######## pipe_ctrl_seq ########
==> config.mk <==
export PLATFORM = sky130hd
export DESIGN_NAME = pipe_ctrl_seq
export DESIGN_NICKNAME = d
export VERILOG_FILES = /design/src/rtl/pipe_ctrl_seq.sv
export SDC_FILE = /design/constraint.sdc
export NUM_CORES = 1
export LEC_CHECK = 0
export ABC_AREA = 1
export CAP_MARGIN = 20
export CORE_ASPECT_RATIO = 1.5
export CORE_MARGIN = 1
export CORE_UTILIZATION = 47
export CTS_CLUSTER_DIAMETER = 40
export DETAILED_ROUTE_END_ITERATION = 8
export GPL_TIMING_DRIVEN = 1
export PLACE_DENSITY_LB_ADDON = 0.1
export SYNTH_ARGS = -nofsm -noshare
export SYNTH_HDL_FRONTEND = slang
export SYNTH_SLANG_ARGS = --single-unit
==> constraint.sdc <==
create_clock -name clk -period 2.8 [get_ports clk]
set_input_delay 0.7 -clock clk [delete_from_list [all_inputs] [get_ports clk]]
set_output_delay 0.7 -clock clk [all_outputs]
set_load 0.1 [all_outputs]
==> src/rtl/pipe_ctrl_seq.sv <==
// Pipelined MIPS control: ID-stage decode into an ID/EX register, hazard stalls,
// branch/jump redirect and tracking of a multicycle mult/div unit.
module pipe_ctrl_seq #(
  parameter int MUL_LAT = 4,
  parameter int DIV_EN  = 1,
  parameter int DIV_LAT = 16,
  parameter int REG_AW  = 5
) (
  input  logic              clk,
  input  logic              rst_n,
  input  logic              id_valid,
  input  logic [5:0]        op,
  input  logic [5:0]        func,
  input  logic [REG_AW-1:0] id_rs,
  input  logic [REG_AW-1:0] id_rt,
  input  logic [REG_AW-1:0] id_rd,
  input  logic              eq_ne,
  output logic              stall,
  output logic              flush_if,
  output logic [1:0]        pc_source,
  output logic              ex_memwrite,
  output logic              ex_regwrite,
  output logic              ex_memtoreg,
  output logic              ex_regdst,
  output logic              ex_mfsrc,
  output logic [1:0]        ex_alusrc,
  output logic [3:0]        ex_alu_op,
  output logic [REG_AW-1:0] ex_dest,
  output logic              md_start,
  output logic [1:0]        md_op,
  output logic              md_busy
);
  localparam int CW = 6;
  localparam logic [CW-1:0] MUL_C = CW'(MUL_LAT);
  localparam logic [CW-1:0] DIV_C = CW'(DIV_LAT);

  typedef struct packed {
    logic       memwrite;
    logic       regwrite;
    logic       memtoreg;
    logic       regdst;
    logic       mfsrc;
    logic [1:0] alusrc;
    logic [3:0] alu_op;
  } ctrl_t;

  ctrl_t             dc, ex_q;
  logic              r_alu, reads_rt, is_md, is_mf, is_br, is_bne, is_j;
  logic [1:0]        dc_mdop;
  logic [CW-1:0]     cnt;
  logic              lu_haz, br_haz, md_haz, stall_i, taken, redirect, issue;

  always_comb begin
    dc        = '0;
    dc.alu_op = 4'b0010;
    r_alu     = 1'b0;
    reads_rt  = 1'b0;
    is_md     = 1'b0;
    is_mf     = 1'b0;
    is_br     = 1'b0;
    is_bne    = 1'b0;
    is_j      = 1'b0;
    dc_mdop   = 2'b00;
    case (op)
      6'b000000: begin
        reads_rt = 1'b1;
        case (func)
          6'b100000, 6'b100001: begin r_alu = 1'b1; dc.alu_op = 4'b0010; end
          6'b100010, 6'b100011: begin r_alu = 1'b1; dc.alu_op = 4'b1010; end
          6'b100100:            begin r_alu = 1'b1; dc.alu_op = 4'b0000; end
          6'b100101:            begin r_alu = 1'b1; dc.alu_op = 4'b0001; end
          6'b100110:            begin r_alu = 1'b1; dc.alu_op = 4'b0101; end
          // xnor lives in the nor function slot on this core
          6'b100111:            begin r_alu = 1'b1; dc.alu_op = 4'b1101; end
          6'b101010:            begin r_alu = 1'b1; dc.alu_op = 4'b1100; end
          6'b101011:            begin r_alu = 1'b1; dc.alu_op = 4'b1011; end
          6'b010000, 6'b010010: begin
            r_alu     = 1'b1;
            is_mf     = 1'b1;
            dc.alusrc = 2'b11;
            dc.alu_op = 4'b0111;
            dc.mfsrc  = func[1];
          end
          6'b011000: begin is_md = 1'b1; dc_mdop = 2'b00; end
          6'b011001: begin is_md = 1'b1; dc_mdop = 2'b01; end
          6'b011010: begin is_md = (DIV_EN != 0); dc_mdop = 2'b10; end
          6'b011011: begin is_md = (DIV_EN != 0); dc_mdop = 2'b11; end
          default: ;
        endcase
        dc.regwrite = r_alu;
        dc.regdst   = r_alu;
      end
      6'b001000, 6'b001001: begin dc.regwrite = 1'b1; dc.alusrc = 2'b01; dc.alu_op = 4'b0010; end
      6'b001010:            begin dc.regwrite = 1'b1; dc.alusrc = 2'b01; dc.alu_op = 4'b1100; end
      6'b001011:            begin dc.regwrite = 1'b1; dc.alusrc = 2'b01; dc.alu_op = 4'b1011; end
      6'b001100:            begin dc.regwrite = 1'b1; dc.alusrc = 2'b10; dc.alu_op = 4'b0000; end
      6'b001101:            begin dc.regwrite = 1'b1; dc.alusrc = 2'b10; dc.alu_op = 4'b0001; end
      6'b001110:            begin dc.regwrite = 1'b1; dc.alusrc = 2'b10; dc.alu_op = 4'b0101; end
      6'b001111:            begin dc.regwrite = 1'b1; dc.alusrc = 2'b01; dc.alu_op = 4'b0110; end
      6'b100011: begin
        dc.regwrite = 1'b1;
        dc.memtoreg = 1'b1;
        dc.alusrc   = 2'b01;
      end
      6'b101011: begin
        dc.memwrite = 1'b1;
        dc.alusrc   = 2'b01;
        reads_rt    = 1'b1;
      end
      6'b000100: begin is_br = 1'b1; reads_rt = 1'b1; end
      6'b000101: begin is_br = 1'b1; is_bne = 1'b1; reads_rt = 1'b1; end
      6'b000010: is_j = 1'b1;
      default: ;
    endcase
  end

  always_comb begin
    lu_haz   = ex_q.memtoreg && (ex_dest != '0) &&
               ((ex_dest == id_rs) || (reads_rt && (ex_dest == id_rt)));
    br_haz   = is_br && ex_q.regwrite && (ex_dest != '0) &&
               ((ex_dest == id_rs) || (ex_dest == id_rt));
    md_haz   = (is_mf || is_md) && md_busy;
    stall_i  = id_valid && (lu_haz || br_haz || md_haz);
    taken    = is_br && (is_bne ? !eq_ne : eq_ne);
    redirect = id_valid && !stall_i && (taken || is_j);
    issue    = id_valid && !stall_i && is_md;
    stall    = rst_n && stall_i;
    flush_if = rst_n && redirect;
    pc_source = 2'b00;
    if (rst_n && redirect) pc_source = is_j ? 2'b10 : 2'b01;
  end

  always_ff @(posedge clk or negedge rst_n) begin
    if (!rst_n) begin
      ex_q     <= '0;
      ex_dest  <= '0;
      md_start <= 1'b0;
      md_op    <= 2'b00;
      md_busy  <= 1'b0;
      cnt      <= '0;
    end else begin
      if (id_valid && !stall_i) begin
        ex_q    <= dc;
        ex_dest <= dc.regdst ? id_rd : id_rt;
      end else begin
        ex_q    <= '0;
        ex_dest <= '0;
      end
      md_start <= issue;
      if (issue) begin
        md_op   <= dc_mdop;
        md_busy <= 1'b1;
        cnt     <= dc_mdop[1] ? DIV_C : MUL_C;
      end else if (md_busy) begin
        cnt <= cnt - 1'b1;
        if (cnt == CW'(1)) md_busy <= 1'b0;
      end
    end
  end

  assign ex_memwrite = ex_q.memwrite;
  assign ex_regwrite = ex_q.regwrite;
  assign ex_memtoreg = ex_q.memtoreg;
  assign ex_regdst   = ex_q.regdst;
  assign ex_mfsrc    = ex_q.mfsrc;
  assign ex_alusrc   = ex_q.alusrc;
  assign ex_alu_op   = ex_q.alu_op;
endmodule

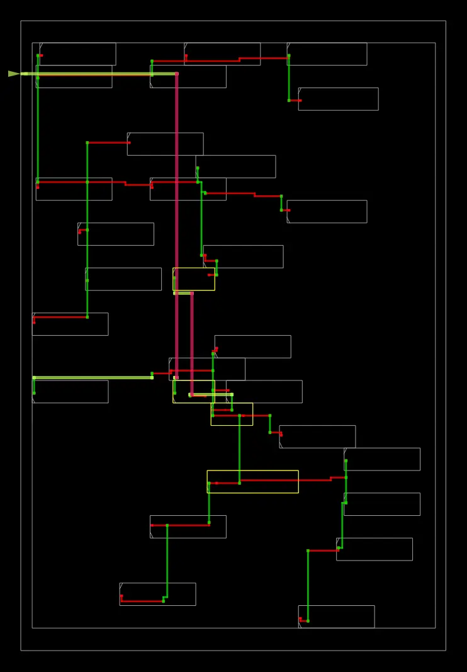
**Above:** pipe_ctrl_seq (clock routing).
Clock Skews: 4.89 ps
num sequential: 26

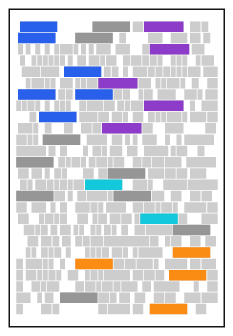
**Above:** pipe_ctrl_seq (sequential cells grouped by signal name).
Other sequential cells in the stronger gray, the rest of the logic in the fainter gray.
[purple] ex_dest | placed flops: 5 | where: north-east
[cyan] ex_alusrc | placed flops: 2
[blue] cnt | placed flops: 6 | where: north-west
[orange] ex_alu_op | placed flops: 4 | where: south-east

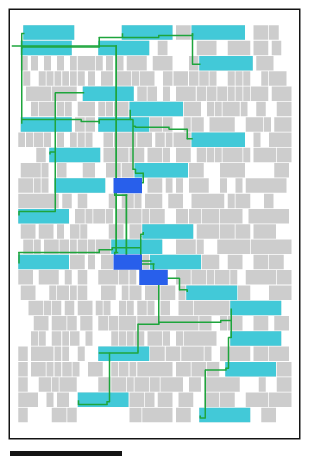
**Above:** pipe_ctrl_seq (clock distribution).
Bar = 20 µm.
[cyan] flip-flops | count: 26
[green] clock wires | length: 349 µm
[blue] clock drivers | count: 3
flops lie: all over the die
routed clock nets: 4

==> CHANGELOG.md <==
### Changed

- Initial antenna violation count: 0
- Crit-path slowest cell: nor3_4
- OpenROAD warnings: 29
- Logic share of the area: between 30% and 40%
- Worst Reg-to-Reg Cells: 13
- Placed insts: ~370
- PD cells: ~420 mW/mm²
- Async SR Flop Fraction: 100%
- Peak supply drop: between 400 and 500 µV
- Post-Syn Area per Cell: 7.11 µm²
- Boundary pin count: about 55
- Run status: complete, no violations
- Routed WL per cell: between 10 and 15 µm
- Distinct lib cells used: 30
- Final non-filler cell total: roughly 380
- Reg2Reg Launch Point: ex_dest[2]$_DFF_PN0_
- Largest Pwr Group: registers
- Leak Pwr: around 1.4 nW
- Initial DRC Count: just over 50
- Internal Pwr Total: 0.786 mW
- Sequential power share: 38.3%
- Gates resized, CTS repair: ~44
- Most frequent cells in the layout: buf_4, nand2_1, inv_1
- Startpoint Class: primary input
- Largest delay share family, worst path: simple AND/OR/NAND/NOR gates
- Clock transition at path regs: approximately 100 ps
- Antenna cells: 0

######## usb_txn_engine ########
`config.mk`:
```
export PLATFORM = sky130hd
export DESIGN_NAME = usb_txn_engine
export DESIGN_NICKNAME = d
export VERILOG_FILES = /design/src/rtl/usb_pkg.sv /design/src/rtl/usb_timeout_ctr.sv /design/src/rtl/usb_txn_engine.sv
export SDC_FILE = /design/constraint.sdc
export NUM_CORES = 1
export LEC_CHECK = 0
export CAP_MARGIN = 40
export CELL_PAD_IN_SITES_DETAIL_PLACEMENT = 1
export CELL_PAD_IN_SITES_GLOBAL_PLACEMENT = 1
export CORE_MARGIN = 2
export CORE_UTILIZATION = 39
export CTS_BUF_LIST = sky130_fd_sc_hd__clkbuf_8
export DETAILED_ROUTE_END_ITERATION = 8
export PLACE_DENSITY_LB_ADDON = 0.1
export SKIP_LAST_GASP = 1
export SLEW_MARGIN = 15
export SYNTH_ARGS = -nofsm -noshare
export SYNTH_HDL_FRONTEND = slang
export SYNTH_HIERARCHICAL = 1
export SYNTH_SLANG_ARGS = --single-unit
```
`constraint.sdc`:
```
create_clock -name clk -period 3.73 [get_ports clk]
set_input_delay 0.9325 -clock clk [delete_from_list [all_inputs] [get_ports clk]]
set_output_delay 0.9325 -clock clk [all_outputs]
set_load 0.02 [all_outputs]
```
`src/rtl/usb_pkg.sv`:
```
// Shared PID codes, completion status and FSM state encoding for the USB
// host transaction engine.
package usb_pkg;

  localparam logic [3:0] PID_OUT   = 4'b0001;
  localparam logic [3:0] PID_IN    = 4'b1001;
  localparam logic [3:0] PID_DATA0 = 4'b0011;
  localparam logic [3:0] PID_DATA1 = 4'b1011;
  localparam logic [3:0] PID_ACK   = 4'b0010;
  localparam logic [3:0] PID_NAK   = 4'b1010;
  localparam logic [3:0] PID_STALL = 4'b1110;

  typedef enum logic [1:0] {
    ST_OK         = 2'b00,
    ST_RETRY_FAIL = 2'b01,
    ST_STALL      = 2'b10
  } status_e;

  typedef enum logic [2:0] {
    IDLE,
    TOKEN,
    DATA_TX,
    HS_WAIT,
    DATA_WAIT,
    HS_TX,
    FIN
  } state_e;

endpackage

```
`src/rtl/usb_timeout_ctr.sv`:
```
// Wait-state timeout counter: cleared while idle, expires in the
// TIMEOUT_CYCLES-th enabled cycle.
module usb_timeout_ctr #(
  parameter int TIMEOUT_CYCLES = 256
) (
  input  logic clk,
  input  logic rst_b,
  input  logic clr,
  input  logic en,
  output logic expired
);

  localparam int CW = $clog2(TIMEOUT_CYCLES);

  logic [CW-1:0] cnt;

  always_ff @(posedge clk or negedge rst_b) begin
    if (!rst_b) begin
      cnt <= '0;
    end else if (clr) begin
      cnt <= '0;
    end else if (en && !expired) begin
      cnt <= cnt + 1'b1;
    end
  end

  assign expired = en && (cnt == CW'(TIMEOUT_CYCLES - 1));

endmodule

```
`src/rtl/usb_txn_engine.sv`:
```
// Host-side USB OUT/IN transaction engine with per-endpoint data toggles.
// Build option USB_STALL_EN: a STALL handshake ends the transaction with status STALL.
module usb_txn_engine
  import usb_pkg::*;
#(
  parameter int DATA_W         = 64,
  parameter int NUM_EP         = 16,
  parameter int MAX_RETRY      = 8,
  parameter int TIMEOUT_CYCLES = 256
) (
  input  logic              clk,
  input  logic              rst_b,
  input  logic              req_valid,
  output logic              req_ready,
  input  logic              req_dir,
  input  logic [6:0]        req_addr,
  input  logic [3:0]        req_endp,
  input  logic [DATA_W-1:0] req_data,
  input  logic              tgl_clr,
  input  logic [3:0]        tgl_endp,
  output logic              enc_valid,
  input  logic              enc_ready,
  output logic [3:0]        enc_pid,
  output logic [6:0]        enc_addr,
  output logic [3:0]        enc_endp,
  output logic [DATA_W-1:0] enc_data,
  input  logic              dec_valid,
  input  logic              dec_ok,
  input  logic [3:0]        dec_pid,
  input  logic [DATA_W-1:0] dec_data,
  output logic              done,
  output logic [1:0]        status,
  output logic [DATA_W-1:0] rd_data
);

  state_e            state, state_n;
  status_e           status_q;
  logic              dir_q, discard_q, cur_tgl;
  logic [6:0]        addr_q;
  logic [3:0]        endp_q, retry_q, retry_inc;
  logic [DATA_W-1:0] data_q, rd_q;
  logic [NUM_EP-1:0] tgl_q;
  logic              capture, flip, fail, give_up, fin_ok, fin_stall, latch_rd, to_hs;
  logic              in_wait, expired;
  logic [3:0]        exp_pid, alt_pid;

  assign in_wait   = (state == HS_WAIT) || (state == DATA_WAIT);
  assign retry_inc = retry_q + 4'd1;
  assign give_up   = (retry_inc == 4'(MAX_RETRY));
  assign exp_pid   = cur_tgl ? PID_DATA1 : PID_DATA0;
  assign alt_pid   = cur_tgl ? PID_DATA0 : PID_DATA1;

  usb_timeout_ctr #(.TIMEOUT_CYCLES(TIMEOUT_CYCLES)) u_timeout (
    .clk    (clk),
    .rst_b  (rst_b),
    .clr    (!in_wait),
    .en     (in_wait),
    .expired(expired)
  );

  always_comb begin
    cur_tgl = 1'b0;
    for (int i = 0; i < NUM_EP; i++) begin
      if (endp_q == 4'(i)) cur_tgl = tgl_q[i];
    end
  end

  always_ff @(posedge clk or negedge rst_b) begin
    if (!rst_b) state <= IDLE;
    else        state <= state_n;
  end

  always_comb begin
    state_n   = state;
    req_ready = 1'b0;
    enc_valid = 1'b0;
    enc_pid   = 4'd0;
    enc_addr  = 7'd0;
    enc_endp  = 4'd0;
    enc_data  = '0;
    capture   = 1'b0;
    flip      = 1'b0;
    fail      = 1'b0;
    fin_ok    = 1'b0;
    fin_stall = 1'b0;
    latch_rd  = 1'b0;
    to_hs     = 1'b0;
    case (state)
      IDLE: begin
        req_ready = 1'b1;
        if (req_valid) begin
          capture = 1'b1;
          state_n = TOKEN;
        end
      end
      TOKEN: begin
        enc_valid = 1'b1;
        enc_pid   = dir_q ? PID_IN : PID_OUT;
        enc_addr  = addr_q;
        enc_endp  = endp_q;
        if (enc_ready) state_n = dir_q ? DATA_WAIT : DATA_TX;
      end
      DATA_TX: begin
        enc_valid = 1'b1;
        enc_pid   = exp_pid;
        enc_data  = data_q;
        if (enc_ready) state_n = HS_WAIT;
      end
      HS_WAIT: begin
        if (dec_valid) begin
          if (dec_ok && dec_pid == PID_ACK) begin
            flip    = 1'b1;
            fin_ok  = 1'b1;
            state_n = FIN;
          end
`ifdef USB_STALL_EN
          else if (dec_ok && dec_pid == PID_STALL) begin
            fin_stall = 1'b1;
            state_n   = FIN;
          end
`endif
          else fail = 1'b1;
        end else if (expired) begin
          fail = 1'b1;
        end
      end
      DATA_WAIT: begin
        // A stale-toggle DATA is still ACKed so the device advances, but its payload is dropped.
        if (dec_valid) begin
          if (dec_ok && dec_pid == exp_pid) begin
            latch_rd = 1'b1;
            flip     = 1'b1;
            to_hs    = 1'b1;
            state_n  = HS_TX;
          end else if (dec_ok && dec_pid == alt_pid) begin
            to_hs   = 1'b1;
            state_n = HS_TX;
          end
`ifdef USB_STALL_EN
          else if (dec_ok && dec_pid == PID_STALL) begin
            fin_stall = 1'b1;
            state_n   = FIN;
          end
`endif
          else fail = 1'b1;
        end else if (expired) begin
          fail = 1'b1;
        end
      end
      HS_TX: begin
        enc_valid = 1'b1;
        enc_pid   = PID_ACK;
        if (enc_ready) begin
          if (discard_q) begin
            fail = 1'b1;
          end else begin
            fin_ok  = 1'b1;
            state_n = FIN;
          end
        end
      end
      FIN:     state_n = IDLE;
      default: state_n = IDLE;
    endcase
    if (fail) state_n = give_up ? FIN : TOKEN;
  end

  always_ff @(posedge clk or negedge rst_b) begin
    if (!rst_b) begin
      dir_q     <= 1'b0;
      addr_q    <= 7'd0;
      endp_q    <= 4'd0;
      data_q    <= '0;
      rd_q      <= '0;
      retry_q   <= 4'd0;
      discard_q <= 1'b0;
      status_q  <= ST_OK;
    end else begin
      if (capture) begin
        dir_q    <= req_dir;
        addr_q   <= req_addr;
        endp_q   <= req_endp;
        data_q   <= req_data;
        retry_q  <= 4'd0;
        status_q <= ST_OK;
      end else if (fail) begin
        retry_q <= retry_inc;
        if (give_up) status_q <= ST_RETRY_FAIL;
      end else if (fin_stall) begin
        status_q <= ST_STALL;
      end else if (fin_ok) begin
        status_q <= ST_OK;
      end
      if (latch_rd) rd_q <= dec_data;
      if (to_hs) discard_q <= !latch_rd;
    end
  end

  // An explicit clear beats a simultaneous toggle flip on the same endpoint.
  always_ff @(posedge clk or negedge rst_b) begin
    if (!rst_b) begin
      tgl_q <= '0;
    end else begin
      for (int i = 0; i < NUM_EP; i++) begin
        if (tgl_clr && tgl_endp == 4'(i))     tgl_q[i] <= 1'b0;
        else if (flip && endp_q == 4'(i))     tgl_q[i] <= ~tgl_q[i];
      end
    end
  end

  assign done    = (state == FIN);
  assign status  = done ? status_q : 2'b00;
  assign rd_data = (done && dir_q && status_q == ST_OK) ? rd_q : '0;

endmodule
```
==> CHANGELOG.md <==
### Changed

- Multiplexer share: 19.9%
- Simple Share, Synth: between 10% and 20%
- P&R area growth vs syn: 42.4%
- Antenna cells: 1
- Run status: complete, no violations
- Clock Power: 1.39 mW
- Count leader, synth: dfrtp_1
- Inverter count: 11
- GP Congestion: around 0.80
- Logic share of the area: 33.2%
- XOR-XNOR Cells, Area Fraction: less than 1%
- Top area cell types: dfrtp_1, mux2_2, and3_1
- Sequential power share: between 30% and 40%
- I/O Buffers: around 300
- RSZ-0062 raised after global routing: no
- Final setup viols: 0
- Initial DRC Count: 271
- R2R Setup Slk: 890 ps
- Residual DRC: 0
- # clk buffers: 18
- Place WS: around 280 ps
- Final non-filler cell total: 1380
- CP Depth: 5
- Switching Share: 37.0%
- Max_cap viols: 0
- Combinational Gates: between 500 and 600
- Routed WL per cell: between 15 and 20 µm
- Share of total power in combinational logic: between 40% and 50%
- Post-Route WL: 26900 µm
- Dominant cell area share: slightly below 50%
- Most Used Layer, Global Route: met2
- Hold Buf Count CTS: 0
- Clock transition at path regs: approximately 100 ps
- Fraction of area in registers: approximately 34%
- Fin. Hold Viols: 0
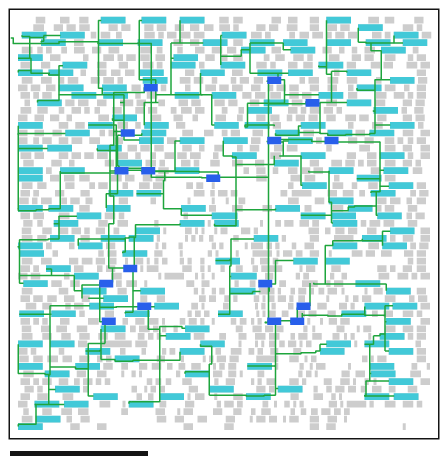
**Above:** usb_txn_engine (clock distribution).
Bar = 50 µm.
[cyan] flip-flops | count: 173
[green] clock wires | length: 2390 µm
[blue] clock drivers | count: 17
routed clock nets: 18
flops lie: all over the die

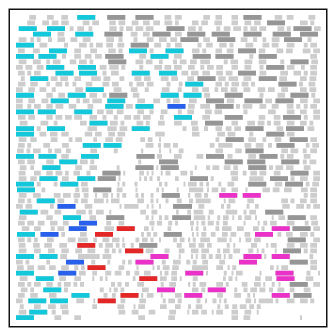
**Above:** usb_txn_engine (sequential cells grouped by signal name).
Other sequential cells in the stronger gray, the rest of the logic in the fainter gray.
[blue] addr_q | placed flops: 7
[cyan] data_q | placed flops: 64
[red] u_timeout/cnt | placed flops: 8
[magenta] tgl_q | placed flops: 16

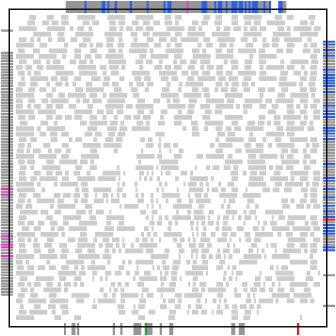
**Above:** usb_txn_engine (ports around the boundary).
Pins as bars across the die edge, other pins in gray.
[magenta] req_addr | pins: 7 | direction: input | edge: 6 west, 1 north
[blue] dec_data | pins: 64 | direction: input | edge: 33 east, 31 north
[red] status | pins: 2 | direction: output | edge: 1 east, 1 south
[green] enc_ready | pins: 1 | direction: input | edge: south
all pins by edge: 113 north, 89 west, 78 east, 23 south


######## adc_frame_ctrl ########
$ cat src/rtl/adc_frame_ctrl_pkg.sv
// ----------------------------------------------------------------------------
// adc_frame_ctrl_pkg
//  Shared definitions for the ADC frame controller and the FFT input block:
//  controller state encoding and default frame geometry.
//  Ports: none (package).
// ----------------------------------------------------------------------------
`timescale 1ns/1ps
package adc_frame_ctrl_pkg;

   localparam int DW_DEF        = 8;
   localparam int FRAME_LEN_DEF = 1024;
   localparam int LEN_W_DEF     = 10;
   localparam int CNT_W_DEF     = 16;

   // Encodings are fixed: the FFT input block decodes these values.
   typedef enum logic [1:0] {
      IDLE      = 2'd0,
      WAIT_TRIG = 2'd1,
      CAPTURE   = 2'd2
   } state_t;

endpackage

$ cat src/rtl/adc_trig_detect.sv
// ----------------------------------------------------------------------------
// adc_trig_detect
//  Level-crossing trigger detector. Remembers the previous valid sample while
//  tracking is enabled and compares it with the current one against an
//  unsigned threshold. hit is combinational and qualified by s_valid.
//  Ports:
//   sysclk_250m  clock
//   sys_rst      asynchronous reset, active-low
//   s_data       current sample
//   s_valid      current sample valid
//   track        1 while the controller is waiting for a trigger
//   trig_en      0 = every valid sample hits, 1 = level crossing
//   trig_rising  1 = rising crossing, 0 = falling crossing
//   trig_level   threshold (unsigned)
//   hit          trigger condition for the current sample
// ----------------------------------------------------------------------------
`timescale 1ns/1ps
module adc_trig_detect #(
   parameter int DW = 8
) (
   input  logic          sysclk_250m,
   input  logic          sys_rst,
   input  logic [DW-1:0] s_data,
   input  logic          s_valid,
   input  logic          track,
   input  logic          trig_en,
   input  logic          trig_rising,
   input  logic [DW-1:0] trig_level,
   output logic          hit
);

   logic [DW-1:0] prev_p1;
   logic          prev_vld_p1;
   logic          rise;
   logic          fall;

   // Holding prev_vld low outside tracking guarantees it is clear on every
   // entry to the wait state, so the first sample seen can never trigger.
   always_ff @(posedge sysclk_250m or negedge sys_rst) begin
      if (!sys_rst) begin
         prev_p1     <= '0;
         prev_vld_p1 <= 1'b0;
      end else if (!track) begin
         prev_vld_p1 <= 1'b0;
      end else if (s_valid) begin
         prev_p1     <= s_data;
         prev_vld_p1 <= 1'b1;
      end
   end

   always_comb begin
      rise = (prev_p1 < trig_level) && (s_data >= trig_level);
      fall = (prev_p1 > trig_level) && (s_data <= trig_level);
      hit  = s_valid && (!trig_en || (prev_vld_p1 && (trig_rising ? rise : fall)));
   end

endmodule

$ cat src/rtl/adc_frame_ctrl.sv
// ----------------------------------------------------------------------------
// adc_frame_ctrl
//  Cuts the capture-FIFO sample stream into fixed-length frames for the FFT.
//  Arm/stop control, free-run or level trigger, single or continuous capture,
//  SOP/EOP marking, abort on sink stall, frame and overflow statistics.
//  All outputs are registered: one cycle from accepted sample to m_*.
//  Ports:
//   sysclk_250m  sole clock
//   sys_rst      asynchronous reset, active-low
//   s_data/s_valid                  sample stream from capture FIFO
//   arm/stop                        1-cycle control pulses
//   continuous                      re-arm after each EOP
//   trig_en/trig_rising/trig_level  trigger setup
//   m_data/m_valid/m_sop/m_eop      frame stream to FFT
//   m_abort                         current frame discarded
//   m_ready                         FFT can accept a sample
//   busy                            controller not idle
//   done                            EOP of a single-shot frame
//   frame_cnt                       completed frames (wraps)
//   ovf_cnt                         aborted frames (saturates)
// ----------------------------------------------------------------------------
`timescale 1ns/1ps
module adc_frame_ctrl
   import adc_frame_ctrl_pkg::*;
#(
   parameter int DW        = DW_DEF,
   parameter int FRAME_LEN = FRAME_LEN_DEF,
   parameter int LEN_W     = LEN_W_DEF,
   parameter int CNT_W     = CNT_W_DEF
) (
   input  logic             sysclk_250m,
   input  logic             sys_rst,
   input  logic [DW-1:0]    s_data,
   input  logic             s_valid,
   input  logic             arm,
   input  logic             stop,
   input  logic             continuous,
   input  logic             trig_en,
   input  logic             trig_rising,
   input  logic [DW-1:0]    trig_level,
   output logic [DW-1:0]    m_data,
   output logic             m_valid,
   output logic             m_sop,
   output logic             m_eop,
   output logic             m_abort,
   input  logic             m_ready,
   output logic             busy,
   output logic             done,
   output logic [CNT_W-1:0] frame_cnt,
   output logic [CNT_W-1:0] ovf_cnt
);

   localparam logic [LEN_W-1:0] LAST_IDX = LEN_W'(FRAME_LEN - 1);

   state_t           state;
   state_t           state_nxt;
   logic [LEN_W-1:0] idx;
   logic [LEN_W-1:0] idx_nxt;
   logic             cont_q;
   logic             cont_nxt;
   logic             trig_hit;

   logic             accept;
   logic             sop_nxt;
   logic             eop_nxt;
   logic             abort_nxt;
   logic             done_nxt;
   logic             frame_inc;
   logic             ovf_inc;

   logic [DW-1:0]    data_p1;
   logic             vld_p1;
   logic             sop_p1;
   logic             eop_p1;
   logic             abort_p1;
   logic             done_p1;
   logic [CNT_W-1:0] frame_cnt_p1;
   logic [CNT_W-1:0] ovf_cnt_p1;

   function automatic logic [CNT_W-1:0] sat_inc(input logic [CNT_W-1:0] v);
      return (&v) ? v : v + CNT_W'(1);
   endfunction

   adc_trig_detect #(
      .DW (DW)
   ) u_trig (
      .sysclk_250m (sysclk_250m),
      .sys_rst     (sys_rst),
      .s_data      (s_data),
      .s_valid     (s_valid),
      .track       (state == WAIT_TRIG),
      .trig_en     (trig_en),
      .trig_rising (trig_rising),
      .trig_level  (trig_level),
      .hit         (trig_hit)
   );

   always_ff @(posedge sysclk_250m or negedge sys_rst) begin
      if (!sys_rst) begin
         state  <= IDLE;
         idx    <= '0;
         cont_q <= 1'b0;
      end else begin
         state  <= state_nxt;
         idx    <= idx_nxt;
         cont_q <= cont_nxt;
      end
   end

   // continuous is captured with the SOP so a mid-frame change only affects
   // what happens after the following trigger evaluation.
   always_comb begin
      state_nxt = state;
      idx_nxt   = idx;
      cont_nxt  = cont_q;
      accept    = 1'b0;
      sop_nxt   = 1'b0;
      eop_nxt   = 1'b0;
      abort_nxt = 1'b0;
      done_nxt  = 1'b0;
      frame_inc = 1'b0;
      ovf_inc   = 1'b0;
      if (stop) begin
         // stop outranks arm, trigger and EOP; a frame in flight is abandoned
         // without counting as an overflow.
         state_nxt = IDLE;
         idx_nxt   = '0;
         if (state == CAPTURE) abort_nxt = 1'b1;
      end else begin
         case (state)
            IDLE: begin
               if (arm) state_nxt = WAIT_TRIG;
            end
            WAIT_TRIG: begin
               // A trigger sample the sink cannot take is simply skipped.
               if (trig_hit && m_ready) begin
                  accept    = 1'b1;
                  sop_nxt   = 1'b1;
                  idx_nxt   = LEN_W'(1);
                  cont_nxt  = continuous;
                  state_nxt = CAPTURE;
               end
            end
            CAPTURE: begin
               if (s_valid) begin
                  if (!m_ready) begin
                     abort_nxt = 1'b1;
                     ovf_inc   = 1'b1;
                     idx_nxt   = '0;
                     state_nxt = cont_q ? WAIT_TRIG : IDLE;
                  end else begin
                     accept = 1'b1;
                     if (idx == LAST_IDX) begin
                        eop_nxt   = 1'b1;
                        frame_inc = 1'b1;
                        done_nxt  = !cont_q;
                        idx_nxt   = '0;
                        state_nxt = cont_q ? WAIT_TRIG : IDLE;
                     end else begin
                        idx_nxt = idx + LEN_W'(1);
                     end
                  end
               end
            end
            default: begin
               state_nxt = IDLE;
               idx_nxt   = '0;
            end
         endcase
      end
   end

   // ---- output stage p1: registered copy of the accepted sample ----
   always_ff @(posedge sysclk_250m or negedge sys_rst) begin
      if (!sys_rst) begin
         data_p1      <= '0;
         vld_p1       <= 1'b0;
         sop_p1       <= 1'b0;
         eop_p1       <= 1'b0;
         abort_p1     <= 1'b0;
         done_p1      <= 1'b0;
         frame_cnt_p1 <= '0;
         ovf_cnt_p1   <= '0;
      end else begin
         if (accept) data_p1 <= s_data;
         vld_p1   <= accept;
         sop_p1   <= sop_nxt;
         eop_p1   <= eop_nxt;
         abort_p1 <= abort_nxt;
         done_p1  <= done_nxt;
         if (frame_inc) frame_cnt_p1 <= frame_cnt_p1 + CNT_W'(1);
         if (ovf_inc)   ovf_cnt_p1   <= sat_inc(ovf_cnt_p1);
      end
   end

   assign m_data    = data_p1;
   assign m_valid   = vld_p1;
   assign m_sop     = sop_p1;
   assign m_eop     = eop_p1;
   assign m_abort   = abort_p1;
   assign done      = done_p1;
   assign frame_cnt = frame_cnt_p1;
   assign ovf_cnt   = ovf_cnt_p1;
   assign busy      = (state != IDLE);

endmodule

$ cat config.mk
export PLATFORM = sky130hd
export DESIGN_NAME = adc_frame_ctrl
export DESIGN_NICKNAME = d
export VERILOG_FILES = /design/src/rtl/adc_frame_ctrl_pkg.sv /design/src/rtl/adc_trig_detect.sv /design/src/rtl/adc_frame_ctrl.sv
export SDC_FILE = /design/constraint.sdc
export NUM_CORES = 1
export LEC_CHECK = 0
export ABC_AREA = 1
export CAP_MARGIN = 20
export CORE_AREA = 2 2 104 96
export CTS_CLUSTER_DIAMETER = 120
export CTS_CLUSTER_SIZE = 28
export DETAILED_ROUTE_END_ITERATION = 12
export DIE_AREA = 0 0 106 98
export GPL_ROUTABILITY_DRIVEN = 0
export HOLD_SLACK_MARGIN = 0.15
export PLACE_DENSITY = 0.68
export REMOVE_ABC_BUFFERS = 1
export SYNTH_ARGS = -nofsm -noshare
export SYNTH_HDL_FRONTEND = slang
export SYNTH_HIERARCHICAL = 1
export SYNTH_SLANG_ARGS = --single-unit
export TNS_END_PERCENT = 10
$ cat constraint.sdc
create_clock -name sysclk_250m -period 6.55 [get_ports sysclk_250m]
set_input_delay 1.6375 -clock sysclk_250m [delete_from_list [all_inputs] [get_ports sysclk_250m]]
set_output_delay 1.6375 -clock sysclk_250m [all_outputs]
set_load 0.02 [all_outputs]
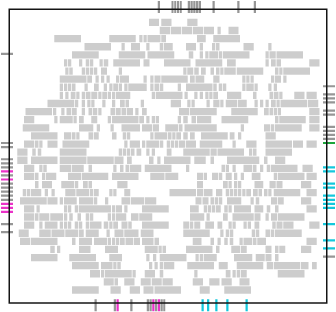
**Above:** adc_frame_ctrl (ports around the boundary).
Pins as bars across the die edge, other pins in gray.
[cyan] ovf_cnt | pins: 16 | direction: output | edge: 11 east, 5 south
[green] continuous | pins: 1 | direction: input | edge: east
[magenta] s_data | pins: 8 | direction: input | edge: 5 west, 3 south

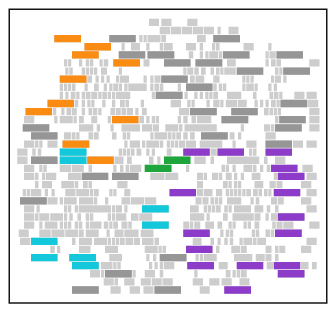
**Above:** adc_frame_ctrl (sequential cells grouped by signal name).
Other sequential cells in the stronger gray, the rest of the logic in the fainter gray.
[green] state | placed flops: 2
[purple] ovf_cnt | placed flops: 16
[cyan] u_trig/prev_p1 | placed flops: 8
[orange] idx | placed flops: 10
not colored: 31

==> CHANGELOG.md <==
### Changed

- Clock share of power: 30.9%
- Hold path cells: 1
- Cells after synthesis: 515
- Inverter count: around 69
- Setup_tns: 0 ps
- Most frequent cells in the layout: nand2_1, clkdlybuf4s50_1, dfrtp_1
- GR Util met3: about 4.7%
- Largest delay share family, worst path: buffers and inverters
- Clk tree area frac: around 4.7%
- Cell row count: 34
- End point of the worst hold path: done$_DFF_PN0_
- Final Instance Area: roughly 0.0052 mm²
- Post-synth EDFFs: 0
- Met2 WL post-DR: ~4000 µm
- CP Depth: 16
- PD cells: 270 mW/mm²
- CP most frequent cell: nand2_1
- Root Buffer: clkbuf_8
- Worst Reg-to-Reg Cells: 15
- Simple Share, Synth: a little over a third
- Multiplexer share: between 1.5 and 2%
- Run status: complete, no violations
- Place WS: 2290 ps
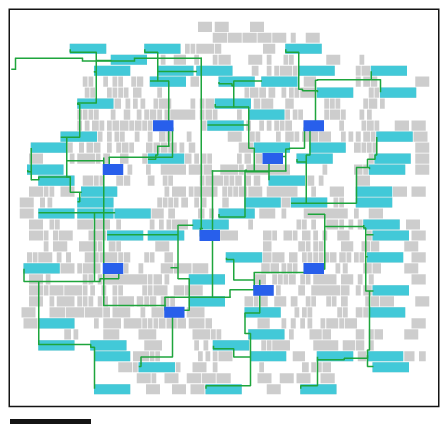
**Above:** adc_frame_ctrl (clock distribution).
Bar = 20 µm.
[cyan] flip-flops | count: 67
[green] clock wires | length: 994 µm
[blue] clock drivers | count: 9
routed clock nets: 10


######## w5300_bus_arbiter ########
**src/rtl/w5300_bus_arbiter.sv**
```systemverilog
// w5300_bus_arbiter: round-robin arbiter sharing the single W5300 parallel-IF
// command port among N_REQ requesters. It issues one register access at a time,
// supports a per-requester bus lock for bursts, and aborts an access that runs
// too long.
// Optional build macro W5300_ARB_INT_PRIO_EN: requester 0 (interrupt service)
// wins every idle arbitration. It may pre-empt a locked owner between accesses;
// the locked owner keeps its sticky status and gets the bus back afterwards.
module w5300_bus_arbiter #(
    parameter int N_REQ          = 4,
    parameter int TIMEOUT_CYCLES = 64,
    parameter int CNT_WIDTH      = 8
) (
    input  logic                  clk,
    input  logic                  rst,
    input  logic [N_REQ-1:0]      req,
    input  logic [N_REQ-1:0]      lock,
    input  logic [12*N_REQ-1:0]   req_caddr,
    input  logic [16*N_REQ-1:0]   req_wr_data,
    output logic [N_REQ-1:0]      grant,
    output logic [N_REQ-1:0]      done,
    output logic [N_REQ-1:0]      err,
    output logic [15:0]           rd_data_out,
    output logic                  arb_busy,
    output logic [11:0]           caddr,
    output logic [15:0]           wr_data,
    input  logic                  op_status,
    input  logic [15:0]           rd_data
);
    localparam int IDX_W = (N_REQ > 1) ? $clog2(N_REQ) : 1;
    localparam logic [11:0] CADDR_NONE = 12'h800;
    localparam logic [CNT_WIDTH-1:0] CNT_LAST = CNT_WIDTH'(TIMEOUT_CYCLES - 1);

    typedef enum logic [1:0] {IDLE, ISSUE, BUSY, DONE} state_t;
    state_t state_reg, state_next;

    // Unpacked per-requester views of the packed command buses
    logic [10:0]      cmd_arr  [N_REQ];
    logic [15:0]      wdat_arr [N_REQ];
    logic [N_REQ-1:0] unused_cmd_bit11;

    generate
        for (genvar gi = 0; gi < N_REQ; gi++) begin : g_unpack
            assign cmd_arr[gi]          = req_caddr[12*gi +: 11];
            assign unused_cmd_bit11[gi] = req_caddr[12*gi + 11];
            assign wdat_arr[gi]         = req_wr_data[16*gi +: 16];
        end
    endgenerate

    logic [IDX_W-1:0]     owner_reg;
    logic [IDX_W-1:0]     ptr_reg;
    logic [IDX_W-1:0]     sticky_owner_reg;
    logic                 sticky_valid_reg;
    logic [CNT_WIDTH-1:0] cnt_reg;
    logic                 timeout_reg;
    logic                 cmd_read_reg;
    logic [11:0]          caddr_reg;
    logic [15:0]          wr_data_reg;
    logic [15:0]          rd_data_reg;

    logic             rr_found;
    logic [IDX_W-1:0] rr_idx;
    logic             sticky_hit;
    logic             win_valid;
    logic [IDX_W-1:0] win_idx;
    logic             timeout_hit;

    // State register
    always_ff @(posedge clk) begin
        if (rst) state_reg <= IDLE;
        else     state_reg <= state_next;
    end

    // Winner selection and next-state logic
    always_comb begin
        rr_found = 1'b0;
        rr_idx   = ptr_reg;
        for (int k = 0; k < N_REQ; k++) begin
            if (!rr_found && req[IDX_W'((int'(ptr_reg) + k) % N_REQ)]) begin
                rr_found = 1'b1;
                rr_idx   = IDX_W'((int'(ptr_reg) + k) % N_REQ);
            end
        end
        sticky_hit = sticky_valid_reg && lock[sticky_owner_reg] && req[sticky_owner_reg];
        win_valid  = 1'b0;
        win_idx    = rr_idx;
`ifdef W5300_ARB_INT_PRIO_EN
        if (req[0]) begin
            win_valid = 1'b1;
            win_idx   = '0;
        end else
`endif
        if (sticky_hit) begin
            win_valid = 1'b1;
            win_idx   = sticky_owner_reg;
        end else if (rr_found) begin
            win_valid = 1'b1;
            win_idx   = rr_idx;
        end
        timeout_hit = (cnt_reg == CNT_LAST);
        state_next  = state_reg;
        case (state_reg)
            IDLE:  if (win_valid && !op_status) state_next = ISSUE;
            ISSUE: if (timeout_hit) state_next = DONE;
                   else if (op_status) state_next = BUSY;
            BUSY:  if (!op_status || timeout_hit) state_next = DONE;
            DONE:  state_next = IDLE;
            default: state_next = IDLE;
        endcase
    end

    // Datapath: command latch, timeout counter, read capture, pointer and lock owner
    always_ff @(posedge clk) begin
        if (rst) begin
            owner_reg        <= '0;
            ptr_reg          <= '0;
            sticky_owner_reg <= '0;
            sticky_valid_reg <= 1'b0;
            cnt_reg          <= '0;
            timeout_reg      <= 1'b0;
            cmd_read_reg     <= 1'b0;
            caddr_reg        <= CADDR_NONE;
            wr_data_reg      <= '0;
            rd_data_reg      <= '0;
        end else begin
            case (state_reg)
                IDLE: begin
                    // A lock owner that stopped requesting (or dropped lock) gives up the bus
                    if (sticky_valid_reg && !(lock[sticky_owner_reg] && req[sticky_owner_reg]))
                        sticky_valid_reg <= 1'b0;
                    if (state_next == ISSUE) begin
                        owner_reg    <= win_idx;
                        caddr_reg    <= {1'b0, cmd_arr[win_idx]};
                        wr_data_reg  <= wdat_arr[win_idx];
                        cmd_read_reg <= cmd_arr[win_idx][10];
                        cnt_reg      <= '0;
                        timeout_reg  <= 1'b0;
                    end
                end
                ISSUE: begin
                    cnt_reg <= cnt_reg + 1'b1;
                    if (timeout_hit) begin
                        caddr_reg   <= CADDR_NONE;
                        timeout_reg <= 1'b1;
                        rd_data_reg <= 16'hFFFF;
                    end else if (op_status) begin
                        // Command accepted; withdraw it so the IF cannot start twice
                        caddr_reg <= CADDR_NONE;
                    end
                end
                BUSY: begin
                    cnt_reg <= cnt_reg + 1'b1;
                    if (!op_status) begin
                        if (cmd_read_reg) rd_data_reg <= rd_data;
                    end else if (timeout_hit) begin
                        caddr_reg   <= CADDR_NONE;
                        timeout_reg <= 1'b1;
                        rd_data_reg <= 16'hFFFF;
                    end
                end
                DONE: begin
                    if (lock[owner_reg] && !timeout_reg) begin
                        sticky_owner_reg <= owner_reg;
                        sticky_valid_reg <= 1'b1;
                    end else begin
                        ptr_reg <= (owner_reg == IDX_W'(N_REQ - 1)) ? '0 : owner_reg + 1'b1;
                        if (sticky_owner_reg == owner_reg) sticky_valid_reg <= 1'b0;
                    end
                end
                default: ;
            endcase
        end
    end

    // Output decode from state and owner
    always_comb begin
        grant    = '0;
        done     = '0;
        err      = '0;
        arb_busy = 1'b0;
        case (state_reg)
            IDLE: if (sticky_valid_reg) grant[sticky_owner_reg] = 1'b1;
            ISSUE, BUSY: begin
                grant[owner_reg] = 1'b1;
                arb_busy         = 1'b1;
            end
            DONE: begin
                grant[owner_reg] = 1'b1;
                done[owner_reg]  = 1'b1;
                err[owner_reg]   = timeout_reg;
            end
            default: ;
        endcase
        caddr       = caddr_reg;
        wr_data     = wr_data_reg;
        rd_data_out = rd_data_reg;
    end

endmodule

```
**config.mk**
```make
export PLATFORM = sky130hd
export DESIGN_NAME = w5300_bus_arbiter
export DESIGN_NICKNAME = d
export VERILOG_FILES = /design/src/rtl/w5300_bus_arbiter.sv
export SDC_FILE = /design/constraint.sdc
export NUM_CORES = 1
export LEC_CHECK = 0
export CORE_UTILIZATION = 39
export CTS_CLUSTER_DIAMETER = 100
export CTS_CLUSTER_SIZE = 8
export DETAILED_ROUTE_END_ITERATION = 6
export PLACE_DENSITY_LB_ADDON = 0.25
export SLEW_MARGIN = 10
export SYNTH_ARGS = -nofsm -noshare
export SYNTH_HDL_FRONTEND = slang
export SYNTH_SLANG_ARGS = --single-unit
```
**constraint.sdc**
```tcl
create_clock -name clk -period 3.4 [get_ports clk]
set_input_delay 0.34 -clock clk [delete_from_list [all_inputs] [get_ports clk]]
set_output_delay 0.34 -clock clk [all_outputs]
set_load 0.01 [all_outputs]
```
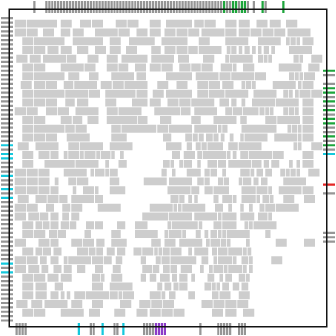
**Above:** w5300_bus_arbiter (ports around the boundary).
Pins as bars across the die edge, other pins in gray.
[red] op_status | pins: 1 | direction: input | edge: east
[purple] lock | pins: 4 | direction: input | edge: south
[green] rd_data_out | pins: 16 | direction: output | edge: 9 east, 7 north
[cyan] caddr | pins: 12 | direction: output | edge: 8 west, 3 south, 1 east

==> CHANGELOG.md <==
### Changed

- Run status: finished, violations left
- Failing checks: design-rule violations
- Fraction of area in registers: a little over a fifth
- Crit-path cells: clkdlybuf4s50_1 -> and2_1 -> mux4_2 -> nand2_4 -> mux2i_4 -> buf_12 -> mux4_1 -> a22o_1
- XOR-XNOR Cells, Area Fraction: under 10%
- WP data required: 3630 ps
- Post-synth EDFFs: 0
- Largest delay share family, worst path: multiplexers
- Adder-Cell Fraction of Synth Area: under 10%
- Top logic family: simple AND/OR/NAND/NOR gates
- Placed insts: approximately 690
- Critical path capture point type: flip-flop
- Share of layout cells above drive strength 1: 6.75%
- Distinct lib cells used: ~50
- AO/OA Area Share: 17.8%
- # clk buffers: 9
- DR top layer: met4
- Pins Over Slew Limit: 0
- Latency at later pin: 340 ps
- WP buf/inv: 2
- Clock buffer depth: 2
- End point of the worst hold path: caddr[11]$_SDFFE_PP1P_
- Final non-filler cell total: about 700
- Slew at the pin closest to its max-slew limit: around 590 ps
- GR Util met3: under 10%
- Logic share of the area: around 37%
- OpenROAD warnings: 37
- Max FO, Critical Path: 19
- Inverter count: 15
- Worst min-delay path category: flip-flop to flip-flop
- Hold Path Origin: caddr[11]$_SDFFE_PP1P_
- Residual DRC: 6
- Worst rel slew slack: between 60% and 70%
- Chip area in the Yosys report: 0.00360 mm²
- Max frequency: approximately 370 MHz
- PD cells: 351 mW/mm²
- Non-Clock Buffer Area Fraction: approximately a third
- Gates resized, CTS repair: 0
- Fin util: 66.4%
- Post-detail-place hpwl: between 8000 and 9000 µm
- Power in sequential cells: just over 0.8 mW
- Cells after synthesis: just under 400
- Most frequent cells in the layout: clkdlybuf4s50_1, dfxtp_1, nor2_1

######## display_scheduler_16b ########
[src/rtl/display_scheduler_16b.sv]
// rtl/display_scheduler_16b.sv - four-source capture buffer with round-robin timed display selection
module display_scheduler_16b #(
    parameter int HOLD_CYCLES = 50000000,
    parameter int CNT_W       = 26
) (
    input  logic        CLK,
    input  logic        RST,
    input  logic [3:0]  REQ,
    input  logic [15:0] DATA_0,
    input  logic [15:0] DATA_1,
    input  logic [15:0] DATA_2,
    input  logic [15:0] DATA_3,
    input  logic        CLR,
    input  logic        FREEZE,
    output logic [3:0]  ACK,
    output logic [15:0] DISP_DATA,
    output logic [1:0]  DISP_SRC,
    output logic        DISP_VALID
);

    typedef enum logic [1:0] {
        ST_IDLE,
        ST_SHOW,
        ST_ADVANCE
    } state_t;

    localparam logic [CNT_W-1:0] CNT_LAST = CNT_W'(HOLD_CYCLES - 1);

    state_t           state_q, state_d;
    logic [15:0]      buf_q [4];
    logic [15:0]      buf_d [4];
    logic [15:0]      data_in [4];
    logic [3:0]       vld_q, vld_d;
    logic [3:0]       ack_q, ack_d;
    logic [CNT_W-1:0] cnt_q, cnt_d;
    logic [1:0]       sel_q, sel_d;
    logic [1:0]       ptr_q, ptr_d;

    assign data_in[0] = DATA_0;
    assign data_in[1] = DATA_1;
    assign data_in[2] = DATA_2;
    assign data_in[3] = DATA_3;

    // First valid index after 'from', wrapping; 'from' itself is the last candidate.
    function automatic logic [1:0] next_valid(input logic [1:0] from, input logic [3:0] vld);
        logic [1:0] idx;
        next_valid = from;
        for (int k = 4; k >= 1; k--) begin
            idx = from + 2'(k);
            if (vld[idx]) next_valid = idx;
        end
    endfunction

    always_comb begin
        state_d = state_q;
        buf_d   = buf_q;
        vld_d   = vld_q;
        ack_d   = REQ & {4{~CLR}};
        cnt_d   = cnt_q;
        sel_d   = sel_q;
        ptr_d   = ptr_q;
        if (CLR) begin
            for (int i = 0; i < 4; i++) buf_d[i] = '0;
            vld_d   = '0;
            cnt_d   = '0;
            state_d = ST_IDLE;
        end else begin
            for (int i = 0; i < 4; i++) begin
                if (REQ[i]) begin
                    buf_d[i] = data_in[i];
                    vld_d[i] = 1'b1;
                end
            end
            case (state_q)
                ST_IDLE: begin
                    if (vld_q != 4'b0000) begin
                        sel_d   = next_valid(ptr_q, vld_q);
                        ptr_d   = sel_d;
                        cnt_d   = '0;
                        state_d = ST_SHOW;
                    end
                end
                ST_SHOW: begin
                    if (!FREEZE) begin
                        if (cnt_q == CNT_LAST) begin
                            cnt_d   = '0;
                            state_d = ST_ADVANCE;
                        end else begin
                            cnt_d = cnt_q + 1'b1;
                        end
                    end
                end
                ST_ADVANCE: begin
                    sel_d   = next_valid(sel_q, vld_q);
                    ptr_d   = sel_d;
                    state_d = ST_SHOW;
                end
                default: state_d = ST_IDLE;
            endcase
        end
    end

    always_ff @(posedge CLK or posedge RST) begin
        if (RST) begin
            state_q <= ST_IDLE;
            for (int i = 0; i < 4; i++) buf_q[i] <= '0;
            vld_q   <= '0;
            ack_q   <= '0;
            cnt_q   <= '0;
            sel_q   <= 2'd0;
            ptr_q   <= 2'd3;
        end else begin
            state_q <= state_d;
            for (int i = 0; i < 4; i++) buf_q[i] <= buf_d[i];
            vld_q   <= vld_d;
            ack_q   <= ack_d;
            cnt_q   <= cnt_d;
            sel_q   <= sel_d;
            ptr_q   <= ptr_d;
        end
    end

    // ADVANCE keeps the outgoing source on display, so only IDLE blanks the output.
    assign ACK        = ack_q;
    assign DISP_VALID = (state_q != ST_IDLE);
    assign DISP_DATA  = DISP_VALID ? buf_q[sel_q] : 16'h0000;
    assign DISP_SRC   = sel_q;

endmodule

[config.mk]
export PLATFORM = sky130hd
export DESIGN_NAME = display_scheduler_16b
export DESIGN_NICKNAME = d
export VERILOG_FILES = /design/src/rtl/display_scheduler_16b.sv
export SDC_FILE = /design/constraint.sdc
export NUM_CORES = 1
export LEC_CHECK = 0
export ABC_AREA = 1
export CORE_ASPECT_RATIO = 0.5
export CORE_MARGIN = 3
export CORE_UTILIZATION = 55
export CTS_CLUSTER_SIZE = 16
export DETAILED_ROUTE_END_ITERATION = 16
export GPL_ROUTABILITY_DRIVEN = 1
export PLACE_DENSITY = 0.82
export SETUP_SLACK_MARGIN = 0.4
export SYNTH_ARGS = -nofsm -noshare
export SYNTH_HDL_FRONTEND = slang
export SYNTH_SLANG_ARGS = --single-unit
[constraint.sdc]
create_clock -name CLK -period 7.3 [get_ports CLK]
set_clock_uncertainty 0.15 [all_clocks]
set_input_delay 2.19 -clock CLK [delete_from_list [all_inputs] [get_ports CLK]]
set_output_delay 2.19 -clock CLK [all_outputs]
set_load 0.05 [all_outputs]
==> CHANGELOG.md <==
### Changed

- Run status: complete, no violations
- Post-Route WL: roughly 14000 µm
- Cells in synth_stat.txt: roughly 750
- Final hold slack: roughly 360 ps
- Hold path cells: 2
- Worst setup margin: 2220 ps
- Largest register by flop count: buf_q
- Critical Setup Path Class: flip-flop to output pin
- Placed insts: 952
- Largest delay share family, worst path: buffers and inverters
- Largest net degree at the start of global routing: 55
- Sequential power share: between 30% and 40%
- Worst Reg-to-Reg Cells: 13
- Clock transition at path regs: about 70 ps
- # nets final: roughly 900
- CTS sink count: ~100
- Met2 WL post-DR: between 6000 and 7000 µm
- Synth top cells by count: nand2_1, dfrtp_1, inv_1
- Internal Pwr Total: ~1.1 mW
- Total die size: ~0.011 mm²
- Core ar.: 0.00960 mm²
- Clock buffer depth: 2
- Worst rel slew slack: about a fifth
- Synth flops: approximately 100
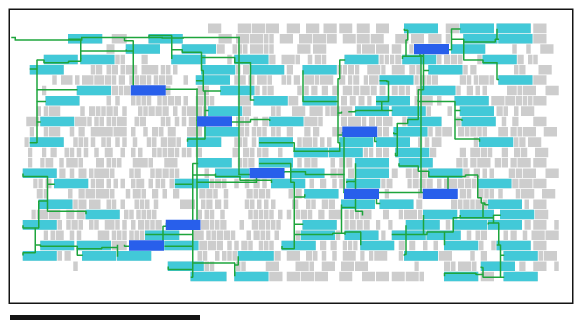
**Above:** display_scheduler_16b (clock distribution).
Bar = 50 µm.
[green] clock wires | length: 1160 µm
[blue] clock drivers | count: 9
[cyan] flip-flops | count: 104
routed clock nets: 10


######## out_sram_req_arbiter ########
**out_sram_req_arbiter: ports around the boundary**

Pins as bars across the die edge, other pins in gray.
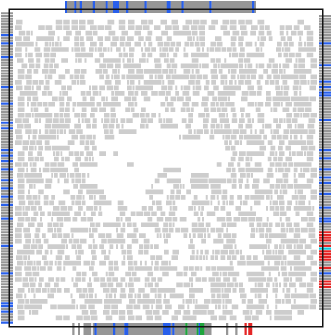
<file path="src/rtl/out_sram_req_arbiter_pkg.sv">
// out_sram_req_arbiter_pkg
// Shared types and constants for the output-SRAM request path.
// Used by the vertex bank buffers, this arbiter and the output SRAM.
//   Bank_Req2Req_Output_SRAM : per-bank request {req, addr, data}
//   `Num_Vertex_Unit         : number of vertex units (= requesting banks)
// Optional build macro used by the top: OUT_SRAM_PERF_EN.
`ifndef Num_Vertex_Unit
`define Num_Vertex_Unit 4
`endif

package out_sram_req_arbiter_pkg;

  localparam int NUM_BANK_DEF = `Num_Vertex_Unit;
  localparam int ADDR_W       = 10;
  localparam int DATA_W       = 64;
  localparam int CNT_W_DEF    = 16;

  typedef struct packed {
    logic              req;
    logic [ADDR_W-1:0] addr;
    logic [DATA_W-1:0] data;
  } Bank_Req2Req_Output_SRAM;

  // Pointer width able to index n banks (at least one bit).
  function automatic int ptr_width(input int n);
    return (n > 1) ? $clog2(n) : 1;
  endfunction

endpackage

</file>
<file path="src/rtl/out_sram_req_arbiter_rr_arbiter.sv">
// out_sram_req_arbiter_rr_arbiter
// Combinational round-robin search. Starting at ptr_i and wrapping modulo
// NUM_BANK, the first requesting bank is granted; the returned pointer is the
// bank after the winner, or ptr_i unchanged when nothing is granted.
//   req_i     : request vector, one bit per bank
//   ptr_i     : current round-robin start position
//   en_i      : grant enable (low forces no grant and a held pointer)
//   gnt_o     : one-hot or zero grant
//   ptr_nxt_o : pointer to register at the next edge
module out_sram_req_arbiter_rr_arbiter #(
  parameter int NUM_BANK = 4,
  parameter int PTR_W    = 2
) (
  input  logic [NUM_BANK-1:0] req_i,
  input  logic [PTR_W-1:0]    ptr_i,
  input  logic                en_i,
  output logic [NUM_BANK-1:0] gnt_o,
  output logic [PTR_W-1:0]    ptr_nxt_o
);

  int               pos;
  logic [PTR_W-1:0] sel;
  logic             found;

  always_comb begin
    gnt_o     = '0;
    ptr_nxt_o = ptr_i;
    found     = 1'b0;
    pos       = 0;
    sel       = '0;
    for (int i = 0; i < NUM_BANK; i++) begin
      pos = int'(ptr_i) + i;
      if (pos >= NUM_BANK) pos = pos - NUM_BANK;
      sel = PTR_W'(pos);
      if (en_i && !found && req_i[sel]) begin
        found      = 1'b1;
        gnt_o[sel] = 1'b1;
        ptr_nxt_o  = (pos == NUM_BANK - 1) ? '0 : PTR_W'(pos + 1);
      end
    end
  end

endmodule

</file>
<file path="src/rtl/out_sram_req_arbiter.sv">
// out_sram_req_arbiter
// Round-robin arbiter between the vertex bank buffers and the output SRAM
// write port. One bank is granted per cycle (combinational req_grant), the
// winning address/data is registered one stage and presented to the SRAM,
// committed writes are counted and idle is reported to the layer controller.
//   clk, reset     : clock, asynchronous active-high reset
//   bank_req_pkt   : per-bank {req, addr, data}, held until granted
//   sram_stall     : SRAM busy, suppresses all grants
//   cnt_clear      : synchronous clear of wr_count (wins over increment)
//   req_grant      : one-hot or zero grant, same cycle as the request
//   sram_wr_en/addr/data : registered SRAM write port
//   wr_count       : writes committed since reset or cnt_clear
//   idle           : no request pending and write stage empty
//   stall_cycles   : per-bank waiting-cycle counters (OUT_SRAM_PERF_EN only)
// Build macro: OUT_SRAM_PERF_EN adds saturating per-bank stall counters.
module out_sram_req_arbiter
  import out_sram_req_arbiter_pkg::*;
#(
  parameter int NUM_BANK = NUM_BANK_DEF,
  parameter int CNT_W    = CNT_W_DEF
) (
  input  logic                    clk,
  input  logic                    reset,
  input  Bank_Req2Req_Output_SRAM bank_req_pkt [NUM_BANK],
  input  logic                    sram_stall,
  input  logic                    cnt_clear,
  output logic [NUM_BANK-1:0]     req_grant,
  output logic                    sram_wr_en,
  output logic [ADDR_W-1:0]       sram_wr_addr,
  output logic [DATA_W-1:0]       sram_wr_data,
  output logic [CNT_W-1:0]        wr_count,
  output logic                    idle
`ifdef OUT_SRAM_PERF_EN
  ,
  output logic [CNT_W-1:0]        stall_cycles [NUM_BANK]
`endif
);

  localparam int PTR_W = ptr_width(NUM_BANK);

  logic [NUM_BANK-1:0] req_vec;
  logic [PTR_W-1:0]    rr_ptr_q, rr_ptr_d;
  logic                wr_en_q, wr_en_d;
  logic [ADDR_W-1:0]   wr_addr_q, wr_addr_d;
  logic [DATA_W-1:0]   wr_data_q, wr_data_d;
  logic [CNT_W-1:0]    wr_count_q, wr_count_d;

  for (genvar b = 0; b < NUM_BANK; b++) begin : g_req
    assign req_vec[b] = bank_req_pkt[b].req;
  end

  // Grants are suppressed during reset so req_grant reads zero while it is held.
  out_sram_req_arbiter_rr_arbiter #(
    .NUM_BANK (NUM_BANK),
    .PTR_W    (PTR_W)
  ) u_rr_arbiter (
    .req_i     (req_vec),
    .ptr_i     (rr_ptr_q),
    .en_i      (~sram_stall & ~reset),
    .gnt_o     (req_grant),
    .ptr_nxt_o (rr_ptr_d)
  );

  // One-hot AND-OR select of the winner; address/data hold when nothing wins.
  always_comb begin
    wr_en_d   = |req_grant;
    wr_addr_d = '0;
    wr_data_d = '0;
    for (int b = 0; b < NUM_BANK; b++) begin
      wr_addr_d = wr_addr_d | (bank_req_pkt[b].addr & {ADDR_W{req_grant[b]}});
      wr_data_d = wr_data_d | (bank_req_pkt[b].data & {DATA_W{req_grant[b]}});
    end
    if (!wr_en_d) begin
      wr_addr_d = wr_addr_q;
      wr_data_d = wr_data_q;
    end
  end

  // A write is counted on the edge after it was presented; clear has priority.
  always_comb begin
    wr_count_d = wr_count_q;
    if (cnt_clear)    wr_count_d = '0;
    else if (wr_en_q) wr_count_d = wr_count_q + 1'b1;
  end

  always_ff @(posedge clk or posedge reset) begin
    if (reset) begin
      rr_ptr_q   <= '0;
      wr_en_q    <= 1'b0;
      wr_addr_q  <= '0;
      wr_data_q  <= '0;
      wr_count_q <= '0;
    end else begin
      rr_ptr_q   <= rr_ptr_d;
      wr_en_q    <= wr_en_d;
      wr_addr_q  <= wr_addr_d;
      wr_data_q  <= wr_data_d;
      wr_count_q <= wr_count_d;
    end
  end

  assign sram_wr_en   = wr_en_q;
  assign sram_wr_addr = wr_addr_q;
  assign sram_wr_data = wr_data_q;
  assign wr_count     = wr_count_q;
  assign idle         = ~(|req_vec) & ~wr_en_q;

`ifdef OUT_SRAM_PERF_EN
  logic [CNT_W-1:0] stall_q [NUM_BANK];

  always_ff @(posedge clk or posedge reset) begin
    if (reset) begin
      for (int b = 0; b < NUM_BANK; b++) stall_q[b] <= '0;
    end else begin
      for (int b = 0; b < NUM_BANK; b++) begin
        if (cnt_clear)
          stall_q[b] <= '0;
        else if (req_vec[b] && !req_grant[b] && (stall_q[b] != '1))
          stall_q[b] <= stall_q[b] + 1'b1;
      end
    end
  end

  assign stall_cycles = stall_q;
`endif

endmodule
</file>
<file path="config.mk">
export PLATFORM = sky130hd
export DESIGN_NAME = out_sram_req_arbiter
export DESIGN_NICKNAME = d
export VERILOG_FILES = /design/src/rtl/out_sram_req_arbiter_pkg.sv /design/src/rtl/out_sram_req_arbiter_rr_arbiter.sv /design/src/rtl/out_sram_req_arbiter.sv
export SDC_FILE = /design/constraint.sdc
export NUM_CORES = 1
export LEC_CHECK = 0
export CAP_MARGIN = 20
export CORE_AREA = 2 2 153 155
export CTS_BUF_LIST = sky130_fd_sc_hd__clkbuf_2 sky130_fd_sc_hd__clkbuf_4 sky130_fd_sc_hd__clkbuf_8
export DETAILED_ROUTE_END_ITERATION = 10
export DIE_AREA = 0 0 155 157
export PLACE_DENSITY = 0.8
export SLEW_MARGIN = 20
export SYNTH_ARGS = -nofsm -noshare
export SYNTH_HDL_FRONTEND = slang
export SYNTH_SLANG_ARGS = --single-unit
</file>
<file path="constraint.sdc">
create_clock -name clk -period 6.15 [get_ports clk]
set_input_delay 1.845 -clock clk [delete_from_list [all_inputs] [get_ports clk]]
set_output_delay 1.845 -clock clk [all_outputs]
set_load 0.05 [all_outputs]
</file>
==> CHANGELOG.md <==
### Changed

- Max frequency: 170 MHz
- Comb area: around 0.0069 mm²
- WP buf/inv: 3
- Async SR Flop Fraction: 100%
- M1 WL: 17000 µm
- Slew at the pin closest to its max-slew limit: 1120 ps
- Clock Power: about 0.44 mW
- Boundary pin count: about 400
- Critical Setup Path Class: primary input to output pin
- OpenROAD warnings: 34
- CP Depth: 7
- Syn_nets: approximately 1600
- Core ar.: 0.0225 mm²
- Largest net degree at the start of global routing: about 150
- Wire length on met3: 5510 µm
- Dominant class by area: logic gates
- Total global-route track usage: about 36%
- GP Congestion: slightly above 0.9
- Worst setup margin: roughly 270 ps
- Residual DRC: 0
- Fillers: 1984
- Most numerous logic cell after layout: clkdlybuf4s50_1
- Share of layout cells above drive strength 1: under 10%
- CTS sink count: 93
- Logic share of the area: 48.8%
- Worst min-delay path category: flip-flop to flip-flop
- Run status: complete, no violations
- Switching Share: 56.4%
- Final hold slack: ~560 ps
- Routed WL per cell: ~25 µm
- Multiplexer share: approximately 1.4%
- Peak supply drop: around 310 µV
- First-pass GRT wire length: a little over 70000 µm
- Met2 GRT Util: around three fifths
- Clock transition at path regs: about 100 ps
- Non-Clock Buffer Area Fraction: a little under a third
- Reg2Reg Launch Point: rr_ptr_q[1]$_DFFE_PP0P_
- Post-synth seq share: roughly a quarter
- Gates resized, CTS repair: 0
- Worst Reg-to-Reg Cells: 10
- Antenna cells: 3
- Most frequent cells in the layout: clkdlybuf4s50_1, a22oi_1, nand2_1
- Logic power comb: ~5.0 mW
- Global route overflow: 0
- Internal Pwr Total: roughly 2.8 mW
About 'ports around the boundary' of out_sram_req_arbiter:
[blue] sram_wr_data | pins: 64 | direction: output | edge: 22 west, 17 east, 15 north, 10 south
[green] req_grant | pins: 4 | direction: output | edge: south
[cyan] cnt_clear | pins: 1 | direction: input | edge: east
[red] wr_count | pins: 16 | direction: output | edge: 13 east, 3 south


######## modo_sequencer_flat ########
**modo_sequencer_flat: ports around the boundary**

Pins as bars across the die edge, other pins in gray.
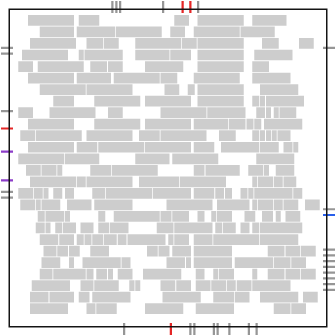
**modo_sequencer_flat: clock distribution**

Bar = 20 µm.
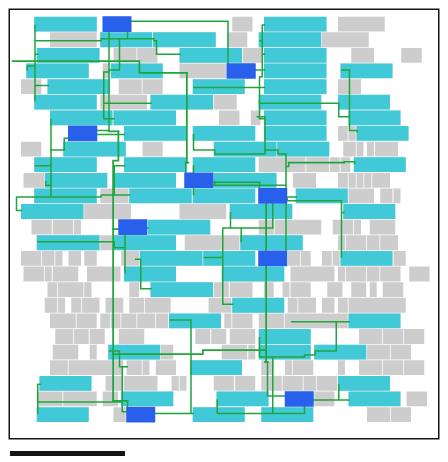
$ cat config.mk
export PLATFORM = sky130hd
export DESIGN_NAME = modo_sequencer_flat
export DESIGN_NICKNAME = d
export VERILOG_FILES = /design/src/rtl/modo_sequencer_pkg.sv /design/src/rtl/modo_sequencer_if.sv /design/src/rtl/modo_cmd_fifo.sv /design/src/rtl/modo_sequencer.sv /design/src/flat_wrapper.sv
export SDC_FILE = /design/constraint.sdc
export NUM_CORES = 1
export LEC_CHECK = 0
export CORE_UTILIZATION = 60
export CTS_CLUSTER_DIAMETER = 120
export DETAILED_ROUTE_END_ITERATION = 16
export PLACE_DENSITY_LB_ADDON = 0.08
export SLEW_MARGIN = 20
export SYNTH_ARGS = -nofsm -noshare
export SYNTH_HDL_FRONTEND = slang
export SYNTH_HIERARCHICAL = 1
export SYNTH_SLANG_ARGS = --single-unit
$ cat constraint.sdc
create_clock -name clk -period 5.45 [get_ports clk]
set_input_delay 1.635 -clock clk [delete_from_list [all_inputs] [get_ports clk]]
set_output_delay 1.635 -clock clk [all_outputs]
set_load 0.01 [all_outputs]
$ cat src/rtl/modo_sequencer_pkg.sv
// Shared definitions for the MODO command sequencer: sizes, MODO mode codes,
// FSM state encoding and the packed command word.
package modo_sequencer_pkg;

  localparam int DEPTH = 4;
  localparam int W     = 4;
  localparam int LEN_W = 4;

  localparam logic [1:0] MODO_UP   = 2'b00;
  localparam logic [1:0] MODO_DOWN = 2'b01;
  localparam logic [1:0] MODO_UP3  = 2'b10;
  localparam logic [1:0] MODO_LOAD = 2'b11;

  typedef enum logic [1:0] {
    S_IDLE = 2'd0,
    S_LOAD = 2'd1,
    S_RUN  = 2'd2,
    S_DONE = 2'd3
  } state_t;

  typedef struct packed {
    logic [1:0]       modo;
    logic [W-1:0]     d;
    logic [LEN_W-1:0] len;
  } cmd_t;

  localparam int CMD_W = $bits(cmd_t);

  function automatic logic drives_counter(state_t s);
    return (s == S_LOAD) || (s == S_RUN);
  endfunction

endpackage

$ cat src/rtl/modo_sequencer_if.sv
// Bundle between the sequencer, its host (command side) and the MODO counter.
interface modo_sequencer_if;
  import modo_sequencer_pkg::*;

  // Command handshake: a command is transferred on a rising clk edge where
  // cmd_valid and cmd_ready are both high; the payload must be stable while
  // cmd_valid is high, and cmd_ready never depends on cmd_valid.
  logic             cmd_valid;
  logic             cmd_ready;
  logic [1:0]       cmd_modo;
  logic [W-1:0]     cmd_d;
  logic [LEN_W-1:0] cmd_len;
  logic             pause;

  logic [W-1:0]     q;
  logic             rco;
  logic             enable;
  logic [1:0]       modo;
  logic [W-1:0]     d;

  logic             busy;
  logic             done;
  logic [W-1:0]     last_q;
  state_t           state;

  modport master (
    output cmd_valid, cmd_modo, cmd_d, cmd_len, pause, q, rco,
    input  cmd_ready, enable, modo, d, busy, done, last_q, state
  );

  modport slave (
    input  cmd_valid, cmd_modo, cmd_d, cmd_len, pause, q, rco,
    output cmd_ready, enable, modo, d, busy, done, last_q, state
  );

endinterface

$ cat src/rtl/modo_cmd_fifo.sv
// Command FIFO: synchronous write, head word always visible on rdata_o,
// pointer-MSB full/empty detection.
module modo_cmd_fifo #(
  parameter int DEPTH = 4,
  parameter int DW    = 10
) (
  input  logic          clk,
  input  logic          rst,
  input  logic          push_i,
  input  logic [DW-1:0] wdata_i,
  input  logic          pop_i,
  output logic [DW-1:0] rdata_o,
  output logic          full_o,
  output logic          empty_o
);

  localparam int AW = $clog2(DEPTH);

  logic [DW-1:0] mem_q [DEPTH];
  logic [AW:0]   wptr_q;
  logic [AW:0]   rptr_q;
  logic          do_push;
  logic          do_pop;

  assign full_o  = (wptr_q[AW] != rptr_q[AW]) && (wptr_q[AW-1:0] == rptr_q[AW-1:0]);
  assign empty_o = (wptr_q == rptr_q);
  assign do_push = push_i && !full_o;
  assign do_pop  = pop_i && !empty_o;
  assign rdata_o = mem_q[rptr_q[AW-1:0]];

  always_ff @(posedge clk or posedge rst) begin
    if (rst) begin
      wptr_q <= '0;
      rptr_q <= '0;
    end else begin
      if (do_push) wptr_q <= wptr_q + (AW+1)'(1);
      if (do_pop)  rptr_q <= rptr_q + (AW+1)'(1);
    end
  end

  // Storage needs no reset: a slot is only read after it has been written.
  always_ff @(posedge clk) begin
    if (do_push) mem_q[wptr_q[AW-1:0]] <= wdata_i;
  end

endmodule

$ cat src/rtl/modo_sequencer.sv
// Pops queued commands and drives the MODO counter pins through a
// preload cycle followed by a counted or rco-terminated run.
module modo_sequencer
  import modo_sequencer_pkg::*;
(
  input logic             clk,
  input logic             rst,
  modo_sequencer_if.slave bus
);

  state_t           state_q, state_d;
  cmd_t             work_q, work_d;
  cmd_t             head;
  logic [CMD_W-1:0] head_raw;
  logic [LEN_W-1:0] rem_q, rem_d;
  logic             enable_q, enable_d;
  logic [1:0]       modo_q, modo_d;
  logic [W-1:0]     d_q, d_d;
  logic             done_q, done_d;
  logic [W-1:0]     last_q_q, last_q_d;
  logic             push;
  logic             pop;
  logic             full;
  logic             empty;

  assign push = bus.cmd_valid && !full;
  assign head = cmd_t'(head_raw);

  modo_cmd_fifo #(
    .DEPTH (DEPTH),
    .DW    (CMD_W)
  ) u_fifo (
    .clk     (clk),
    .rst     (rst),
    .push_i  (push),
    .wdata_i ({bus.cmd_modo, bus.cmd_d, bus.cmd_len}),
    .pop_i   (pop),
    .rdata_o (head_raw),
    .full_o  (full),
    .empty_o (empty)
  );

  always_comb begin
    state_d  = state_q;
    work_d   = work_q;
    rem_d    = rem_q;
    last_q_d = last_q_q;
    pop      = 1'b0;
    case (state_q)
      S_IDLE: begin
        if (!empty && !bus.pause) begin
          pop     = 1'b1;
          work_d  = head;
          rem_d   = head.len;
          state_d = S_LOAD;
        end
      end
      S_LOAD: begin
        if (!bus.pause) state_d = (work_q.modo == MODO_LOAD) ? S_DONE : S_RUN;
      end
      S_RUN: begin
        // Only enabled (unpaused) cycles advance the run.
        if (!bus.pause) begin
          if (work_q.len == '0) begin
            if (bus.rco) state_d = S_DONE;
          end else if (rem_q == LEN_W'(1)) begin
            state_d = S_DONE;
          end else begin
            rem_d = rem_q - LEN_W'(1);
          end
        end
      end
      S_DONE: begin
        last_q_d = bus.q;
        state_d  = S_IDLE;
      end
      default: state_d = S_IDLE;
    endcase

    enable_d = drives_counter(state_d);
    modo_d   = (state_d == S_LOAD) ? MODO_LOAD :
               (state_d == S_RUN)  ? work_d.modo : MODO_UP;
    d_d      = work_d.d;
    done_d   = (state_d == S_DONE);
  end

  always_ff @(posedge clk or posedge rst) begin
    if (rst) begin
      state_q  <= S_IDLE;
      work_q   <= '0;
      rem_q    <= '0;
      enable_q <= 1'b0;
      modo_q   <= MODO_UP;
      d_q      <= '0;
      done_q   <= 1'b0;
      last_q_q <= '0;
    end else begin
      state_q  <= state_d;
      work_q   <= work_d;
      rem_q    <= rem_d;
      enable_q <= enable_d;
      modo_q   <= modo_d;
      d_q      <= d_d;
      done_q   <= done_d;
      last_q_q <= last_q_d;
    end
  end

  assign bus.cmd_ready = !full;
  assign bus.enable    = enable_q && !bus.pause;
  assign bus.modo      = modo_q;
  assign bus.d         = d_q;
  assign bus.busy      = (state_q != S_IDLE);
  assign bus.done      = done_q;
  assign bus.last_q    = last_q_q;
  assign bus.state     = state_q;

endmodule

$ cat src/flat_wrapper.sv
// flat-port wrapper written by rule: the top's interface ports become plain ports
module modo_sequencer_flat import modo_sequencer_pkg::*;
  (clk, rst, bus_cmd_valid, bus_cmd_modo, bus_cmd_d, bus_cmd_len, bus_pause, bus_q, bus_rco, bus_cmd_ready, bus_enable, bus_modo, bus_d, bus_busy, bus_done, bus_last_q, bus_state);
  modo_sequencer_if bus_i ();
  input logic clk;
  input logic rst;
  input wire logic [$bits(bus_i.cmd_valid)-1:0] bus_cmd_valid;
  input wire logic [$bits(bus_i.cmd_modo)-1:0] bus_cmd_modo;
  input wire logic [$bits(bus_i.cmd_d)-1:0] bus_cmd_d;
  input wire logic [$bits(bus_i.cmd_len)-1:0] bus_cmd_len;
  input wire logic [$bits(bus_i.pause)-1:0] bus_pause;
  input wire logic [$bits(bus_i.q)-1:0] bus_q;
  input wire logic [$bits(bus_i.rco)-1:0] bus_rco;
  output wire logic [$bits(bus_i.cmd_ready)-1:0] bus_cmd_ready;
  output wire logic [$bits(bus_i.enable)-1:0] bus_enable;
  output wire logic [$bits(bus_i.modo)-1:0] bus_modo;
  output wire logic [$bits(bus_i.d)-1:0] bus_d;
  output wire logic [$bits(bus_i.busy)-1:0] bus_busy;
  output wire logic [$bits(bus_i.done)-1:0] bus_done;
  output wire logic [$bits(bus_i.last_q)-1:0] bus_last_q;
  output wire logic [$bits(bus_i.state)-1:0] bus_state;
  assign bus_i.cmd_valid = bus_cmd_valid;
  assign bus_i.cmd_modo = bus_cmd_modo;
  assign bus_i.cmd_d = bus_cmd_d;
  assign bus_i.cmd_len = bus_cmd_len;
  assign bus_i.pause = bus_pause;
  assign bus_i.q = bus_q;
  assign bus_i.rco = bus_rco;
  assign bus_cmd_ready = bus_i.cmd_ready;
  assign bus_enable = bus_i.enable;
  assign bus_modo = bus_i.modo;
  assign bus_d = bus_i.d;
  assign bus_busy = bus_i.busy;
  assign bus_done = bus_i.done;
  assign bus_last_q = bus_i.last_q;
  assign bus_state = bus_i.state;
  modo_sequencer u_core (.clk(clk), .rst(rst), .bus(bus_i));
endmodule
==> CHANGELOG.md <==
### Changed

- Run status: complete, no violations
- # nets final: ~270
- Logic power comb: about 0.90 mW
- PD cells: around 600 mW/mm²
- Async SR Flop Fraction: a little over two fifths
- Final Instance Area: about 0.0037 mm²
- Cells in synth_stat.txt: slightly above 200
- Clk tree area frac: 5.38%
- WP buf/inv: 2
- Largest Pwr Group: combinational cells
- Critical Path End: bus_enable
- Core ar.: just over 0.005 mm²
- NetSw: between 0.7 and 0.8 mW
- Critical Setup Path Class: primary input to output pin
- # clk buffers: 11
- Mapped Area: about 0.0032 mm²
- Total die size: ~0.0056 mm²
- End point of the worst hold path: u_core/bus.last_q[0]$_DFFE_PP0N_
- Fraction of area in registers: 52.5%
- Largest delay share family, worst path: buffers and inverters
- Most numerous logic cell after layout: edfxtp_1
- Chip area in the Yosys report: about 0.0032 mm²
- Met2 GRT Util: between 30% and 40%
- Tmin final: approximately 4600 ps
- Clock transition at path regs: around 70 ps
- Root Buffer: clkbuf_8
- Clock Power: about 0.4 mW
- Worst setup margin: approximately 860 ps
- Synth warn: 6
- Post-synth EDFFs: 40
- Top area cell types: edfxtp_1, dfrtp_1, mux4_2
- CP Depth: 3
About 'ports around the boundary' of modo_sequencer_flat:
[purple] bus_cmd_modo | pins: 2 | direction: input | edge: west
[red] bus_cmd_len | pins: 4 | direction: input | edge: 2 north, 1 south, 1 west
[blue] bus_pause | pins: 1 | direction: input | edge: east
all pins by edge: 11 east, 9 south, 8 west, 7 north

About 'clock distribution' of modo_sequencer_flat:
[blue] clock drivers | count: 9
[cyan] flip-flops | count: 70
[green] clock wires | length: 767 µm
routed clock nets: 10
flops lie: all over the die


######## arc4_sched ########
**arc4_sched: wiring by layer**

Bar = 20 µm.
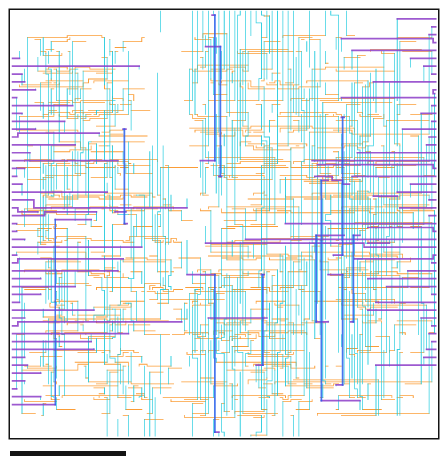
**arc4_sched: clock routing**

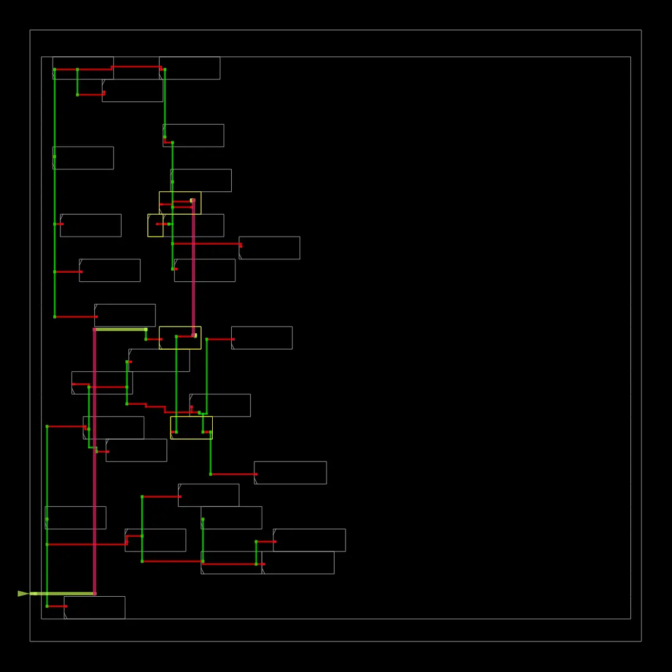
### config.mk
export PLATFORM = sky130hd
export DESIGN_NAME = arc4_sched
export DESIGN_NICKNAME = d
export VERILOG_FILES = /design/src/rtl/arc4_pkg.sv /design/src/rtl/arc4_smem_mux.sv /design/src/rtl/arc4_sched.sv
export SDC_FILE = /design/constraint.sdc
export NUM_CORES = 1
export LEC_CHECK = 0
export ABC_AREA = 1
export ABC_CLOCK_PERIOD_IN_PS = 2450
export CORE_UTILIZATION = 35
export CTS_CLUSTER_DIAMETER = 200
export DETAILED_ROUTE_END_ITERATION = 12
export GPL_TIMING_DRIVEN = 0
export PLACE_DENSITY = 0.81
export SLEW_MARGIN = 0
export SYNTH_ARGS = -nofsm -noshare
export SYNTH_HDL_FRONTEND = slang
export SYNTH_HIERARCHICAL = 1
export SYNTH_SLANG_ARGS = --single-unit
### constraint.sdc
create_clock -name clk -period 2.45 [get_ports clk]
set_clock_uncertainty 0.15 [all_clocks]
set_input_delay 0.735 -clock clk [delete_from_list [all_inputs] [get_ports clk]]
set_output_delay 0.735 -clock clk [all_outputs]
set_load 0.1 [all_outputs]
### src/rtl/arc4_pkg.sv
// Shared types and constants for the ARC4 scheduler and its S-memory grant mux.
package arc4_pkg;

  localparam int ARC4_ADDR_W = 8;
  localparam int ARC4_KEY_W  = 24;

  typedef enum logic [2:0] {
    ST_IDLE     = 3'd0,
    ST_INIT_GO  = 3'd1,
    ST_INIT_RUN = 3'd2,
    ST_KSA_GO   = 3'd3,
    ST_KSA_RUN  = 3'd4,
    ST_PRGA_GO  = 3'd5,
    ST_PRGA_RUN = 3'd6
  } sched_state_t;

  typedef enum logic [1:0] {
    PH_IDLE = 2'd0,
    PH_INIT = 2'd1,
    PH_KSA  = 2'd2,
    PH_PRGA = 2'd3
  } phase_t;

  // Both the GO and RUN state of a phase report that phase, so the memory
  // grant is already in place when the phase block sees its en pulse.
  function automatic phase_t state_phase(input sched_state_t s);
    case (s)
      ST_INIT_GO, ST_INIT_RUN: return PH_INIT;
      ST_KSA_GO,  ST_KSA_RUN:  return PH_KSA;
      ST_PRGA_GO, ST_PRGA_RUN: return PH_PRGA;
      default:                 return PH_IDLE;
    endcase
  endfunction

endpackage

### src/rtl/arc4_smem_mux.sv
// Combinational 3:1 S-memory write-port grant; only the selected phase block
// reaches the memory, and idle drives an all-zero, write-disabled port.
module arc4_smem_mux
  import arc4_pkg::*;
#(
  parameter int ADDR_W = ARC4_ADDR_W
) (
  input  phase_t             i_sel,
  input  logic [ADDR_W-1:0]  i_init_addr,
  input  logic [7:0]         i_init_wrdata,
  input  logic               i_init_wren,
  input  logic [ADDR_W-1:0]  i_ksa_addr,
  input  logic [7:0]         i_ksa_wrdata,
  input  logic               i_ksa_wren,
  input  logic [ADDR_W-1:0]  i_prga_addr,
  input  logic [7:0]         i_prga_wrdata,
  input  logic               i_prga_wren,
  output logic [ADDR_W-1:0]  o_addr,
  output logic [7:0]         o_wrdata,
  output logic               o_wren
);

  always_comb begin
    o_addr   = '0;
    o_wrdata = '0;
    o_wren   = 1'b0;
    case (i_sel)
      PH_INIT: begin
        o_addr   = i_init_addr;
        o_wrdata = i_init_wrdata;
        o_wren   = i_init_wren;
      end
      PH_KSA: begin
        o_addr   = i_ksa_addr;
        o_wrdata = i_ksa_wrdata;
        o_wren   = i_ksa_wren;
      end
      PH_PRGA: begin
        o_addr   = i_prga_addr;
        o_wrdata = i_prga_wrdata;
        o_wren   = i_prga_wren;
      end
      default: ;
    endcase
  end

endmodule

### src/rtl/arc4_sched.sv
// ARC4 top sequencer: init -> KSA -> PRGA per start request, owning the S-memory port.
// Optional build macro ARC4_SCHED_PERF_EN adds the cyc_cnt busy-cycle counter.
module arc4_sched
  import arc4_pkg::*;
#(
  parameter int KEY_W  = ARC4_KEY_W,
  parameter int ADDR_W = ARC4_ADDR_W
) (
  input  logic               clk,
  input  logic               rst,
  input  logic               en,
  output logic               rdy,
  input  logic [KEY_W-1:0]   key,
  output logic [KEY_W-1:0]   key_q,
  output logic               init_en,
  output logic               ksa_en,
  output logic               prga_en,
  input  logic               init_rdy,
  input  logic               ksa_rdy,
  input  logic               prga_rdy,
  input  logic [ADDR_W-1:0]  init_addr,
  input  logic [ADDR_W-1:0]  ksa_addr,
  input  logic [ADDR_W-1:0]  prga_addr,
  input  logic [7:0]         init_wrdata,
  input  logic [7:0]         ksa_wrdata,
  input  logic [7:0]         prga_wrdata,
  input  logic               init_wren,
  input  logic               ksa_wren,
  input  logic               prga_wren,
  output logic [ADDR_W-1:0]  s_addr,
  output logic [7:0]         s_wrdata,
  output logic               s_wren,
  output logic [1:0]         phase,
`ifdef ARC4_SCHED_PERF_EN
  output logic [31:0]        cyc_cnt,
`endif
  output logic [2:0]         o_dbg_state
);

  // Handshake: a transfer occurs on a rising edge where valid (en / x_en) and
  // ready (rdy / x_rdy) are both 1; valid while not ready is dropped, never queued.

  sched_state_t       r_state;
  sched_state_t       w_next;
  logic [KEY_W-1:0]   r_key_q;
  phase_t             w_phase;
  logic               w_accept;

  assign rdy         = (r_state == ST_IDLE);
  assign w_accept    = en && rdy;
  assign w_phase     = state_phase(r_state);
  assign phase       = w_phase;
  assign key_q       = r_key_q;
  assign o_dbg_state = r_state;

  always_ff @(posedge clk) begin
    if (rst) r_state <= ST_IDLE;
    else     r_state <= w_next;
  end

  always_ff @(posedge clk) begin
    if (rst)           r_key_q <= '0;
    else if (w_accept) r_key_q <= key;
  end

  // x_en mirrors x_rdy in GO, so the pulse lands exactly on the accepting edge.
  always_comb begin
    w_next  = r_state;
    init_en = 1'b0;
    ksa_en  = 1'b0;
    prga_en = 1'b0;
    case (r_state)
      ST_IDLE:     if (en) w_next = ST_INIT_GO;
      ST_INIT_GO: begin
        init_en = init_rdy;
        if (init_rdy) w_next = ST_INIT_RUN;
      end
      ST_INIT_RUN: if (init_rdy) w_next = ST_KSA_GO;
      ST_KSA_GO: begin
        ksa_en = ksa_rdy;
        if (ksa_rdy) w_next = ST_KSA_RUN;
      end
      ST_KSA_RUN:  if (ksa_rdy) w_next = ST_PRGA_GO;
      ST_PRGA_GO: begin
        prga_en = prga_rdy;
        if (prga_rdy) w_next = ST_PRGA_RUN;
      end
      ST_PRGA_RUN: if (prga_rdy) w_next = ST_IDLE;
      default:     w_next = ST_IDLE;
    endcase
  end

  arc4_smem_mux #(.ADDR_W(ADDR_W)) u_smem_mux (
    .i_sel         (w_phase),
    .i_init_addr   (init_addr),
    .i_init_wrdata (init_wrdata),
    .i_init_wren   (init_wren),
    .i_ksa_addr    (ksa_addr),
    .i_ksa_wrdata  (ksa_wrdata),
    .i_ksa_wren    (ksa_wren),
    .i_prga_addr   (prga_addr),
    .i_prga_wrdata (prga_wrdata),
    .i_prga_wren   (prga_wren),
    .o_addr        (s_addr),
    .o_wrdata      (s_wrdata),
    .o_wren        (s_wren)
  );

`ifdef ARC4_SCHED_PERF_EN
  logic [31:0] r_cyc_cnt;

  always_ff @(posedge clk) begin
    if (rst || w_accept)              r_cyc_cnt <= '0;
    else if (!rdy && (r_cyc_cnt != '1)) r_cyc_cnt <= r_cyc_cnt + 32'd1;
  end

  assign cyc_cnt = r_cyc_cnt;
`endif

endmodule

==> CHANGELOG.md <==
### Changed

- Run status: finished, violations left
- Failing checks: negative setup slack
- Syn_nets: roughly 320
- Final setup viols: 17
- Post-CTS setup buffer count: 12
- OpenROAD warnings: 29
- M1 WL: about 2800 µm
- WP buf/inv: 6
- Die y size: 74.0 µm
- Crit-path cells: inv_8 -> nand2_8 -> nand2_4 -> o21ai_4 -> buf_8 -> inv_8 -> buf_12 -> buf_12 -> nand3_4 -> nand3_4 -> buf_12
- Met1 Usage GRT: a little over a quarter
- Fraction of area in registers: approximately 14%
- Multiplexer share: 0%
- Post-Route WL: between 7000 and 8000 µm
- Comb area: 0.00139 mm²
- Total die size: about 0.0055 mm²
- Worst setup margin: -315 ps
- CP Depth: 11
- FF-to-FF End: key_q[19]$_SDFFE_PP0P_
- Gates resized, CTS repair: between 200 and 300
- Die width: approximately 74 µm
- Fillers: 300
- Post-synth seq share: just under 30%
- Reg2Reg Launch Point: o_dbg_state[2]$_SDFFE_PP0P_
- GR Util met3: around 9.9%
- Hold path cells: 2
- Hold Path Origin: key_q[23]$_SDFFE_PP0P_
- Simple Share, Synth: 48.7%
- Largest net degree at the start of global routing: 16
- Final non-filler cell total: approximately 460
- Clock transition at path regs: 100 ps
About 'wiring by layer' of arc4_sched:
[cyan] metal 2 | wire length: 4140 µm
[blue] metal 4 | wire length: 250 µm
[purple] metal 3 | wire length: 819 µm
[orange] metal 1 | wire length: 2770 µm

About 'clock routing' of arc4_sched:
# clk buffers: 3
Latency at later pin: 280 ps
Num CTS Buffers: 3
CTS sink count: 27
num sequential: 27


######## fcvt_sd ########
`config.mk`:
```
export PLATFORM = sky130hd
export DESIGN_NAME = fcvt_sd
export DESIGN_NICKNAME = d
export VERILOG_FILES = /design/src/rtl/fcvt_sd.sv
export SDC_FILE = /design/constraint.sdc
export NUM_CORES = 1
export LEC_CHECK = 0
export CELL_PAD_IN_SITES_DETAIL_PLACEMENT = 1
export CELL_PAD_IN_SITES_GLOBAL_PLACEMENT = 1
export CORE_AREA = 2 2 193 195
export DETAILED_ROUTE_END_ITERATION = 8
export DIE_AREA = 0 0 195 197
export PLACE_DENSITY = 0.74
export SYNTH_ARGS = -nofsm -noshare
export SYNTH_HDL_FRONTEND = slang
export SYNTH_SLANG_ARGS = --single-unit
export TNS_END_PERCENT = 20
```
`constraint.sdc`:
```
create_clock -name clk_i -period 20.9 [get_ports clk_i]
set_input_delay 6.27 -clock clk_i [delete_from_list [all_inputs] [get_ports clk_i]]
set_output_delay 6.27 -clock clk_i [all_outputs]
set_load 0.01 [all_outputs]
```
`src/rtl/fcvt_sd.sv`:
```
// Multi-cycle FP32<->FP64 conversion (FCVT.S.D / FCVT.D.S) with IEEE-754 rounding and flags.
// Subnormal alignment shifts one bit per cycle, so latency depends on the operand.
module fcvt_sd (
  input  logic        clk_i,
  input  logic        rst_i,
  input  logic        start_i,
  input  logic        dir_i,
  input  logic [63:0] operand_i,
  input  logic [2:0]  rm_i,
  output logic        busy_o,
  output logic        valid_o,
  output logic [63:0] result_o,
  output logic [4:0]  flags_o
);

  typedef enum logic [2:0] {IDLE, UNPACK, SHIFT, ROUND, DONE} state_t;

  localparam logic [63:0] DNAN = 64'h7FF8000000000000;
  localparam logic [63:0] SNAN = 64'hFFFFFFFF7FC00000;
  localparam logic [4:0]  F_NV = 5'b10000;
  localparam logic [4:0]  F_OF = 5'b00100;
  localparam logic [4:0]  F_NX = 5'b00001;

  state_t             state_reg;
  logic               dir_reg;
  logic [63:0]        op_reg;
  logic [2:0]         rm_reg;
  logic               sign_reg;
  logic signed [12:0] exp_reg;
  logic [52:0]        sig_reg;
  logic               sticky_reg;
  logic [4:0]         cnt_reg;
  logic               special_reg;
  logic [63:0]        spec_res_reg;
  logic [4:0]         spec_flags_reg;
  logic               tiny_reg;

  function automatic logic round_inc(input logic [2:0] rm, input logic sign,
                                     input logic lsb, input logic g, input logic st);
    case (rm)
      3'd1:    return 1'b0;
      3'd2:    return sign & (g | st);
      3'd3:    return ~sign & (g | st);
      3'd4:    return g;
      default: return g & (st | lsb);
    endcase
  endfunction

  // Unpack: exp is held biased in the target format (may go negative when narrowing).
  logic               u_sign, u_special, u_shift, u_tiny;
  logic signed [12:0] u_exp, u_dist;
  logic [52:0]        u_sig;
  logic [63:0]        u_res;
  logic [4:0]         u_flags, u_cnt;

  always_comb begin
    u_sign    = 1'b0;
    u_special = 1'b0;
    u_shift   = 1'b0;
    u_tiny    = 1'b0;
    u_exp     = '0;
    u_dist    = '0;
    u_sig     = '0;
    u_res     = '0;
    u_flags   = '0;
    u_cnt     = '0;
    if (dir_reg) begin
      u_sign = op_reg[31];
      if (op_reg[63:32] != 32'hFFFFFFFF) begin
        u_special = 1'b1;
        u_res     = DNAN;
      end else if (op_reg[30:23] == 8'hFF) begin
        u_special = 1'b1;
        u_res     = (op_reg[22:0] == '0) ? {u_sign, 11'h7FF, 52'b0} : DNAN;
        u_flags   = (op_reg[22:0] != '0 && !op_reg[22]) ? F_NV : 5'b0;
      end else if (op_reg[30:0] == '0) begin
        u_special = 1'b1;
        u_res     = {u_sign, 63'b0};
      end else begin
        u_exp   = (op_reg[30:23] == '0) ? 13'sd897 : $signed({5'b0, op_reg[30:23]}) + 13'sd896;
        u_sig   = {op_reg[30:23] != '0, op_reg[22:0], 29'b0};
        u_shift = (op_reg[30:23] == '0);
      end
    end else begin
      u_sign = op_reg[63];
      if (op_reg[62:52] == 11'h7FF) begin
        u_special = 1'b1;
        u_res     = (op_reg[51:0] == '0) ? {32'hFFFFFFFF, u_sign, 8'hFF, 23'b0} : SNAN;
        u_flags   = (op_reg[51:0] != '0 && !op_reg[51]) ? F_NV : 5'b0;
      end else if (op_reg[62:0] == '0) begin
        u_special = 1'b1;
        u_res     = {32'hFFFFFFFF, u_sign, 31'b0};
      end else begin
        u_exp = (op_reg[62:52] == '0) ? -13'sd895 : $signed({2'b0, op_reg[62:52]}) - 13'sd896;
        u_sig = {op_reg[62:52] != '0, op_reg[51:0]};
        if (u_exp < 13'sd1) begin
          u_shift = 1'b1;
          u_dist  = 13'sd1 - u_exp;
          u_cnt   = (u_dist > 13'sd25) ? 5'd25 : u_dist[4:0];
        end
        // Biased exponent 0 is still not tiny if unbounded rounding carries up to 2^-126.
        u_tiny = (u_exp < 13'sd0) ||
                 (u_exp == 13'sd0 && !(&u_sig[52:29] &&
                  round_inc(rm_reg, u_sign, 1'b1, u_sig[28], |u_sig[27:0])));
      end
    end
  end

  logic        r_g, r_st, r_inc, r_nx, r_ovf, r_to_inf;
  logic [7:0]  r_epre;
  logic [30:0] r_packed;
  logic [63:0] r_res;
  logic [4:0]  r_flags;

  always_comb begin
    r_g      = sig_reg[28];
    r_st     = (|sig_reg[27:0]) | sticky_reg;
    r_inc    = round_inc(rm_reg, sign_reg, sig_reg[29], r_g, r_st);
    r_nx     = r_g | r_st;
    r_epre   = sig_reg[52] ? exp_reg[7:0] : 8'h00;
    // Mantissa carry-out propagates straight into the exponent field.
    r_packed = {r_epre, sig_reg[51:29]} + {30'b0, r_inc};
    r_ovf    = (exp_reg > 13'sd254) || (r_packed[30:23] == 8'hFF);
    r_to_inf = (rm_reg == 3'd0) || (rm_reg == 3'd4) ||
               (rm_reg == 3'd2 && sign_reg) || (rm_reg == 3'd3 && !sign_reg);
    r_res    = '0;
    r_flags  = '0;
    if (dir_reg) begin
      r_res = {sign_reg, exp_reg[10:0], sig_reg[51:0]};
    end else if (r_ovf) begin
      r_res   = {32'hFFFFFFFF, sign_reg, r_to_inf ? {8'hFF, 23'h000000} : {8'hFE, 23'h7FFFFF}};
      r_flags = F_OF | F_NX;
    end else begin
      r_res   = {32'hFFFFFFFF, sign_reg, r_packed};
      r_flags = {3'b000, tiny_reg & r_nx, r_nx};
    end
  end

  always_ff @(posedge clk_i or posedge rst_i) begin
    if (rst_i) begin
      state_reg      <= IDLE;
      dir_reg        <= 1'b0;
      op_reg         <= '0;
      rm_reg         <= '0;
      sign_reg       <= 1'b0;
      exp_reg        <= '0;
      sig_reg        <= '0;
      sticky_reg     <= 1'b0;
      cnt_reg        <= '0;
      special_reg    <= 1'b0;
      spec_res_reg   <= '0;
      spec_flags_reg <= '0;
      tiny_reg       <= 1'b0;
      valid_o        <= 1'b0;
      result_o       <= '0;
      flags_o        <= '0;
    end else begin
      valid_o <= 1'b0;
      case (state_reg)
        IDLE: begin
          if (start_i) begin
            dir_reg   <= dir_i;
            op_reg    <= operand_i;
            rm_reg    <= (rm_i > 3'd4) ? 3'd0 : rm_i;
            state_reg <= UNPACK;
          end
        end
        UNPACK: begin
          sign_reg       <= u_sign;
          exp_reg        <= u_exp;
          sig_reg        <= u_sig;
          sticky_reg     <= 1'b0;
          cnt_reg        <= u_cnt;
          special_reg    <= u_special;
          spec_res_reg   <= u_res;
          spec_flags_reg <= u_flags;
          tiny_reg       <= u_tiny;
          state_reg      <= (!u_special && u_shift) ? SHIFT : ROUND;
        end
        SHIFT: begin
          if (dir_reg) begin
            sig_reg <= sig_reg << 1;
            exp_reg <= exp_reg - 13'sd1;
            if (sig_reg[51]) state_reg <= ROUND;
          end else begin
            sig_reg    <= sig_reg >> 1;
            sticky_reg <= sticky_reg | sig_reg[0];
            exp_reg    <= exp_reg + 13'sd1;
            cnt_reg    <= cnt_reg - 5'd1;
            if (cnt_reg == 5'd1) state_reg <= ROUND;
          end
        end
        ROUND: begin
          result_o  <= special_reg ? spec_res_reg : r_res;
          flags_o   <= special_reg ? spec_flags_reg : r_flags;
          valid_o   <= 1'b1;
          state_reg <= DONE;
        end
        DONE: state_reg <= IDLE;
        default: state_reg <= IDLE;
      endcase
    end
  end

  assign busy_o = (state_reg != IDLE);

endmodule

```
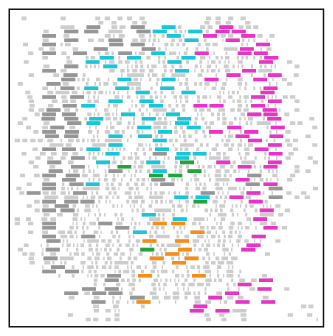
**Above:** fcvt_sd (sequential cells grouped by signal name).
Other sequential cells in the stronger gray, the rest of the logic in the fainter gray.
[green] spec_res_reg | placed flops: 7 | where: center
[cyan] sig_reg | placed flops: 53
[magenta] result_o | placed flops: 64 | where: a vertical strip on the right
[orange] exp_reg | placed flops: 13 | where: south
not colored: 86

==> CHANGELOG.md <==
### Changed

- Run status: complete, no violations
- Critical path capture point type: output pin
- Fp util: 34.7%
- Cells after synthesis: 1347
- CTS sink count: 223
- M1 WL: roughly 20000 µm
- Met1 Usage GRT: approximately 33%
- Setup_tns: 0 ps
- Cell row count: roughly 70
- Async SR Flop Fraction: 100%
- H-tree depth: 1
- Post-Syn Area per Cell: approximately 9.3 µm²
- Flop area: between 0.005 and 0.006 mm²
- Largest Pwr Group: combinational cells
- Crit. Startpoint: state_reg[1]$_DFFE_PP0P_
- NetSw: around 1.3 mW
- Internal Pwr Total: approximately 1.5 mW
- Cells in synth_stat.txt: 1347
- Final Cycle Share: roughly 40%
- Share of total power in combinational logic: 47.6%
- Inverter count: 41
- Sequential power share: around a third
- Critical Setup Path Class: flip-flop to output pin
- Boundary pin count: 142
- Clk tree area frac: roughly 5.8%
- Met2 GRT Util: around 32%
- Core ar.: 0.0363 mm²
- Well Taps: approximately 470
- Antenna cells: 0
- Top area cell types: dfrtp_1, mux2_2, nand2_1
- Multiplexer share: ~8%
- Total global-route track usage: between 20% and 30%
- Crit-path cells: or3_1 -> clkdlybuf4s50_1
- Count leader, synth: dfrtp_1
- Final setup viols: 0
- Most Used Layer, Global Route: met1
- Synth warn: 0
- Post-Route WL: ~41000 µm
- # clk buffers: 33
- Post-CTS setup buffer count: 0
- AO/OA Area Share: between 15 and 20%
- Share of layout cells above drive strength 1: approximately a tenth
- Most numerous logic cell after layout: dfrtp_1
- Max frequency: between 100 and 150 MHz
- Post-detail-place hpwl: between 20000 and 30000 µm
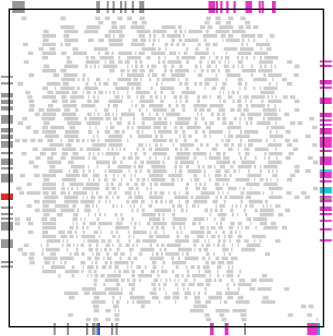
**Above:** fcvt_sd (ports around the boundary).
Pins as bars across the die edge, other pins in gray.
[magenta] result_o | pins: 64 | direction: output | edge: 37 east, 16 north, 11 south
[blue] dir_i | pins: 1 | direction: input | edge: south
[red] rm_i | pins: 3 | direction: input | edge: west
[cyan] flags_o | pins: 5 | direction: output | edge: 4 east, 1 south
all pins by edge: 44 west, 42 east, 34 north, 22 south


######## div_unit_flat ########
--- src/rtl/div_unit_if.sv ---
// Request/response bundle between the ID/EX stage and the divider.
// Ports: start_i/funct3_i/word_i/operand1_i/operand2_i/flush_i go toward the divider;
//        busy_o/done_o/result_o come back. master = pipeline side, slave = divider.
interface div_unit_if #(
   parameter int XLEN = 64
);
   logic            start_i;
   logic [2:0]      funct3_i;
   logic            word_i;
   logic [XLEN-1:0] operand1_i;
   logic [XLEN-1:0] operand2_i;
   logic            flush_i;
   logic            busy_o;
   logic            done_o;
   logic [XLEN-1:0] result_o;

   modport master (
      output start_i, funct3_i, word_i, operand1_i, operand2_i, flush_i,
      input  busy_o, done_o, result_o
   );

   modport slave (
      input  start_i, funct3_i, word_i, operand1_i, operand2_i, flush_i,
      output busy_o, done_o, result_o
   );
endinterface

--- src/rtl/div_unit.sv ---
// Purpose: iterative restoring radix-2 divider for DIV/DIVU/REM/REMU and their W forms.
// Latency: accepted in cycle T -> busy_o in T+1..T+N (N=64, or 32 for W), done_o pulse at T+N+1.
// Backpressure: none; EX stalls on busy_o, start_i is ignored outside IDLE, flush_i aborts.
// Ports: clock, reset (async, active high), bus (div_unit_if.slave).
// Option: define DIV_FASTPATH_EN to finish divide-by-zero and signed overflow in one cycle
//         (IDLE->DONE, done_o at T+1, busy_o never raised).
module div_unit #(
   parameter int XLEN = 64
) (
   input  logic      clock,
   input  logic      reset,
   div_unit_if.slave bus
);

   typedef enum logic [1:0] {IDLE, CALC, DONE} state_t;

   localparam logic [XLEN-1:0] MIN_D = {1'b1, {(XLEN-1){1'b0}}};
   localparam logic [XLEN-1:0] MIN_W = {{(XLEN-31){1'b1}}, 31'b0};

   state_t          state, state_nxt;
   logic [5:0]      cnt;
   logic            op_rem, op_word, neg_q, neg_r, div_zero, ovf;
   logic [XLEN-1:0] a_ext, div_mag, quo, rem, result;

   // ---------------- request decode (only meaningful in the accept cycle)
   logic            accept, in_uns, in_sa, in_sb, in_dz, in_ovf, fast_hit;
   logic [XLEN-1:0] in_a, in_b, in_amag, in_bmag, in_dvd, fast_res;

   assign accept  = (state == IDLE) && bus.start_i && bus.funct3_i[2] && !bus.flush_i;
   assign in_uns  = bus.funct3_i[0];

   // W forms only look at the low word, extended according to signedness.
   assign in_a = !bus.word_i ? bus.operand1_i :
                 in_uns ? {{(XLEN-32){1'b0}}, bus.operand1_i[31:0]}
                        : {{(XLEN-32){bus.operand1_i[31]}}, bus.operand1_i[31:0]};
   assign in_b = !bus.word_i ? bus.operand2_i :
                 in_uns ? {{(XLEN-32){1'b0}}, bus.operand2_i[31:0]}
                        : {{(XLEN-32){bus.operand2_i[31]}}, bus.operand2_i[31:0]};

   assign in_sa   = !in_uns && in_a[XLEN-1];
   assign in_sb   = !in_uns && in_b[XLEN-1];
   assign in_amag = in_sa ? -in_a : in_a;
   assign in_bmag = in_sb ? -in_b : in_b;
   assign in_dz   = (in_b == '0);
   assign in_ovf  = !in_uns && (in_b == '1) && (in_a == (bus.word_i ? MIN_W : MIN_D));

   // A W dividend is parked in the top half so its MSB is the first bit shifted out;
   // after 32 steps the quotient sits in the low word.
   assign in_dvd  = bus.word_i ? {in_amag[31:0], {(XLEN-32){1'b0}}} : in_amag;

`ifdef DIV_FASTPATH_EN
   assign fast_hit = in_dz || in_ovf;
`else
   assign fast_hit = 1'b0;
`endif

   // ---------------- one restoring step
   logic [XLEN:0]   rem_sh;
   logic            ge;
   logic [XLEN-1:0] rem_nxt, quo_nxt;

   assign rem_sh  = {rem, quo[XLEN-1]};
   assign ge      = (rem_sh >= {1'b0, div_mag});
   // When ge holds the difference is below the divisor, so 64-bit wraparound is exact.
   assign rem_nxt = ge ? (rem_sh[XLEN-1:0] - div_mag) : rem_sh[XLEN-1:0];
   assign quo_nxt = {quo[XLEN-2:0], ge};

   // Sign fix-up, special cases and W sign extension of the final value.
   function automatic logic [XLEN-1:0] finish(
      input logic [XLEN-1:0] q_mag, r_mag, a_val,
      input logic            is_rem, is_word, nq, nr, dz, of
   );
      logic [XLEN-1:0] q, r, res;
      if (dz) begin
         q = '1;
         r = a_val;
      end else if (of) begin
         q = a_val;
         r = '0;
      end else begin
         q = nq ? -q_mag : q_mag;
         r = nr ? -r_mag : r_mag;
      end
      res = is_rem ? r : q;
      if (is_word) res = {{(XLEN-32){res[31]}}, res[31:0]};
      return res;
   endfunction

   assign fast_res = finish('0, '0, in_a, bus.funct3_i[1], bus.word_i, 1'b0, 1'b0, in_dz, in_ovf);

   // ---------------- FSM
   always_ff @(posedge clock or posedge reset) begin
      if (reset) state <= IDLE;
      else       state <= state_nxt;
   end

   always_comb begin
      state_nxt = state;
      case (state)
         IDLE:    if (accept) state_nxt = fast_hit ? DONE : CALC;
         CALC:    if (bus.flush_i) state_nxt = IDLE;
                  else if (cnt == 6'd0) state_nxt = DONE;
         DONE:    state_nxt = IDLE;
         default: state_nxt = IDLE;
      endcase
   end

   // ---------------- datapath
   always_ff @(posedge clock or posedge reset) begin
      if (reset) begin
         cnt      <= '0;
         op_rem   <= 1'b0;
         op_word  <= 1'b0;
         neg_q    <= 1'b0;
         neg_r    <= 1'b0;
         div_zero <= 1'b0;
         ovf      <= 1'b0;
         a_ext    <= '0;
         div_mag  <= '0;
         quo      <= '0;
         rem      <= '0;
         result   <= '0;
      end else if (accept) begin
         op_rem   <= bus.funct3_i[1];
         op_word  <= bus.word_i;
         neg_q    <= in_sa ^ in_sb;
         neg_r    <= in_sa;
         div_zero <= in_dz;
         ovf      <= in_ovf;
         a_ext    <= in_a;
         div_mag  <= in_bmag;
         quo      <= in_dvd;
         rem      <= '0;
         cnt      <= bus.word_i ? 6'd31 : 6'd63;
         if (fast_hit) result <= fast_res;
      end else if (state == CALC) begin
         quo <= quo_nxt;
         rem <= rem_nxt;
         if (bus.flush_i)      cnt <= '0;
         else if (cnt != 6'd0) cnt <= cnt - 6'd1;
         // Last step lands straight in the result register on the edge into DONE.
         if (state_nxt == DONE)
            result <= finish(quo_nxt, rem_nxt, a_ext, op_rem, op_word, neg_q, neg_r, div_zero, ovf);
      end
   end

   assign bus.busy_o   = (state == CALC);
   assign bus.done_o   = (state == DONE);
   assign bus.result_o = result;

endmodule
--- src/flat_wrapper.sv ---
// flat-port wrapper written by rule: the top's interface ports become plain ports
module div_unit_flat 
#(
   parameter int XLEN = 64
)
  (clock, reset, bus_start_i, bus_funct3_i, bus_word_i, bus_operand1_i, bus_operand2_i, bus_flush_i, bus_busy_o, bus_done_o, bus_result_o);
  div_unit_if #(.XLEN(XLEN)) bus_i ();
  input  logic clock;
  input  logic reset;
  input wire logic [$bits(bus_i.start_i)-1:0] bus_start_i;
  input wire logic [$bits(bus_i.funct3_i)-1:0] bus_funct3_i;
  input wire logic [$bits(bus_i.word_i)-1:0] bus_word_i;
  input wire logic [$bits(bus_i.operand1_i)-1:0] bus_operand1_i;
  input wire logic [$bits(bus_i.operand2_i)-1:0] bus_operand2_i;
  input wire logic [$bits(bus_i.flush_i)-1:0] bus_flush_i;
  output wire logic [$bits(bus_i.busy_o)-1:0] bus_busy_o;
  output wire logic [$bits(bus_i.done_o)-1:0] bus_done_o;
  output wire logic [$bits(bus_i.result_o)-1:0] bus_result_o;
  assign bus_i.start_i = bus_start_i;
  assign bus_i.funct3_i = bus_funct3_i;
  assign bus_i.word_i = bus_word_i;
  assign bus_i.operand1_i = bus_operand1_i;
  assign bus_i.operand2_i = bus_operand2_i;
  assign bus_i.flush_i = bus_flush_i;
  assign bus_busy_o = bus_i.busy_o;
  assign bus_done_o = bus_i.done_o;
  assign bus_result_o = bus_i.result_o;
  div_unit #(.XLEN(XLEN)) u_core (.clock(clock), .reset(reset), .bus(bus_i));
endmodule
--- config.mk ---
export PLATFORM = sky130hd
export DESIGN_NAME = div_unit_flat
export DESIGN_NICKNAME = d
export VERILOG_FILES = /design/src/rtl/div_unit_if.sv /design/src/rtl/div_unit.sv /design/src/flat_wrapper.sv
export SDC_FILE = /design/constraint.sdc
export NUM_CORES = 2
export LEC_CHECK = 0
export CAP_MARGIN = 20
export CORE_ASPECT_RATIO = 1.2
export CORE_MARGIN = 2
export CORE_UTILIZATION = 50
export DETAILED_ROUTE_END_ITERATION = 6
export GPL_ROUTABILITY_DRIVEN = 1
export GPL_TIMING_DRIVEN = 0
export PLACE_DENSITY = 0.69
export SYNTH_ARGS = -nofsm -noshare
export SYNTH_HDL_FRONTEND = slang
export SYNTH_SLANG_ARGS = --single-unit
--- constraint.sdc ---
create_clock -name clock -period 20 [get_ports clock]
set_input_delay 4 -clock clock [delete_from_list [all_inputs] [get_ports clock]]
set_output_delay 4 -clock clock [all_outputs]
set_load 0.02 [all_outputs]
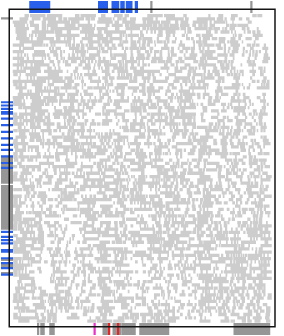
**Above:** div_unit_flat (ports around the boundary).
Pins as bars across the die edge, other pins in gray.
[blue] bus_result_o | pins: 64 | direction: output | edge: 40 north, 24 west
[red] bus_funct3_i | pins: 3 | direction: input | edge: 2 south, 1 north
[magenta] bus_word_i | pins: 1 | direction: input | edge: south

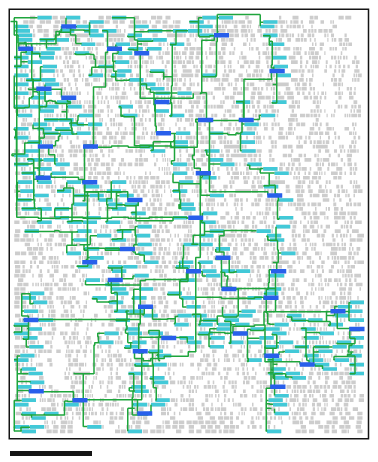
**Above:** div_unit_flat (clock distribution).
Bar = 50 µm.
[blue] clock drivers | count: 41
[cyan] flip-flops | count: 334
[green] clock wires | length: 5150 µm
routed clock nets: 42
flops lie: all over the die

==> CHANGELOG.md <==
### Changed

- Failing checks: design-rule violations
- Startpoint Class: flip-flop
- Met2 GRT Util: around 74%
- Run status: finished, violations left
- Max FO, Critical Path: 10
- Syn_nets: around 3900
- Fp util: 50.5%
- Worst Reg-to-Reg Cells: 30
- Max frequency: roughly 100 MHz
- Simple Share, Synth: 23.0%
- Residual DRC: 2
- Logic share of the area: 55.2%
- Initial antenna violation count: 4
- Adder-Cell Fraction of Synth Area: 3.24%
- Synth top cells by count: nand2_1, o21ai_0, dfrtp_1
- Switching Share: a little over half
- Mapped Area: 0.0277 mm²
- Leak Pwr: 13.2 nW
- Multiplexer share: under 10%
- Clock transition at path regs: around 60 ps
- Largest net degree at the start of global routing: ~130
- Post-synth EDFFs: 0
- Final Instance Area: approximately 0.032 mm²
- Post-synth seq share: a little under a third

######## clock_set_controller ########
**clock_set_controller: sequential cells grouped by signal name**

Other sequential cells in the stronger gray, the rest of the logic in the fainter gray.
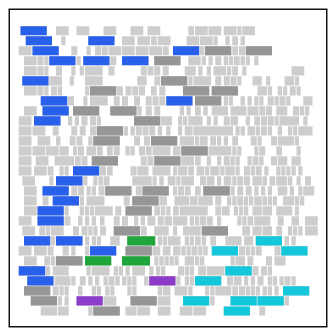
**clock_set_controller: wiring by layer**

Bar = 20 µm.
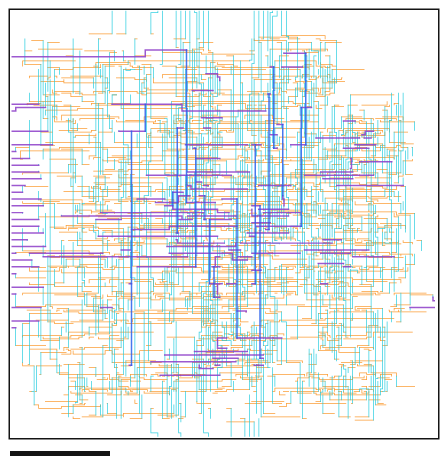
**clock_set_controller: clock routing**

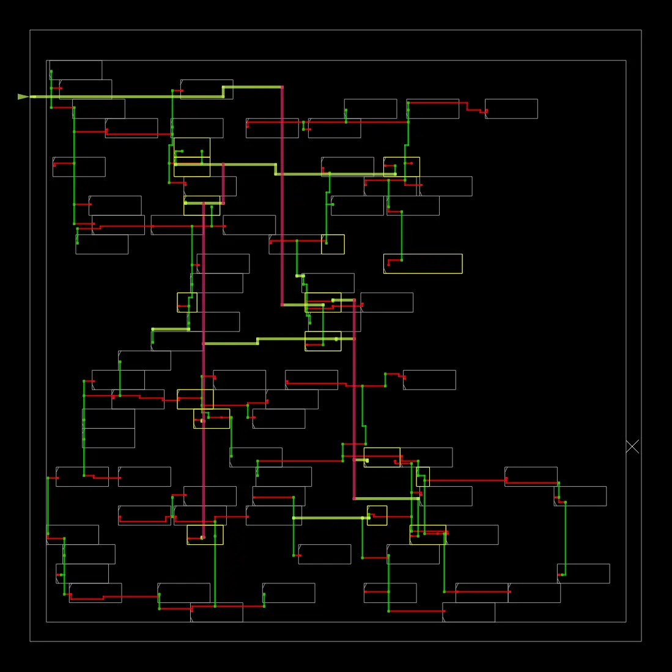
--- src/rtl/clock_ctrl_pkg.sv ---
// clock_ctrl_pkg
// Shared definitions for the clock set controller: FSM state encoding,
// edit_field display codes, BCD field limits, the bit positions of the
// HH/MM/SS fields inside a 24-bit BCD time word, and a helper that
// replaces an invalid captured field with 00.
package clock_ctrl_pkg;

    typedef enum logic [2:0] {
        ST_IDLE    = 3'd0,
        ST_EDIT_HH = 3'd1,
        ST_EDIT_MM = 3'd2,
        ST_EDIT_SS = 3'd3,
        ST_COMMIT  = 3'd4,
        ST_CLEAR   = 3'd5
    } ctrl_state_t;

    typedef enum logic [1:0] {
        FIELD_NONE = 2'b00,
        FIELD_HH   = 2'b01,
        FIELD_MM   = 2'b10,
        FIELD_SS   = 2'b11
    } edit_field_t;

    localparam logic [7:0] HH_MAX = 8'h23;
    localparam logic [7:0] MS_MAX = 8'h59;

    localparam int HH_MSB = 23;
    localparam int HH_LSB = 16;
    localparam int MM_MSB = 15;
    localparam int MM_LSB = 8;
    localparam int SS_MSB = 7;
    localparam int SS_LSB = 0;

    // A field is only kept when both digits are decimal and the value does
    // not exceed the field limit. Valid BCD sorts the same way as binary, so
    // a plain magnitude compare against the BCD limit is enough.
    function automatic logic [7:0] sanitize_field(input logic [7:0] value,
                                                  input logic [7:0] max_value);
        logic [7:0] result;
        result = value;
        if ((value[7:4] > 4'd9) || (value[3:0] > 4'd9) || (value > max_value)) begin
            result = 8'h00;
        end
        return result;
    endfunction

endpackage

--- src/rtl/bcd_field_step.sv ---
// bcd_field_step
// Combinational +/-1 step of a two-digit BCD field with wrap-around.
// Ports:
//   value      - current BCD field value
//   max_value  - largest legal value (23 for hours, 59 for minutes/seconds)
//   step_up    - request +1 (wraps max_value -> 00)
//   step_down  - request -1 (wraps 00 -> max_value)
//   result     - stepped value; equals value when neither or both requests set
module bcd_field_step
    import clock_ctrl_pkg::*;
(
    input  logic [7:0] value,
    input  logic [7:0] max_value,
    input  logic       step_up,
    input  logic       step_down,
    output logic [7:0] result
);

    // Up and down together cancel. Otherwise the units digit moves and
    // carries/borrows into the tens digit at 9/0, and the whole field wraps
    // at its limits.
    always_comb begin
        result = value;
        if (step_up && !step_down) begin
            if (value == max_value) begin
                result = 8'h00;
            end else if (value[3:0] == 4'd9) begin
                result = {value[7:4] + 4'd1, 4'd0};
            end else begin
                result = {value[7:4], value[3:0] + 4'd1};
            end
        end else if (step_down && !step_up) begin
            if (value == 8'h00) begin
                result = max_value;
            end else if (value[3:0] == 4'd0) begin
                result = {value[7:4] - 4'd1, 4'd9};
            end else begin
                result = {value[7:4], value[3:0] - 4'd1};
            end
        end
    end

endmodule

--- src/rtl/clock_set_controller.sv ---
// clock_set_controller
// Turns single-cycle button pulses into a field-by-field HH/MM/SS edit of
// the 24-hour BCD clock, then loads the result with a held set_time strobe.
// A clear in IDLE resets the clock; a clear or inactivity timeout during an
// edit abandons it without loading anything.
// Ports:
//   clk, reset           - system clock, synchronous active-high reset
//   btn_mode             - enter edit / advance field / commit
//   btn_up, btn_down     - step the current field
//   btn_clear            - reset clock from IDLE, abort an edit
//   time_now[23:0]       - current BCD HHMMSS from the clock
//   time_in[23:0]        - BCD HHMMSS to load into the clock
//   set_time             - load strobe, reset_time - clock reset strobe
//   editing              - high in the edit states and COMMIT
//   edit_field[1:0]      - field being edited, for display blinking
module clock_set_controller
    import clock_ctrl_pkg::*;
#(
    parameter int TIMEOUT_CYCLES    = 1000,
    parameter int SET_HOLD_CYCLES   = 4,
    parameter int RESET_HOLD_CYCLES = 2
) (
    input  logic        clk,
    input  logic        reset,
    input  logic        btn_mode,
    input  logic        btn_up,
    input  logic        btn_down,
    input  logic        btn_clear,
    input  logic [23:0] time_now,
    output logic [23:0] time_in,
    output logic        set_time,
    output logic        reset_time,
    output logic        editing,
    output logic [1:0]  edit_field
);

    localparam int TO_W     = $clog2(TIMEOUT_CYCLES + 1);
    localparam int HOLD_MAX = (SET_HOLD_CYCLES > RESET_HOLD_CYCLES) ? SET_HOLD_CYCLES
                                                                    : RESET_HOLD_CYCLES;
    localparam int HOLD_W   = $clog2(HOLD_MAX + 1);

    ctrl_state_t       state;
    ctrl_state_t       state_next;
    logic [23:0]       edit_reg;
    logic [23:0]       edit_reg_next;
    logic [TO_W-1:0]   timeout_cnt;
    logic [TO_W-1:0]   timeout_cnt_next;
    logic [HOLD_W-1:0] hold_cnt;
    logic [HOLD_W-1:0] hold_cnt_next;
    logic [23:0]       time_in_next;
    logic              set_time_next;
    logic              reset_time_next;
    logic              editing_next;
    edit_field_t       edit_field_next;
    logic [7:0]        step_value;
    logic [7:0]        step_max;
    logic [7:0]        step_result;

    // Select the field under edit so a single stepper serves all three.
    always_comb begin
        step_value = edit_reg[HH_MSB:HH_LSB];
        step_max   = HH_MAX;
        case (state)
            ST_EDIT_MM: begin
                step_value = edit_reg[MM_MSB:MM_LSB];
                step_max   = MS_MAX;
            end
            ST_EDIT_SS: begin
                step_value = edit_reg[SS_MSB:SS_LSB];
                step_max   = MS_MAX;
            end
            default: begin
                step_value = edit_reg[HH_MSB:HH_LSB];
                step_max   = HH_MAX;
            end
        endcase
    end

    bcd_field_step u_step (
        .value     (step_value),
        .max_value (step_max),
        .step_up   (btn_up),
        .step_down (btn_down),
        .result    (step_result)
    );

    // Next-state and next-output logic. Strobes and counters default to
    // zero so any state change restarts the timeout and hold counters.
    // Button priority in the edit states is clear, then mode, then up/down;
    // a button pulse always beats the timeout in the same cycle. COMMIT
    // spends its first cycle presenting time_in with set_time still low,
    // then holds set_time for SET_HOLD_CYCLES and drops back to IDLE.
    always_comb begin
        state_next       = state;
        edit_reg_next    = edit_reg;
        time_in_next     = time_in;
        set_time_next    = 1'b0;
        reset_time_next  = 1'b0;
        timeout_cnt_next = '0;
        hold_cnt_next    = '0;

        case (state)
            ST_IDLE: begin
                if (btn_clear) begin
                    state_next      = ST_CLEAR;
                    reset_time_next = 1'b1;
                end else if (btn_mode) begin
                    edit_reg_next = {sanitize_field(time_now[HH_MSB:HH_LSB], HH_MAX),
                                     sanitize_field(time_now[MM_MSB:MM_LSB], MS_MAX),
                                     sanitize_field(time_now[SS_MSB:SS_LSB], MS_MAX)};
                    state_next    = ST_EDIT_HH;
                end
            end

            ST_EDIT_HH, ST_EDIT_MM, ST_EDIT_SS: begin
                if (btn_clear) begin
                    state_next = ST_IDLE;
                end else if (btn_mode) begin
                    case (state)
                        ST_EDIT_HH: state_next = ST_EDIT_MM;
                        ST_EDIT_MM: state_next = ST_EDIT_SS;
                        default: begin
                            state_next   = ST_COMMIT;
                            time_in_next = edit_reg;
                        end
                    endcase
                end else if (btn_up || btn_down) begin
                    case (state)
                        ST_EDIT_HH: edit_reg_next[HH_MSB:HH_LSB] = step_result;
                        ST_EDIT_MM: edit_reg_next[MM_MSB:MM_LSB] = step_result;
                        default:    edit_reg_next[SS_MSB:SS_LSB] = step_result;
                    endcase
                end else if (timeout_cnt == TO_W'(TIMEOUT_CYCLES - 1)) begin
                    state_next = ST_IDLE;
                end else begin
                    timeout_cnt_next = timeout_cnt + TO_W'(1);
                end
            end

            ST_COMMIT: begin
                if (hold_cnt == HOLD_W'(SET_HOLD_CYCLES)) begin
                    state_next = ST_IDLE;
                end else begin
                    set_time_next = 1'b1;
                    hold_cnt_next = hold_cnt + HOLD_W'(1);
                end
            end

            ST_CLEAR: begin
                if (hold_cnt == HOLD_W'(RESET_HOLD_CYCLES - 1)) begin
                    state_next = ST_IDLE;
                end else begin
                    reset_time_next = 1'b1;
                    hold_cnt_next   = hold_cnt + HOLD_W'(1);
                end
            end

            default: begin
                state_next = ST_IDLE;
            end
        endcase

        editing_next = (state_next == ST_EDIT_HH) || (state_next == ST_EDIT_MM) ||
                       (state_next == ST_EDIT_SS) || (state_next == ST_COMMIT);
        case (state_next)
            ST_EDIT_HH: edit_field_next = FIELD_HH;
            ST_EDIT_MM: edit_field_next = FIELD_MM;
            ST_EDIT_SS: edit_field_next = FIELD_SS;
            default:    edit_field_next = FIELD_NONE;
        endcase
    end

    // State, working registers and registered outputs. Outputs are derived
    // from the next state so they always line up with the state register.
    always_ff @(posedge clk) begin
        if (reset) begin
            state       <= ST_IDLE;
            edit_reg    <= 24'h000000;
            timeout_cnt <= '0;
            hold_cnt    <= '0;
            time_in     <= 24'h000000;
            set_time    <= 1'b0;
            reset_time  <= 1'b0;
            editing     <= 1'b0;
            edit_field  <= FIELD_NONE;
        end else begin
            state       <= state_next;
            edit_reg    <= edit_reg_next;
            timeout_cnt <= timeout_cnt_next;
            hold_cnt    <= hold_cnt_next;
            time_in     <= time_in_next;
            set_time    <= set_time_next;
            reset_time  <= reset_time_next;
            editing     <= editing_next;
            edit_field  <= edit_field_next;
        end
    end

endmodule

--- config.mk ---
export PLATFORM = sky130hd
export DESIGN_NAME = clock_set_controller
export DESIGN_NICKNAME = d
export VERILOG_FILES = /design/src/rtl/clock_ctrl_pkg.sv /design/src/rtl/bcd_field_step.sv /design/src/rtl/clock_set_controller.sv
export SDC_FILE = /design/constraint.sdc
export NUM_CORES = 1
export LEC_CHECK = 0
export ABC_AREA = 1
export CORE_MARGIN = 2
export CORE_UTILIZATION = 54
export CTS_CLUSTER_SIZE = 16
export DETAILED_ROUTE_END_ITERATION = 16
export GPL_TIMING_DRIVEN = 0
export PLACE_DENSITY = 0.8
export SYNTH_ARGS = -nofsm -noshare
export SYNTH_HDL_FRONTEND = slang
export SYNTH_SLANG_ARGS = --single-unit
--- constraint.sdc ---
create_clock -name clk -period 2.7 [get_ports clk]
set_clock_uncertainty 0.2 [all_clocks]
set_input_delay 0.81 -clock clk [delete_from_list [all_inputs] [get_ports clk]]
set_output_delay 0.81 -clock clk [all_outputs]
set_load 0.005 [all_outputs]
==> CHANGELOG.md <==
### Changed

- Distinct lib cells used: 34
- Boundary pin count: slightly below 60
- Slew at the pin closest to its max-slew limit: around 800 ps
- Largest net degree at the start of global routing: 13
- Final Instance Area: around 0.0047 mm²
- Clock transition at path regs: approximately 80 ps
- Gates resized, CTS repair: 4
- Drt pass-1 iters: 12
- Run status: finished, violations left
- Crit-path cells: clkdlybuf4s50_1 -> nor2_1 -> inv_1 -> o21ai_1 -> nor4_4 -> buf_2 -> o21ai_0 -> a21oi_2
- Residual DRC: 1
- Failing checks: design-rule violations
- Non-CTS buffers: about 80
- Cells in synth_stat.txt: 537
- GR Util met3: 6.06%
- Synth top cells by count: nand2_1, nor2_1, dfxtp_1
- Post-detail-place hpwl: roughly 7800 µm
- Latency at later pin: 360 ps
- Clk tree area frac: 4.51%
- PD cells: ~660 mW/mm²
- Async SR Flop Fraction: 0%
- Dpl cell area: 0.00430 mm²
- Mapped Area: between 0.003 and 0.004 mm²
- WP buf/inv: 3
- Slowest cell delay on critical path: around 500 ps
- Routed WL per cell: ~15 µm
- Vias: 3989
## Picture notes: 'sequential cells grouped by signal name' of clock_set_controller
[purple] edit_field | placed flops: 2
[blue] time_in | placed flops: 24
[cyan] timeout_cnt | placed flops: 10
[green] state | placed flops: 3
not colored: 30

## Picture notes: 'wiring by layer' of clock_set_controller
[blue] metal 4 | wire length: 341 µm
[purple] metal 3 | wire length: 855 µm
[cyan] metal 2 | wire length: 4830 µm
[orange] metal 1 | wire length: 4680 µm

## Picture notes: 'clock routing' of clock_set_controller
# clk buffers: 11
num sequential: 69
Clock Power: 0.888 mW
Num CTS Buffers: 9


######## hash_stream_ctrl ########
**hash_stream_ctrl: ports around the boundary**

Pins as bars across the die edge, other pins in gray.
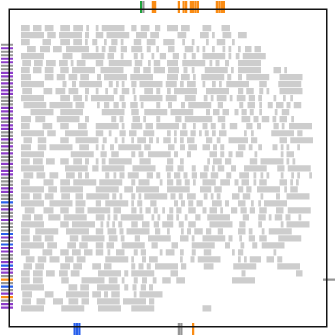
===== src/rtl/hash_stream_ctrl_pkg.sv =====
// hash_stream_ctrl_pkg: shared defaults and FSM state encoding for the hash stream controller
package hash_stream_ctrl_pkg;
    localparam int WORD_W_DEF = 8;
    localparam int OUT_W_DEF  = 32;
    localparam logic [2:0] S_IDLE   = 3'd0;
    localparam logic [2:0] S_CLEAR  = 3'd1;
    localparam logic [2:0] S_WARMUP = 3'd2;
    localparam logic [2:0] S_ABSORB = 3'd3;
    localparam logic [2:0] S_FLUSH  = 3'd4;
    localparam logic [2:0] S_DONE   = 3'd5;
endpackage


===== src/rtl/hash_word_serializer.sv =====
// hash_word_serializer: holding + shift register turning message words into one bit per cycle, MSB first
//   clr      : empty both registers and zero the accepted-word count
//   window   : words may be accepted this cycle
//   shift_en : a message bit is due this cycle
//   len      : message length in words; in_valid/in_data/in_ready : word handshake
//   tx_bit   : bit for the injector; miss : a word slot started with no data available
module hash_word_serializer #(
    parameter int WORD_W = 8
) (
    input  logic              clk,
    input  logic              reset,
    input  logic              clr,
    input  logic              window,
    input  logic              shift_en,
    input  logic [15:0]       len,
    input  logic              in_valid,
    input  logic [WORD_W-1:0] in_data,
    output logic              in_ready,
    output logic              tx_bit,
    output logic              miss
);
    localparam int BW = $clog2(WORD_W + 1);
    logic [WORD_W-1:0] hold, sr, src;
    logic              hold_full, xfer, take, have;
    logic [BW-1:0]     bits;
    logic [15:0]       acc;
    // a word arriving while both registers are empty goes straight into the shift register
    always_comb begin
        in_ready = window && !hold_full && acc < len;
        xfer     = in_valid && in_ready;
        take     = shift_en && bits == '0;
        have     = hold_full || xfer;
        src      = hold_full ? hold : in_data;
        miss     = take && !have;
        tx_bit   = shift_en && (take ? have && src[WORD_W-1] : sr[WORD_W-1]);
    end
    // a missed slot still occupies WORD_W zero bits and counts as a consumed word
    always_ff @(posedge clk or negedge reset) begin
        if (!reset) begin
            hold      <= '0;
            sr        <= '0;
            hold_full <= 1'b0;
            bits      <= '0;
            acc       <= '0;
        end else if (clr) begin
            hold      <= '0;
            sr        <= '0;
            hold_full <= 1'b0;
            bits      <= '0;
            acc       <= '0;
        end else begin
            if (take) begin
                sr   <= have ? src << 1 : '0;
                bits <= BW'(WORD_W - 1);
            end else if (shift_en) begin
                sr   <= sr << 1;
                bits <= bits - BW'(1);
            end
            if (take) hold_full <= 1'b0;
            else if (xfer) begin
                hold_full <= 1'b1;
                hold      <= in_data;
            end
            if (xfer || miss) acc <= acc + 16'd1;
        end
    end
endmodule


===== src/rtl/hash_stream_ctrl.sv =====
// hash_stream_ctrl: sequences a serial hash core through clear, warm-up, absorb and flush, then captures the digest
//   start/msg_len      : begin a hash of msg_len words (sampled in IDLE)
//   in_valid/in_data/in_ready : message word handshake
//   hash_rst/injector/hash_o  : hash core reset, serial input bit and output
//   digest/digest_valid       : captured result and its one-cycle update pulse
//   underflow/busy            : missed-data flag for the current hash, not-IDLE indicator
module hash_stream_ctrl import hash_stream_ctrl_pkg::*; #(
    parameter int WORD_W  = WORD_W_DEF,
    parameter int OUT_W   = OUT_W_DEF,
    parameter int CLR_CYC = 2,
    parameter int WARMUP  = 16,
    parameter int FLUSH   = 64
) (
    input  logic              clk,
    input  logic              reset,
    input  logic              start,
    input  logic [15:0]       msg_len,
    input  logic              in_valid,
    input  logic [WORD_W-1:0] in_data,
    output logic              in_ready,
    output logic              hash_rst,
    output logic              injector,
    input  logic [OUT_W-1:0]  hash_o,
    output logic [OUT_W-1:0]  digest,
    output logic              digest_valid,
    output logic              underflow,
    output logic              busy
);
    localparam int TOT = 65535 * WORD_W;
    localparam int M1  = TOT > FLUSH ? TOT : FLUSH;
    localparam int M2  = M1 > WARMUP ? M1 : WARMUP;
    localparam int M3  = M2 > CLR_CYC ? M2 : CLR_CYC;
    localparam int CW  = $clog2(M3 + 1);
    logic [2:0]    state;
    logic [CW-1:0] cnt, plen;
    logic [15:0]   len;
    logic          last, miss;
    // one phase counter, compared against the length of whichever phase is active
    always_comb begin
        plen     = state == S_CLEAR ? CW'(CLR_CYC) : state == S_WARMUP ? CW'(WARMUP) :
                   state == S_ABSORB ? CW'(len) * CW'(WORD_W) : CW'(FLUSH);
        last     = cnt == plen - CW'(1);
        busy     = state != S_IDLE;
        hash_rst = !reset || state == S_CLEAR;
    end
    hash_word_serializer #(.WORD_W(WORD_W)) u_ser (
        .clk(clk),
        .reset(reset),
        .clr(state == S_CLEAR),
        .window(state == S_WARMUP || state == S_ABSORB),
        .shift_en(state == S_ABSORB),
        .len(len),
        .in_valid(in_valid),
        .in_data(in_data),
        .in_ready(in_ready),
        .tx_bit(injector),
        .miss(miss)
    );
    always_ff @(posedge clk or negedge reset) begin
        if (!reset) begin
            state        <= S_IDLE;
            cnt          <= '0;
            len          <= '0;
            digest       <= '0;
            digest_valid <= 1'b0;
            underflow    <= 1'b0;
        end else begin
            digest_valid <= state == S_DONE;
            if (state == S_DONE) digest <= hash_o;
            if (miss) underflow <= 1'b1;
            cnt <= (state == S_IDLE || state == S_DONE || last) ? '0 : cnt + CW'(1);
            case (state)
                S_IDLE: if (start) begin
                    len       <= msg_len;
                    underflow <= 1'b0;
                    state     <= S_CLEAR;
                end
                S_CLEAR:  if (last) state <= S_WARMUP;
                S_WARMUP: if (last) state <= len == 16'd0 ? S_FLUSH : S_ABSORB;
                S_ABSORB: if (last) state <= S_FLUSH;
                S_FLUSH:  if (last) state <= S_DONE;
                default:  state <= S_IDLE;
            endcase
        end
    end
endmodule


===== config.mk =====
export PLATFORM = sky130hd
export DESIGN_NAME = hash_stream_ctrl
export DESIGN_NICKNAME = d
export VERILOG_FILES = /design/src/rtl/hash_stream_ctrl_pkg.sv /design/src/rtl/hash_word_serializer.sv /design/src/rtl/hash_stream_ctrl.sv
export SDC_FILE = /design/constraint.sdc
export NUM_CORES = 1
export LEC_CHECK = 0
export CELL_PAD_IN_SITES_DETAIL_PLACEMENT = 1
export CELL_PAD_IN_SITES_GLOBAL_PLACEMENT = 1
export CORE_MARGIN = 4
export CORE_UTILIZATION = 45
export DETAILED_ROUTE_END_ITERATION = 8
export PLACE_DENSITY = 0.86
export SLEW_MARGIN = 10
export SYNTH_ARGS = -nofsm -noshare
export SYNTH_HDL_FRONTEND = slang
export SYNTH_SLANG_ARGS = --single-unit

===== constraint.sdc =====
create_clock -name clk -period 9.31 [get_ports clk]
set_input_delay 2.793 -clock clk [delete_from_list [all_inputs] [get_ports clk]]
set_output_delay 2.793 -clock clk [all_outputs]
set_load 0.03 [all_outputs]

==> CHANGELOG.md <==
### Changed

- Top logic family: simple AND/OR/NAND/NOR gates
- Fillers: between 1000 and 1500
- Flop area: 0.00270 mm²
- Synth flops: ~110
- NetSw: between 0.9 and 1 mW
- Comb area: about 0.003 mm²
- Cell row count: 41
- Switching Share: around 44%
- Sequential power share: approximately 36%
- Worst setup margin: about 1200 ps
- Worst rel slew slack: about a quarter
- Vias: between 5000 and 6000
- Max frequency: between 100 and 150 MHz
- Yosys top cell by area: dfrtp_1
- Post-DRT Antenna Nets: 0
- Gates resized, CTS repair: 0
- Antenna cells: 0
- Routed WL per cell: about 21 µm
- Fin util: 57.4%
- Total power: roughly 2.1 mW
- Total global-route track usage: roughly a quarter
- PD cells: 293 mW/mm²
- # nets final: about 760
- CP Depth: 8
- Post-Route WL: roughly 18000 µm
- Combinational Gates: 443
- Wire length on met3: approximately 1200 µm
- Crit-path cells: clkdlybuf4s50_1 -> o211ai_1 -> a41oi_1 -> buf_4 -> nor2_1 -> or3_1 -> a21oi_1 -> clkdlybuf4s50_1
- Cells after synthesis: 604
- Most Used Layer, Global Route: met2
- Clk tree area frac: under 10%
- Hold Path Origin: u_ser.sr[1]$_DFFE_PN0P_
- Max_cap viols: 0
- Final non-filler cell total: ~860
- Crit. Startpoint: in_valid
- Chip area in the Yosys report: between 0.005 and 0.006 mm²
- Final setup viols: 0
- Async SR Flop Fraction: 100%
- Synth warn: 0
- Placed insts: ~850
- Count leader, synth: dfrtp_1
- Run status: complete, no violations
- Most frequent cells in the layout: dfrtp_1, clkdlybuf4s50_1, nor2_1
## Picture notes: 'ports around the boundary' of hash_stream_ctrl
[blue] in_data | pins: 8 | direction: input | edge: 5 west, 3 south
[green] in_ready | pins: 1 | direction: output | edge: north
[purple] digest | pins: 32 | direction: output | edge: west
[orange] msg_len | pins: 16 | direction: input | edge: 13 north, 2 west, 1 south
all pins by edge: 76 west, 15 north, 6 south, 1 east


######## fifo_ctrl_d1 ########
**fifo_ctrl_d1: sequential cells grouped by signal name**

Other sequential cells in the stronger gray, the rest of the logic in the fainter gray.
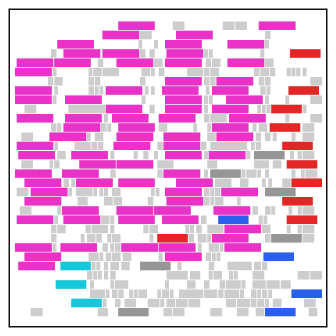
**fifo_ctrl_d1: wiring by layer**

Bar = 20 µm.
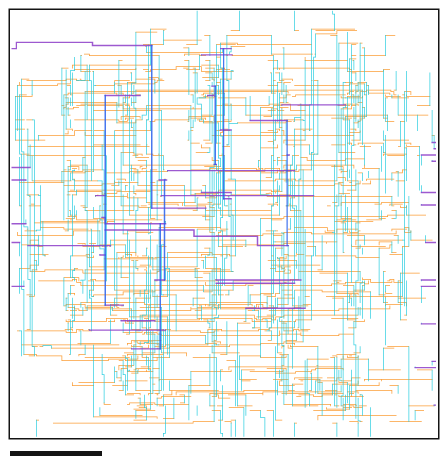
File: src/rtl/fifo_ctrl_d1.sv
// Synchronous FIFO: RAM, pointers, occupancy count, status and error flags.
// Define FIFO_ERR_STICKY_EN to hold overflow/underflow errors until reset.
module fifo_ctrl_d1 #(
  parameter int DATA_SIZE       = 10,
  parameter int ADDR_SIZE       = 3,
  parameter int ALMOST_FULL_TH  = 6,
  parameter int ALMOST_EMPTY_TH = 2
) (
  input  logic                 clk,
  input  logic                 reset_L,
  input  logic                 push,
  input  logic [DATA_SIZE-1:0] data_in,
  input  logic                 pop,
  output logic [DATA_SIZE-1:0] data_out,
  output logic                 data_valid,
  output logic [ADDR_SIZE:0]   fifo_count,
  output logic                 full,
  output logic                 empty,
  output logic                 almost_full,
  output logic                 almost_empty,
  output logic                 overflow_err,
  output logic                 underflow_err
);

  localparam int DEPTH = 1 << ADDR_SIZE;
  localparam logic [ADDR_SIZE:0] DEPTH_C = DEPTH[ADDR_SIZE:0];
  localparam logic [ADDR_SIZE:0] AF_TH = ALMOST_FULL_TH[ADDR_SIZE:0];
  localparam logic [ADDR_SIZE:0] AE_TH = ALMOST_EMPTY_TH[ADDR_SIZE:0];
  localparam logic [ADDR_SIZE-1:0] PTR_ONE = ADDR_SIZE'(1);
  localparam logic [ADDR_SIZE:0] CNT_ONE = (ADDR_SIZE + 1)'(1);

  logic [DATA_SIZE-1:0] ram_q [DEPTH];

  logic [ADDR_SIZE-1:0] wr_ptr_q, wr_ptr_d;
  logic [ADDR_SIZE-1:0] rd_ptr_q, rd_ptr_d;
  logic [ADDR_SIZE:0]   count_q, count_d;
  logic [DATA_SIZE-1:0] data_q, data_d;
  logic                 valid_q, valid_d;
  logic                 ovf_q, ovf_d;
  logic                 udf_q, udf_d;

  logic push_ok, pop_ok, ovf_ev, udf_ev;

  assign full         = (count_q == DEPTH_C);
  assign empty        = (count_q == '0);
  assign almost_full  = (count_q >= AF_TH);
  assign almost_empty = (count_q <= AE_TH);

  assign pop_ok  = pop & ~empty;
  assign push_ok = push & (~full | pop_ok);
  assign ovf_ev  = push & ~push_ok;
  assign udf_ev  = pop & ~pop_ok;

  always_comb begin
    wr_ptr_d = wr_ptr_q;
    rd_ptr_d = rd_ptr_q;
    count_d  = count_q;
    data_d   = data_q;
    valid_d  = 1'b0;
    if (push_ok) wr_ptr_d = wr_ptr_q + PTR_ONE;
    if (pop_ok) begin
      rd_ptr_d = rd_ptr_q + PTR_ONE;
      data_d   = ram_q[rd_ptr_q];
      valid_d  = 1'b1;
    end
    unique case ({push_ok, pop_ok})
      2'b10:   count_d = count_q + CNT_ONE;
      2'b01:   count_d = count_q - CNT_ONE;
      default: count_d = count_q;
    endcase
`ifdef FIFO_ERR_STICKY_EN
    ovf_d = ovf_q | ovf_ev;
    udf_d = udf_q | udf_ev;
`else
    ovf_d = ovf_ev;
    udf_d = udf_ev;
`endif
  end

  // Storage is not reset; a full-with-pop read sees the old word.
  always_ff @(posedge clk) begin
    if (push_ok) ram_q[wr_ptr_q] <= data_in;
  end

  always_ff @(posedge clk or negedge reset_L) begin
    if (!reset_L) begin
      wr_ptr_q <= '0;
      rd_ptr_q <= '0;
      count_q  <= '0;
      data_q   <= '0;
      valid_q  <= 1'b0;
      ovf_q    <= 1'b0;
      udf_q    <= 1'b0;
    end else begin
      wr_ptr_q <= wr_ptr_d;
      rd_ptr_q <= rd_ptr_d;
      count_q  <= count_d;
      data_q   <= data_d;
      valid_q  <= valid_d;
      ovf_q    <= ovf_d;
      udf_q    <= udf_d;
    end
  end

  assign data_out      = data_q;
  assign data_valid    = valid_q;
  assign fifo_count    = count_q;
  assign overflow_err  = ovf_q;
  assign underflow_err = udf_q;

endmodule

File: config.mk
export PLATFORM = sky130hd
export DESIGN_NAME = fifo_ctrl_d1
export DESIGN_NICKNAME = d
export VERILOG_FILES = /design/src/rtl/fifo_ctrl_d1.sv
export SDC_FILE = /design/constraint.sdc
export NUM_CORES = 1
export LEC_CHECK = 0
export ABC_AREA = 1
export CORE_UTILIZATION = 51
export DETAILED_ROUTE_END_ITERATION = 7
export HOLD_SLACK_MARGIN = 0.06
export PLACE_DENSITY_LB_ADDON = 0.1
export SKIP_LAST_GASP = 1
export SLEW_MARGIN = 20
export SYNTH_ARGS = -nofsm -noshare
export SYNTH_HDL_FRONTEND = slang
export SYNTH_SLANG_ARGS = --single-unit
File: constraint.sdc
create_clock -name clk -period 2.5 [get_ports clk]
set_input_delay 0.625 -clock clk [delete_from_list [all_inputs] [get_ports clk]]
set_output_delay 0.625 -clock clk [all_outputs]
set_load 0.05 [all_outputs]
==> CHANGELOG.md <==
### Changed

- Cell row count: 32
- Crit. Startpoint: fifo_count[1]$_DFFE_PN0P_
- Worst min-delay path category: flip-flop to flip-flop
- Total power: 5.95 mW
- Reg2Reg Launch Point: fifo_count[3]$_DFFE_PN0P_
- Adder-Cell Fraction of Synth Area: approximately 1.7%
- Num sequential: about 100
- Clk tree area frac: under 10%
- Die width: approximately 93 µm
- Most common reg cell: edfxtp_1
- Run status: complete, no violations
- Total die size: around 0.0087 mm²
- H-tree depth: 3
- Max frequency: between 400 and 500 MHz
- M1 WL: 3890 µm
- Top logic family: simple AND/OR/NAND/NOR gates
- Sequential power share: between 30% and 40%
- Chip area in the Yosys report: ~0.0042 mm²
- Largest Pwr Group: combinational cells
- WP data required: between 1500 and 2000 ps
- CTS sink count: roughly 100
- Well Taps: 102
About 'sequential cells grouped by signal name' of fifo_ctrl_d1:
[magenta] ram_q | placed flops: 80
[red] data_out | placed flops: 10
[blue] fifo_count | placed flops: 4 | where: south-east
[cyan] wr_ptr_q | placed flops: 3

About 'wiring by layer' of fifo_ctrl_d1:
[purple] metal 3 | wire length: 362 µm
[cyan] metal 2 | wire length: 3880 µm
[blue] metal 4 | wire length: 207 µm
[orange] metal 1 | wire length: 3890 µm


######## fir_tap_ctrl ########
**fir_tap_ctrl: sequential cells grouped by signal name**

Other sequential cells in the stronger gray, the rest of the logic in the fainter gray.
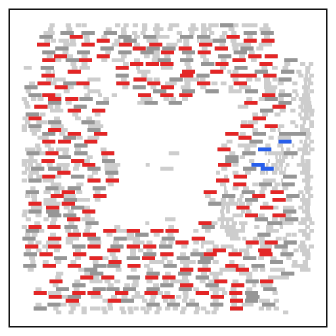
**fir_tap_ctrl: clock distribution**

Bar = 50 µm.
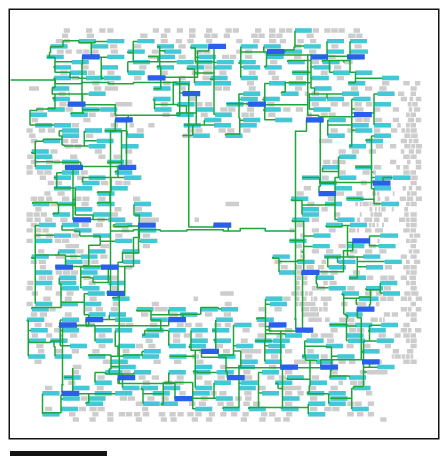
[src/rtl/fir_tap_ctrl.sv]
// Tap-coefficient and sample-pacing controller for a FIR datapath.
// Host writes a shadow bank; a commit swaps it into the live bank in one sample-free cycle.
module fir_tap_ctrl #(
  parameter int NTAPS   = 10,
  parameter int W       = 16,
  parameter int FIR_LAT = 1
) (
  input  logic                     clock,
  input  logic                     reset_n,
  input  logic                     cfg_we,
  input  logic [$clog2(NTAPS)-1:0] cfg_addr,
  input  logic [W-1:0]             cfg_wdata,
  input  logic                     cfg_commit,
  output logic                     cfg_busy,
  output logic                     cfg_err,
  input  logic                     in_valid,
  input  logic [W-1:0]             in_data,
  output logic                     in_ready,
  output logic                     fir_en,
  output logic [W-1:0]             fir_xin,
  output logic [NTAPS-1:0][W-1:0]  taps,
  input  logic [W-1:0]             fir_y,
  output logic                     out_valid,
  output logic [W-1:0]             out_data
);

  localparam int AW = $clog2(NTAPS);
  localparam int CW = $clog2(NTAPS + 1);
  localparam logic [AW:0]   ADDR_LIMIT = (AW + 1)'(NTAPS);
  localparam logic [CW-1:0] FILL_MAX   = CW'(NTAPS);
  localparam logic [CW-1:0] FILL_LAST  = CW'(NTAPS - 1);

  typedef enum logic {
    ST_IDLE    = 1'b0,
    ST_PENDING = 1'b1
  } state_t;

  state_t                   state_q, state_d;
  logic                     cfg_busy_q, cfg_busy_d;
  logic                     cfg_err_q, cfg_err_d;
  logic                     in_ready_q, in_ready_d;
  logic [NTAPS-1:0][W-1:0]  live_q, live_d;
  logic [NTAPS-1:0][W-1:0]  shadow_q, shadow_d;
  logic [CW-1:0]            fill_q, fill_d;
  logic [FIR_LAT-1:0]       tag_vld_q, tag_vld_d;
  logic [FIR_LAT-1:0]       tag_qual_q, tag_qual_d;
  logic                     accept;
  logic                     addr_ok;
  logic                     start_swap;

  always_comb begin
    accept     = in_valid && in_ready_q;
    addr_ok    = ({1'b0, cfg_addr} < ADDR_LIMIT);
    start_swap = (state_q == ST_IDLE) && cfg_commit;

    state_d    = state_q;
    cfg_busy_d = cfg_busy_q;
    cfg_err_d  = 1'b0;
    shadow_d   = shadow_q;
    live_d     = live_q;
    fill_d     = fill_q;

    case (state_q)
      ST_IDLE: begin
        // A write in the commit cycle lands in shadow first, so the swap picks it up.
        for (int i = 0; i < NTAPS; i++) begin
          if (cfg_we && addr_ok && (cfg_addr == AW'(i))) begin
            shadow_d[i] = cfg_wdata;
          end
        end
        if (cfg_we && !addr_ok) begin
          cfg_err_d = 1'b1;
        end
        if (accept) begin
          fill_d = (fill_q == FILL_MAX) ? FILL_MAX : fill_q + 1'b1;
        end
        if (cfg_commit) begin
          state_d    = ST_PENDING;
          cfg_busy_d = 1'b1;
        end
      end
      ST_PENDING: begin
        live_d     = shadow_q;
        fill_d     = '0;
        state_d    = ST_IDLE;
        cfg_busy_d = 1'b0;
        cfg_err_d  = cfg_we || cfg_commit;
      end
      default: begin
        state_d    = ST_IDLE;
        cfg_busy_d = 1'b0;
      end
    endcase

    // in_ready low for exactly the swap cycle keeps taps stable whenever fir_en is high.
    in_ready_d = (state_d == ST_IDLE);

    tag_vld_d     = tag_vld_q;
    tag_qual_d    = tag_qual_q;
    tag_vld_d[0]  = accept;
    tag_qual_d[0] = accept && (fill_q >= FILL_LAST);
    for (int i = 1; i < FIR_LAT; i++) begin
      tag_vld_d[i]  = tag_vld_q[i-1];
      tag_qual_d[i] = tag_qual_q[i-1];
    end
    // Outputs computed from pre-swap history are dropped, including the one entering now.
    if (start_swap) begin
      tag_qual_d = '0;
    end
  end

  always_ff @(posedge clock or negedge reset_n) begin
    if (!reset_n) begin
      state_q    <= ST_IDLE;
      cfg_busy_q <= 1'b0;
      cfg_err_q  <= 1'b0;
      in_ready_q <= 1'b0;
      live_q     <= '0;
      shadow_q   <= '0;
      fill_q     <= '0;
      tag_vld_q  <= '0;
      tag_qual_q <= '0;
    end else begin
      state_q    <= state_d;
      cfg_busy_q <= cfg_busy_d;
      cfg_err_q  <= cfg_err_d;
      in_ready_q <= in_ready_d;
      live_q     <= live_d;
      shadow_q   <= shadow_d;
      fill_q     <= fill_d;
      tag_vld_q  <= tag_vld_d;
      tag_qual_q <= tag_qual_d;
    end
  end

  // The emerging tag lines up with the cycle in which the FIR presents its result.
  assign out_valid = tag_vld_q[FIR_LAT-1] && tag_qual_q[FIR_LAT-1];
  assign out_data  = out_valid ? fir_y : '0;

  assign cfg_busy = cfg_busy_q;
  assign cfg_err  = cfg_err_q;
  assign in_ready = in_ready_q;
  assign fir_en   = accept;
  assign fir_xin  = accept ? in_data : '0;
  assign taps     = live_q;

endmodule

[config.mk]
export PLATFORM = sky130hd
export DESIGN_NAME = fir_tap_ctrl
export DESIGN_NICKNAME = d
export VERILOG_FILES = /design/src/rtl/fir_tap_ctrl.sv
export SDC_FILE = /design/constraint.sdc
export NUM_CORES = 1
export LEC_CHECK = 0
export CORE_MARGIN = 8
export CORE_UTILIZATION = 30
export DETAILED_ROUTE_END_ITERATION = 8
export PLACE_DENSITY = 0.52
export REMOVE_ABC_BUFFERS = 1
export SETUP_SLACK_MARGIN = 0.5
export SYNTH_ARGS = -nofsm -noshare
export SYNTH_HDL_FRONTEND = slang
export SYNTH_SLANG_ARGS = --single-unit
export TNS_END_PERCENT = 100
[constraint.sdc]
create_clock -name clock -period 3.2 [get_ports clock]
set_input_delay 0.8 -clock clock [delete_from_list [all_inputs] [get_ports clock]]
set_output_delay 0.8 -clock clock [all_outputs]
set_load 0.01 [all_outputs]
==> CHANGELOG.md <==
### Changed

- I/O Buffers: 253
- PD cells: 783 mW/mm²
- Synth top cells by count: dfrtp_1, mux2_2, and3_1
- Fin. Hold Viols: 0
- CTS tree: done
- Worst min-delay path category: primary input to asynchronous set/reset pin
- Total global-route track usage: between 10% and 20%
- Max_cap viols: 0
- Post-CTS setup buffer count: 0
- Placed insts: 1558
- GR Util met3: approximately 3.6%
- Final Cycle Share: around 82%
- Max frequency: between 300 and 400 MHz
- Wire length on met3: slightly above 2000 µm
- Run status: complete, no violations
- Die width: ~220 µm
- WP data required: about 2400 ps
- # clk buffers: about 59
- Post-detail-place hpwl: 22100 µm
- Leak Pwr: 7.87 nW
- Critical path data arrival time: between 1500 and 2000 ps
- Tmin final: about 2600 ps
- GP Congestion: between 0.7 and 0.8
## Picture notes: 'sequential cells grouped by signal name' of fir_tap_ctrl
[blue] fill_q | placed flops: 4 | where: east
[red] shadow_q | placed flops: 160 | where: all over the die

## Picture notes: 'clock distribution' of fir_tap_ctrl
[cyan] flip-flops | count: 330
[blue] clock drivers | count: 38
[green] clock wires | length: 4440 µm
flops lie: all over the die
routed clock nets: 39


######## pcie_ingress_ctrl ########
**pcie_ingress_ctrl: clock distribution**

Bar = 20 µm.
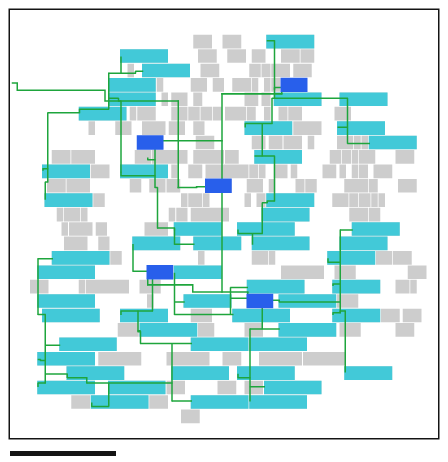
**pcie_ingress_ctrl: ports around the boundary**

Pins as bars across the die edge, other pins in gray.
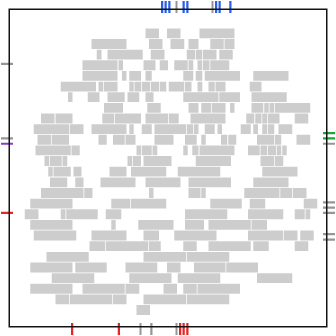
$ cat src/rtl/pcie_ingress_ctrl.sv
// rtl/pcie_ingress_ctrl.sv - ingress buffer and push launcher ahead of the PCIe transaction-layer main FIFO
module pcie_ingress_ctrl #(
    parameter int DATA_W    = 6,
    parameter int DEPTH     = 4,
    parameter int PAUSE_MAX = 16
) (
    input  logic              clk,
    input  logic              reset,
    input  logic              init,
    input  logic              src_valid,
    input  logic [DATA_W-1:0] src_data,
    output logic              src_ready,
    input  logic              Pausa_MF,
    output logic              push,
    output logic [DATA_W-1:0] data_in_principal,
    output logic [1:0]        state,
    output logic              error_out,
    output logic [7:0]        words_sent
);

    localparam int AW = $clog2(DEPTH);
    localparam int CW = AW + 1;
    localparam int PW = $clog2(PAUSE_MAX + 1);

    typedef enum logic [1:0] {
        S_IDLE  = 2'b00,
        S_SEND  = 2'b01,
        S_PAUSE = 2'b10,
        S_ERROR = 2'b11
    } state_t;

    state_t              state_q, state_d;
    logic [AW-1:0]       head_q, head_d;
    logic [AW-1:0]       tail_q, tail_d;
    logic [CW-1:0]       count_q, count_d;
    logic [PW-1:0]       pcnt_q, pcnt_d;
    logic [7:0]          sent_q, sent_d;
    logic                push_q, push_d;
    logic [DATA_W-1:0]   data_q, data_d;
    logic [DATA_W-1:0]   mem_q [DEPTH];

    logic wr_en;
    logic launch;
    logic pause_hit;

    assign src_ready = (count_q < CW'(DEPTH)) && (state_q != S_ERROR) && !init;
    assign wr_en     = src_valid && src_ready;
    assign launch    = (state_q != S_ERROR) && !init && !Pausa_MF && (count_q != '0);

    // Datapath next state; init discards everything except the last pushed word.
    always_comb begin
        head_d  = head_q;
        tail_d  = tail_q;
        count_d = count_q;
        pcnt_d  = pcnt_q;
        sent_d  = sent_q;
        push_d  = 1'b0;
        data_d  = data_q;
        if (init) begin
            head_d  = '0;
            tail_d  = '0;
            count_d = '0;
            pcnt_d  = '0;
            sent_d  = '0;
        end else begin
            if (wr_en) begin
                tail_d = tail_q + AW'(1);
            end
            if (launch) begin
                push_d = 1'b1;
                data_d = mem_q[head_q];
                head_d = head_q + AW'(1);
                sent_d = sent_q + 8'd1;
            end
            count_d = count_q + CW'(wr_en) - CW'(launch);
            // Only cycles where backpressure actually stalls pending data count as pause.
            if (state_q != S_ERROR) begin
                pcnt_d = (Pausa_MF && (count_q != '0)) ? pcnt_q + PW'(1) : '0;
            end
        end
    end

    assign pause_hit = (state_q != S_ERROR) && !init && (pcnt_d == PW'(PAUSE_MAX));

    always_comb begin
        state_d = state_q;
        if (init) begin
            state_d = S_IDLE;
        end else if (pause_hit) begin
            state_d = S_ERROR;
        end else begin
            case (state_q)
                S_IDLE: begin
                    if (count_d != '0) begin
                        state_d = Pausa_MF ? S_PAUSE : S_SEND;
                    end
                end
                S_SEND: begin
                    if (count_d == '0) begin
                        state_d = S_IDLE;
                    end else if (Pausa_MF) begin
                        state_d = S_PAUSE;
                    end
                end
                S_PAUSE: begin
                    if (!Pausa_MF) begin
                        state_d = (count_d != '0) ? S_SEND : S_IDLE;
                    end
                end
                default: state_d = S_ERROR;
            endcase
        end
    end

    always_ff @(posedge clk or posedge reset) begin
        if (reset) begin
            state_q <= S_IDLE;
            head_q  <= '0;
            tail_q  <= '0;
            count_q <= '0;
            pcnt_q  <= '0;
            sent_q  <= '0;
            push_q  <= 1'b0;
            data_q  <= '0;
        end else begin
            state_q <= state_d;
            head_q  <= head_d;
            tail_q  <= tail_d;
            count_q <= count_d;
            pcnt_q  <= pcnt_d;
            sent_q  <= sent_d;
            push_q  <= push_d;
            data_q  <= data_d;
        end
    end

    // Storage needs no reset: pointers and count define which entries are live.
    always_ff @(posedge clk) begin
        if (wr_en) begin
            mem_q[tail_q] <= src_data;
        end
    end

    assign push              = push_q;
    assign data_in_principal = data_q;
    assign state             = state_q;
    assign error_out         = (state_q == S_ERROR);
    assign words_sent        = sent_q;

endmodule

$ cat config.mk
export PLATFORM = sky130hd
export DESIGN_NAME = pcie_ingress_ctrl
export DESIGN_NICKNAME = d
export VERILOG_FILES = /design/src/rtl/pcie_ingress_ctrl.sv
export SDC_FILE = /design/constraint.sdc
export NUM_CORES = 1
export LEC_CHECK = 0
export CORE_MARGIN = 2
export CORE_UTILIZATION = 40
export CTS_CLUSTER_DIAMETER = 30
export DETAILED_ROUTE_END_ITERATION = 12
export GPL_TIMING_DRIVEN = 1
export MAX_ROUTING_LAYER = met4
export SETUP_SLACK_MARGIN = 0.4
export SYNTH_ARGS = -nofsm -noshare
export SYNTH_HDL_FRONTEND = slang
export SYNTH_SLANG_ARGS = --single-unit
$ cat constraint.sdc
create_clock -name clk -period 3.3 [get_ports clk]
set_input_delay 0.66 -clock clk [delete_from_list [all_inputs] [get_ports clk]]
set_output_delay 0.66 -clock clk [all_outputs]
set_load 0.02 [all_outputs]
==> CHANGELOG.md <==
### Changed

- CTS sink count: 53
- Place WS: between 150 and 200 ps
- Chip area in the Yosys report: approximately 0.0024 mm²
- Final Instance Area: about 0.0029 mm²
- Mapped Area: between 0.002 and 0.0025 mm²
- R2R Setup Slk: 740 ps
- Latency at later pin: a little over 300 ps
- Largest delay share family, worst path: buffers and inverters
- # nets final: approximately 230
- Hold Path Origin: data_in_principal[2]$_DFFE_PP0P_
- Worst min-delay path category: flip-flop to flip-flop
- Internal Pwr Total: approximately 1.2 mW
- Dominant cell area share: just over 30%
- Hold path cells: 1
- Clk tree area frac: roughly 3.1%
- M1 WL: 2120 µm
- Clock buffer depth: 2
- Dpl cell area: 0.00274 mm²
- WP data required: between 2000 and 3000 ps
- NetSw: roughly 0.54 mW
- Num sequential: 53
- Antenna cells: 0
- Run status: complete, no violations
- Share of total power in combinational logic: between 20% and 30%
- Met2 WL post-DR: roughly 2200 µm
- Root Buffer: clkbuf_8
- Logic power comb: a little over 0.5 mW
- Synth top cells by count: dfrtp_1, edfxtp_1, nor2_1
- GR Util met3: under 10%
- Global route overflow: 0
- Vias in the first global route: about 1500
- Hold Buf Count CTS: 0
- Post-Route WL: ~4500 µm
- H-tree depth: 2
- Inverter count: 9
- Final non-filler cell total: 279
- Residual DRC: 0
- Worst rel slew slack: approximately 60%
- Pins Over Slew Limit: 0
About 'clock distribution' of pcie_ingress_ctrl:
[cyan] flip-flops | count: 53
[green] clock wires | length: 582 µm
[blue] clock drivers | count: 5
routed clock nets: 6

About 'ports around the boundary' of pcie_ingress_ctrl:
[red] src_data | pins: 6 | direction: input | edge: 5 south, 1 west
[purple] src_valid | pins: 1 | direction: input | edge: west
[green] state | pins: 2 | direction: output | edge: east
[blue] words_sent | pins: 8 | direction: output | edge: north
all pins by edge: 10 north, 8 south, 8 east, 4 west


######## fetch_ifid ########
===== src/rtl/fetch_ifid.sv =====
// fetch_ifid: fetch-stage PC and IF/ID register with stall, flush and HALT freeze; ports clk, rst, stall, flush, redirect_pc, halt_dec, imem_addr, imem_rdata -> instruction, currPC, new_addr, if_valid, halted
module fetch_ifid #(
  parameter logic [15:0] RESET_PC  = 16'h0000,
  parameter logic [15:0] NOP_INSTR = 16'h0800
) (
  input  logic        clk,
  input  logic        rst,
  input  logic        stall,
  input  logic        flush,
  input  logic [15:0] redirect_pc,
  input  logic        halt_dec,
  output logic [15:0] imem_addr,
  input  logic [15:0] imem_rdata,
  output logic [15:0] instruction,
  output logic [15:0] currPC,
  output logic [15:0] new_addr,
  output logic        if_valid,
  output logic        halted
);
  typedef enum logic [1:0] {RUN, HALT_PEND, HALTED} state_t;
  state_t      state_q;
  logic [15:0] pc_q, instr_q, cur_q, new_q, pc_d;
  logic        valid_q, halted_q, fetch_halt;
  assign pc_d        = pc_q + 16'd2;
  assign fetch_halt  = imem_rdata[15:11] == 5'b00000;
  assign imem_addr   = pc_q;
  assign instruction = instr_q;
  assign currPC      = cur_q;
  assign new_addr    = new_q;
  assign if_valid    = valid_q;
  assign halted      = halted_q;
  always_ff @(posedge clk) begin
    if (rst) begin
      state_q  <= RUN;
      pc_q     <= RESET_PC;
      instr_q  <= NOP_INSTR;
      cur_q    <= 16'h0000;
      new_q    <= 16'h0000;
      valid_q  <= 1'b0;
      halted_q <= 1'b0;
    end else if (state_q != HALTED) begin
      if (flush) begin
        state_q <= RUN;
        pc_q    <= redirect_pc;
        instr_q <= NOP_INSTR;
        valid_q <= 1'b0;
      end else if (state_q == HALT_PEND) begin
        if (halt_dec && !stall) begin
          state_q  <= HALTED;
          instr_q  <= NOP_INSTR;
          valid_q  <= 1'b0;
          halted_q <= 1'b1;
        end
      end else if (!stall) begin
        state_q <= fetch_halt ? HALT_PEND : RUN;
        pc_q    <= pc_d;
        instr_q <= imem_rdata;
        cur_q   <= pc_q;
        new_q   <= pc_d;
        valid_q <= 1'b1;
      end
    end
  end
endmodule


===== config.mk =====
export PLATFORM = sky130hd
export DESIGN_NAME = fetch_ifid
export DESIGN_NICKNAME = d
export VERILOG_FILES = /design/src/rtl/fetch_ifid.sv
export SDC_FILE = /design/constraint.sdc
export NUM_CORES = 1
export LEC_CHECK = 0
export CORE_ASPECT_RATIO = 0.7
export CORE_MARGIN = 2
export CORE_UTILIZATION = 30
export DETAILED_ROUTE_END_ITERATION = 16
export PLACE_DENSITY_LB_ADDON = 0.3
export SLEW_MARGIN = 20
export SYNTH_ARGS = -nofsm -noshare
export SYNTH_HDL_FRONTEND = slang
export SYNTH_SLANG_ARGS = --single-unit

===== constraint.sdc =====
create_clock -name clk -period 2.8 [get_ports clk]
set_clock_uncertainty 0.1 [all_clocks]
set_input_delay 0.56 -clock clk [delete_from_list [all_inputs] [get_ports clk]]
set_output_delay 0.56 -clock clk [all_outputs]
set_load 0.01 [all_outputs]

==> CHANGELOG.md <==
### Changed

- M1 WL: 4510 µm
- Max frequency: 450 MHz
- Fillers: 945
- Clock buffer depth: 2
- Root Buffer: clkbuf_16
- Vias in the first global route: ~2700
- Total power: around 2.5 mW
- Final setup viols: 0
- Post-DRT Antenna Nets: 0
- Boundary pin count: 103
- WP data required: roughly 2900 ps
- Max FO, Critical Path: 24
- Share of layout cells above drive strength 1: between 7 and 8%
- Flop area: ~0.0013 mm²
- Total global-route track usage: between 10% and 20%
- Count leader, synth: dfxtp_1
- Run status: complete, no violations
- P&R area growth vs syn: 48.3%
- Critical path data arrival time: 2350 ps
- Chip area in the Yosys report: about 0.003 mm²
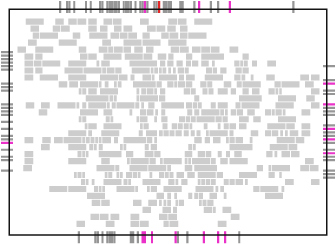
**Above:** fetch_ifid (ports around the boundary).
Pins as bars across the die edge, other pins in gray.
[red] halt_dec | pins: 1 | direction: input | edge: north
[magenta] redirect_pc | pins: 16 | direction: input | edge: 7 south, 5 east, 3 north, 1 west
all pins by edge: 38 north, 22 west, 22 east, 21 south

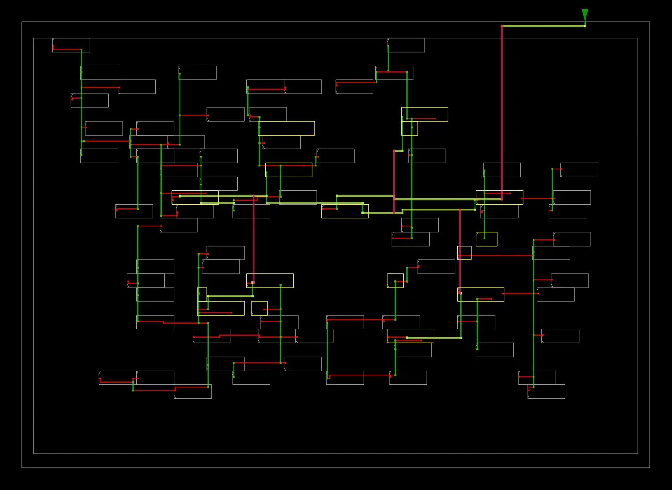
**Above:** fetch_ifid (clock routing).
Num CTS Buffers: 9
num sequential: 67
Latency at later pin: 330 ps


######## chain_builder ########
## config.mk

```make
export PLATFORM = sky130hd
export DESIGN_NAME = chain_builder
export DESIGN_NICKNAME = d
export VERILOG_FILES = /design/src/rtl/list_pkg.sv /design/src/rtl/ptr_fifo.sv /design/src/rtl/chain_builder.sv
export SDC_FILE = /design/constraint.sdc
export NUM_CORES = 1
export LEC_CHECK = 0
export CAP_MARGIN = 0
export CORE_MARGIN = 2
export CORE_UTILIZATION = 60
export CTS_BUF_LIST = sky130_fd_sc_hd__clkbuf_16
export DETAILED_ROUTE_END_ITERATION = 8
export GPL_ROUTABILITY_DRIVEN = 0
export PLACE_DENSITY = 0.91
export SYNTH_ARGS = -nofsm -noshare
export SYNTH_HDL_FRONTEND = slang
export SYNTH_SLANG_ARGS = --single-unit
```

## constraint.sdc

```tcl
create_clock -name clk -period 4.35 [get_ports clk]
set_clock_uncertainty 0.2 [all_clocks]
set_input_delay 1.305 -clock clk [delete_from_list [all_inputs] [get_ports clk]]
set_output_delay 1.305 -clock clk [all_outputs]
set_load 0.005 [all_outputs]
```

## src/rtl/list_pkg.sv

```systemverilog
// Shared types for the linked-list pointer memory:
// node pointer width, null terminator and chain-builder states.
package list_pkg;
  localparam int n = 16;
  localparam int Width = $clog2(n);

  typedef logic [Width-1:0] Pointer;

  localparam Pointer NULL_PTR = '0;

  typedef enum logic [1:0] {
    IDLE,
    OPEN,
    TERM
  } state_t;
endpackage

```

## src/rtl/ptr_fifo.sv

```systemverilog
// Small show-ahead FIFO of completed chain heads.
// dout is forced to null whenever the FIFO is empty.
module ptr_fifo
  import list_pkg::*;
#(
  parameter int DEPTH = 4,
  localparam int AW = $clog2(DEPTH)
) (
  input  logic        clk,
  input  logic        rst_n,
  input  logic        push,
  input  Pointer      din,
  output logic        full,
  input  logic        pop,
  output Pointer      dout,
  output logic        vld,
  output logic [AW:0] count
);
  Pointer        mem [DEPTH];
  logic [AW-1:0] wp;
  logic [AW-1:0] rp;
  logic          do_push;
  logic          do_pop;

  assign full    = count == (AW+1)'(DEPTH);
  assign vld     = count != '0;
  assign dout    = vld ? mem[rp] : NULL_PTR;
  assign do_pop  = pop && vld;
  assign do_push = push && (!full || do_pop);

  always_ff @(posedge clk or negedge rst_n) begin
    if (!rst_n) begin
      wp    <= '0;
      rp    <= '0;
      count <= '0;
    end else begin
      if (do_push) wp <= wp + AW'(1);
      if (do_pop) rp <= rp + AW'(1);
      count <= count + (AW+1)'(do_push)
                     - (AW+1)'(do_pop);
    end
  end

  always_ff @(posedge clk) begin
    if (do_push) mem[wp] <= din;
  end
endmodule

```

## src/rtl/chain_builder.sv

```systemverilog
// Writes the next-pointer table from a stream of chained node
// pointers and publishes each completed chain head.
module chain_builder
  import list_pkg::*;
#(
  parameter int HEAD_DEPTH = 4
) (
  input  logic   clk,
  input  logic   rst_n,
  input  Pointer in_ptr,
  input  logic   in_last,
  input  logic   in_vld,
  output logic   in_rdy,
  output logic   wr_en,
  output Pointer wr_addr,
  output Pointer wr_data,
  output Pointer start,
  output logic   start_vld,
  input  logic   start_rdy,
  output logic   err_null
);
  localparam int CW = $clog2(HEAD_DEPTH) + 1;

  state_t          state;
  Pointer          head;
  Pointer          prev;
  logic            push_q;
  Pointer          push_din;
  logic            fifo_full;
  logic [CW-1:0]   fifo_cnt;
  logic            busy;
  logic            acc;
  logic            acc_node;

  // A head still in the push register already owns a FIFO slot.
  assign busy = fifo_full ||
    (push_q && fifo_cnt == CW'(HEAD_DEPTH - 1));

  assign in_rdy   = rst_n && state != TERM && !busy;
  assign acc      = in_vld && in_rdy;
  assign acc_node = acc && in_ptr != NULL_PTR;

  always_ff @(posedge clk or negedge rst_n) begin
    if (!rst_n) begin
      state    <= IDLE;
      head     <= NULL_PTR;
      prev     <= NULL_PTR;
      wr_en    <= 1'b0;
      wr_addr  <= NULL_PTR;
      wr_data  <= NULL_PTR;
      push_q   <= 1'b0;
      push_din <= NULL_PTR;
      err_null <= 1'b0;
    end else begin
      wr_en  <= 1'b0;
      push_q <= 1'b0;
      if (acc && in_ptr == NULL_PTR) err_null <= 1'b1;
      unique case (state)
        IDLE: begin
          if (acc_node) begin
            if (in_last) begin
              wr_en    <= 1'b1;
              wr_addr  <= in_ptr;
              wr_data  <= NULL_PTR;
              push_q   <= 1'b1;
              push_din <= in_ptr;
            end else begin
              head  <= in_ptr;
              prev  <= in_ptr;
              state <= OPEN;
            end
          end
        end
        OPEN: begin
          if (acc_node) begin
            wr_en   <= 1'b1;
            wr_addr <= prev;
            wr_data <= in_ptr;
            prev    <= in_ptr;
            if (in_last) state <= TERM;
          end
        end
        TERM: begin
          wr_en    <= 1'b1;
          wr_addr  <= prev;
          wr_data  <= NULL_PTR;
          push_q   <= 1'b1;
          push_din <= head;
          state    <= IDLE;
        end
        default: state <= IDLE;
      endcase
    end
  end

  ptr_fifo #(.DEPTH(HEAD_DEPTH)) u_heads (
    .clk   (clk),
    .rst_n (rst_n),
    .push  (push_q),
    .din   (push_din),
    .full  (fifo_full),
    .pop   (start_rdy),
    .dout  (start),
    .vld   (start_vld),
    .count (fifo_cnt)
  );
endmodule
```

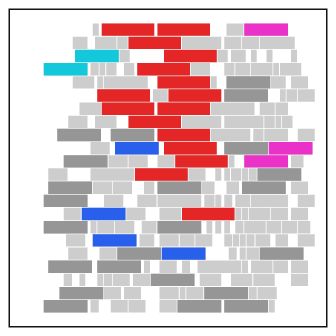
**Above:** chain_builder (sequential cells grouped by signal name).
Other sequential cells in the stronger gray, the rest of the logic in the fainter gray.
[red] u_heads.mem | placed flops: 16
[cyan] u_heads.wp | placed flops: 2
[magenta] u_heads.count | placed flops: 3
[blue] head | placed flops: 4

==> CHANGELOG.md <==
### Changed

- Num sequential: about 48
- Critical path capture point type: output pin
- Antenna cells: 0
- Max reg flops: 16
- Top area cell types: dfrtp_1, edfxtp_1, mux2_2
- Largest delay share family, worst path: buffers and inverters
- Num CTS Buffers: 5
- Final Cycle Share: slightly below 100%
- I/O Buffers: 24
- Switching Share: 33.1%
- Met2 WL post-DR: 2450 µm
- Share of layout cells above drive strength 1: 17.5%
- DR top layer: met4
- Total power: 1.89 mW
- Final hold slack: around 280 ps
- Synth top cells by count: dfrtp_1, mux2_2, edfxtp_1
- Most numerous logic cell after layout: dfrtp_1
- Inverter count: 12
- Clock transition at path regs: 60 ps
- Run status: complete, no violations
- RSZ-0062 raised after global routing: no
- Most frequent cells in the layout: dfrtp_1, clkdlybuf4s50_1, mux2_2
- Fillers: ~230

######## dac_sample_feeder_flat ########
**dac_sample_feeder_flat: clock distribution**

Bar = 20 µm.
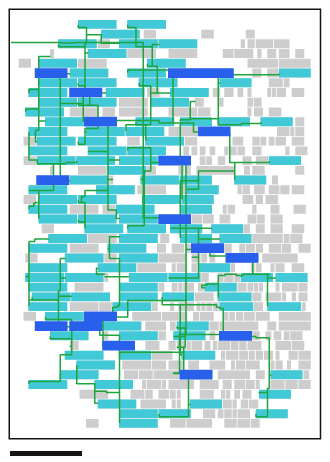
**dac_sample_feeder_flat: clock routing**

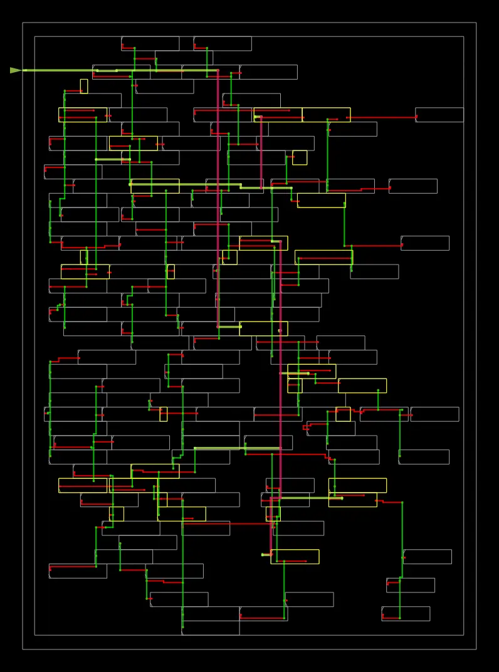
$ cat src/rtl/dac_sample_feeder_if.sv
// Valid/ready sample stream from the modulator into dac_sample_feeder.
// master = sample source, slave = feeder.
interface dac_sample_feeder_if #(
  parameter int DATA_WIDTH = 10
);
  logic [DATA_WIDTH-1:0] s_data;
  logic                  s_valid;
  logic                  s_ready;

  modport master (
    output s_data,
    output s_valid,
    input  s_ready
  );

  modport slave (
    input  s_data,
    input  s_valid,
    output s_ready
  );
endinterface

$ cat src/rtl/dac_sample_feeder.sv
// Rate-controlled DAC sample source: FIFO-buffered signed samples, offset-binary output codes.
// Optional build macro DAC_FEEDER_UNDERFLOW_CNT_EN adds a saturating underflow_count_o.
module dac_sample_feeder #(
  parameter int DATA_WIDTH      = 10,
  parameter int FIFO_DEPTH_LOG2 = 3,
  parameter int DIV_WIDTH       = 8
) (
  input  logic                       clk_i,
  input  logic                       rst_ni,
  input  logic                       enable_i,
  input  logic [DIV_WIDTH-1:0]       rate_div_i,
  dac_sample_feeder_if.slave         s_if,
  output logic [DATA_WIDTH-1:0]      dac_code_o,
  output logic                       dac_update_o,
  output logic [FIFO_DEPTH_LOG2:0]   fifo_level_o,
  output logic                       underflow_o,
`ifdef DAC_FEEDER_UNDERFLOW_CNT_EN
  output logic [15:0]                underflow_count_o,
`endif
  input  logic                       clear_underflow_i
);

  localparam int DEPTH = 1 << FIFO_DEPTH_LOG2;
  localparam logic [FIFO_DEPTH_LOG2:0] LEVEL_FULL = (FIFO_DEPTH_LOG2+1)'(DEPTH);
  localparam logic [FIFO_DEPTH_LOG2:0] LEVEL_HALF = (FIFO_DEPTH_LOG2+1)'(DEPTH / 2);
  localparam logic [DATA_WIDTH-1:0]    MIDSCALE   = {1'b1, {(DATA_WIDTH-1){1'b0}}};

  typedef enum logic [1:0] {
    ST_IDLE  = 2'd0,
    ST_PRIME = 2'd1,
    ST_RUN   = 2'd2
  } state_t;

  state_t                      state_reg, state_next;
  logic [DATA_WIDTH-1:0]       mem [DEPTH];
  logic [FIFO_DEPTH_LOG2-1:0]  wr_ptr_reg, wr_ptr_next;
  logic [FIFO_DEPTH_LOG2-1:0]  rd_ptr_reg, rd_ptr_next;
  logic [FIFO_DEPTH_LOG2:0]    level_reg, level_next;
  logic [DIV_WIDTH-1:0]        div_reg, div_next;
  logic [DATA_WIDTH-1:0]       code_reg, code_next;
  logic                        update_reg, update_next;
  logic                        ready_reg, ready_next;
  logic                        uf_reg, uf_next;

  logic                        tick;
  logic                        push;
  logic                        pop;
  logic                        tick_empty;
  logic [DATA_WIDTH-1:0]       head_data;

  // Empty check uses the registered level, so a same-cycle push never bypasses to the DAC.
  assign tick       = enable_i && (state_reg == ST_RUN) && (div_reg == '0);
  assign push       = enable_i && s_if.s_valid && ready_reg;
  assign pop        = tick && (level_reg != '0);
  assign tick_empty = tick && (level_reg == '0);
  assign head_data  = mem[rd_ptr_reg];

  always_comb begin
    state_next  = state_reg;
    wr_ptr_next = wr_ptr_reg;
    rd_ptr_next = rd_ptr_reg;
    level_next  = level_reg;
    div_next    = div_reg;
    code_next   = code_reg;
    update_next = 1'b0;
    uf_next     = uf_reg;

    case (state_reg)
      ST_IDLE: begin
        div_next = '0;
        if (enable_i) begin
          state_next = ST_PRIME;
        end
      end
      ST_PRIME: begin
        if (level_reg >= LEVEL_HALF) begin
          state_next = ST_RUN;
          div_next   = rate_div_i;
        end
      end
      ST_RUN: begin
        if (div_reg == '0) begin
          div_next = rate_div_i;
        end else begin
          div_next = div_reg - 1'b1;
        end
      end
      default: begin
        state_next = ST_IDLE;
      end
    endcase

    if (push) begin
      wr_ptr_next = wr_ptr_reg + 1'b1;
    end
    if (pop) begin
      rd_ptr_next = rd_ptr_reg + 1'b1;
      code_next   = {~head_data[DATA_WIDTH-1], head_data[DATA_WIDTH-2:0]};
      update_next = 1'b1;
    end
    if (push && !pop) begin
      level_next = level_reg + 1'b1;
    end else if (pop && !push) begin
      level_next = level_reg - 1'b1;
    end

    if (clear_underflow_i) begin
      uf_next = 1'b0;
    end
    if (tick_empty) begin
      uf_next = 1'b1;
    end

    // Disabled or idle: FIFO flushed, divider parked, output returned to midscale.
    if (!enable_i) begin
      state_next = ST_IDLE;
    end
    if (!enable_i || (state_reg == ST_IDLE)) begin
      wr_ptr_next = '0;
      rd_ptr_next = '0;
      level_next  = '0;
      div_next    = '0;
      code_next   = MIDSCALE;
      update_next = (code_reg != MIDSCALE);
    end
  end

  // Registered ready reflects next-cycle state and level, so a full FIFO never accepts.
  assign ready_next = (state_next != ST_IDLE) && (level_next < LEVEL_FULL);

  always_ff @(posedge clk_i or negedge rst_ni) begin
    if (!rst_ni) begin
      state_reg  <= ST_IDLE;
      wr_ptr_reg <= '0;
      rd_ptr_reg <= '0;
      level_reg  <= '0;
      div_reg    <= '0;
      code_reg   <= MIDSCALE;
      update_reg <= 1'b0;
      ready_reg  <= 1'b0;
      uf_reg     <= 1'b0;
    end else begin
      state_reg  <= state_next;
      wr_ptr_reg <= wr_ptr_next;
      rd_ptr_reg <= rd_ptr_next;
      level_reg  <= level_next;
      div_reg    <= div_next;
      code_reg   <= code_next;
      update_reg <= update_next;
      ready_reg  <= ready_next;
      uf_reg     <= uf_next;
    end
  end

  always_ff @(posedge clk_i) begin
    if (push) begin
      mem[wr_ptr_reg] <= s_if.s_data;
    end
  end

`ifdef DAC_FEEDER_UNDERFLOW_CNT_EN
  logic [15:0] cnt_reg, cnt_next;

  always_comb begin
    cnt_next = cnt_reg;
    if (clear_underflow_i) begin
      cnt_next = '0;
    end
    if (tick_empty) begin
      if (clear_underflow_i) begin
        cnt_next = 16'd1;
      end else if (cnt_reg != 16'hFFFF) begin
        cnt_next = cnt_reg + 16'd1;
      end
    end
  end

  always_ff @(posedge clk_i or negedge rst_ni) begin
    if (!rst_ni) begin
      cnt_reg <= '0;
    end else begin
      cnt_reg <= cnt_next;
    end
  end

  assign underflow_count_o = cnt_reg;
`endif

  assign s_if.s_ready = ready_reg;
  assign dac_code_o   = code_reg;
  assign dac_update_o = update_reg;
  assign fifo_level_o = level_reg;
  assign underflow_o  = uf_reg;

endmodule
$ cat src/flat_wrapper.sv
// flat-port wrapper written by rule: the top's interface ports become plain ports
module dac_sample_feeder_flat 
#(
  parameter int DATA_WIDTH      = 10,
  parameter int FIFO_DEPTH_LOG2 = 3,
  parameter int DIV_WIDTH       = 8
)
  (clk_i, rst_ni, enable_i, rate_div_i, dac_code_o, dac_update_o, fifo_level_o, underflow_o, clear_underflow_i, s_if_s_data, s_if_s_valid, s_if_s_ready);
  dac_sample_feeder_if #(.DATA_WIDTH(DATA_WIDTH)) s_if_i ();
  input  logic clk_i;
  input  logic rst_ni;
  input  logic enable_i;
  input  logic [DIV_WIDTH-1:0] rate_div_i;
  output logic [DATA_WIDTH-1:0] dac_code_o;
  output logic dac_update_o;
  output logic [FIFO_DEPTH_LOG2:0] fifo_level_o;
  output logic underflow_o;
  input  logic clear_underflow_i;
  input wire logic [$bits(s_if_i.s_data)-1:0] s_if_s_data;
  input wire logic [$bits(s_if_i.s_valid)-1:0] s_if_s_valid;
  output wire logic [$bits(s_if_i.s_ready)-1:0] s_if_s_ready;
  assign s_if_i.s_data = s_if_s_data;
  assign s_if_i.s_valid = s_if_s_valid;
  assign s_if_s_ready = s_if_i.s_ready;
  dac_sample_feeder #(.DATA_WIDTH(DATA_WIDTH), .FIFO_DEPTH_LOG2(FIFO_DEPTH_LOG2), .DIV_WIDTH(DIV_WIDTH)) u_core (.clk_i(clk_i), .rst_ni(rst_ni), .enable_i(enable_i), .rate_div_i(rate_div_i), .s_if(s_if_i), .dac_code_o(dac_code_o), .dac_update_o(dac_update_o), .fifo_level_o(fifo_level_o), .underflow_o(underflow_o), .clear_underflow_i(clear_underflow_i));
endmodule
$ cat config.mk
export PLATFORM = sky130hd
export DESIGN_NAME = dac_sample_feeder_flat
export DESIGN_NICKNAME = d
export VERILOG_FILES = /design/src/rtl/dac_sample_feeder_if.sv /design/src/rtl/dac_sample_feeder.sv /design/src/flat_wrapper.sv
export SDC_FILE = /design/constraint.sdc
export NUM_CORES = 1
export LEC_CHECK = 0
export CAP_MARGIN = 15
export CORE_ASPECT_RATIO = 1.4
export CORE_MARGIN = 2
export CORE_UTILIZATION = 52
export CTS_CLUSTER_DIAMETER = 60
export DETAILED_ROUTE_END_ITERATION = 8
export GPL_TIMING_DRIVEN = 0
export HOLD_SLACK_MARGIN = 0.15
export PLACE_DENSITY = 0.75
export RECOVER_POWER = 25
export SYNTH_ARGS = -nofsm -noshare
export SYNTH_HDL_FRONTEND = slang
export SYNTH_SLANG_ARGS = --single-unit
$ cat constraint.sdc
create_clock -name clk_i -period 2 [get_ports clk_i]
set_clock_uncertainty 0.1 [all_clocks]
set_input_delay 0.4 -clock clk_i [delete_from_list [all_inputs] [get_ports clk_i]]
set_output_delay 0.4 -clock clk_i [all_outputs]
set_load 0.005 [all_outputs]
==> CHANGELOG.md <==
### Changed

- Run status: finished, violations left
- Distinct lib cells used: between 50 and 60
- Dominant class by area: flip-flops and latches
- Top logic family: multiplexers
- Post-Route WL: between 10000 and 15000 µm
- Chip area in the Yosys report: about 0.005 mm²
- End point of the worst hold path: u_core.underflow_o$_DFFE_PN0P_
- Most common reg cell: edfxtp_1
- DR top layer: met4
- Failing checks: negative setup slack
- Sequential power share: between 40 and 50%
- Comb area: about 0.0018 mm²
- Post-DRT Antenna Nets: 0
- I/O Buffers: 38
- Max frequency: 498 MHz
- Post-synth seq share: 65.0%
- Multiplexer share: between 10% and 20%
- Root Buffer: clkbuf_16
- Cell row count: roughly 42
- Startpoint Class: flip-flop
- Setup_tns: -8.52 ps
- Count leader, synth: edfxtp_1
- Final hold slack: roughly 280 ps
- Clock transition at path regs: about 50 ps
- Worst setup margin: -8.52 ps
- Vias per cell: approximately 5.9
- Residual DRC: 0
- Critical path capture point type: flip-flop
- Hold Buf Count CTS: 1
- Slowest cell delay on critical path: 420 ps
- Gates resized, CTS repair: ~42
- AO/OA Area Share: 8.67%
- Final setup viols: 1
- Post-synth EDFFs: about 80
- CP Depth: 7
## Picture notes: 'clock distribution' of dac_sample_feeder_flat
[cyan] flip-flops | count: 113
[blue] clock drivers | count: 17
[green] clock wires | length: 1330 µm
routed clock nets: 18

## Picture notes: 'clock routing' of dac_sample_feeder_flat
CTS sink count: 113
Latency at later pin: 410 ps
Clock Power: 2.79 mW
# clk buffers: 19
Num CTS Buffers: 17


######## fft_bfly_feeder_flat ########
**src/rtl/fft_bfly_feeder_pkg.sv**
```systemverilog
`default_nettype none
// ---------------------------------------------------------------------------
// fft_pkg : constants, complex word type and FSM encoding for the FFT feeder.
// Rev 1.0
// ---------------------------------------------------------------------------
package fft_pkg;

  localparam int BITS   = 16;
  localparam int FRAC   = 7;
  localparam int LOG2N  = 5;
  localparam int N      = 1 << LOG2N;
  localparam int HALF_N = N / 2;

  // Packed {imag, real}
  typedef logic [2*BITS-1:0] cplx_t;

  typedef enum logic [0:0] {
    LOAD  = 1'b0,
    ISSUE = 1'b1
  } state_t;

  function automatic logic [BITS-1:0] cplx_re(input cplx_t w);
    return w[BITS-1:0];
  endfunction

  function automatic logic [BITS-1:0] cplx_im(input cplx_t w);
    return w[2*BITS-1:BITS];
  endfunction

  function automatic logic [LOG2N-1:0] bitrev(input logic [LOG2N-1:0] a);
    logic [LOG2N-1:0] r;
    for (int i = 0; i < LOG2N; i++) r[i] = a[LOG2N-1-i];
    return r;
  endfunction

endpackage
`default_nettype wire

```
**src/rtl/fft_bfly_feeder_if.sv**
```systemverilog
`default_nettype none
// ---------------------------------------------------------------------------
// fft_bfly_feeder_if : sample input stream and butterfly operand output stream.
// Rev 1.0
// ---------------------------------------------------------------------------
interface fft_bfly_feeder_if;
  import fft_pkg::*;

  cplx_t            in_data;
  logic             in_valid;
  logic             in_ready;
  logic [LOG2N-1:0] stage;
  cplx_t            out_in0;
  cplx_t            out_in1;
  cplx_t            out_twiddle;
  logic             out_valid;
  logic             out_ready;
  logic             out_last;
  logic             frame_done;

  // master is the feeder; slave is the surrounding producer/consumer
  modport master (
    input  in_data, in_valid, stage, out_ready,
    output in_ready, out_in0, out_in1, out_twiddle, out_valid, out_last, frame_done
  );

  modport slave (
    output in_data, in_valid, stage, out_ready,
    input  in_ready, out_in0, out_in1, out_twiddle, out_valid, out_last, frame_done
  );

endinterface
`default_nettype wire

```
**src/rtl/fft_twiddle_rom.sv**
```systemverilog
`default_nettype none
// ---------------------------------------------------------------------------
// fft_twiddle_rom : combinational W32^t, packed {imag, real}, scaled by 2^FRAC.
// Rev 1.0
// ---------------------------------------------------------------------------
module fft_twiddle_rom #(
  parameter int BITS = fft_pkg::BITS,
  parameter int FRAC = fft_pkg::FRAC
) (
  input  logic [3:0]        i_t,
  output logic [2*BITS-1:0] o_w
);

  // cos(pi*m/16) for m = 0..8 in Q16; other angles follow by symmetry
  function automatic longint cos_q16(input int m);
    case (m)
      0:       return 64'sd65536;
      1:       return 64'sd64277;
      2:       return 64'sd60547;
      3:       return 64'sd54491;
      4:       return 64'sd46341;
      5:       return 64'sd36410;
      6:       return 64'sd25080;
      7:       return 64'sd12785;
      default: return 64'sd0;
    endcase
  endfunction

  // Round half away from zero: round the magnitude, then apply the sign
  function automatic logic [BITS-1:0] scaled(input int m, input logic neg);
    longint mag;
    mag = ((cos_q16(m) <<< FRAC) + 64'sd32768) >>> 16;
    return BITS'(neg ? -mag : mag);
  endfunction

  logic [BITS-1:0] w_re;
  logic [BITS-1:0] w_im;

  always_comb begin
    w_re = '0;
    w_im = '0;
    if (i_t <= 4'd8) begin
      w_re = scaled(int'(i_t), 1'b0);
      w_im = scaled(8 - int'(i_t), 1'b1);
    end else begin
      w_re = scaled(16 - int'(i_t), 1'b1);
      w_im = scaled(int'(i_t) - 8, 1'b1);
    end
  end

  assign o_w = {w_im, w_re};

endmodule
`default_nettype wire

```
**src/rtl/fft_bfly_feeder.sv**
```systemverilog
`default_nettype none
// ---------------------------------------------------------------------------
// fft_bfly_feeder : buffers a 32-point frame and issues DIT butterfly operand
// triples for one stage. Define BITREV_LOAD_EN to bit-reverse load addresses.
// Rev 1.0
// ---------------------------------------------------------------------------
module fft_bfly_feeder
  import fft_pkg::*;
(
  input  logic               clk,
  input  logic               reset,
  fft_bfly_feeder_if.master  bus
);

  state_t           r_state;
  logic [LOG2N-1:0] r_wr_cnt;
  logic [LOG2N-1:0] r_k;
  logic [2:0]       r_stg;
  cplx_t            r_mem [N];
  cplx_t            r_in0;
  cplx_t            r_in1;
  cplx_t            r_tw;
  logic             r_valid;
  logic             r_last;
  logic             r_done;

  logic [LOG2N-1:0] w_wa;
  logic [LOG2N-1:0] w_span;
  logic [LOG2N-1:0] w_pos;
  logic [LOG2N-1:0] w_i0;
  logic [LOG2N-1:0] w_i1;
  logic [3:0]       w_t;
  logic [2:0]       w_stg_clamp;
  cplx_t            w_rom;
  logic             w_accept_in;
  logic             w_fire;
  logic             w_load;

`ifdef BITREV_LOAD_EN
  assign w_wa = bitrev(r_wr_cnt);
`else
  assign w_wa = r_wr_cnt;
`endif

  assign w_accept_in = bus.in_valid && (r_state == LOAD);
  assign w_fire      = r_valid && bus.out_ready;
  // r_k reaching HALF_N means every pair of the frame has been loaded
  assign w_load      = (r_state == ISSUE) && (r_k < LOG2N'(HALF_N)) &&
                       (!r_valid || bus.out_ready);

  assign w_stg_clamp = (bus.stage > LOG2N'(LOG2N-1)) ? 3'(LOG2N-1) : bus.stage[2:0];

  assign w_span = LOG2N'(1) << r_stg;
  assign w_pos  = r_k & (w_span - LOG2N'(1));
  assign w_i0   = ((r_k >> r_stg) << (r_stg + 3'd1)) + w_pos;
  assign w_i1   = w_i0 + w_span;
  assign w_t    = w_pos[3:0] << (3'(LOG2N-1) - r_stg);

  fft_twiddle_rom #(
    .BITS (BITS),
    .FRAC (FRAC)
  ) u_rom (
    .i_t (w_t),
    .o_w (w_rom)
  );

  // Frame storage has no reset; a fresh load always overwrites it
  always_ff @(posedge clk) begin
    if (w_accept_in) r_mem[w_wa] <= bus.in_data;
  end

  always_ff @(posedge clk or negedge reset) begin
    if (!reset) begin
      r_state  <= LOAD;
      r_wr_cnt <= '0;
      r_k      <= '0;
      r_stg    <= '0;
      r_in0    <= '0;
      r_in1    <= '0;
      r_tw     <= '0;
      r_valid  <= 1'b0;
      r_last   <= 1'b0;
      r_done   <= 1'b0;
    end else begin
      r_done <= 1'b0;
      case (r_state)
        LOAD: begin
          if (w_accept_in) begin
            r_wr_cnt <= r_wr_cnt + LOG2N'(1);
            if (r_wr_cnt == LOG2N'(N-1)) begin
              r_stg   <= w_stg_clamp;
              r_k     <= '0;
              r_state <= ISSUE;
            end
          end
        end
        ISSUE: begin
          if (w_load) begin
            r_in0   <= r_mem[w_i0];
            r_in1   <= r_mem[w_i1];
            r_tw    <= w_rom;
            r_valid <= 1'b1;
            r_last  <= (r_k == LOG2N'(HALF_N-1));
            r_k     <= r_k + LOG2N'(1);
          end else if (w_fire && r_last) begin
            r_valid  <= 1'b0;
            r_last   <= 1'b0;
            r_done   <= 1'b1;
            r_wr_cnt <= '0;
            r_state  <= LOAD;
          end
        end
        default: r_state <= LOAD;
      endcase
    end
  end

  assign bus.in_ready    = (r_state == LOAD);
  assign bus.out_in0     = r_in0;
  assign bus.out_in1     = r_in1;
  assign bus.out_twiddle = r_tw;
  assign bus.out_valid   = r_valid;
  assign bus.out_last    = r_last;
  assign bus.frame_done  = r_done;

endmodule
`default_nettype wire

```
**src/flat_wrapper.sv**
```systemverilog
// flat-port wrapper written by rule: the top's interface ports become plain ports
module fft_bfly_feeder_flat import fft_pkg::*;
  (clk, reset, bus_in_data, bus_in_valid, bus_stage, bus_out_ready, bus_in_ready, bus_out_in0, bus_out_in1, bus_out_twiddle, bus_out_valid, bus_out_last, bus_frame_done);
  fft_bfly_feeder_if bus_i ();
  input  logic clk;
  input  logic reset;
  input wire logic [$bits(bus_i.in_data)-1:0] bus_in_data;
  input wire logic [$bits(bus_i.in_valid)-1:0] bus_in_valid;
  input wire logic [$bits(bus_i.stage)-1:0] bus_stage;
  input wire logic [$bits(bus_i.out_ready)-1:0] bus_out_ready;
  output wire logic [$bits(bus_i.in_ready)-1:0] bus_in_ready;
  output wire logic [$bits(bus_i.out_in0)-1:0] bus_out_in0;
  output wire logic [$bits(bus_i.out_in1)-1:0] bus_out_in1;
  output wire logic [$bits(bus_i.out_twiddle)-1:0] bus_out_twiddle;
  output wire logic [$bits(bus_i.out_valid)-1:0] bus_out_valid;
  output wire logic [$bits(bus_i.out_last)-1:0] bus_out_last;
  output wire logic [$bits(bus_i.frame_done)-1:0] bus_frame_done;
  assign bus_i.in_data = bus_in_data;
  assign bus_i.in_valid = bus_in_valid;
  assign bus_i.stage = bus_stage;
  assign bus_i.out_ready = bus_out_ready;
  assign bus_in_ready = bus_i.in_ready;
  assign bus_out_in0 = bus_i.out_in0;
  assign bus_out_in1 = bus_i.out_in1;
  assign bus_out_twiddle = bus_i.out_twiddle;
  assign bus_out_valid = bus_i.out_valid;
  assign bus_out_last = bus_i.out_last;
  assign bus_frame_done = bus_i.frame_done;
  fft_bfly_feeder u_core (.clk(clk), .reset(reset), .bus(bus_i));
endmodule
```
**config.mk**
```make
export PLATFORM = sky130hd
export DESIGN_NAME = fft_bfly_feeder_flat
export DESIGN_NICKNAME = d
export VERILOG_FILES = /design/src/rtl/fft_bfly_feeder_pkg.sv /design/src/rtl/fft_bfly_feeder_if.sv /design/src/rtl/fft_twiddle_rom.sv /design/src/rtl/fft_bfly_feeder.sv /design/src/flat_wrapper.sv
export SDC_FILE = /design/constraint.sdc
export NUM_CORES = 2
export LEC_CHECK = 0
export CAP_MARGIN = 5
export CORE_MARGIN = 2
export CORE_UTILIZATION = 45
export CTS_CLUSTER_DIAMETER = 80
export DETAILED_ROUTE_END_ITERATION = 16
export PLACE_DENSITY = 0.62
export REMOVE_ABC_BUFFERS = 1
export SYNTH_ARGS = -nofsm -noshare
export SYNTH_HDL_FRONTEND = slang
export SYNTH_SLANG_ARGS = --single-unit
```
**constraint.sdc**
```tcl
create_clock -name clk -period 6.15 [get_ports clk]
set_input_delay 1.23 -clock clk [delete_from_list [all_inputs] [get_ports clk]]
set_output_delay 1.23 -clock clk [all_outputs]
set_load 0.01 [all_outputs]
```
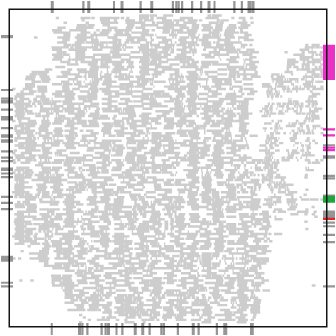
**Above:** fft_bfly_feeder_flat (ports around the boundary).
Pins as bars across the die edge, other pins in gray.
[green] bus_stage | pins: 5 | direction: input | edge: east
[magenta] bus_out_twiddle | pins: 32 | direction: output | edge: east
[red] bus_frame_done | pins: 1 | direction: output | edge: east
all pins by edge: 55 east, 31 west, 28 south, 27 north

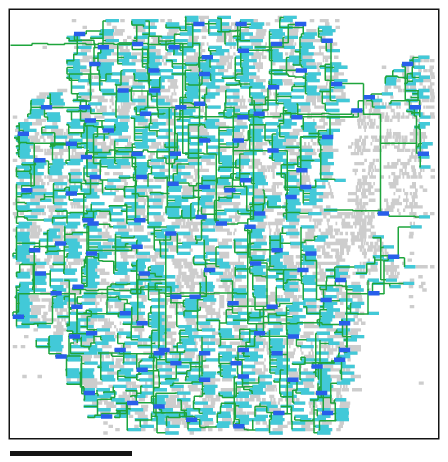
**Above:** fft_bfly_feeder_flat (clock distribution).
Bar = 100 µm.
[cyan] flip-flops | count: 1137
[green] clock wires | length: 13600 µm
[blue] clock drivers | count: 119
flops lie: all over the die
routed clock nets: 120

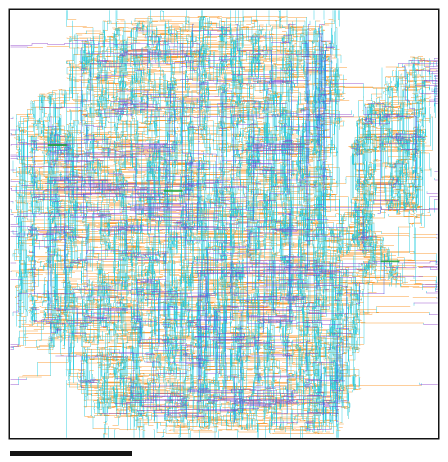
**Above:** fft_bfly_feeder_flat (wiring by layer).
Bar = 100 µm.
[cyan] metal 2 | wire length: 74.7 mm
[blue] metal 4 | wire length: 5480 µm
[purple] metal 3 | wire length: 14900 µm
[green] metal 5 | wire length: 41.4 µm
[orange] metal 1 | wire length: 61.5 mm

==> CHANGELOG.md <==
### Changed

- Startpoint Class: flip-flop
- Simple Share, Synth: 4.61%
- Fin util: 52.4%
- Run status: complete, no violations
- Distinct lib cells used: about 90
- Crit. Startpoint: u_core.r_stg[1]$_DFFE_PN0P_
- Max_cap viols: 0
- Multiplexer share: between 20% and 30%
- Well Taps: ~1600
- Synth flops: 1137
- Sequential power share: 32.3%
- I/O Buffers: between 100 and 150
- Crit-path cells: inv_1 -> ha_1 -> ha_1 -> inv_1 -> ha_1 -> nor2b_1 -> o221ai_2 -> nor2_4 -> inv_1 -> ha_1 -> and2_4 -> or3_4 -> and2_4 -> nor2_1 -> ha_1 -> o21ai_0 -> xor2_1 -> nand3_1 -> o32ai_2 -> nand2_1 -> o41ai_1 -> a221o_1
- Clock share of power: a little over a quarter
- Post-synth seq share: between 60% and 70%
- Post-synth EDFFs: just over 1000
- CTS tree: done
- Largest net degree at the start of global routing: 130
- Flop area: approximately 0.034 mm²
- Met1 Usage GRT: about a third

######## video_timing_gen_v2_flat ########
`src/rtl/video_timing_gen_v2_pkg.sv`:
```
// Shared types and config validation for the raster timing generator.
// Axis records are held at VTG_MAX_W bits; narrower axes zero-extend into them.
package video_timing_gen_v2_pkg;

  localparam int unsigned VTG_MAX_W = 16;

  typedef struct packed {
    logic [VTG_MAX_W-1:0] total;
    logic [VTG_MAX_W-1:0] size;
    logic [VTG_MAX_W-1:0] start;
    logic [VTG_MAX_W-1:0] sync;
  } vtg_axis_cfg_t;

  // Window ends are formed one bit wider so start+size can never wrap.
  function automatic logic vtg_cfg_valid(input vtg_axis_cfg_t h, input vtg_axis_cfg_t v);
    logic [VTG_MAX_W:0] h_end;
    logic [VTG_MAX_W:0] v_end;
    h_end = {1'b0, h.start} + {1'b0, h.size};
    v_end = {1'b0, v.start} + {1'b0, v.size};
    return (h.total >= 16'd2) && (v.total >= 16'd1) &&
           (h.sync < h.total) && (v.sync <= v.total) &&
           (h_end <= {1'b0, h.total}) && (v_end <= {1'b0, v.total});
  endfunction

endpackage

```
`src/rtl/video_timing_gen_v2_if.sv`:
```
// Configuration offer channel: valid/ready handshake, timing fields and reject pulse.
interface video_timing_gen_v2_if #(
  parameter int H_W = 12,
  parameter int V_W = 11
);
  logic           cfg_valid;
  logic           cfg_ready;
  logic           cfg_err;
  logic [H_W-1:0] cfg_h_total;
  logic [H_W-1:0] cfg_h_size;
  logic [H_W-1:0] cfg_h_start;
  logic [H_W-1:0] cfg_h_sync;
  logic [V_W-1:0] cfg_v_total;
  logic [V_W-1:0] cfg_v_size;
  logic [V_W-1:0] cfg_v_start;
  logic [V_W-1:0] cfg_v_sync;

  modport master (
    output cfg_valid, cfg_h_total, cfg_h_size, cfg_h_start, cfg_h_sync,
           cfg_v_total, cfg_v_size, cfg_v_start, cfg_v_sync,
    input  cfg_ready, cfg_err
  );

  modport slave (
    input  cfg_valid, cfg_h_total, cfg_h_size, cfg_h_start, cfg_h_sync,
           cfg_v_total, cfg_v_size, cfg_v_start, cfg_v_sync,
    output cfg_ready, cfg_err
  );
endinterface

```
`src/rtl/vtg_axis_counter.sv`:
```
// One raster axis: position counter with wrap and forced restart, plus
// combinational sync and active-window compares against the applied config.
module vtg_axis_counter #(
  parameter int W = 12
) (
  input  logic         clk,
  input  logic         rst,
  input  logic         run_i,
  input  logic         step_i,
  input  logic         force_i,
  input  logic [W-1:0] total_i,
  input  logic [W-1:0] size_i,
  input  logic [W-1:0] start_i,
  input  logic [W-1:0] sync_i,
  output logic         end_o,
  output logic         zero_o,
  output logic         sync_o,
  output logic         win_o,
  output logic [W-1:0] idx_o
);

  localparam logic [W-1:0] ONE = {{(W-1){1'b0}}, 1'b1};

  logic [W-1:0] cnt_q;
  logic [W-1:0] cnt_d;
  logic [W:0]   win_end_s;

  assign end_o     = (cnt_q == (total_i - ONE));
  assign zero_o    = (cnt_q == '0);
  assign sync_o    = (cnt_q < sync_i);
  assign win_end_s = {1'b0, start_i} + {1'b0, size_i};
  assign win_o     = (cnt_q >= start_i) && ({1'b0, cnt_q} < win_end_s);
  assign idx_o     = cnt_q - start_i;

  // Next position: parked at 0 while idle or forced, otherwise advance/wrap.
  always_comb begin
    cnt_d = cnt_q;
    if (!run_i || force_i) begin
      cnt_d = '0;
    end else if (step_i) begin
      cnt_d = end_o ? '0 : (cnt_q + ONE);
    end else begin
      cnt_d = cnt_q;
    end
  end

  always_ff @(posedge clk) begin
    if (rst) begin
      cnt_q <= '0;
    end else begin
      cnt_q <= cnt_d;
    end
  end

endmodule

```
`src/rtl/video_timing_gen_v2.sv`:
```
// Raster timing generator: shadowed config handshake, genlock re-alignment and
// registered sync/enable/coordinate outputs driven from two axis counters.
module video_timing_gen_v2
  import video_timing_gen_v2_pkg::*;
#(
  parameter int H_W = 12,
  parameter int V_W = 11
) (
  input  logic                 clk,
  input  logic                 rst,
  video_timing_gen_v2_if.slave cfg,
  input  logic                 genlock_en,
  input  logic                 ext_vs,
  output logic                 locked,
  output logic                 hsync,
  output logic                 vsync,
  output logic                 de,
  output logic [H_W-1:0]       act_x,
  output logic [V_W-1:0]       act_y,
  output logic                 frame_start,
  output logic                 line_start,
  output logic                 running
);

  typedef struct packed {
    logic [H_W-1:0] total;
    logic [H_W-1:0] size;
    logic [H_W-1:0] start;
    logic [H_W-1:0] sync;
  } h_cfg_t;

  typedef struct packed {
    logic [V_W-1:0] total;
    logic [V_W-1:0] size;
    logic [V_W-1:0] start;
    logic [V_W-1:0] sync;
  } v_cfg_t;

  h_cfg_t h_in_s, h_sh_q, h_sh_d, h_pd_q, h_pd_d;
  v_cfg_t v_in_s, v_sh_q, v_sh_d, v_pd_q, v_pd_d;
  vtg_axis_cfg_t h_chk_s, v_chk_s;

  logic pend_q, pend_d, run_q, run_d, err_q, err_d;
  logic ext_q, locked_q, locked_d;
  logic hsync_q, hsync_d, vsync_q, vsync_d, de_q, de_d;
  logic fs_q, fs_d, ls_q, ls_d;
  logic [H_W-1:0] act_x_q, act_x_d, h_idx_s;
  logic [V_W-1:0] act_y_q, act_y_d, v_idx_s;

  logic h_end_s, h_zero_s, h_sync_s, h_win_s;
  logic v_end_s, v_zero_s, v_sync_s, v_win_s;
  logic frame_end_s, gl_edge_s, force_s, xfer_s, cfg_ok_s, de_s;

  assign h_in_s = '{total: cfg.cfg_h_total, size: cfg.cfg_h_size,
                    start: cfg.cfg_h_start, sync: cfg.cfg_h_sync};
  assign v_in_s = '{total: cfg.cfg_v_total, size: cfg.cfg_v_size,
                    start: cfg.cfg_v_start, sync: cfg.cfg_v_sync};

  assign h_chk_s = '{total: VTG_MAX_W'(h_in_s.total), size: VTG_MAX_W'(h_in_s.size),
                     start: VTG_MAX_W'(h_in_s.start), sync: VTG_MAX_W'(h_in_s.sync)};
  assign v_chk_s = '{total: VTG_MAX_W'(v_in_s.total), size: VTG_MAX_W'(v_in_s.size),
                     start: VTG_MAX_W'(v_in_s.start), sync: VTG_MAX_W'(v_in_s.sync)};
  assign cfg_ok_s = vtg_cfg_valid(h_chk_s, v_chk_s);

  // A coincident ext_vs edge and frame end is a lock hit, never a restart.
  assign frame_end_s = run_q & h_end_s & v_end_s;
  assign gl_edge_s   = genlock_en & run_q & ext_vs & ~ext_q;
  assign force_s     = gl_edge_s & ~frame_end_s;
  assign xfer_s      = cfg.cfg_valid & ~pend_q;
  assign de_s        = run_q & h_win_s & v_win_s;

  vtg_axis_counter #(.W(H_W)) u_h_axis (
    .clk     (clk),
    .rst     (rst),
    .run_i   (run_q),
    .step_i  (1'b1),
    .force_i (force_s),
    .total_i (h_sh_q.total),
    .size_i  (h_sh_q.size),
    .start_i (h_sh_q.start),
    .sync_i  (h_sh_q.sync),
    .end_o   (h_end_s),
    .zero_o  (h_zero_s),
    .sync_o  (h_sync_s),
    .win_o   (h_win_s),
    .idx_o   (h_idx_s)
  );

  vtg_axis_counter #(.W(V_W)) u_v_axis (
    .clk     (clk),
    .rst     (rst),
    .run_i   (run_q),
    .step_i  (h_end_s),
    .force_i (force_s),
    .total_i (v_sh_q.total),
    .size_i  (v_sh_q.size),
    .start_i (v_sh_q.start),
    .sync_i  (v_sh_q.sync),
    .end_o   (v_end_s),
    .zero_o  (v_zero_s),
    .sync_o  (v_sync_s),
    .win_o   (v_win_s),
    .idx_o   (v_idx_s)
  );

  // Handshake, shadow/pending update, genlock status and output decode.
  always_comb begin
    h_sh_d   = h_sh_q;
    v_sh_d   = v_sh_q;
    h_pd_d   = h_pd_q;
    v_pd_d   = v_pd_q;
    pend_d   = pend_q;
    run_d    = run_q;
    err_d    = 1'b0;
    locked_d = locked_q;
    if (pend_q && (frame_end_s || force_s)) begin
      h_sh_d = h_pd_q;
      v_sh_d = v_pd_q;
      pend_d = 1'b0;
    end else if (xfer_s && !cfg_ok_s) begin
      err_d = 1'b1;
    end else if (xfer_s && !run_q) begin
      h_sh_d = h_in_s;
      v_sh_d = v_in_s;
      run_d  = 1'b1;
    end else if (xfer_s) begin
      h_pd_d = h_in_s;
      v_pd_d = v_in_s;
      pend_d = 1'b1;
    end else begin
      err_d = 1'b0;
    end

    if (!genlock_en) begin
      locked_d = 1'b0;
    end else if (gl_edge_s) begin
      locked_d = frame_end_s;
    end else begin
      locked_d = locked_q;
    end

    hsync_d = run_q & h_sync_s;
    vsync_d = run_q & v_sync_s;
    de_d    = de_s;
    act_x_d = de_s ? h_idx_s : '0;
    act_y_d = de_s ? v_idx_s : '0;
    ls_d    = run_q & h_zero_s;
    fs_d    = run_q & h_zero_s & v_zero_s;
  end

  // Control state: config registers, run/pending flags, genlock tracking.
  always_ff @(posedge clk) begin
    if (rst) begin
      h_sh_q   <= '0;
      v_sh_q   <= '0;
      h_pd_q   <= '0;
      v_pd_q   <= '0;
      pend_q   <= 1'b0;
      run_q    <= 1'b0;
      err_q    <= 1'b0;
      ext_q    <= 1'b0;
      locked_q <= 1'b0;
    end else begin
      h_sh_q   <= h_sh_d;
      v_sh_q   <= v_sh_d;
      h_pd_q   <= h_pd_d;
      v_pd_q   <= v_pd_d;
      pend_q   <= pend_d;
      run_q    <= run_d;
      err_q    <= err_d;
      ext_q    <= ext_vs;
      locked_q <= locked_d;
    end
  end

  // Output registers: decode of the current counter state, one cycle behind.
  always_ff @(posedge clk) begin
    if (rst) begin
      hsync_q <= 1'b0;
      vsync_q <= 1'b0;
      de_q    <= 1'b0;
      act_x_q <= '0;
      act_y_q <= '0;
      ls_q    <= 1'b0;
      fs_q    <= 1'b0;
    end else begin
      hsync_q <= hsync_d;
      vsync_q <= vsync_d;
      de_q    <= de_d;
      act_x_q <= act_x_d;
      act_y_q <= act_y_d;
      ls_q    <= ls_d;
      fs_q    <= fs_d;
    end
  end

  assign cfg.cfg_ready = ~pend_q;
  assign cfg.cfg_err   = err_q;
  assign locked        = locked_q;
  assign running       = run_q;
  assign hsync         = hsync_q;
  assign vsync         = vsync_q;
  assign de            = de_q;
  assign act_x         = act_x_q;
  assign act_y         = act_y_q;
  assign frame_start   = fs_q;
  assign line_start    = ls_q;

endmodule

```
`src/flat_wrapper.sv`:
```
// flat-port wrapper written by rule: the top's interface ports become plain ports
module video_timing_gen_v2_flat import video_timing_gen_v2_pkg::*;
#(
  parameter int H_W = 12,
  parameter int V_W = 11
)
  (clk, rst, genlock_en, ext_vs, locked, hsync, vsync, de, act_x, act_y, frame_start, line_start, running, cfg_cfg_valid, cfg_cfg_h_total, cfg_cfg_h_size, cfg_cfg_h_start, cfg_cfg_h_sync, cfg_cfg_v_total, cfg_cfg_v_size, cfg_cfg_v_start, cfg_cfg_v_sync, cfg_cfg_ready, cfg_cfg_err);
  video_timing_gen_v2_if #(.H_W(H_W), .V_W(V_W)) cfg_i ();
  input  logic clk;
  input  logic rst;
  input  logic genlock_en;
  input  logic ext_vs;
  output logic locked;
  output logic hsync;
  output logic vsync;
  output logic de;
  output logic [H_W-1:0] act_x;
  output logic [V_W-1:0] act_y;
  output logic frame_start;
  output logic line_start;
  output logic running;
  input wire logic [$bits(cfg_i.cfg_valid)-1:0] cfg_cfg_valid;
  input wire logic [$bits(cfg_i.cfg_h_total)-1:0] cfg_cfg_h_total;
  input wire logic [$bits(cfg_i.cfg_h_size)-1:0] cfg_cfg_h_size;
  input wire logic [$bits(cfg_i.cfg_h_start)-1:0] cfg_cfg_h_start;
  input wire logic [$bits(cfg_i.cfg_h_sync)-1:0] cfg_cfg_h_sync;
  input wire logic [$bits(cfg_i.cfg_v_total)-1:0] cfg_cfg_v_total;
  input wire logic [$bits(cfg_i.cfg_v_size)-1:0] cfg_cfg_v_size;
  input wire logic [$bits(cfg_i.cfg_v_start)-1:0] cfg_cfg_v_start;
  input wire logic [$bits(cfg_i.cfg_v_sync)-1:0] cfg_cfg_v_sync;
  output wire logic [$bits(cfg_i.cfg_ready)-1:0] cfg_cfg_ready;
  output wire logic [$bits(cfg_i.cfg_err)-1:0] cfg_cfg_err;
  assign cfg_i.cfg_valid = cfg_cfg_valid;
  assign cfg_i.cfg_h_total = cfg_cfg_h_total;
  assign cfg_i.cfg_h_size = cfg_cfg_h_size;
  assign cfg_i.cfg_h_start = cfg_cfg_h_start;
  assign cfg_i.cfg_h_sync = cfg_cfg_h_sync;
  assign cfg_i.cfg_v_total = cfg_cfg_v_total;
  assign cfg_i.cfg_v_size = cfg_cfg_v_size;
  assign cfg_i.cfg_v_start = cfg_cfg_v_start;
  assign cfg_i.cfg_v_sync = cfg_cfg_v_sync;
  assign cfg_cfg_ready = cfg_i.cfg_ready;
  assign cfg_cfg_err = cfg_i.cfg_err;
  video_timing_gen_v2 #(.H_W(H_W), .V_W(V_W)) u_core (.clk(clk), .rst(rst), .cfg(cfg_i), .genlock_en(genlock_en), .ext_vs(ext_vs), .locked(locked), .hsync(hsync), .vsync(vsync), .de(de), .act_x(act_x), .act_y(act_y), .frame_start(frame_start), .line_start(line_start), .running(running));
endmodule
```
`config.mk`:
```
export PLATFORM = sky130hd
export DESIGN_NAME = video_timing_gen_v2_flat
export DESIGN_NICKNAME = d
export VERILOG_FILES = /design/src/rtl/video_timing_gen_v2_pkg.sv /design/src/rtl/video_timing_gen_v2_if.sv /design/src/rtl/vtg_axis_counter.sv /design/src/rtl/video_timing_gen_v2.sv /design/src/flat_wrapper.sv
export SDC_FILE = /design/constraint.sdc
export NUM_CORES = 1
export LEC_CHECK = 0
export ABC_AREA = 1
export CELL_PAD_IN_SITES_DETAIL_PLACEMENT = 0
export CELL_PAD_IN_SITES_GLOBAL_PLACEMENT = 1
export CORE_ASPECT_RATIO = 0.8
export CORE_MARGIN = 2
export CORE_UTILIZATION = 40
export CTS_CLUSTER_DIAMETER = 100
export DETAILED_ROUTE_END_ITERATION = 8
export MAX_ROUTING_LAYER = met4
export PLACE_DENSITY = 0.85
export REMOVE_ABC_BUFFERS = 1
export SLEW_MARGIN = 20
export SYNTH_ARGS = -nofsm -noshare
export SYNTH_HDL_FRONTEND = slang
export SYNTH_SLANG_ARGS = --single-unit
```
`constraint.sdc`:
```
create_clock -name clk -period 4.34 [get_ports clk]
set_clock_uncertainty 0.1 [all_clocks]
set_input_delay 0.434 -clock clk [delete_from_list [all_inputs] [get_ports clk]]
set_output_delay 0.434 -clock clk [all_outputs]
set_load 0.01 [all_outputs]
```
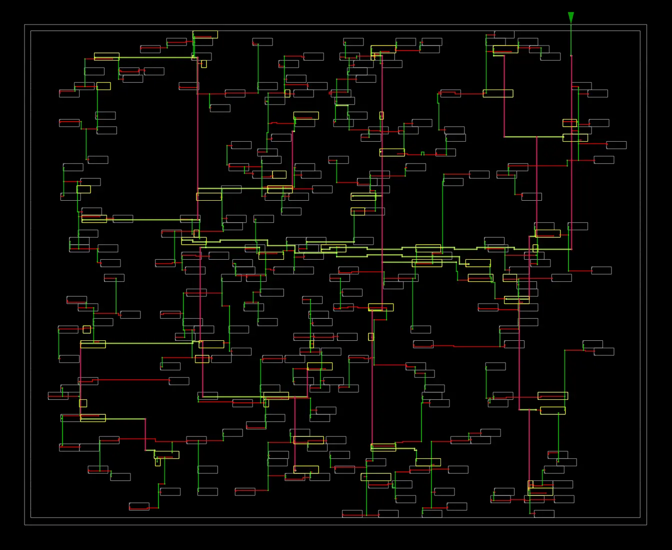
**Above:** video_timing_gen_v2_flat (clock routing).
CTS sink count: 240
Latency at later pin: 570 ps

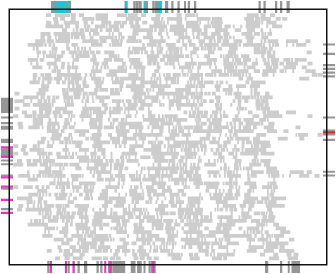
**Above:** video_timing_gen_v2_flat (ports around the boundary).
Pins as bars across the die edge, other pins in gray.
[magenta] cfg_cfg_h_size | pins: 12 | direction: input | edge: 6 south, 6 west
[red] line_start | pins: 1 | direction: output | edge: east
[cyan] cfg_cfg_v_start | pins: 11 | direction: input | edge: north
all pins by edge: 44 south, 43 north, 29 west, 13 east

==> CHANGELOG.md <==
### Changed

- Hold Path Origin: rst
- CP most frequent cell: nand2_1
- Well Taps: 544
- M1 WL: between 20000 and 30000 µm
- Global route overflow: 0
- Worst Reg-to-Reg Cells: 18
- Final Cycle Share: around 90%
- I/O Buffers: 128
- Dpl cell area: around 0.018 mm²
- RSZ-0062 raised after global routing: no
- Top area cell types: dfxtp_1, nand2_1, ha_1
- Non-CTS buffers: 187
- Synth warn: 0
- Worst setup margin: 448 ps
- Core ar.: approximately 0.040 mm²
- Logic share of the area: 50.2%
- CTS tree: done
- Total global-route track usage: a little under a quarter
- Run status: complete, no violations
- Share of total power in combinational logic: 22.3%
- Critical Path End: u_core.h_sh_q[25]$_SDFFE_PP0P_
- Cell row count: 66
- Fin. Hold Viols: 0
- Critical path data arrival time: roughly 4300 ps
- H-tree depth: 1
- Worst rel slew slack: about 45%
- Reg2Reg Launch Point: u_core.v_sh_q[33]$_SDFFE_PP0P_
- Total power: 6.56 mW
- Worst min-delay path category: primary input to flip-flop
- Comb area: ~0.0098 mm²
- Max frequency: 257 MHz
- Pins Over Slew Limit: 0
- Initial antenna violation count: 1
- Final hold slack: 167 ps
- Cells in synth_stat.txt: between 2000 and 3000
- Wire length on met3: around 2600 µm

######## scan_seq6 ########
File: src/rtl/scan_pkg.sv
// Shared types and sizes for the decoder address sequencer.
// No logic; no latency.
// No flow control.
package scan_pkg;

    localparam int ADDR_W    = 6;
    localparam int NUM_LINES = 64;

    typedef enum logic [1:0] {
        IDLE,
        ACTIVE,
        BLANK
    } scan_state_t;

endpackage

File: src/rtl/scan_dwell_cnt.sv
// Loadable dwell down-counter; zero marks the final active cycle of a line.
// Load takes effect on the next edge.
// No backpressure; decrements only when dec is high.
module scan_dwell_cnt #(
    parameter int DWELL_W = 8
) (
    input  logic               clk,
    input  logic               rst_n,
    input  logic               load,
    input  logic               dec,
    input  logic [DWELL_W-1:0] load_val,
    output logic               zero
);

    logic [DWELL_W-1:0] cnt;

    // Holds remaining cycles minus one, so a load of 0 behaves like a load of 1.
    always_ff @(posedge clk or negedge rst_n) begin
        if (!rst_n) begin
            cnt <= '0;
        end else if (load) begin
            cnt <= (load_val == '0) ? '0 : load_val - DWELL_W'(1);
        end else if (dec && cnt != '0) begin
            cnt <= cnt - DWELL_W'(1);
        end
    end

    assign zero = (cnt == '0);

endmodule

File: src/rtl/scan_seq6.sv
// Walks a 6-bit decoder address window with per-line dwell and a one-cycle enable gap.
// Start to first enabled line: 1 cycle; stop to enable low: 1 cycle.
// No backpressure; start is ignored while a scan is running, stop always wins.
module scan_seq6
    import scan_pkg::*;
#(
    parameter int DWELL_W = 8
) (
    input  logic               clk,
    input  logic               rst_n,
    input  logic               start,
    input  logic               stop,
    input  logic               cont,
    input  logic [5:0]         first,
    input  logic [5:0]         last,
    input  logic [DWELL_W-1:0] dwell,
    output logic               en,
    output logic [5:0]         A,
    output logic               busy,
    output logic               done,
    output logic               wrap
);

    scan_state_t        state;
    logic               cont_q;
    logic [5:0]         first_q;
    logic [5:0]         last_q;
    logic [DWELL_W-1:0] dwell_q;

    logic               cnt_load;
    logic               cnt_zero;
    logic [DWELL_W-1:0] cnt_val;

    // Launch loads the live dwell input; every later line reuses the latched copy.
    assign cnt_load = ((state == IDLE) && start && !stop) || ((state == BLANK) && !stop);
    assign cnt_val  = (state == IDLE) ? dwell : dwell_q;

    scan_dwell_cnt #(
        .DWELL_W (DWELL_W)
    ) u_dwell_cnt (
        .clk      (clk),
        .rst_n    (rst_n),
        .load     (cnt_load),
        .dec      (state == ACTIVE),
        .load_val (cnt_val),
        .zero     (cnt_zero)
    );

    always_ff @(posedge clk or negedge rst_n) begin
        if (!rst_n) begin
            state   <= IDLE;
            en      <= 1'b0;
            A       <= '0;
            busy    <= 1'b0;
            done    <= 1'b0;
            wrap    <= 1'b0;
            cont_q  <= 1'b0;
            first_q <= '0;
            last_q  <= '0;
            dwell_q <= '0;
        end else begin
            done <= 1'b0;
            wrap <= 1'b0;
            case (state)
                IDLE: begin
                    if (start && !stop) begin
                        cont_q  <= cont;
                        first_q <= first;
                        last_q  <= last;
                        dwell_q <= dwell;
                        A       <= first;
                        en      <= 1'b1;
                        busy    <= 1'b1;
                        state   <= ACTIVE;
                    end
                end
                ACTIVE: begin
                    if (stop) begin
                        en    <= 1'b0;
                        busy  <= 1'b0;
                        state <= IDLE;
                    end else if (cnt_zero) begin
                        en <= 1'b0;
                        if (A != last_q) begin
                            A     <= A + ADDR_W'(1);
                            state <= BLANK;
                        end else if (!cont_q) begin
                            busy  <= 1'b0;
                            done  <= 1'b1;
                            state <= IDLE;
                        end else begin
                            A     <= first_q;
                            wrap  <= 1'b1;
                            state <= BLANK;
                        end
                    end
                end
                BLANK: begin
                    if (stop) begin
                        busy  <= 1'b0;
                        state <= IDLE;
                    end else begin
                        en    <= 1'b1;
                        state <= ACTIVE;
                    end
                end
                default: begin
                    en    <= 1'b0;
                    busy  <= 1'b0;
                    state <= IDLE;
                end
            endcase
        end
    end

endmodule

File: config.mk
export PLATFORM = sky130hd
export DESIGN_NAME = scan_seq6
export DESIGN_NICKNAME = d
export VERILOG_FILES = /design/src/rtl/scan_pkg.sv /design/src/rtl/scan_dwell_cnt.sv /design/src/rtl/scan_seq6.sv
export SDC_FILE = /design/constraint.sdc
export NUM_CORES = 1
export LEC_CHECK = 0
export ABC_CLOCK_PERIOD_IN_PS = 3200
export CAP_MARGIN = 10
export CORE_MARGIN = 5
export CORE_UTILIZATION = 54
export CTS_CLUSTER_DIAMETER = 60
export CTS_CLUSTER_SIZE = 10
export DETAILED_ROUTE_END_ITERATION = 8
export GPL_TIMING_DRIVEN = 0
export PLACE_DENSITY = 0.79
export SYNTH_ARGS = -nofsm -noshare
export SYNTH_HDL_FRONTEND = slang
export SYNTH_SLANG_ARGS = --single-unit
File: constraint.sdc
create_clock -name clk -period 3.2 [get_ports clk]
set_input_delay 0.64 -clock clk [delete_from_list [all_inputs] [get_ports clk]]
set_output_delay 0.64 -clock clk [all_outputs]
set_load 0.01 [all_outputs]
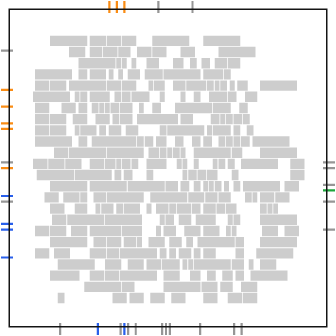
**Above:** scan_seq6 (ports around the boundary).
Pins as bars across the die edge, other pins in gray.
[orange] dwell | pins: 8 | direction: input | edge: 5 west, 3 north
[green] cont | pins: 1 | direction: input | edge: east
[blue] last | pins: 6 | direction: input | edge: 4 west, 2 south
all pins by edge: 12 south, 12 west, 6 east, 5 north

==> CHANGELOG.md <==
### Changed

- Crit-path slowest cell: o41ai_4
- Post-DRT Antenna Nets: 0
- Clock Skews: between 5 and 6 ps
- Run status: complete, no violations
- Post-synth seq share: between 40% and 50%
- Die y size: ~77 µm
- WP buf/inv: 3
- Count leader, synth: dfrtp_1
- XOR-XNOR Cells, Area Fraction: under 10%
- Post-Syn Area per Cell: roughly 10 µm²
- Slowest cell delay on critical path: 560 ps
- Crit-path cells: buf_4 -> nor2_2 -> mux2_2 -> inv_1 -> ha_1 -> inv_1 -> o41ai_4 -> nor2_1 -> o22a_1
- GR Util met3: 5.85%
- Post-synth EDFFs: 0
- # nets final: 307
- Clock share of power: between 20% and 30%
- Total die size: between 0.005 and 0.006 mm²
- Setup_tns: 0 ps
- CP Depth: 9
- Fin. Hold Viols: 0
- Final Instance Area: 0.00295 mm²
- Dpl cell area: around 0.0028 mm²
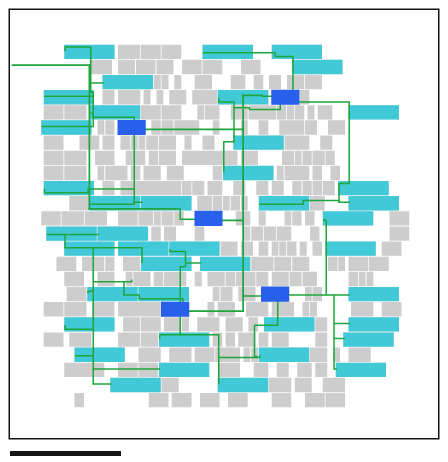
**Above:** scan_seq6 (clock distribution).
Bar = 20 µm.
[blue] clock drivers | count: 5
[green] clock wires | length: 557 µm
[cyan] flip-flops | count: 41
flops lie: all over the die


######## chip_sched_flat ########
==> src/rtl/chip_sched_if.sv <==
// chip_sched_if
//   Groups the scheduler's request/config inputs and its frame-gating outputs
//   into one bundle, so the channel side and the scheduler share one port.
//
//   master : the side that raises requests, supplies config, sample strobes
//            and buffer ready, and watches the grant/frame outputs.
//   slave  : the scheduler itself (chip_sched).
//
//   Signals:
//     req[7:0]       per-channel frame request (level)
//     cfg_mask[7:0]  channel enable
//     cfg_len[19:0]  frame length in samples
//     sm_vld         common sample strobe
//     buf_rdy        chip buffer can accept a full frame
//     grant[7:0]     one-hot granted channel
//     sel_path[6:0]  {seq[3:0], ch[2:0]}
//     frm_vld        gated sample strobe
//     frm_cnt[19:0]  samples passed in the current frame
//     frm_done       end-of-frame pulse
//     to_err         ready-wait timeout pulse
//     busy           scheduler not idle
interface chip_sched_if;
  logic [7:0]  req;
  logic [7:0]  cfg_mask;
  logic [19:0] cfg_len;
  logic        sm_vld;
  logic        buf_rdy;
  logic [7:0]  grant;
  logic [6:0]  sel_path;
  logic        frm_vld;
  logic [19:0] frm_cnt;
  logic        frm_done;
  logic        to_err;
  logic        busy;

  modport master (
    output req, cfg_mask, cfg_len, sm_vld, buf_rdy,
    input  grant, sel_path, frm_vld, frm_cnt, frm_done, to_err, busy
  );

  modport slave (
    input  req, cfg_mask, cfg_len, sm_vld, buf_rdy,
    output grant, sel_path, frm_vld, frm_cnt, frm_done, to_err, busy
  );
endinterface

==> src/rtl/chip_sched.sv <==
// chip_sched
//   Frame scheduler for the chip path. Shares one chip output channel among
//   eight sensor-module channels with round-robin arbitration. A granted
//   frame waits for the chip buffer to report ready, then exactly len_q
//   sample strobes are gated through, followed by a one-cycle done pulse.
//
//   Ports:
//     clk_sys   system clock (only clock)
//     rst_n     asynchronous active-low reset
//     pluse_us  one-cycle pulse every microsecond (timeout time base)
//     bus       chip_sched_if.slave: requests/config/strobes in,
//               grant/sel_path/frm_vld/frm_cnt/frm_done/to_err/busy out
//
//   Parameters:
//     NCH    number of requesting channels (fixed at 8)
//     TO_US  ready-wait timeout in pluse_us ticks
//
//   Build option:
//     CHIP_SCHED_TIMEOUT_EN  when defined, a grant stuck waiting for buf_rdy
//                            is abandoned after TO_US ticks with a to_err
//                            pulse. When undefined the wait is unbounded and
//                            to_err is tied low.
module chip_sched #(
  parameter int NCH   = 8,
  parameter int TO_US = 1000
) (
  input  logic         clk_sys,
  input  logic         rst_n,
  input  logic         pluse_us,
  chip_sched_if.slave  bus
);

  localparam logic [1:0] ST_IDLE     = 2'd0;
  localparam logic [1:0] ST_WAIT_RDY = 2'd1;
  localparam logic [1:0] ST_XFER     = 2'd2;
  localparam logic [1:0] ST_DONE     = 2'd3;

  logic [1:0]  state;
  logic [2:0]  ptr;
  logic [2:0]  ch;
  logic [3:0]  seq;
  logic [7:0]  grant;
  logic [19:0] len_q;
  logic [19:0] frm_cnt;
  logic        frm_vld;
  logic        frm_done;
  logic        busy;

  logic [7:0]  eff;
  logic        pick_ok;
  logic [2:0]  pick_idx;
  logic        tmo_hit;

  // Round-robin pick: first enabled request at or above ptr, wrapping.
  // The 3-bit index sum wraps naturally from 7 back to 0.
  always_comb begin
    eff      = bus.req & bus.cfg_mask;
    pick_ok  = 1'b0;
    pick_idx = ptr;
    for (int i = 0; i < NCH; i++) begin
      if (!pick_ok && eff[ptr + 3'(i)]) begin
        pick_ok  = 1'b1;
        pick_idx = ptr + 3'(i);
      end
    end
  end

  // Main frame FSM. Everything needed by the active frame (channel, length)
  // is latched at grant time so later request/config changes cannot disturb it.
  always_ff @(posedge clk_sys or negedge rst_n) begin
    if (!rst_n) begin
      state    <= ST_IDLE;
      ptr      <= '0;
      ch       <= '0;
      seq      <= '0;
      grant    <= '0;
      len_q    <= '0;
      frm_cnt  <= '0;
      frm_vld  <= 1'b0;
      frm_done <= 1'b0;
      busy     <= 1'b0;
    end else begin
      frm_vld  <= 1'b0;
      frm_done <= 1'b0;
      case (state)
        ST_IDLE: begin
          if (pick_ok && (bus.cfg_len != '0)) begin
            ch      <= pick_idx;
            grant   <= 8'b0000_0001 << pick_idx;
            len_q   <= bus.cfg_len;
            frm_cnt <= '0;
            busy    <= 1'b1;
            state   <= ST_WAIT_RDY;
          end
        end
        ST_WAIT_RDY: begin
          // Ready wins over a coincident timeout.
          if (bus.buf_rdy) begin
            state <= ST_XFER;
          end else if (tmo_hit) begin
            grant <= '0;
            ptr   <= ch + 3'd1;
            busy  <= 1'b0;
            state <= ST_IDLE;
          end
        end
        ST_XFER: begin
          // buf_rdy is deliberately ignored here: a started frame completes.
          if (bus.sm_vld) begin
            frm_vld <= 1'b1;
            frm_cnt <= frm_cnt + 20'd1;
            if ((frm_cnt + 20'd1) == len_q) begin
              state <= ST_DONE;
            end
          end
        end
        ST_DONE: begin
          frm_done <= 1'b1;
          ptr      <= ch + 3'd1;
          seq      <= seq + 4'd1;
          grant    <= '0;
          busy     <= 1'b0;
          state    <= ST_IDLE;
        end
        default: begin
          state <= ST_IDLE;
        end
      endcase
    end
  end

`ifdef CHIP_SCHED_TIMEOUT_EN
  localparam int TW = $clog2(TO_US + 1);
  localparam logic [TW-1:0] TO_LAST = TW'(TO_US - 1);

  logic [TW-1:0] tmo_cnt;
  logic          to_err_q;

  // The tick that would bring the count to TO_US is the timeout event.
  assign tmo_hit = (state == ST_WAIT_RDY) && pluse_us && (tmo_cnt == TO_LAST);

  // Tick counter lives only in WAIT_RDY; it sits at zero everywhere else,
  // which makes it start from zero on every entry.
  always_ff @(posedge clk_sys or negedge rst_n) begin
    if (!rst_n) begin
      tmo_cnt  <= '0;
      to_err_q <= 1'b0;
    end else begin
      to_err_q <= tmo_hit && !bus.buf_rdy;
      if ((state != ST_WAIT_RDY) || tmo_hit) begin
        tmo_cnt <= '0;
      end else if (pluse_us) begin
        tmo_cnt <= tmo_cnt + TW'(1);
      end
    end
  end

  assign bus.to_err = to_err_q;
`else
  localparam int unused_to_us = TO_US;
  logic unused_pluse;

  assign unused_pluse = pluse_us;
  assign tmo_hit      = 1'b0;
  assign bus.to_err   = 1'b0;
`endif

  assign bus.grant    = grant;
  assign bus.sel_path = {seq, ch};
  assign bus.frm_vld  = frm_vld;
  assign bus.frm_cnt  = frm_cnt;
  assign bus.frm_done = frm_done;
  assign bus.busy     = busy;

endmodule

==> src/flat_wrapper.sv <==
// flat-port wrapper written by rule: the top's interface ports become plain ports
module chip_sched_flat 
#(
  parameter int NCH   = 8,
  parameter int TO_US = 1000
)
  (clk_sys, rst_n, pluse_us, bus_req, bus_cfg_mask, bus_cfg_len, bus_sm_vld, bus_buf_rdy, bus_grant, bus_sel_path, bus_frm_vld, bus_frm_cnt, bus_frm_done, bus_to_err, bus_busy);
  chip_sched_if bus_i ();
  input  logic clk_sys;
  input  logic rst_n;
  input  logic pluse_us;
  input wire logic [$bits(bus_i.req)-1:0] bus_req;
  input wire logic [$bits(bus_i.cfg_mask)-1:0] bus_cfg_mask;
  input wire logic [$bits(bus_i.cfg_len)-1:0] bus_cfg_len;
  input wire logic [$bits(bus_i.sm_vld)-1:0] bus_sm_vld;
  input wire logic [$bits(bus_i.buf_rdy)-1:0] bus_buf_rdy;
  output wire logic [$bits(bus_i.grant)-1:0] bus_grant;
  output wire logic [$bits(bus_i.sel_path)-1:0] bus_sel_path;
  output wire logic [$bits(bus_i.frm_vld)-1:0] bus_frm_vld;
  output wire logic [$bits(bus_i.frm_cnt)-1:0] bus_frm_cnt;
  output wire logic [$bits(bus_i.frm_done)-1:0] bus_frm_done;
  output wire logic [$bits(bus_i.to_err)-1:0] bus_to_err;
  output wire logic [$bits(bus_i.busy)-1:0] bus_busy;
  assign bus_i.req = bus_req;
  assign bus_i.cfg_mask = bus_cfg_mask;
  assign bus_i.cfg_len = bus_cfg_len;
  assign bus_i.sm_vld = bus_sm_vld;
  assign bus_i.buf_rdy = bus_buf_rdy;
  assign bus_grant = bus_i.grant;
  assign bus_sel_path = bus_i.sel_path;
  assign bus_frm_vld = bus_i.frm_vld;
  assign bus_frm_cnt = bus_i.frm_cnt;
  assign bus_frm_done = bus_i.frm_done;
  assign bus_to_err = bus_i.to_err;
  assign bus_busy = bus_i.busy;
  chip_sched #(.NCH(NCH), .TO_US(TO_US)) u_core (.clk_sys(clk_sys), .rst_n(rst_n), .pluse_us(pluse_us), .bus(bus_i));
endmodule
==> config.mk <==
export PLATFORM = sky130hd
export DESIGN_NAME = chip_sched_flat
export DESIGN_NICKNAME = d
export VERILOG_FILES = /design/src/rtl/chip_sched_if.sv /design/src/rtl/chip_sched.sv /design/src/flat_wrapper.sv
export SDC_FILE = /design/constraint.sdc
export NUM_CORES = 1
export LEC_CHECK = 0
export CELL_PAD_IN_SITES_DETAIL_PLACEMENT = 0
export CELL_PAD_IN_SITES_GLOBAL_PLACEMENT = 1
export CORE_AREA = 2 2 103 105
export CTS_CLUSTER_DIAMETER = 80
export DETAILED_ROUTE_END_ITERATION = 10
export DIE_AREA = 0 0 105 107
export GPL_ROUTABILITY_DRIVEN = 0
export GPL_TIMING_DRIVEN = 0
export HOLD_SLACK_MARGIN = 0.05
export PLACE_DENSITY_LB_ADDON = 0.2
export REMOVE_ABC_BUFFERS = 1
export SYNTH_ARGS = -nofsm -noshare
export SYNTH_HDL_FRONTEND = slang
export SYNTH_SLANG_ARGS = --single-unit
==> constraint.sdc <==
create_clock -name clk_sys -period 5 [get_ports clk_sys]
set_input_delay 1.5 -clock clk_sys [delete_from_list [all_inputs] [get_ports clk_sys]]
set_output_delay 1.5 -clock clk_sys [all_outputs]
set_load 0.005 [all_outputs]
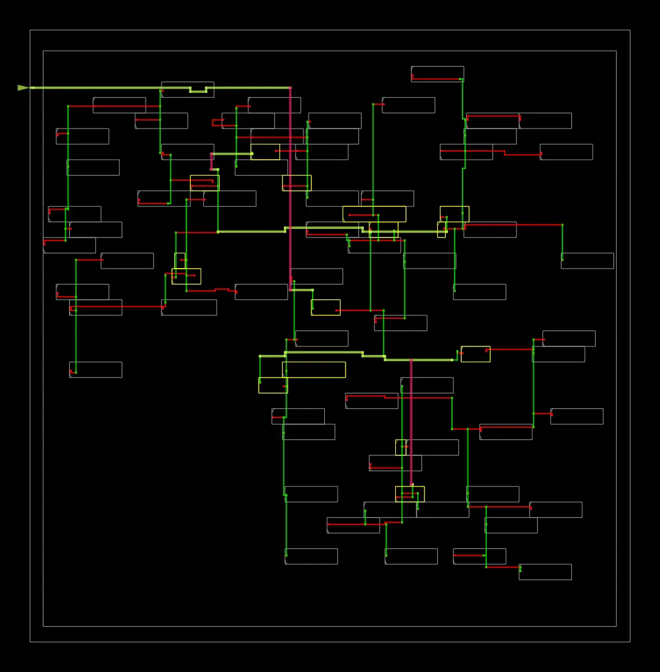
**Above:** chip_sched_flat (clock routing).
num sequential: 63
Clock Power: 0.488 mW
Latency at later pin: 350 ps
Clock Skews: 17.7 ps
Num CTS Buffers: 9

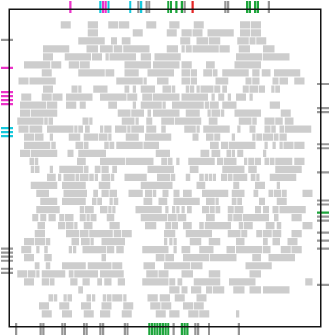
**Above:** chip_sched_flat (ports around the boundary).
Pins as bars across the die edge, other pins in gray.
[magenta] bus_grant | pins: 8 | direction: output | edge: 5 west, 3 north
[red] bus_sm_vld | pins: 1 | direction: input | edge: north
[green] bus_cfg_len | pins: 20 | direction: input | edge: 11 south, 8 north, 1 east
[cyan] bus_sel_path | pins: 7 | direction: output | edge: 4 north, 3 west

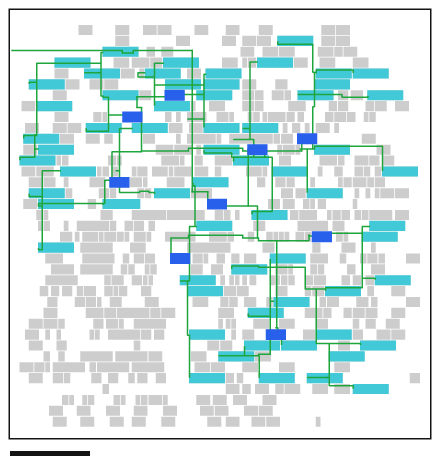
**Above:** chip_sched_flat (clock distribution).
Bar = 20 µm.
[cyan] flip-flops | count: 63
[blue] clock drivers | count: 9
[green] clock wires | length: 921 µm
flops lie: all over the die

==> CHANGELOG.md <==
### Changed

- Yosys top cell by area: dfrtp_1
- Met1 Usage GRT: approximately a quarter
- Well Taps: about 140
- H-tree depth: 3
- Most Used Layer, Global Route: met2
- Leak Pwr: 2.09 nW
- Dominant cell area share: a little over a third
- Logic share of the area: around half
- Crit. Startpoint: bus_req[6]
- Fraction of area in registers: 28.8%
- Placed insts: about 630
- Cell row count: 37
- Critical path capture point type: flip-flop
- Met2 WL post-DR: approximately 5600 µm
- Post-Route WL: about 11000 µm
- Post-DRT Antenna Nets: 0
- GR Util met3: under 10%
- Async SR Flop Fraction: 100%
- Reg2Reg Launch Point: u_core.ptr[0]$_DFFE_PN0P_
- Dpl cell area: roughly 0.0052 mm²
- M1 WL: 4540 µm
- Startpoint Class: primary input
- Worst Reg-to-Reg Cells: 9
- Crit-path slowest cell: mux4_2
- Crit-path cells: clkdlybuf4s50_1 -> nand2_1 -> o21ai_1 -> mux4_2 -> nor4b_4 -> a31oi_4 -> o22ai_4 -> or2_2 -> o31ai_1
- Worst setup margin: between 300 and 400 ps
- WP buf/inv: 1
- Run status: complete, no violations
- Max FO, Critical Path: 23
- Chip area in the Yosys report: approximately 0.0045 mm²
- Initial DRC Count: around 140
- Core ar.: about 0.010 mm²

######## pipe_stage_reg ########
`config.mk`:
```
export PLATFORM = sky130hd
export DESIGN_NAME = pipe_stage_reg
export DESIGN_NICKNAME = d
export VERILOG_FILES = /design/src/rtl/pipe_pkg.sv /design/src/rtl/pipe_data_reg.sv /design/src/rtl/pipe_stage_reg.sv
export SDC_FILE = /design/constraint.sdc
export NUM_CORES = 1
export LEC_CHECK = 0
export ABC_AREA = 1
export CAP_MARGIN = 20
export CORE_UTILIZATION = 45
export CTS_BUF_LIST = sky130_fd_sc_hd__clkbuf_4
export DETAILED_ROUTE_END_ITERATION = 16
export PLACE_DENSITY = 0.83
export SLEW_MARGIN = 20
export SYNTH_ARGS = -nofsm -noshare
export SYNTH_HDL_FRONTEND = slang
export SYNTH_HIERARCHICAL = 1
export SYNTH_SLANG_ARGS = --single-unit
```
`constraint.sdc`:
```
create_clock -name clk_i -period 1.7 [get_ports clk_i]
set_input_delay 0.34 -clock clk_i [delete_from_list [all_inputs] [get_ports clk_i]]
set_output_delay 0.34 -clock clk_i [all_outputs]
set_load 0.1 [all_outputs]
```
`src/rtl/pipe_pkg.sv`:
```
// Shared definitions for the inter-stage pipeline register.
//   PIPE_EMPTY / PIPE_BUSY / PIPE_FULL : occupancy codes, equal to count_o
//   pipe_state_t                       : 2-bit occupancy state of the skid FSM
package pipe_pkg;

   localparam logic [1:0] PIPE_EMPTY = 2'd0;
   localparam logic [1:0] PIPE_BUSY  = 2'd1;
   localparam logic [1:0] PIPE_FULL  = 2'd2;

   typedef enum logic [1:0] {
      ST_EMPTY   = PIPE_EMPTY,
      ST_BUSY    = PIPE_BUSY,
      ST_FULL    = PIPE_FULL,
      ST_ILLEGAL = 2'd3
   } pipe_state_t;

endpackage

```
`src/rtl/pipe_data_reg.sv`:
```
// Payload register with load enable and synchronous clear to NOP_VALUE.
//   clk_i  : clock, rising edge
//   clr    : synchronous clear to NOP_VALUE (wins over ld)
//   ld     : load enable
//   ld_val : value loaded when ld=1
//   q      : registered payload
module pipe_data_reg #(
   parameter int                 DATA_W    = 32,
   parameter logic [DATA_W-1:0]  NOP_VALUE = '0
) (
   input  logic              clk_i,
   input  logic              clr,
   input  logic              ld,
   input  logic [DATA_W-1:0] ld_val,
   output logic [DATA_W-1:0] q
);

   always_ff @(posedge clk_i) begin
      if (clr) begin
         q <= NOP_VALUE;
      end else if (ld) begin
         q <= ld_val;
      end
   end

endmodule

```
`src/rtl/pipe_stage_reg.sv`:
```
// Generic inter-stage pipeline register with valid/ready handshake.
// SKID=0: one entry, combinational up_ready_o. SKID=1: two entries with
// up_ready_o decoded straight from the state flops, so no combinational
// path from dn_ready_i to up_ready_o.
//   clk_i, rst            : clock, synchronous active-high reset
//   flush_i               : kill all held beats (same-cycle up beat dropped)
//   up_valid_i/up_ready_o : upstream handshake, up_data_i payload
//   dn_valid_o/dn_ready_i : downstream handshake, dn_data_o payload
//   count_o               : occupied entries
//
// Skid FSM (SKID=1):
//   state      | meaning
//   ST_EMPTY   | no beat held, ready to accept
//   ST_BUSY    | main holds the output beat, ready to accept
//   ST_FULL    | main + skid both hold beats, not ready
//   ST_ILLEGAL | unreachable; recovers to ST_EMPTY clearing both entries
module pipe_stage_reg
   import pipe_pkg::*;
#(
   parameter int                 DATA_W    = 32,
   parameter int                 SKID      = 0,
   parameter logic [DATA_W-1:0]  NOP_VALUE = '0
) (
   input  logic              clk_i,
   input  logic              rst,
   input  logic              flush_i,
   input  logic              up_valid_i,
   output logic              up_ready_o,
   input  logic [DATA_W-1:0] up_data_i,
   output logic              dn_valid_o,
   input  logic              dn_ready_i,
   output logic [DATA_W-1:0] dn_data_o,
   output logic [1:0]        count_o
);

   logic              up_fire;
   logic              dn_fire;
   logic              main_clr;
   logic              main_ld;
   logic [DATA_W-1:0] main_val;
   logic [DATA_W-1:0] main_q;

   assign up_fire   = up_valid_i & up_ready_o;
   assign dn_fire   = dn_valid_o & dn_ready_i;
   assign dn_data_o = main_q;

   pipe_data_reg #(
      .DATA_W    (DATA_W),
      .NOP_VALUE (NOP_VALUE)
   ) u_main (
      .clk_i  (clk_i),
      .clr    (main_clr),
      .ld     (main_ld),
      .ld_val (main_val),
      .q      (main_q)
   );

   generate
      if (SKID == 0) begin : g_single
         logic valid_q;

         always_ff @(posedge clk_i) begin
            if (rst || flush_i) begin
               valid_q <= 1'b0;
            end else if (up_fire) begin
               valid_q <= 1'b1;
            end else if (dn_fire) begin
               valid_q <= 1'b0;
            end
         end

         assign up_ready_o = ~valid_q | dn_ready_i;
         assign dn_valid_o = valid_q;
         assign count_o    = {1'b0, valid_q};

         // a drained register reloads NOP so bubbles carry a harmless payload
         assign main_clr = rst | flush_i;
         assign main_ld  = up_fire | dn_fire;
         assign main_val = up_fire ? up_data_i : NOP_VALUE;
      end else begin : g_skid
         pipe_state_t       state_q;
         pipe_state_t       state_d;
         logic              skid_clr;
         logic              skid_ld;
         logic [DATA_W-1:0] skid_val;
         logic [DATA_W-1:0] skid_q;

         always_ff @(posedge clk_i) begin
            if (rst || flush_i) begin
               state_q <= ST_EMPTY;
            end else begin
               state_q <= state_d;
            end
         end

         always_comb begin
            state_d  = state_q;
            main_clr = rst | flush_i;
            skid_clr = rst | flush_i;
            main_ld  = 1'b0;
            main_val = up_data_i;
            skid_ld  = 1'b0;
            skid_val = up_data_i;
            case (state_q)
               ST_EMPTY: begin
                  if (up_fire) begin
                     state_d = ST_BUSY;
                     main_ld = 1'b1;
                  end
               end
               ST_BUSY: begin
                  if (up_fire && dn_fire) begin
                     main_ld = 1'b1;
                  end else if (up_fire) begin
                     state_d = ST_FULL;
                     skid_ld = 1'b1;
                  end else if (dn_fire) begin
                     state_d  = ST_EMPTY;
                     main_ld  = 1'b1;
                     main_val = NOP_VALUE;
                  end
               end
               ST_FULL: begin
                  if (dn_fire) begin
                     state_d  = ST_BUSY;
                     main_ld  = 1'b1;
                     main_val = skid_q;
                     skid_ld  = 1'b1;
                     skid_val = NOP_VALUE;
                  end
               end
               default: begin
                  state_d  = ST_EMPTY;
                  main_clr = 1'b1;
                  skid_clr = 1'b1;
               end
            endcase
         end

         assign up_ready_o = (state_q == ST_EMPTY) | (state_q == ST_BUSY);
         assign dn_valid_o = (state_q == ST_BUSY)  | (state_q == ST_FULL);
         assign count_o    = state_q;

         pipe_data_reg #(
            .DATA_W    (DATA_W),
            .NOP_VALUE (NOP_VALUE)
         ) u_skid (
            .clk_i  (clk_i),
            .clr    (skid_clr),
            .ld     (skid_ld),
            .ld_val (skid_val),
            .q      (skid_q)
         );
      end
   endgenerate

endmodule

```
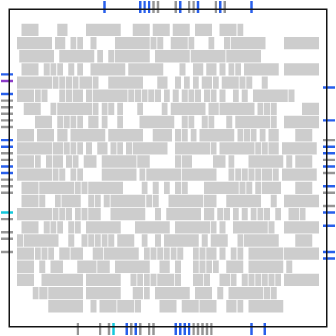
**Above:** pipe_stage_reg (ports around the boundary).
Pins as bars across the die edge, other pins in gray.
[blue] dn_data_o | pins: 32 | direction: output | edge: 10 east, 8 south, 8 north, 6 west
[cyan] count_o | pins: 2 | direction: output | edge: 1 south, 1 west
[purple] clk_i | pins: 1 | direction: input | edge: west

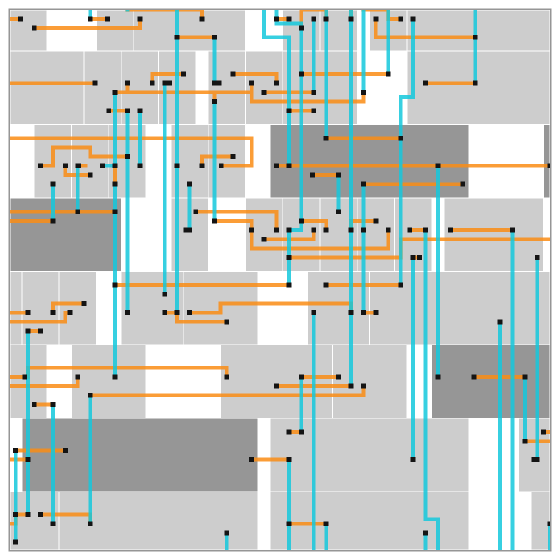
**Above:** pipe_stage_reg (layout detail).
Window x 6 to 26, y 6 to 26 µm. Cells in gray, sequential cells in the stronger gray; small squares are vias.
[orange] metal 1
[cyan] metal 2
cells with their middle in the window: 45
most frequent: inv_1 (11), nor2_1 (7), nand2_1 (7)
sequential cells in the window: 4
netlist names of flops here include: u_main/q (3), dn_valid_o (1)

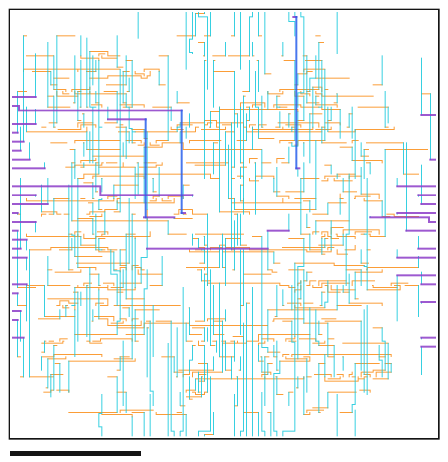
**Above:** pipe_stage_reg (wiring by layer).
Bar = 20 µm.
[purple] metal 3 | wire length: 187 µm
[cyan] metal 2 | wire length: 1960 µm
[blue] metal 4 | wire length: 53.7 µm
[orange] metal 1 | wire length: 1440 µm

==> CHANGELOG.md <==
### Changed

- Run status: complete, no violations
- Largest net degree at the start of global routing: 36
- XOR-XNOR Cells, Area Fraction: 0%
- CTS sink count: 33
- Placed insts: 394
- Die y size: around 65 µm
- First-pass GRT wire length: 6330 µm
- Setup_tns: 0 ps
- WP data required: roughly 1400 ps
- Cells after synthesis: 284
- Hold path cells: 2
- RSZ-0062 raised after global routing: no
- Antenna cells: 0
- Final Cycle Share: a little over nine tenths
- Crit-path cells: clkdlybuf4s50_1 -> inv_1 -> nand2_8 -> buf_4 -> buf_12
- Clock Power: just under 0.4 mW
- Residual DRC: 0
- Worst setup margin: just under 70 ps
- Latency at later pin: around 320 ps
- Gates resized, CTS repair: 0
- Well Taps: ~48
- Most frequent cells in the layout: inv_1, nor2_1, nand2_1
- Non-Clock Buffer Area Fraction: 39.2%
- DR top layer: met4
- Multiplexer share: 0%
- Final Instance Area: roughly 0.0029 mm²
- Power in sequential cells: around 0.84 mW
- Total global-route track usage: about a fifth
- Worst Reg-to-Reg Cells: 8
- Max reg flops: 32
- Core ar.: between 0.003 and 0.004 mm²
- Async SR Flop Fraction: 0%
- NetSw: around 0.72 mW
- Boundary pin count: between 70 and 80
- Num CTS Buffers: 5

######## uart_echo ########
--- src/rtl/uart_echo.sv ---
// UART far-end loopback: 8N1 receiver -> small byte FIFO -> 8N1 transmitter at the same baud.
// Received bytes are echoed unchanged; TX may be held off with tx_enable while the queue fills.
module uart_echo #(
  parameter int CLKS_PER_BIT = 1250,
  parameter int FIFO_DEPTH   = 4
) (
  input  logic                          clk,
  input  logic                          rst_n,
  input  logic                          serial_rx,
  input  logic                          tx_enable,
  output logic                          serial_tx,
  output logic [7:0]                    rx_data,
  output logic                          rx_valid,
  output logic                          frame_err,
  output logic                          overflow,
  output logic [$clog2(FIFO_DEPTH):0]   fifo_count,
  output logic                          tx_busy
);

  localparam int CNT_W = $clog2(CLKS_PER_BIT);
  localparam int PTR_W = $clog2(FIFO_DEPTH);
  localparam int FCW   = PTR_W + 1;
  localparam logic [CNT_W-1:0] BIT_END  = CNT_W'(CLKS_PER_BIT - 1);
  localparam logic [CNT_W-1:0] HALF_END = CNT_W'(CLKS_PER_BIT / 2 - 1);
  localparam logic [FCW-1:0]   FULL_CNT = FCW'(FIFO_DEPTH);

  typedef enum logic [1:0] {RX_IDLE, RX_START, RX_DATA, RX_STOP} rx_state_t;
  typedef enum logic [1:0] {TX_IDLE, TX_START, TX_DATA, TX_STOP} tx_state_t;

  logic             rx_meta_q, rx_sync_q;
  rx_state_t        rx_state_q, rx_state_d;
  logic [CNT_W-1:0] rx_cnt_q, rx_cnt_d;
  logic [2:0]       rx_bit_q, rx_bit_d;
  logic [7:0]       rx_shift_q, rx_shift_d;
  logic [7:0]       rx_data_q, rx_data_d;
  logic             rx_valid_q, rx_valid_d;
  logic             frame_err_q, frame_err_d;

  logic [7:0]       mem_q [FIFO_DEPTH];
  logic [PTR_W-1:0] wr_ptr_q, rd_ptr_q;
  logic [FCW-1:0]   count_q, count_d;
  logic             overflow_q;
  logic             push_s, pop_s, accept_s;

  tx_state_t        tx_state_q, tx_state_d;
  logic [CNT_W-1:0] tx_cnt_q, tx_cnt_d;
  logic [2:0]       tx_bit_q, tx_bit_d;
  logic [7:0]       tx_shift_q, tx_shift_d;
  logic             tx_line_q, tx_line_d;
  logic             tx_busy_q;

  // Two-flop synchroniser on the asynchronous line input; idles high.
  always_ff @(posedge clk or negedge rst_n) begin
    if (!rst_n) begin
      rx_meta_q <= 1'b1;
      rx_sync_q <= 1'b1;
    end else begin
      rx_meta_q <= serial_rx;
      rx_sync_q <= rx_meta_q;
    end
  end

  // Receiver next state: half-bit start qualification, then centre sampling.
  always_comb begin
    rx_state_d  = rx_state_q;
    rx_cnt_d    = rx_cnt_q;
    rx_bit_d    = rx_bit_q;
    rx_shift_d  = rx_shift_q;
    rx_data_d   = rx_data_q;
    rx_valid_d  = 1'b0;
    frame_err_d = 1'b0;
    case (rx_state_q)
      RX_IDLE: begin
        if (!rx_sync_q) begin
          rx_state_d = RX_START;
          rx_cnt_d   = '0;
        end else begin
          rx_cnt_d   = '0;
        end
      end
      RX_START: begin
        if (rx_cnt_q == HALF_END) begin
          rx_cnt_d   = '0;
          rx_bit_d   = 3'd0;
          rx_state_d = rx_sync_q ? RX_IDLE : RX_DATA;
        end else begin
          rx_cnt_d   = rx_cnt_q + CNT_W'(1);
        end
      end
      RX_DATA: begin
        if (rx_cnt_q == BIT_END) begin
          rx_cnt_d   = '0;
          rx_shift_d = {rx_sync_q, rx_shift_q[7:1]};
          rx_bit_d   = rx_bit_q + 3'd1;
          if (rx_bit_q == 3'd7) begin
            rx_state_d = RX_STOP;
          end else begin
            rx_state_d = RX_DATA;
          end
        end else begin
          rx_cnt_d   = rx_cnt_q + CNT_W'(1);
        end
      end
      RX_STOP: begin
        if (rx_cnt_q == BIT_END) begin
          // Return to idle at stop centre so the next start edge is not missed.
          rx_cnt_d   = '0;
          rx_state_d = RX_IDLE;
          if (rx_sync_q) begin
            rx_data_d  = rx_shift_q;
            rx_valid_d = 1'b1;
          end else begin
            frame_err_d = 1'b1;
          end
        end else begin
          rx_cnt_d   = rx_cnt_q + CNT_W'(1);
        end
      end
      default: begin
        rx_state_d = RX_IDLE;
        rx_cnt_d   = '0;
      end
    endcase
  end

  // Receiver state registers.
  always_ff @(posedge clk or negedge rst_n) begin
    if (!rst_n) begin
      rx_state_q  <= RX_IDLE;
      rx_cnt_q    <= '0;
      rx_bit_q    <= 3'd0;
      rx_shift_q  <= 8'h00;
      rx_data_q   <= 8'h00;
      rx_valid_q  <= 1'b0;
      frame_err_q <= 1'b0;
    end else begin
      rx_state_q  <= rx_state_d;
      rx_cnt_q    <= rx_cnt_d;
      rx_bit_q    <= rx_bit_d;
      rx_shift_q  <= rx_shift_d;
      rx_data_q   <= rx_data_d;
      rx_valid_q  <= rx_valid_d;
      frame_err_q <= frame_err_d;
    end
  end

  // A push on a full queue is still accepted when TX pops in the same cycle.
  assign push_s   = rx_valid_q;
  assign accept_s = push_s && ((count_q != FULL_CNT) || pop_s);

  // Occupancy update for push/pop combinations.
  always_comb begin
    count_d = count_q;
    case ({accept_s, pop_s})
      2'b10:   count_d = count_q + FCW'(1);
      2'b01:   count_d = count_q - FCW'(1);
      default: count_d = count_q;
    endcase
  end

  // FIFO storage, pointers and sticky overflow flag.
  always_ff @(posedge clk or negedge rst_n) begin
    if (!rst_n) begin
      for (int i = 0; i < FIFO_DEPTH; i++) begin
        mem_q[i] <= 8'h00;
      end
      wr_ptr_q   <= '0;
      rd_ptr_q   <= '0;
      count_q    <= '0;
      overflow_q <= 1'b0;
    end else begin
      if (accept_s) begin
        mem_q[wr_ptr_q] <= rx_data_q;
        wr_ptr_q        <= wr_ptr_q + PTR_W'(1);
      end
      if (pop_s) begin
        rd_ptr_q <= rd_ptr_q + PTR_W'(1);
      end
      if (push_s && !accept_s) begin
        overflow_q <= 1'b1;
      end
      count_q <= count_d;
    end
  end

  // Transmitter next state; the line value is computed here and registered.
  always_comb begin
    tx_state_d = tx_state_q;
    tx_cnt_d   = tx_cnt_q;
    tx_bit_d   = tx_bit_q;
    tx_shift_d = tx_shift_q;
    tx_line_d  = tx_line_q;
    pop_s      = 1'b0;
    case (tx_state_q)
      TX_IDLE: begin
        tx_line_d = 1'b1;
        if (tx_enable && (count_q != '0)) begin
          pop_s      = 1'b1;
          tx_shift_d = mem_q[rd_ptr_q];
          tx_cnt_d   = '0;
          tx_line_d  = 1'b0;
          tx_state_d = TX_START;
        end else begin
          tx_cnt_d   = '0;
        end
      end
      TX_START: begin
        if (tx_cnt_q == BIT_END) begin
          tx_cnt_d   = '0;
          tx_bit_d   = 3'd0;
          tx_line_d  = tx_shift_q[0];
          tx_shift_d = {1'b0, tx_shift_q[7:1]};
          tx_state_d = TX_DATA;
        end else begin
          tx_cnt_d   = tx_cnt_q + CNT_W'(1);
        end
      end
      TX_DATA: begin
        if (tx_cnt_q == BIT_END) begin
          tx_cnt_d = '0;
          if (tx_bit_q == 3'd7) begin
            tx_line_d  = 1'b1;
            tx_state_d = TX_STOP;
          end else begin
            tx_line_d  = tx_shift_q[0];
            tx_shift_d = {1'b0, tx_shift_q[7:1]};
            tx_bit_d   = tx_bit_q + 3'd1;
          end
        end else begin
          tx_cnt_d = tx_cnt_q + CNT_W'(1);
        end
      end
      TX_STOP: begin
        if (tx_cnt_q == BIT_END) begin
          tx_cnt_d   = '0;
          tx_state_d = TX_IDLE;
        end else begin
          tx_cnt_d   = tx_cnt_q + CNT_W'(1);
        end
      end
      default: begin
        tx_state_d = TX_IDLE;
        tx_line_d  = 1'b1;
      end
    endcase
  end

  // Transmitter state registers; busy follows the next state so it aligns with the line.
  always_ff @(posedge clk or negedge rst_n) begin
    if (!rst_n) begin
      tx_state_q <= TX_IDLE;
      tx_cnt_q   <= '0;
      tx_bit_q   <= 3'd0;
      tx_shift_q <= 8'h00;
      tx_line_q  <= 1'b1;
      tx_busy_q  <= 1'b0;
    end else begin
      tx_state_q <= tx_state_d;
      tx_cnt_q   <= tx_cnt_d;
      tx_bit_q   <= tx_bit_d;
      tx_shift_q <= tx_shift_d;
      tx_line_q  <= tx_line_d;
      tx_busy_q  <= (tx_state_d != TX_IDLE);
    end
  end

  assign serial_tx  = tx_line_q;
  assign rx_data    = rx_data_q;
  assign rx_valid   = rx_valid_q;
  assign frame_err  = frame_err_q;
  assign overflow   = overflow_q;
  assign fifo_count = count_q;
  assign tx_busy    = tx_busy_q;

endmodule

--- config.mk ---
export PLATFORM = sky130hd
export DESIGN_NAME = uart_echo
export DESIGN_NICKNAME = d
export VERILOG_FILES = /design/src/rtl/uart_echo.sv
export SDC_FILE = /design/constraint.sdc
export NUM_CORES = 1
export LEC_CHECK = 0
export ABC_AREA = 1
export CAP_MARGIN = 0
export CORE_AREA = 2 2 107 109
export DETAILED_ROUTE_END_ITERATION = 7
export DIE_AREA = 0 0 109 111
export PLACE_DENSITY = 0.7
export SLEW_MARGIN = 20
export SYNTH_ARGS = -nofsm -noshare
export SYNTH_HDL_FRONTEND = slang
export SYNTH_SLANG_ARGS = --single-unit
--- constraint.sdc ---
create_clock -name clk -period 1.6 [get_ports clk]
set_input_delay 0.4 -clock clk [delete_from_list [all_inputs] [get_ports clk]]
set_output_delay 0.4 -clock clk [all_outputs]
set_load 0.1 [all_outputs]
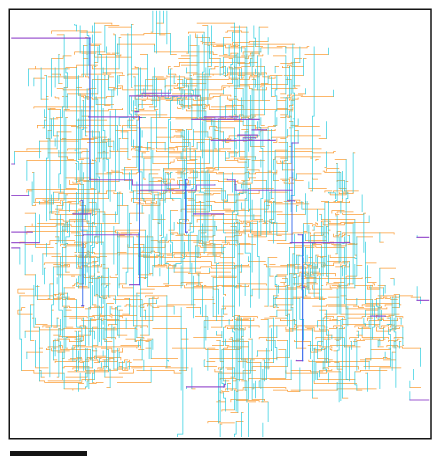
**Above:** uart_echo (wiring by layer).
Bar = 20 µm.
[cyan] metal 2 | wire length: 5680 µm
[blue] metal 4 | wire length: 180 µm
[purple] metal 3 | wire length: 279 µm
[orange] metal 1 | wire length: 4760 µm

==> CHANGELOG.md <==
### Changed

- Run status: finished, violations left
- Failing checks: negative setup slack
- Cell row count: 39
- Largest delay share family, worst path: simple AND/OR/NAND/NOR gates
- Vias per cell: between 5 and 6
- OpenROAD warnings: 37
- Worst rel slew slack: between 70% and 80%
- Dominant class by area: flip-flops and latches
- WP data required: about 1800 ps
- Worst setup margin: -9.91 ps
- Distinct lib cells used: 35
- Clock buffer depth: 2
- Async SR Flop Fraction: 100%
- Hold Path Origin: rx_meta_q$_DFF_PN1_
- NetSw: 1.00 mW
- Multiplexer share: 0%
- Synth flops: between 100 and 150
- Combinational Gates: about 400
- Vias in the first global route: 3958
- Total global-route track usage: between 10% and 20%
- Core ar.: approximately 0.011 mm²
- Root Buffer: clkbuf_16
- Adder-Cell Fraction of Synth Area: approximately 4.5%
- Pins Over Slew Limit: 0
- Leak Pwr: ~3.1 nW
- Yosys top cell by area: dfrtp_1
- Final setup viols: 1
- GP Congestion: 0.847
- Place WS: -308 ps
- Max reg flops: 32
- Initial DRC Count: a little over 200
- Hold Buf Count CTS: 1
- Logic share of the area: 36.8%
- End point of the worst hold path: rx_sync_q$_DFF_PN1_


==> notes/layouts.md <==
Pictures saved along the way, in no particular order.

Clock routing.
image #1
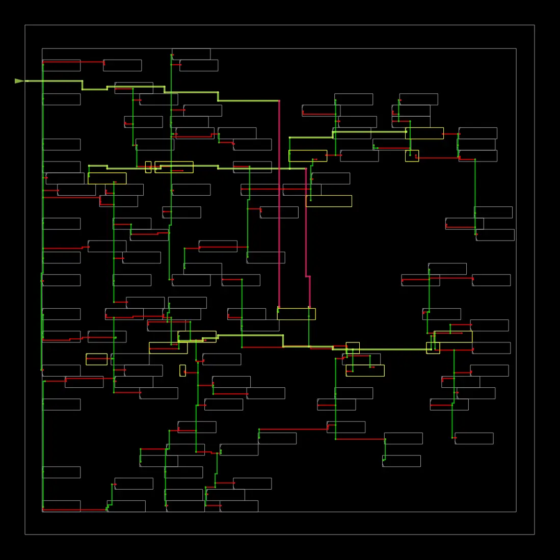
image #2
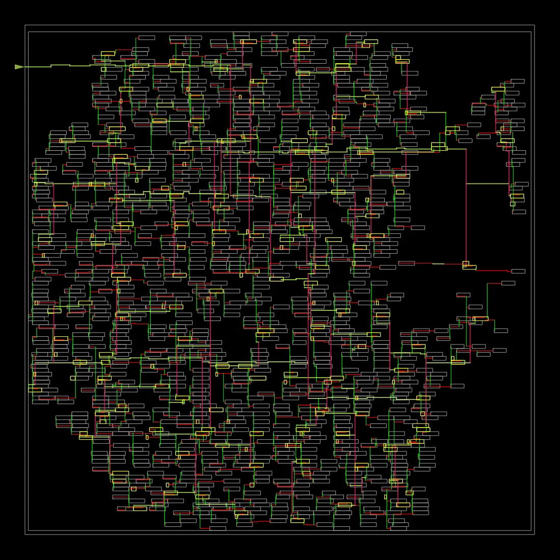
image #3
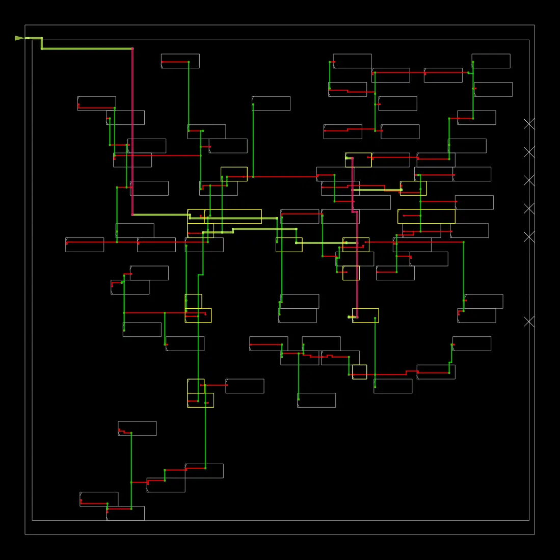
image #4
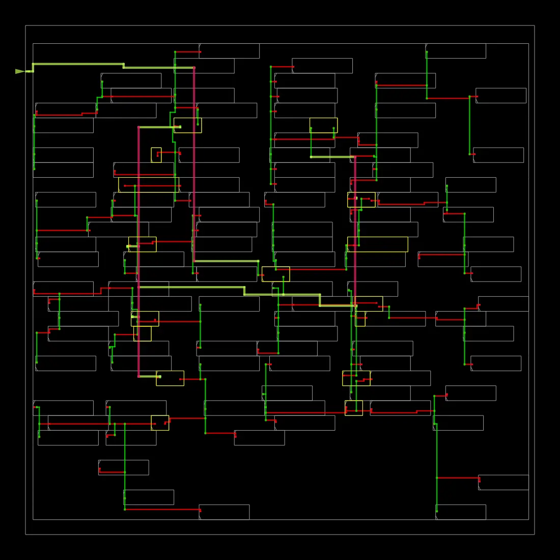
image #5
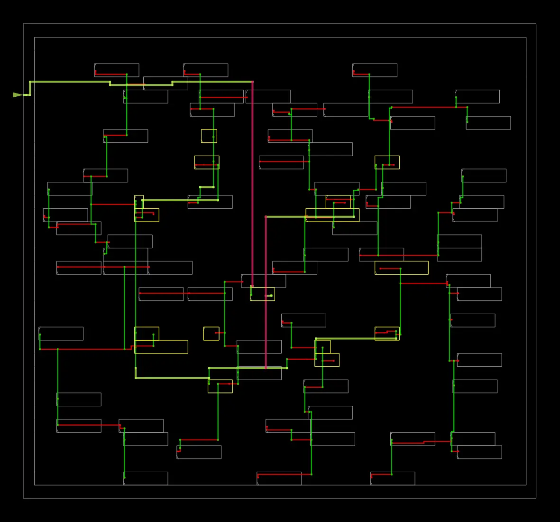
image #6
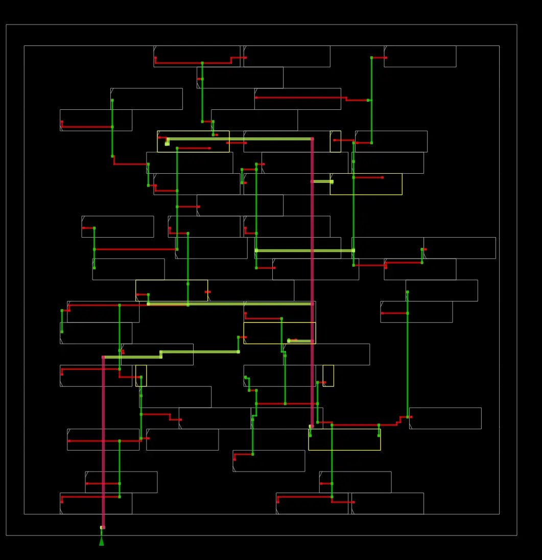
- most clock buffers: image #2
Image #6 comes from chain_builder.
Image #3 comes from w5300_bus_arbiter.
Image #1 comes from hash_stream_ctrl.
Image #4 comes from fifo_ctrl_d1.
Image #5 comes from adc_frame_ctrl.
Image #2 comes from fft_bfly_feeder_flat.


==> gallery <==
Clock distribution.
Plate I
Bar = 20 µm.
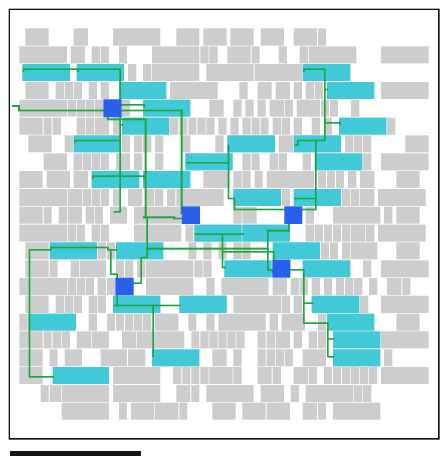
Plate II
Bar = 20 µm.
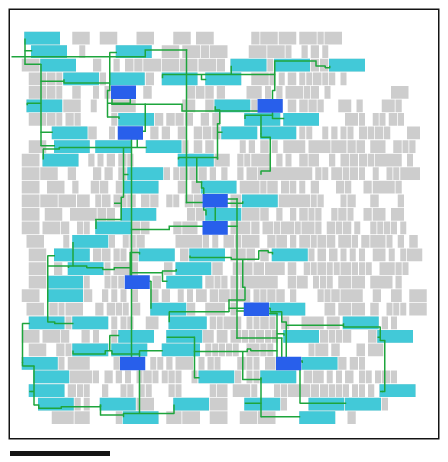
Plate III
Bar = 50 µm.
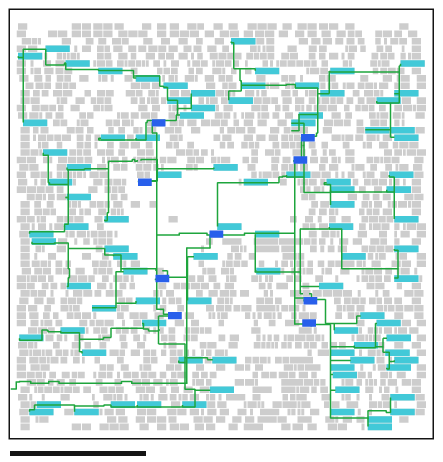
Plate IV
Bar = 50 µm.
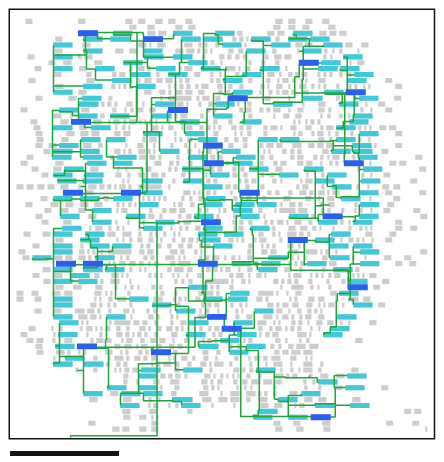
Plate V
Bar = 20 µm.
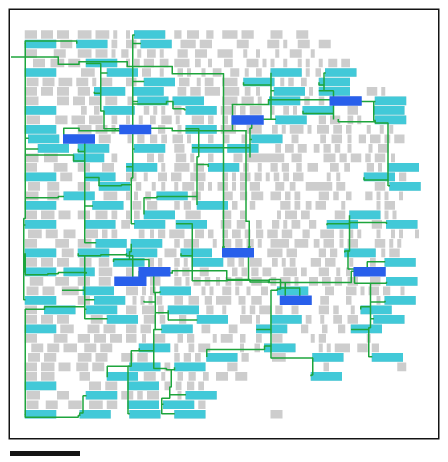
Plate VI
Bar = 50 µm.
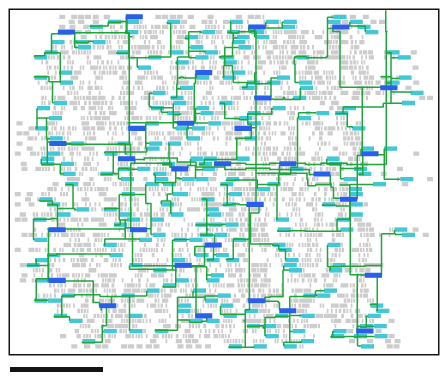
- smallest die: Plate I
- fewest sequential cells: Plate I
| from | picture |
|---|---|
| clock_set_controller | Plate II |
| fcvt_sd | Plate IV |
| video_timing_gen_v2_flat | Plate VI |
| hash_stream_ctrl | Plate V |
| out_sram_req_arbiter | Plate III |
| pipe_stage_reg | Plate I |

Power and IR drop assume default switching activity.
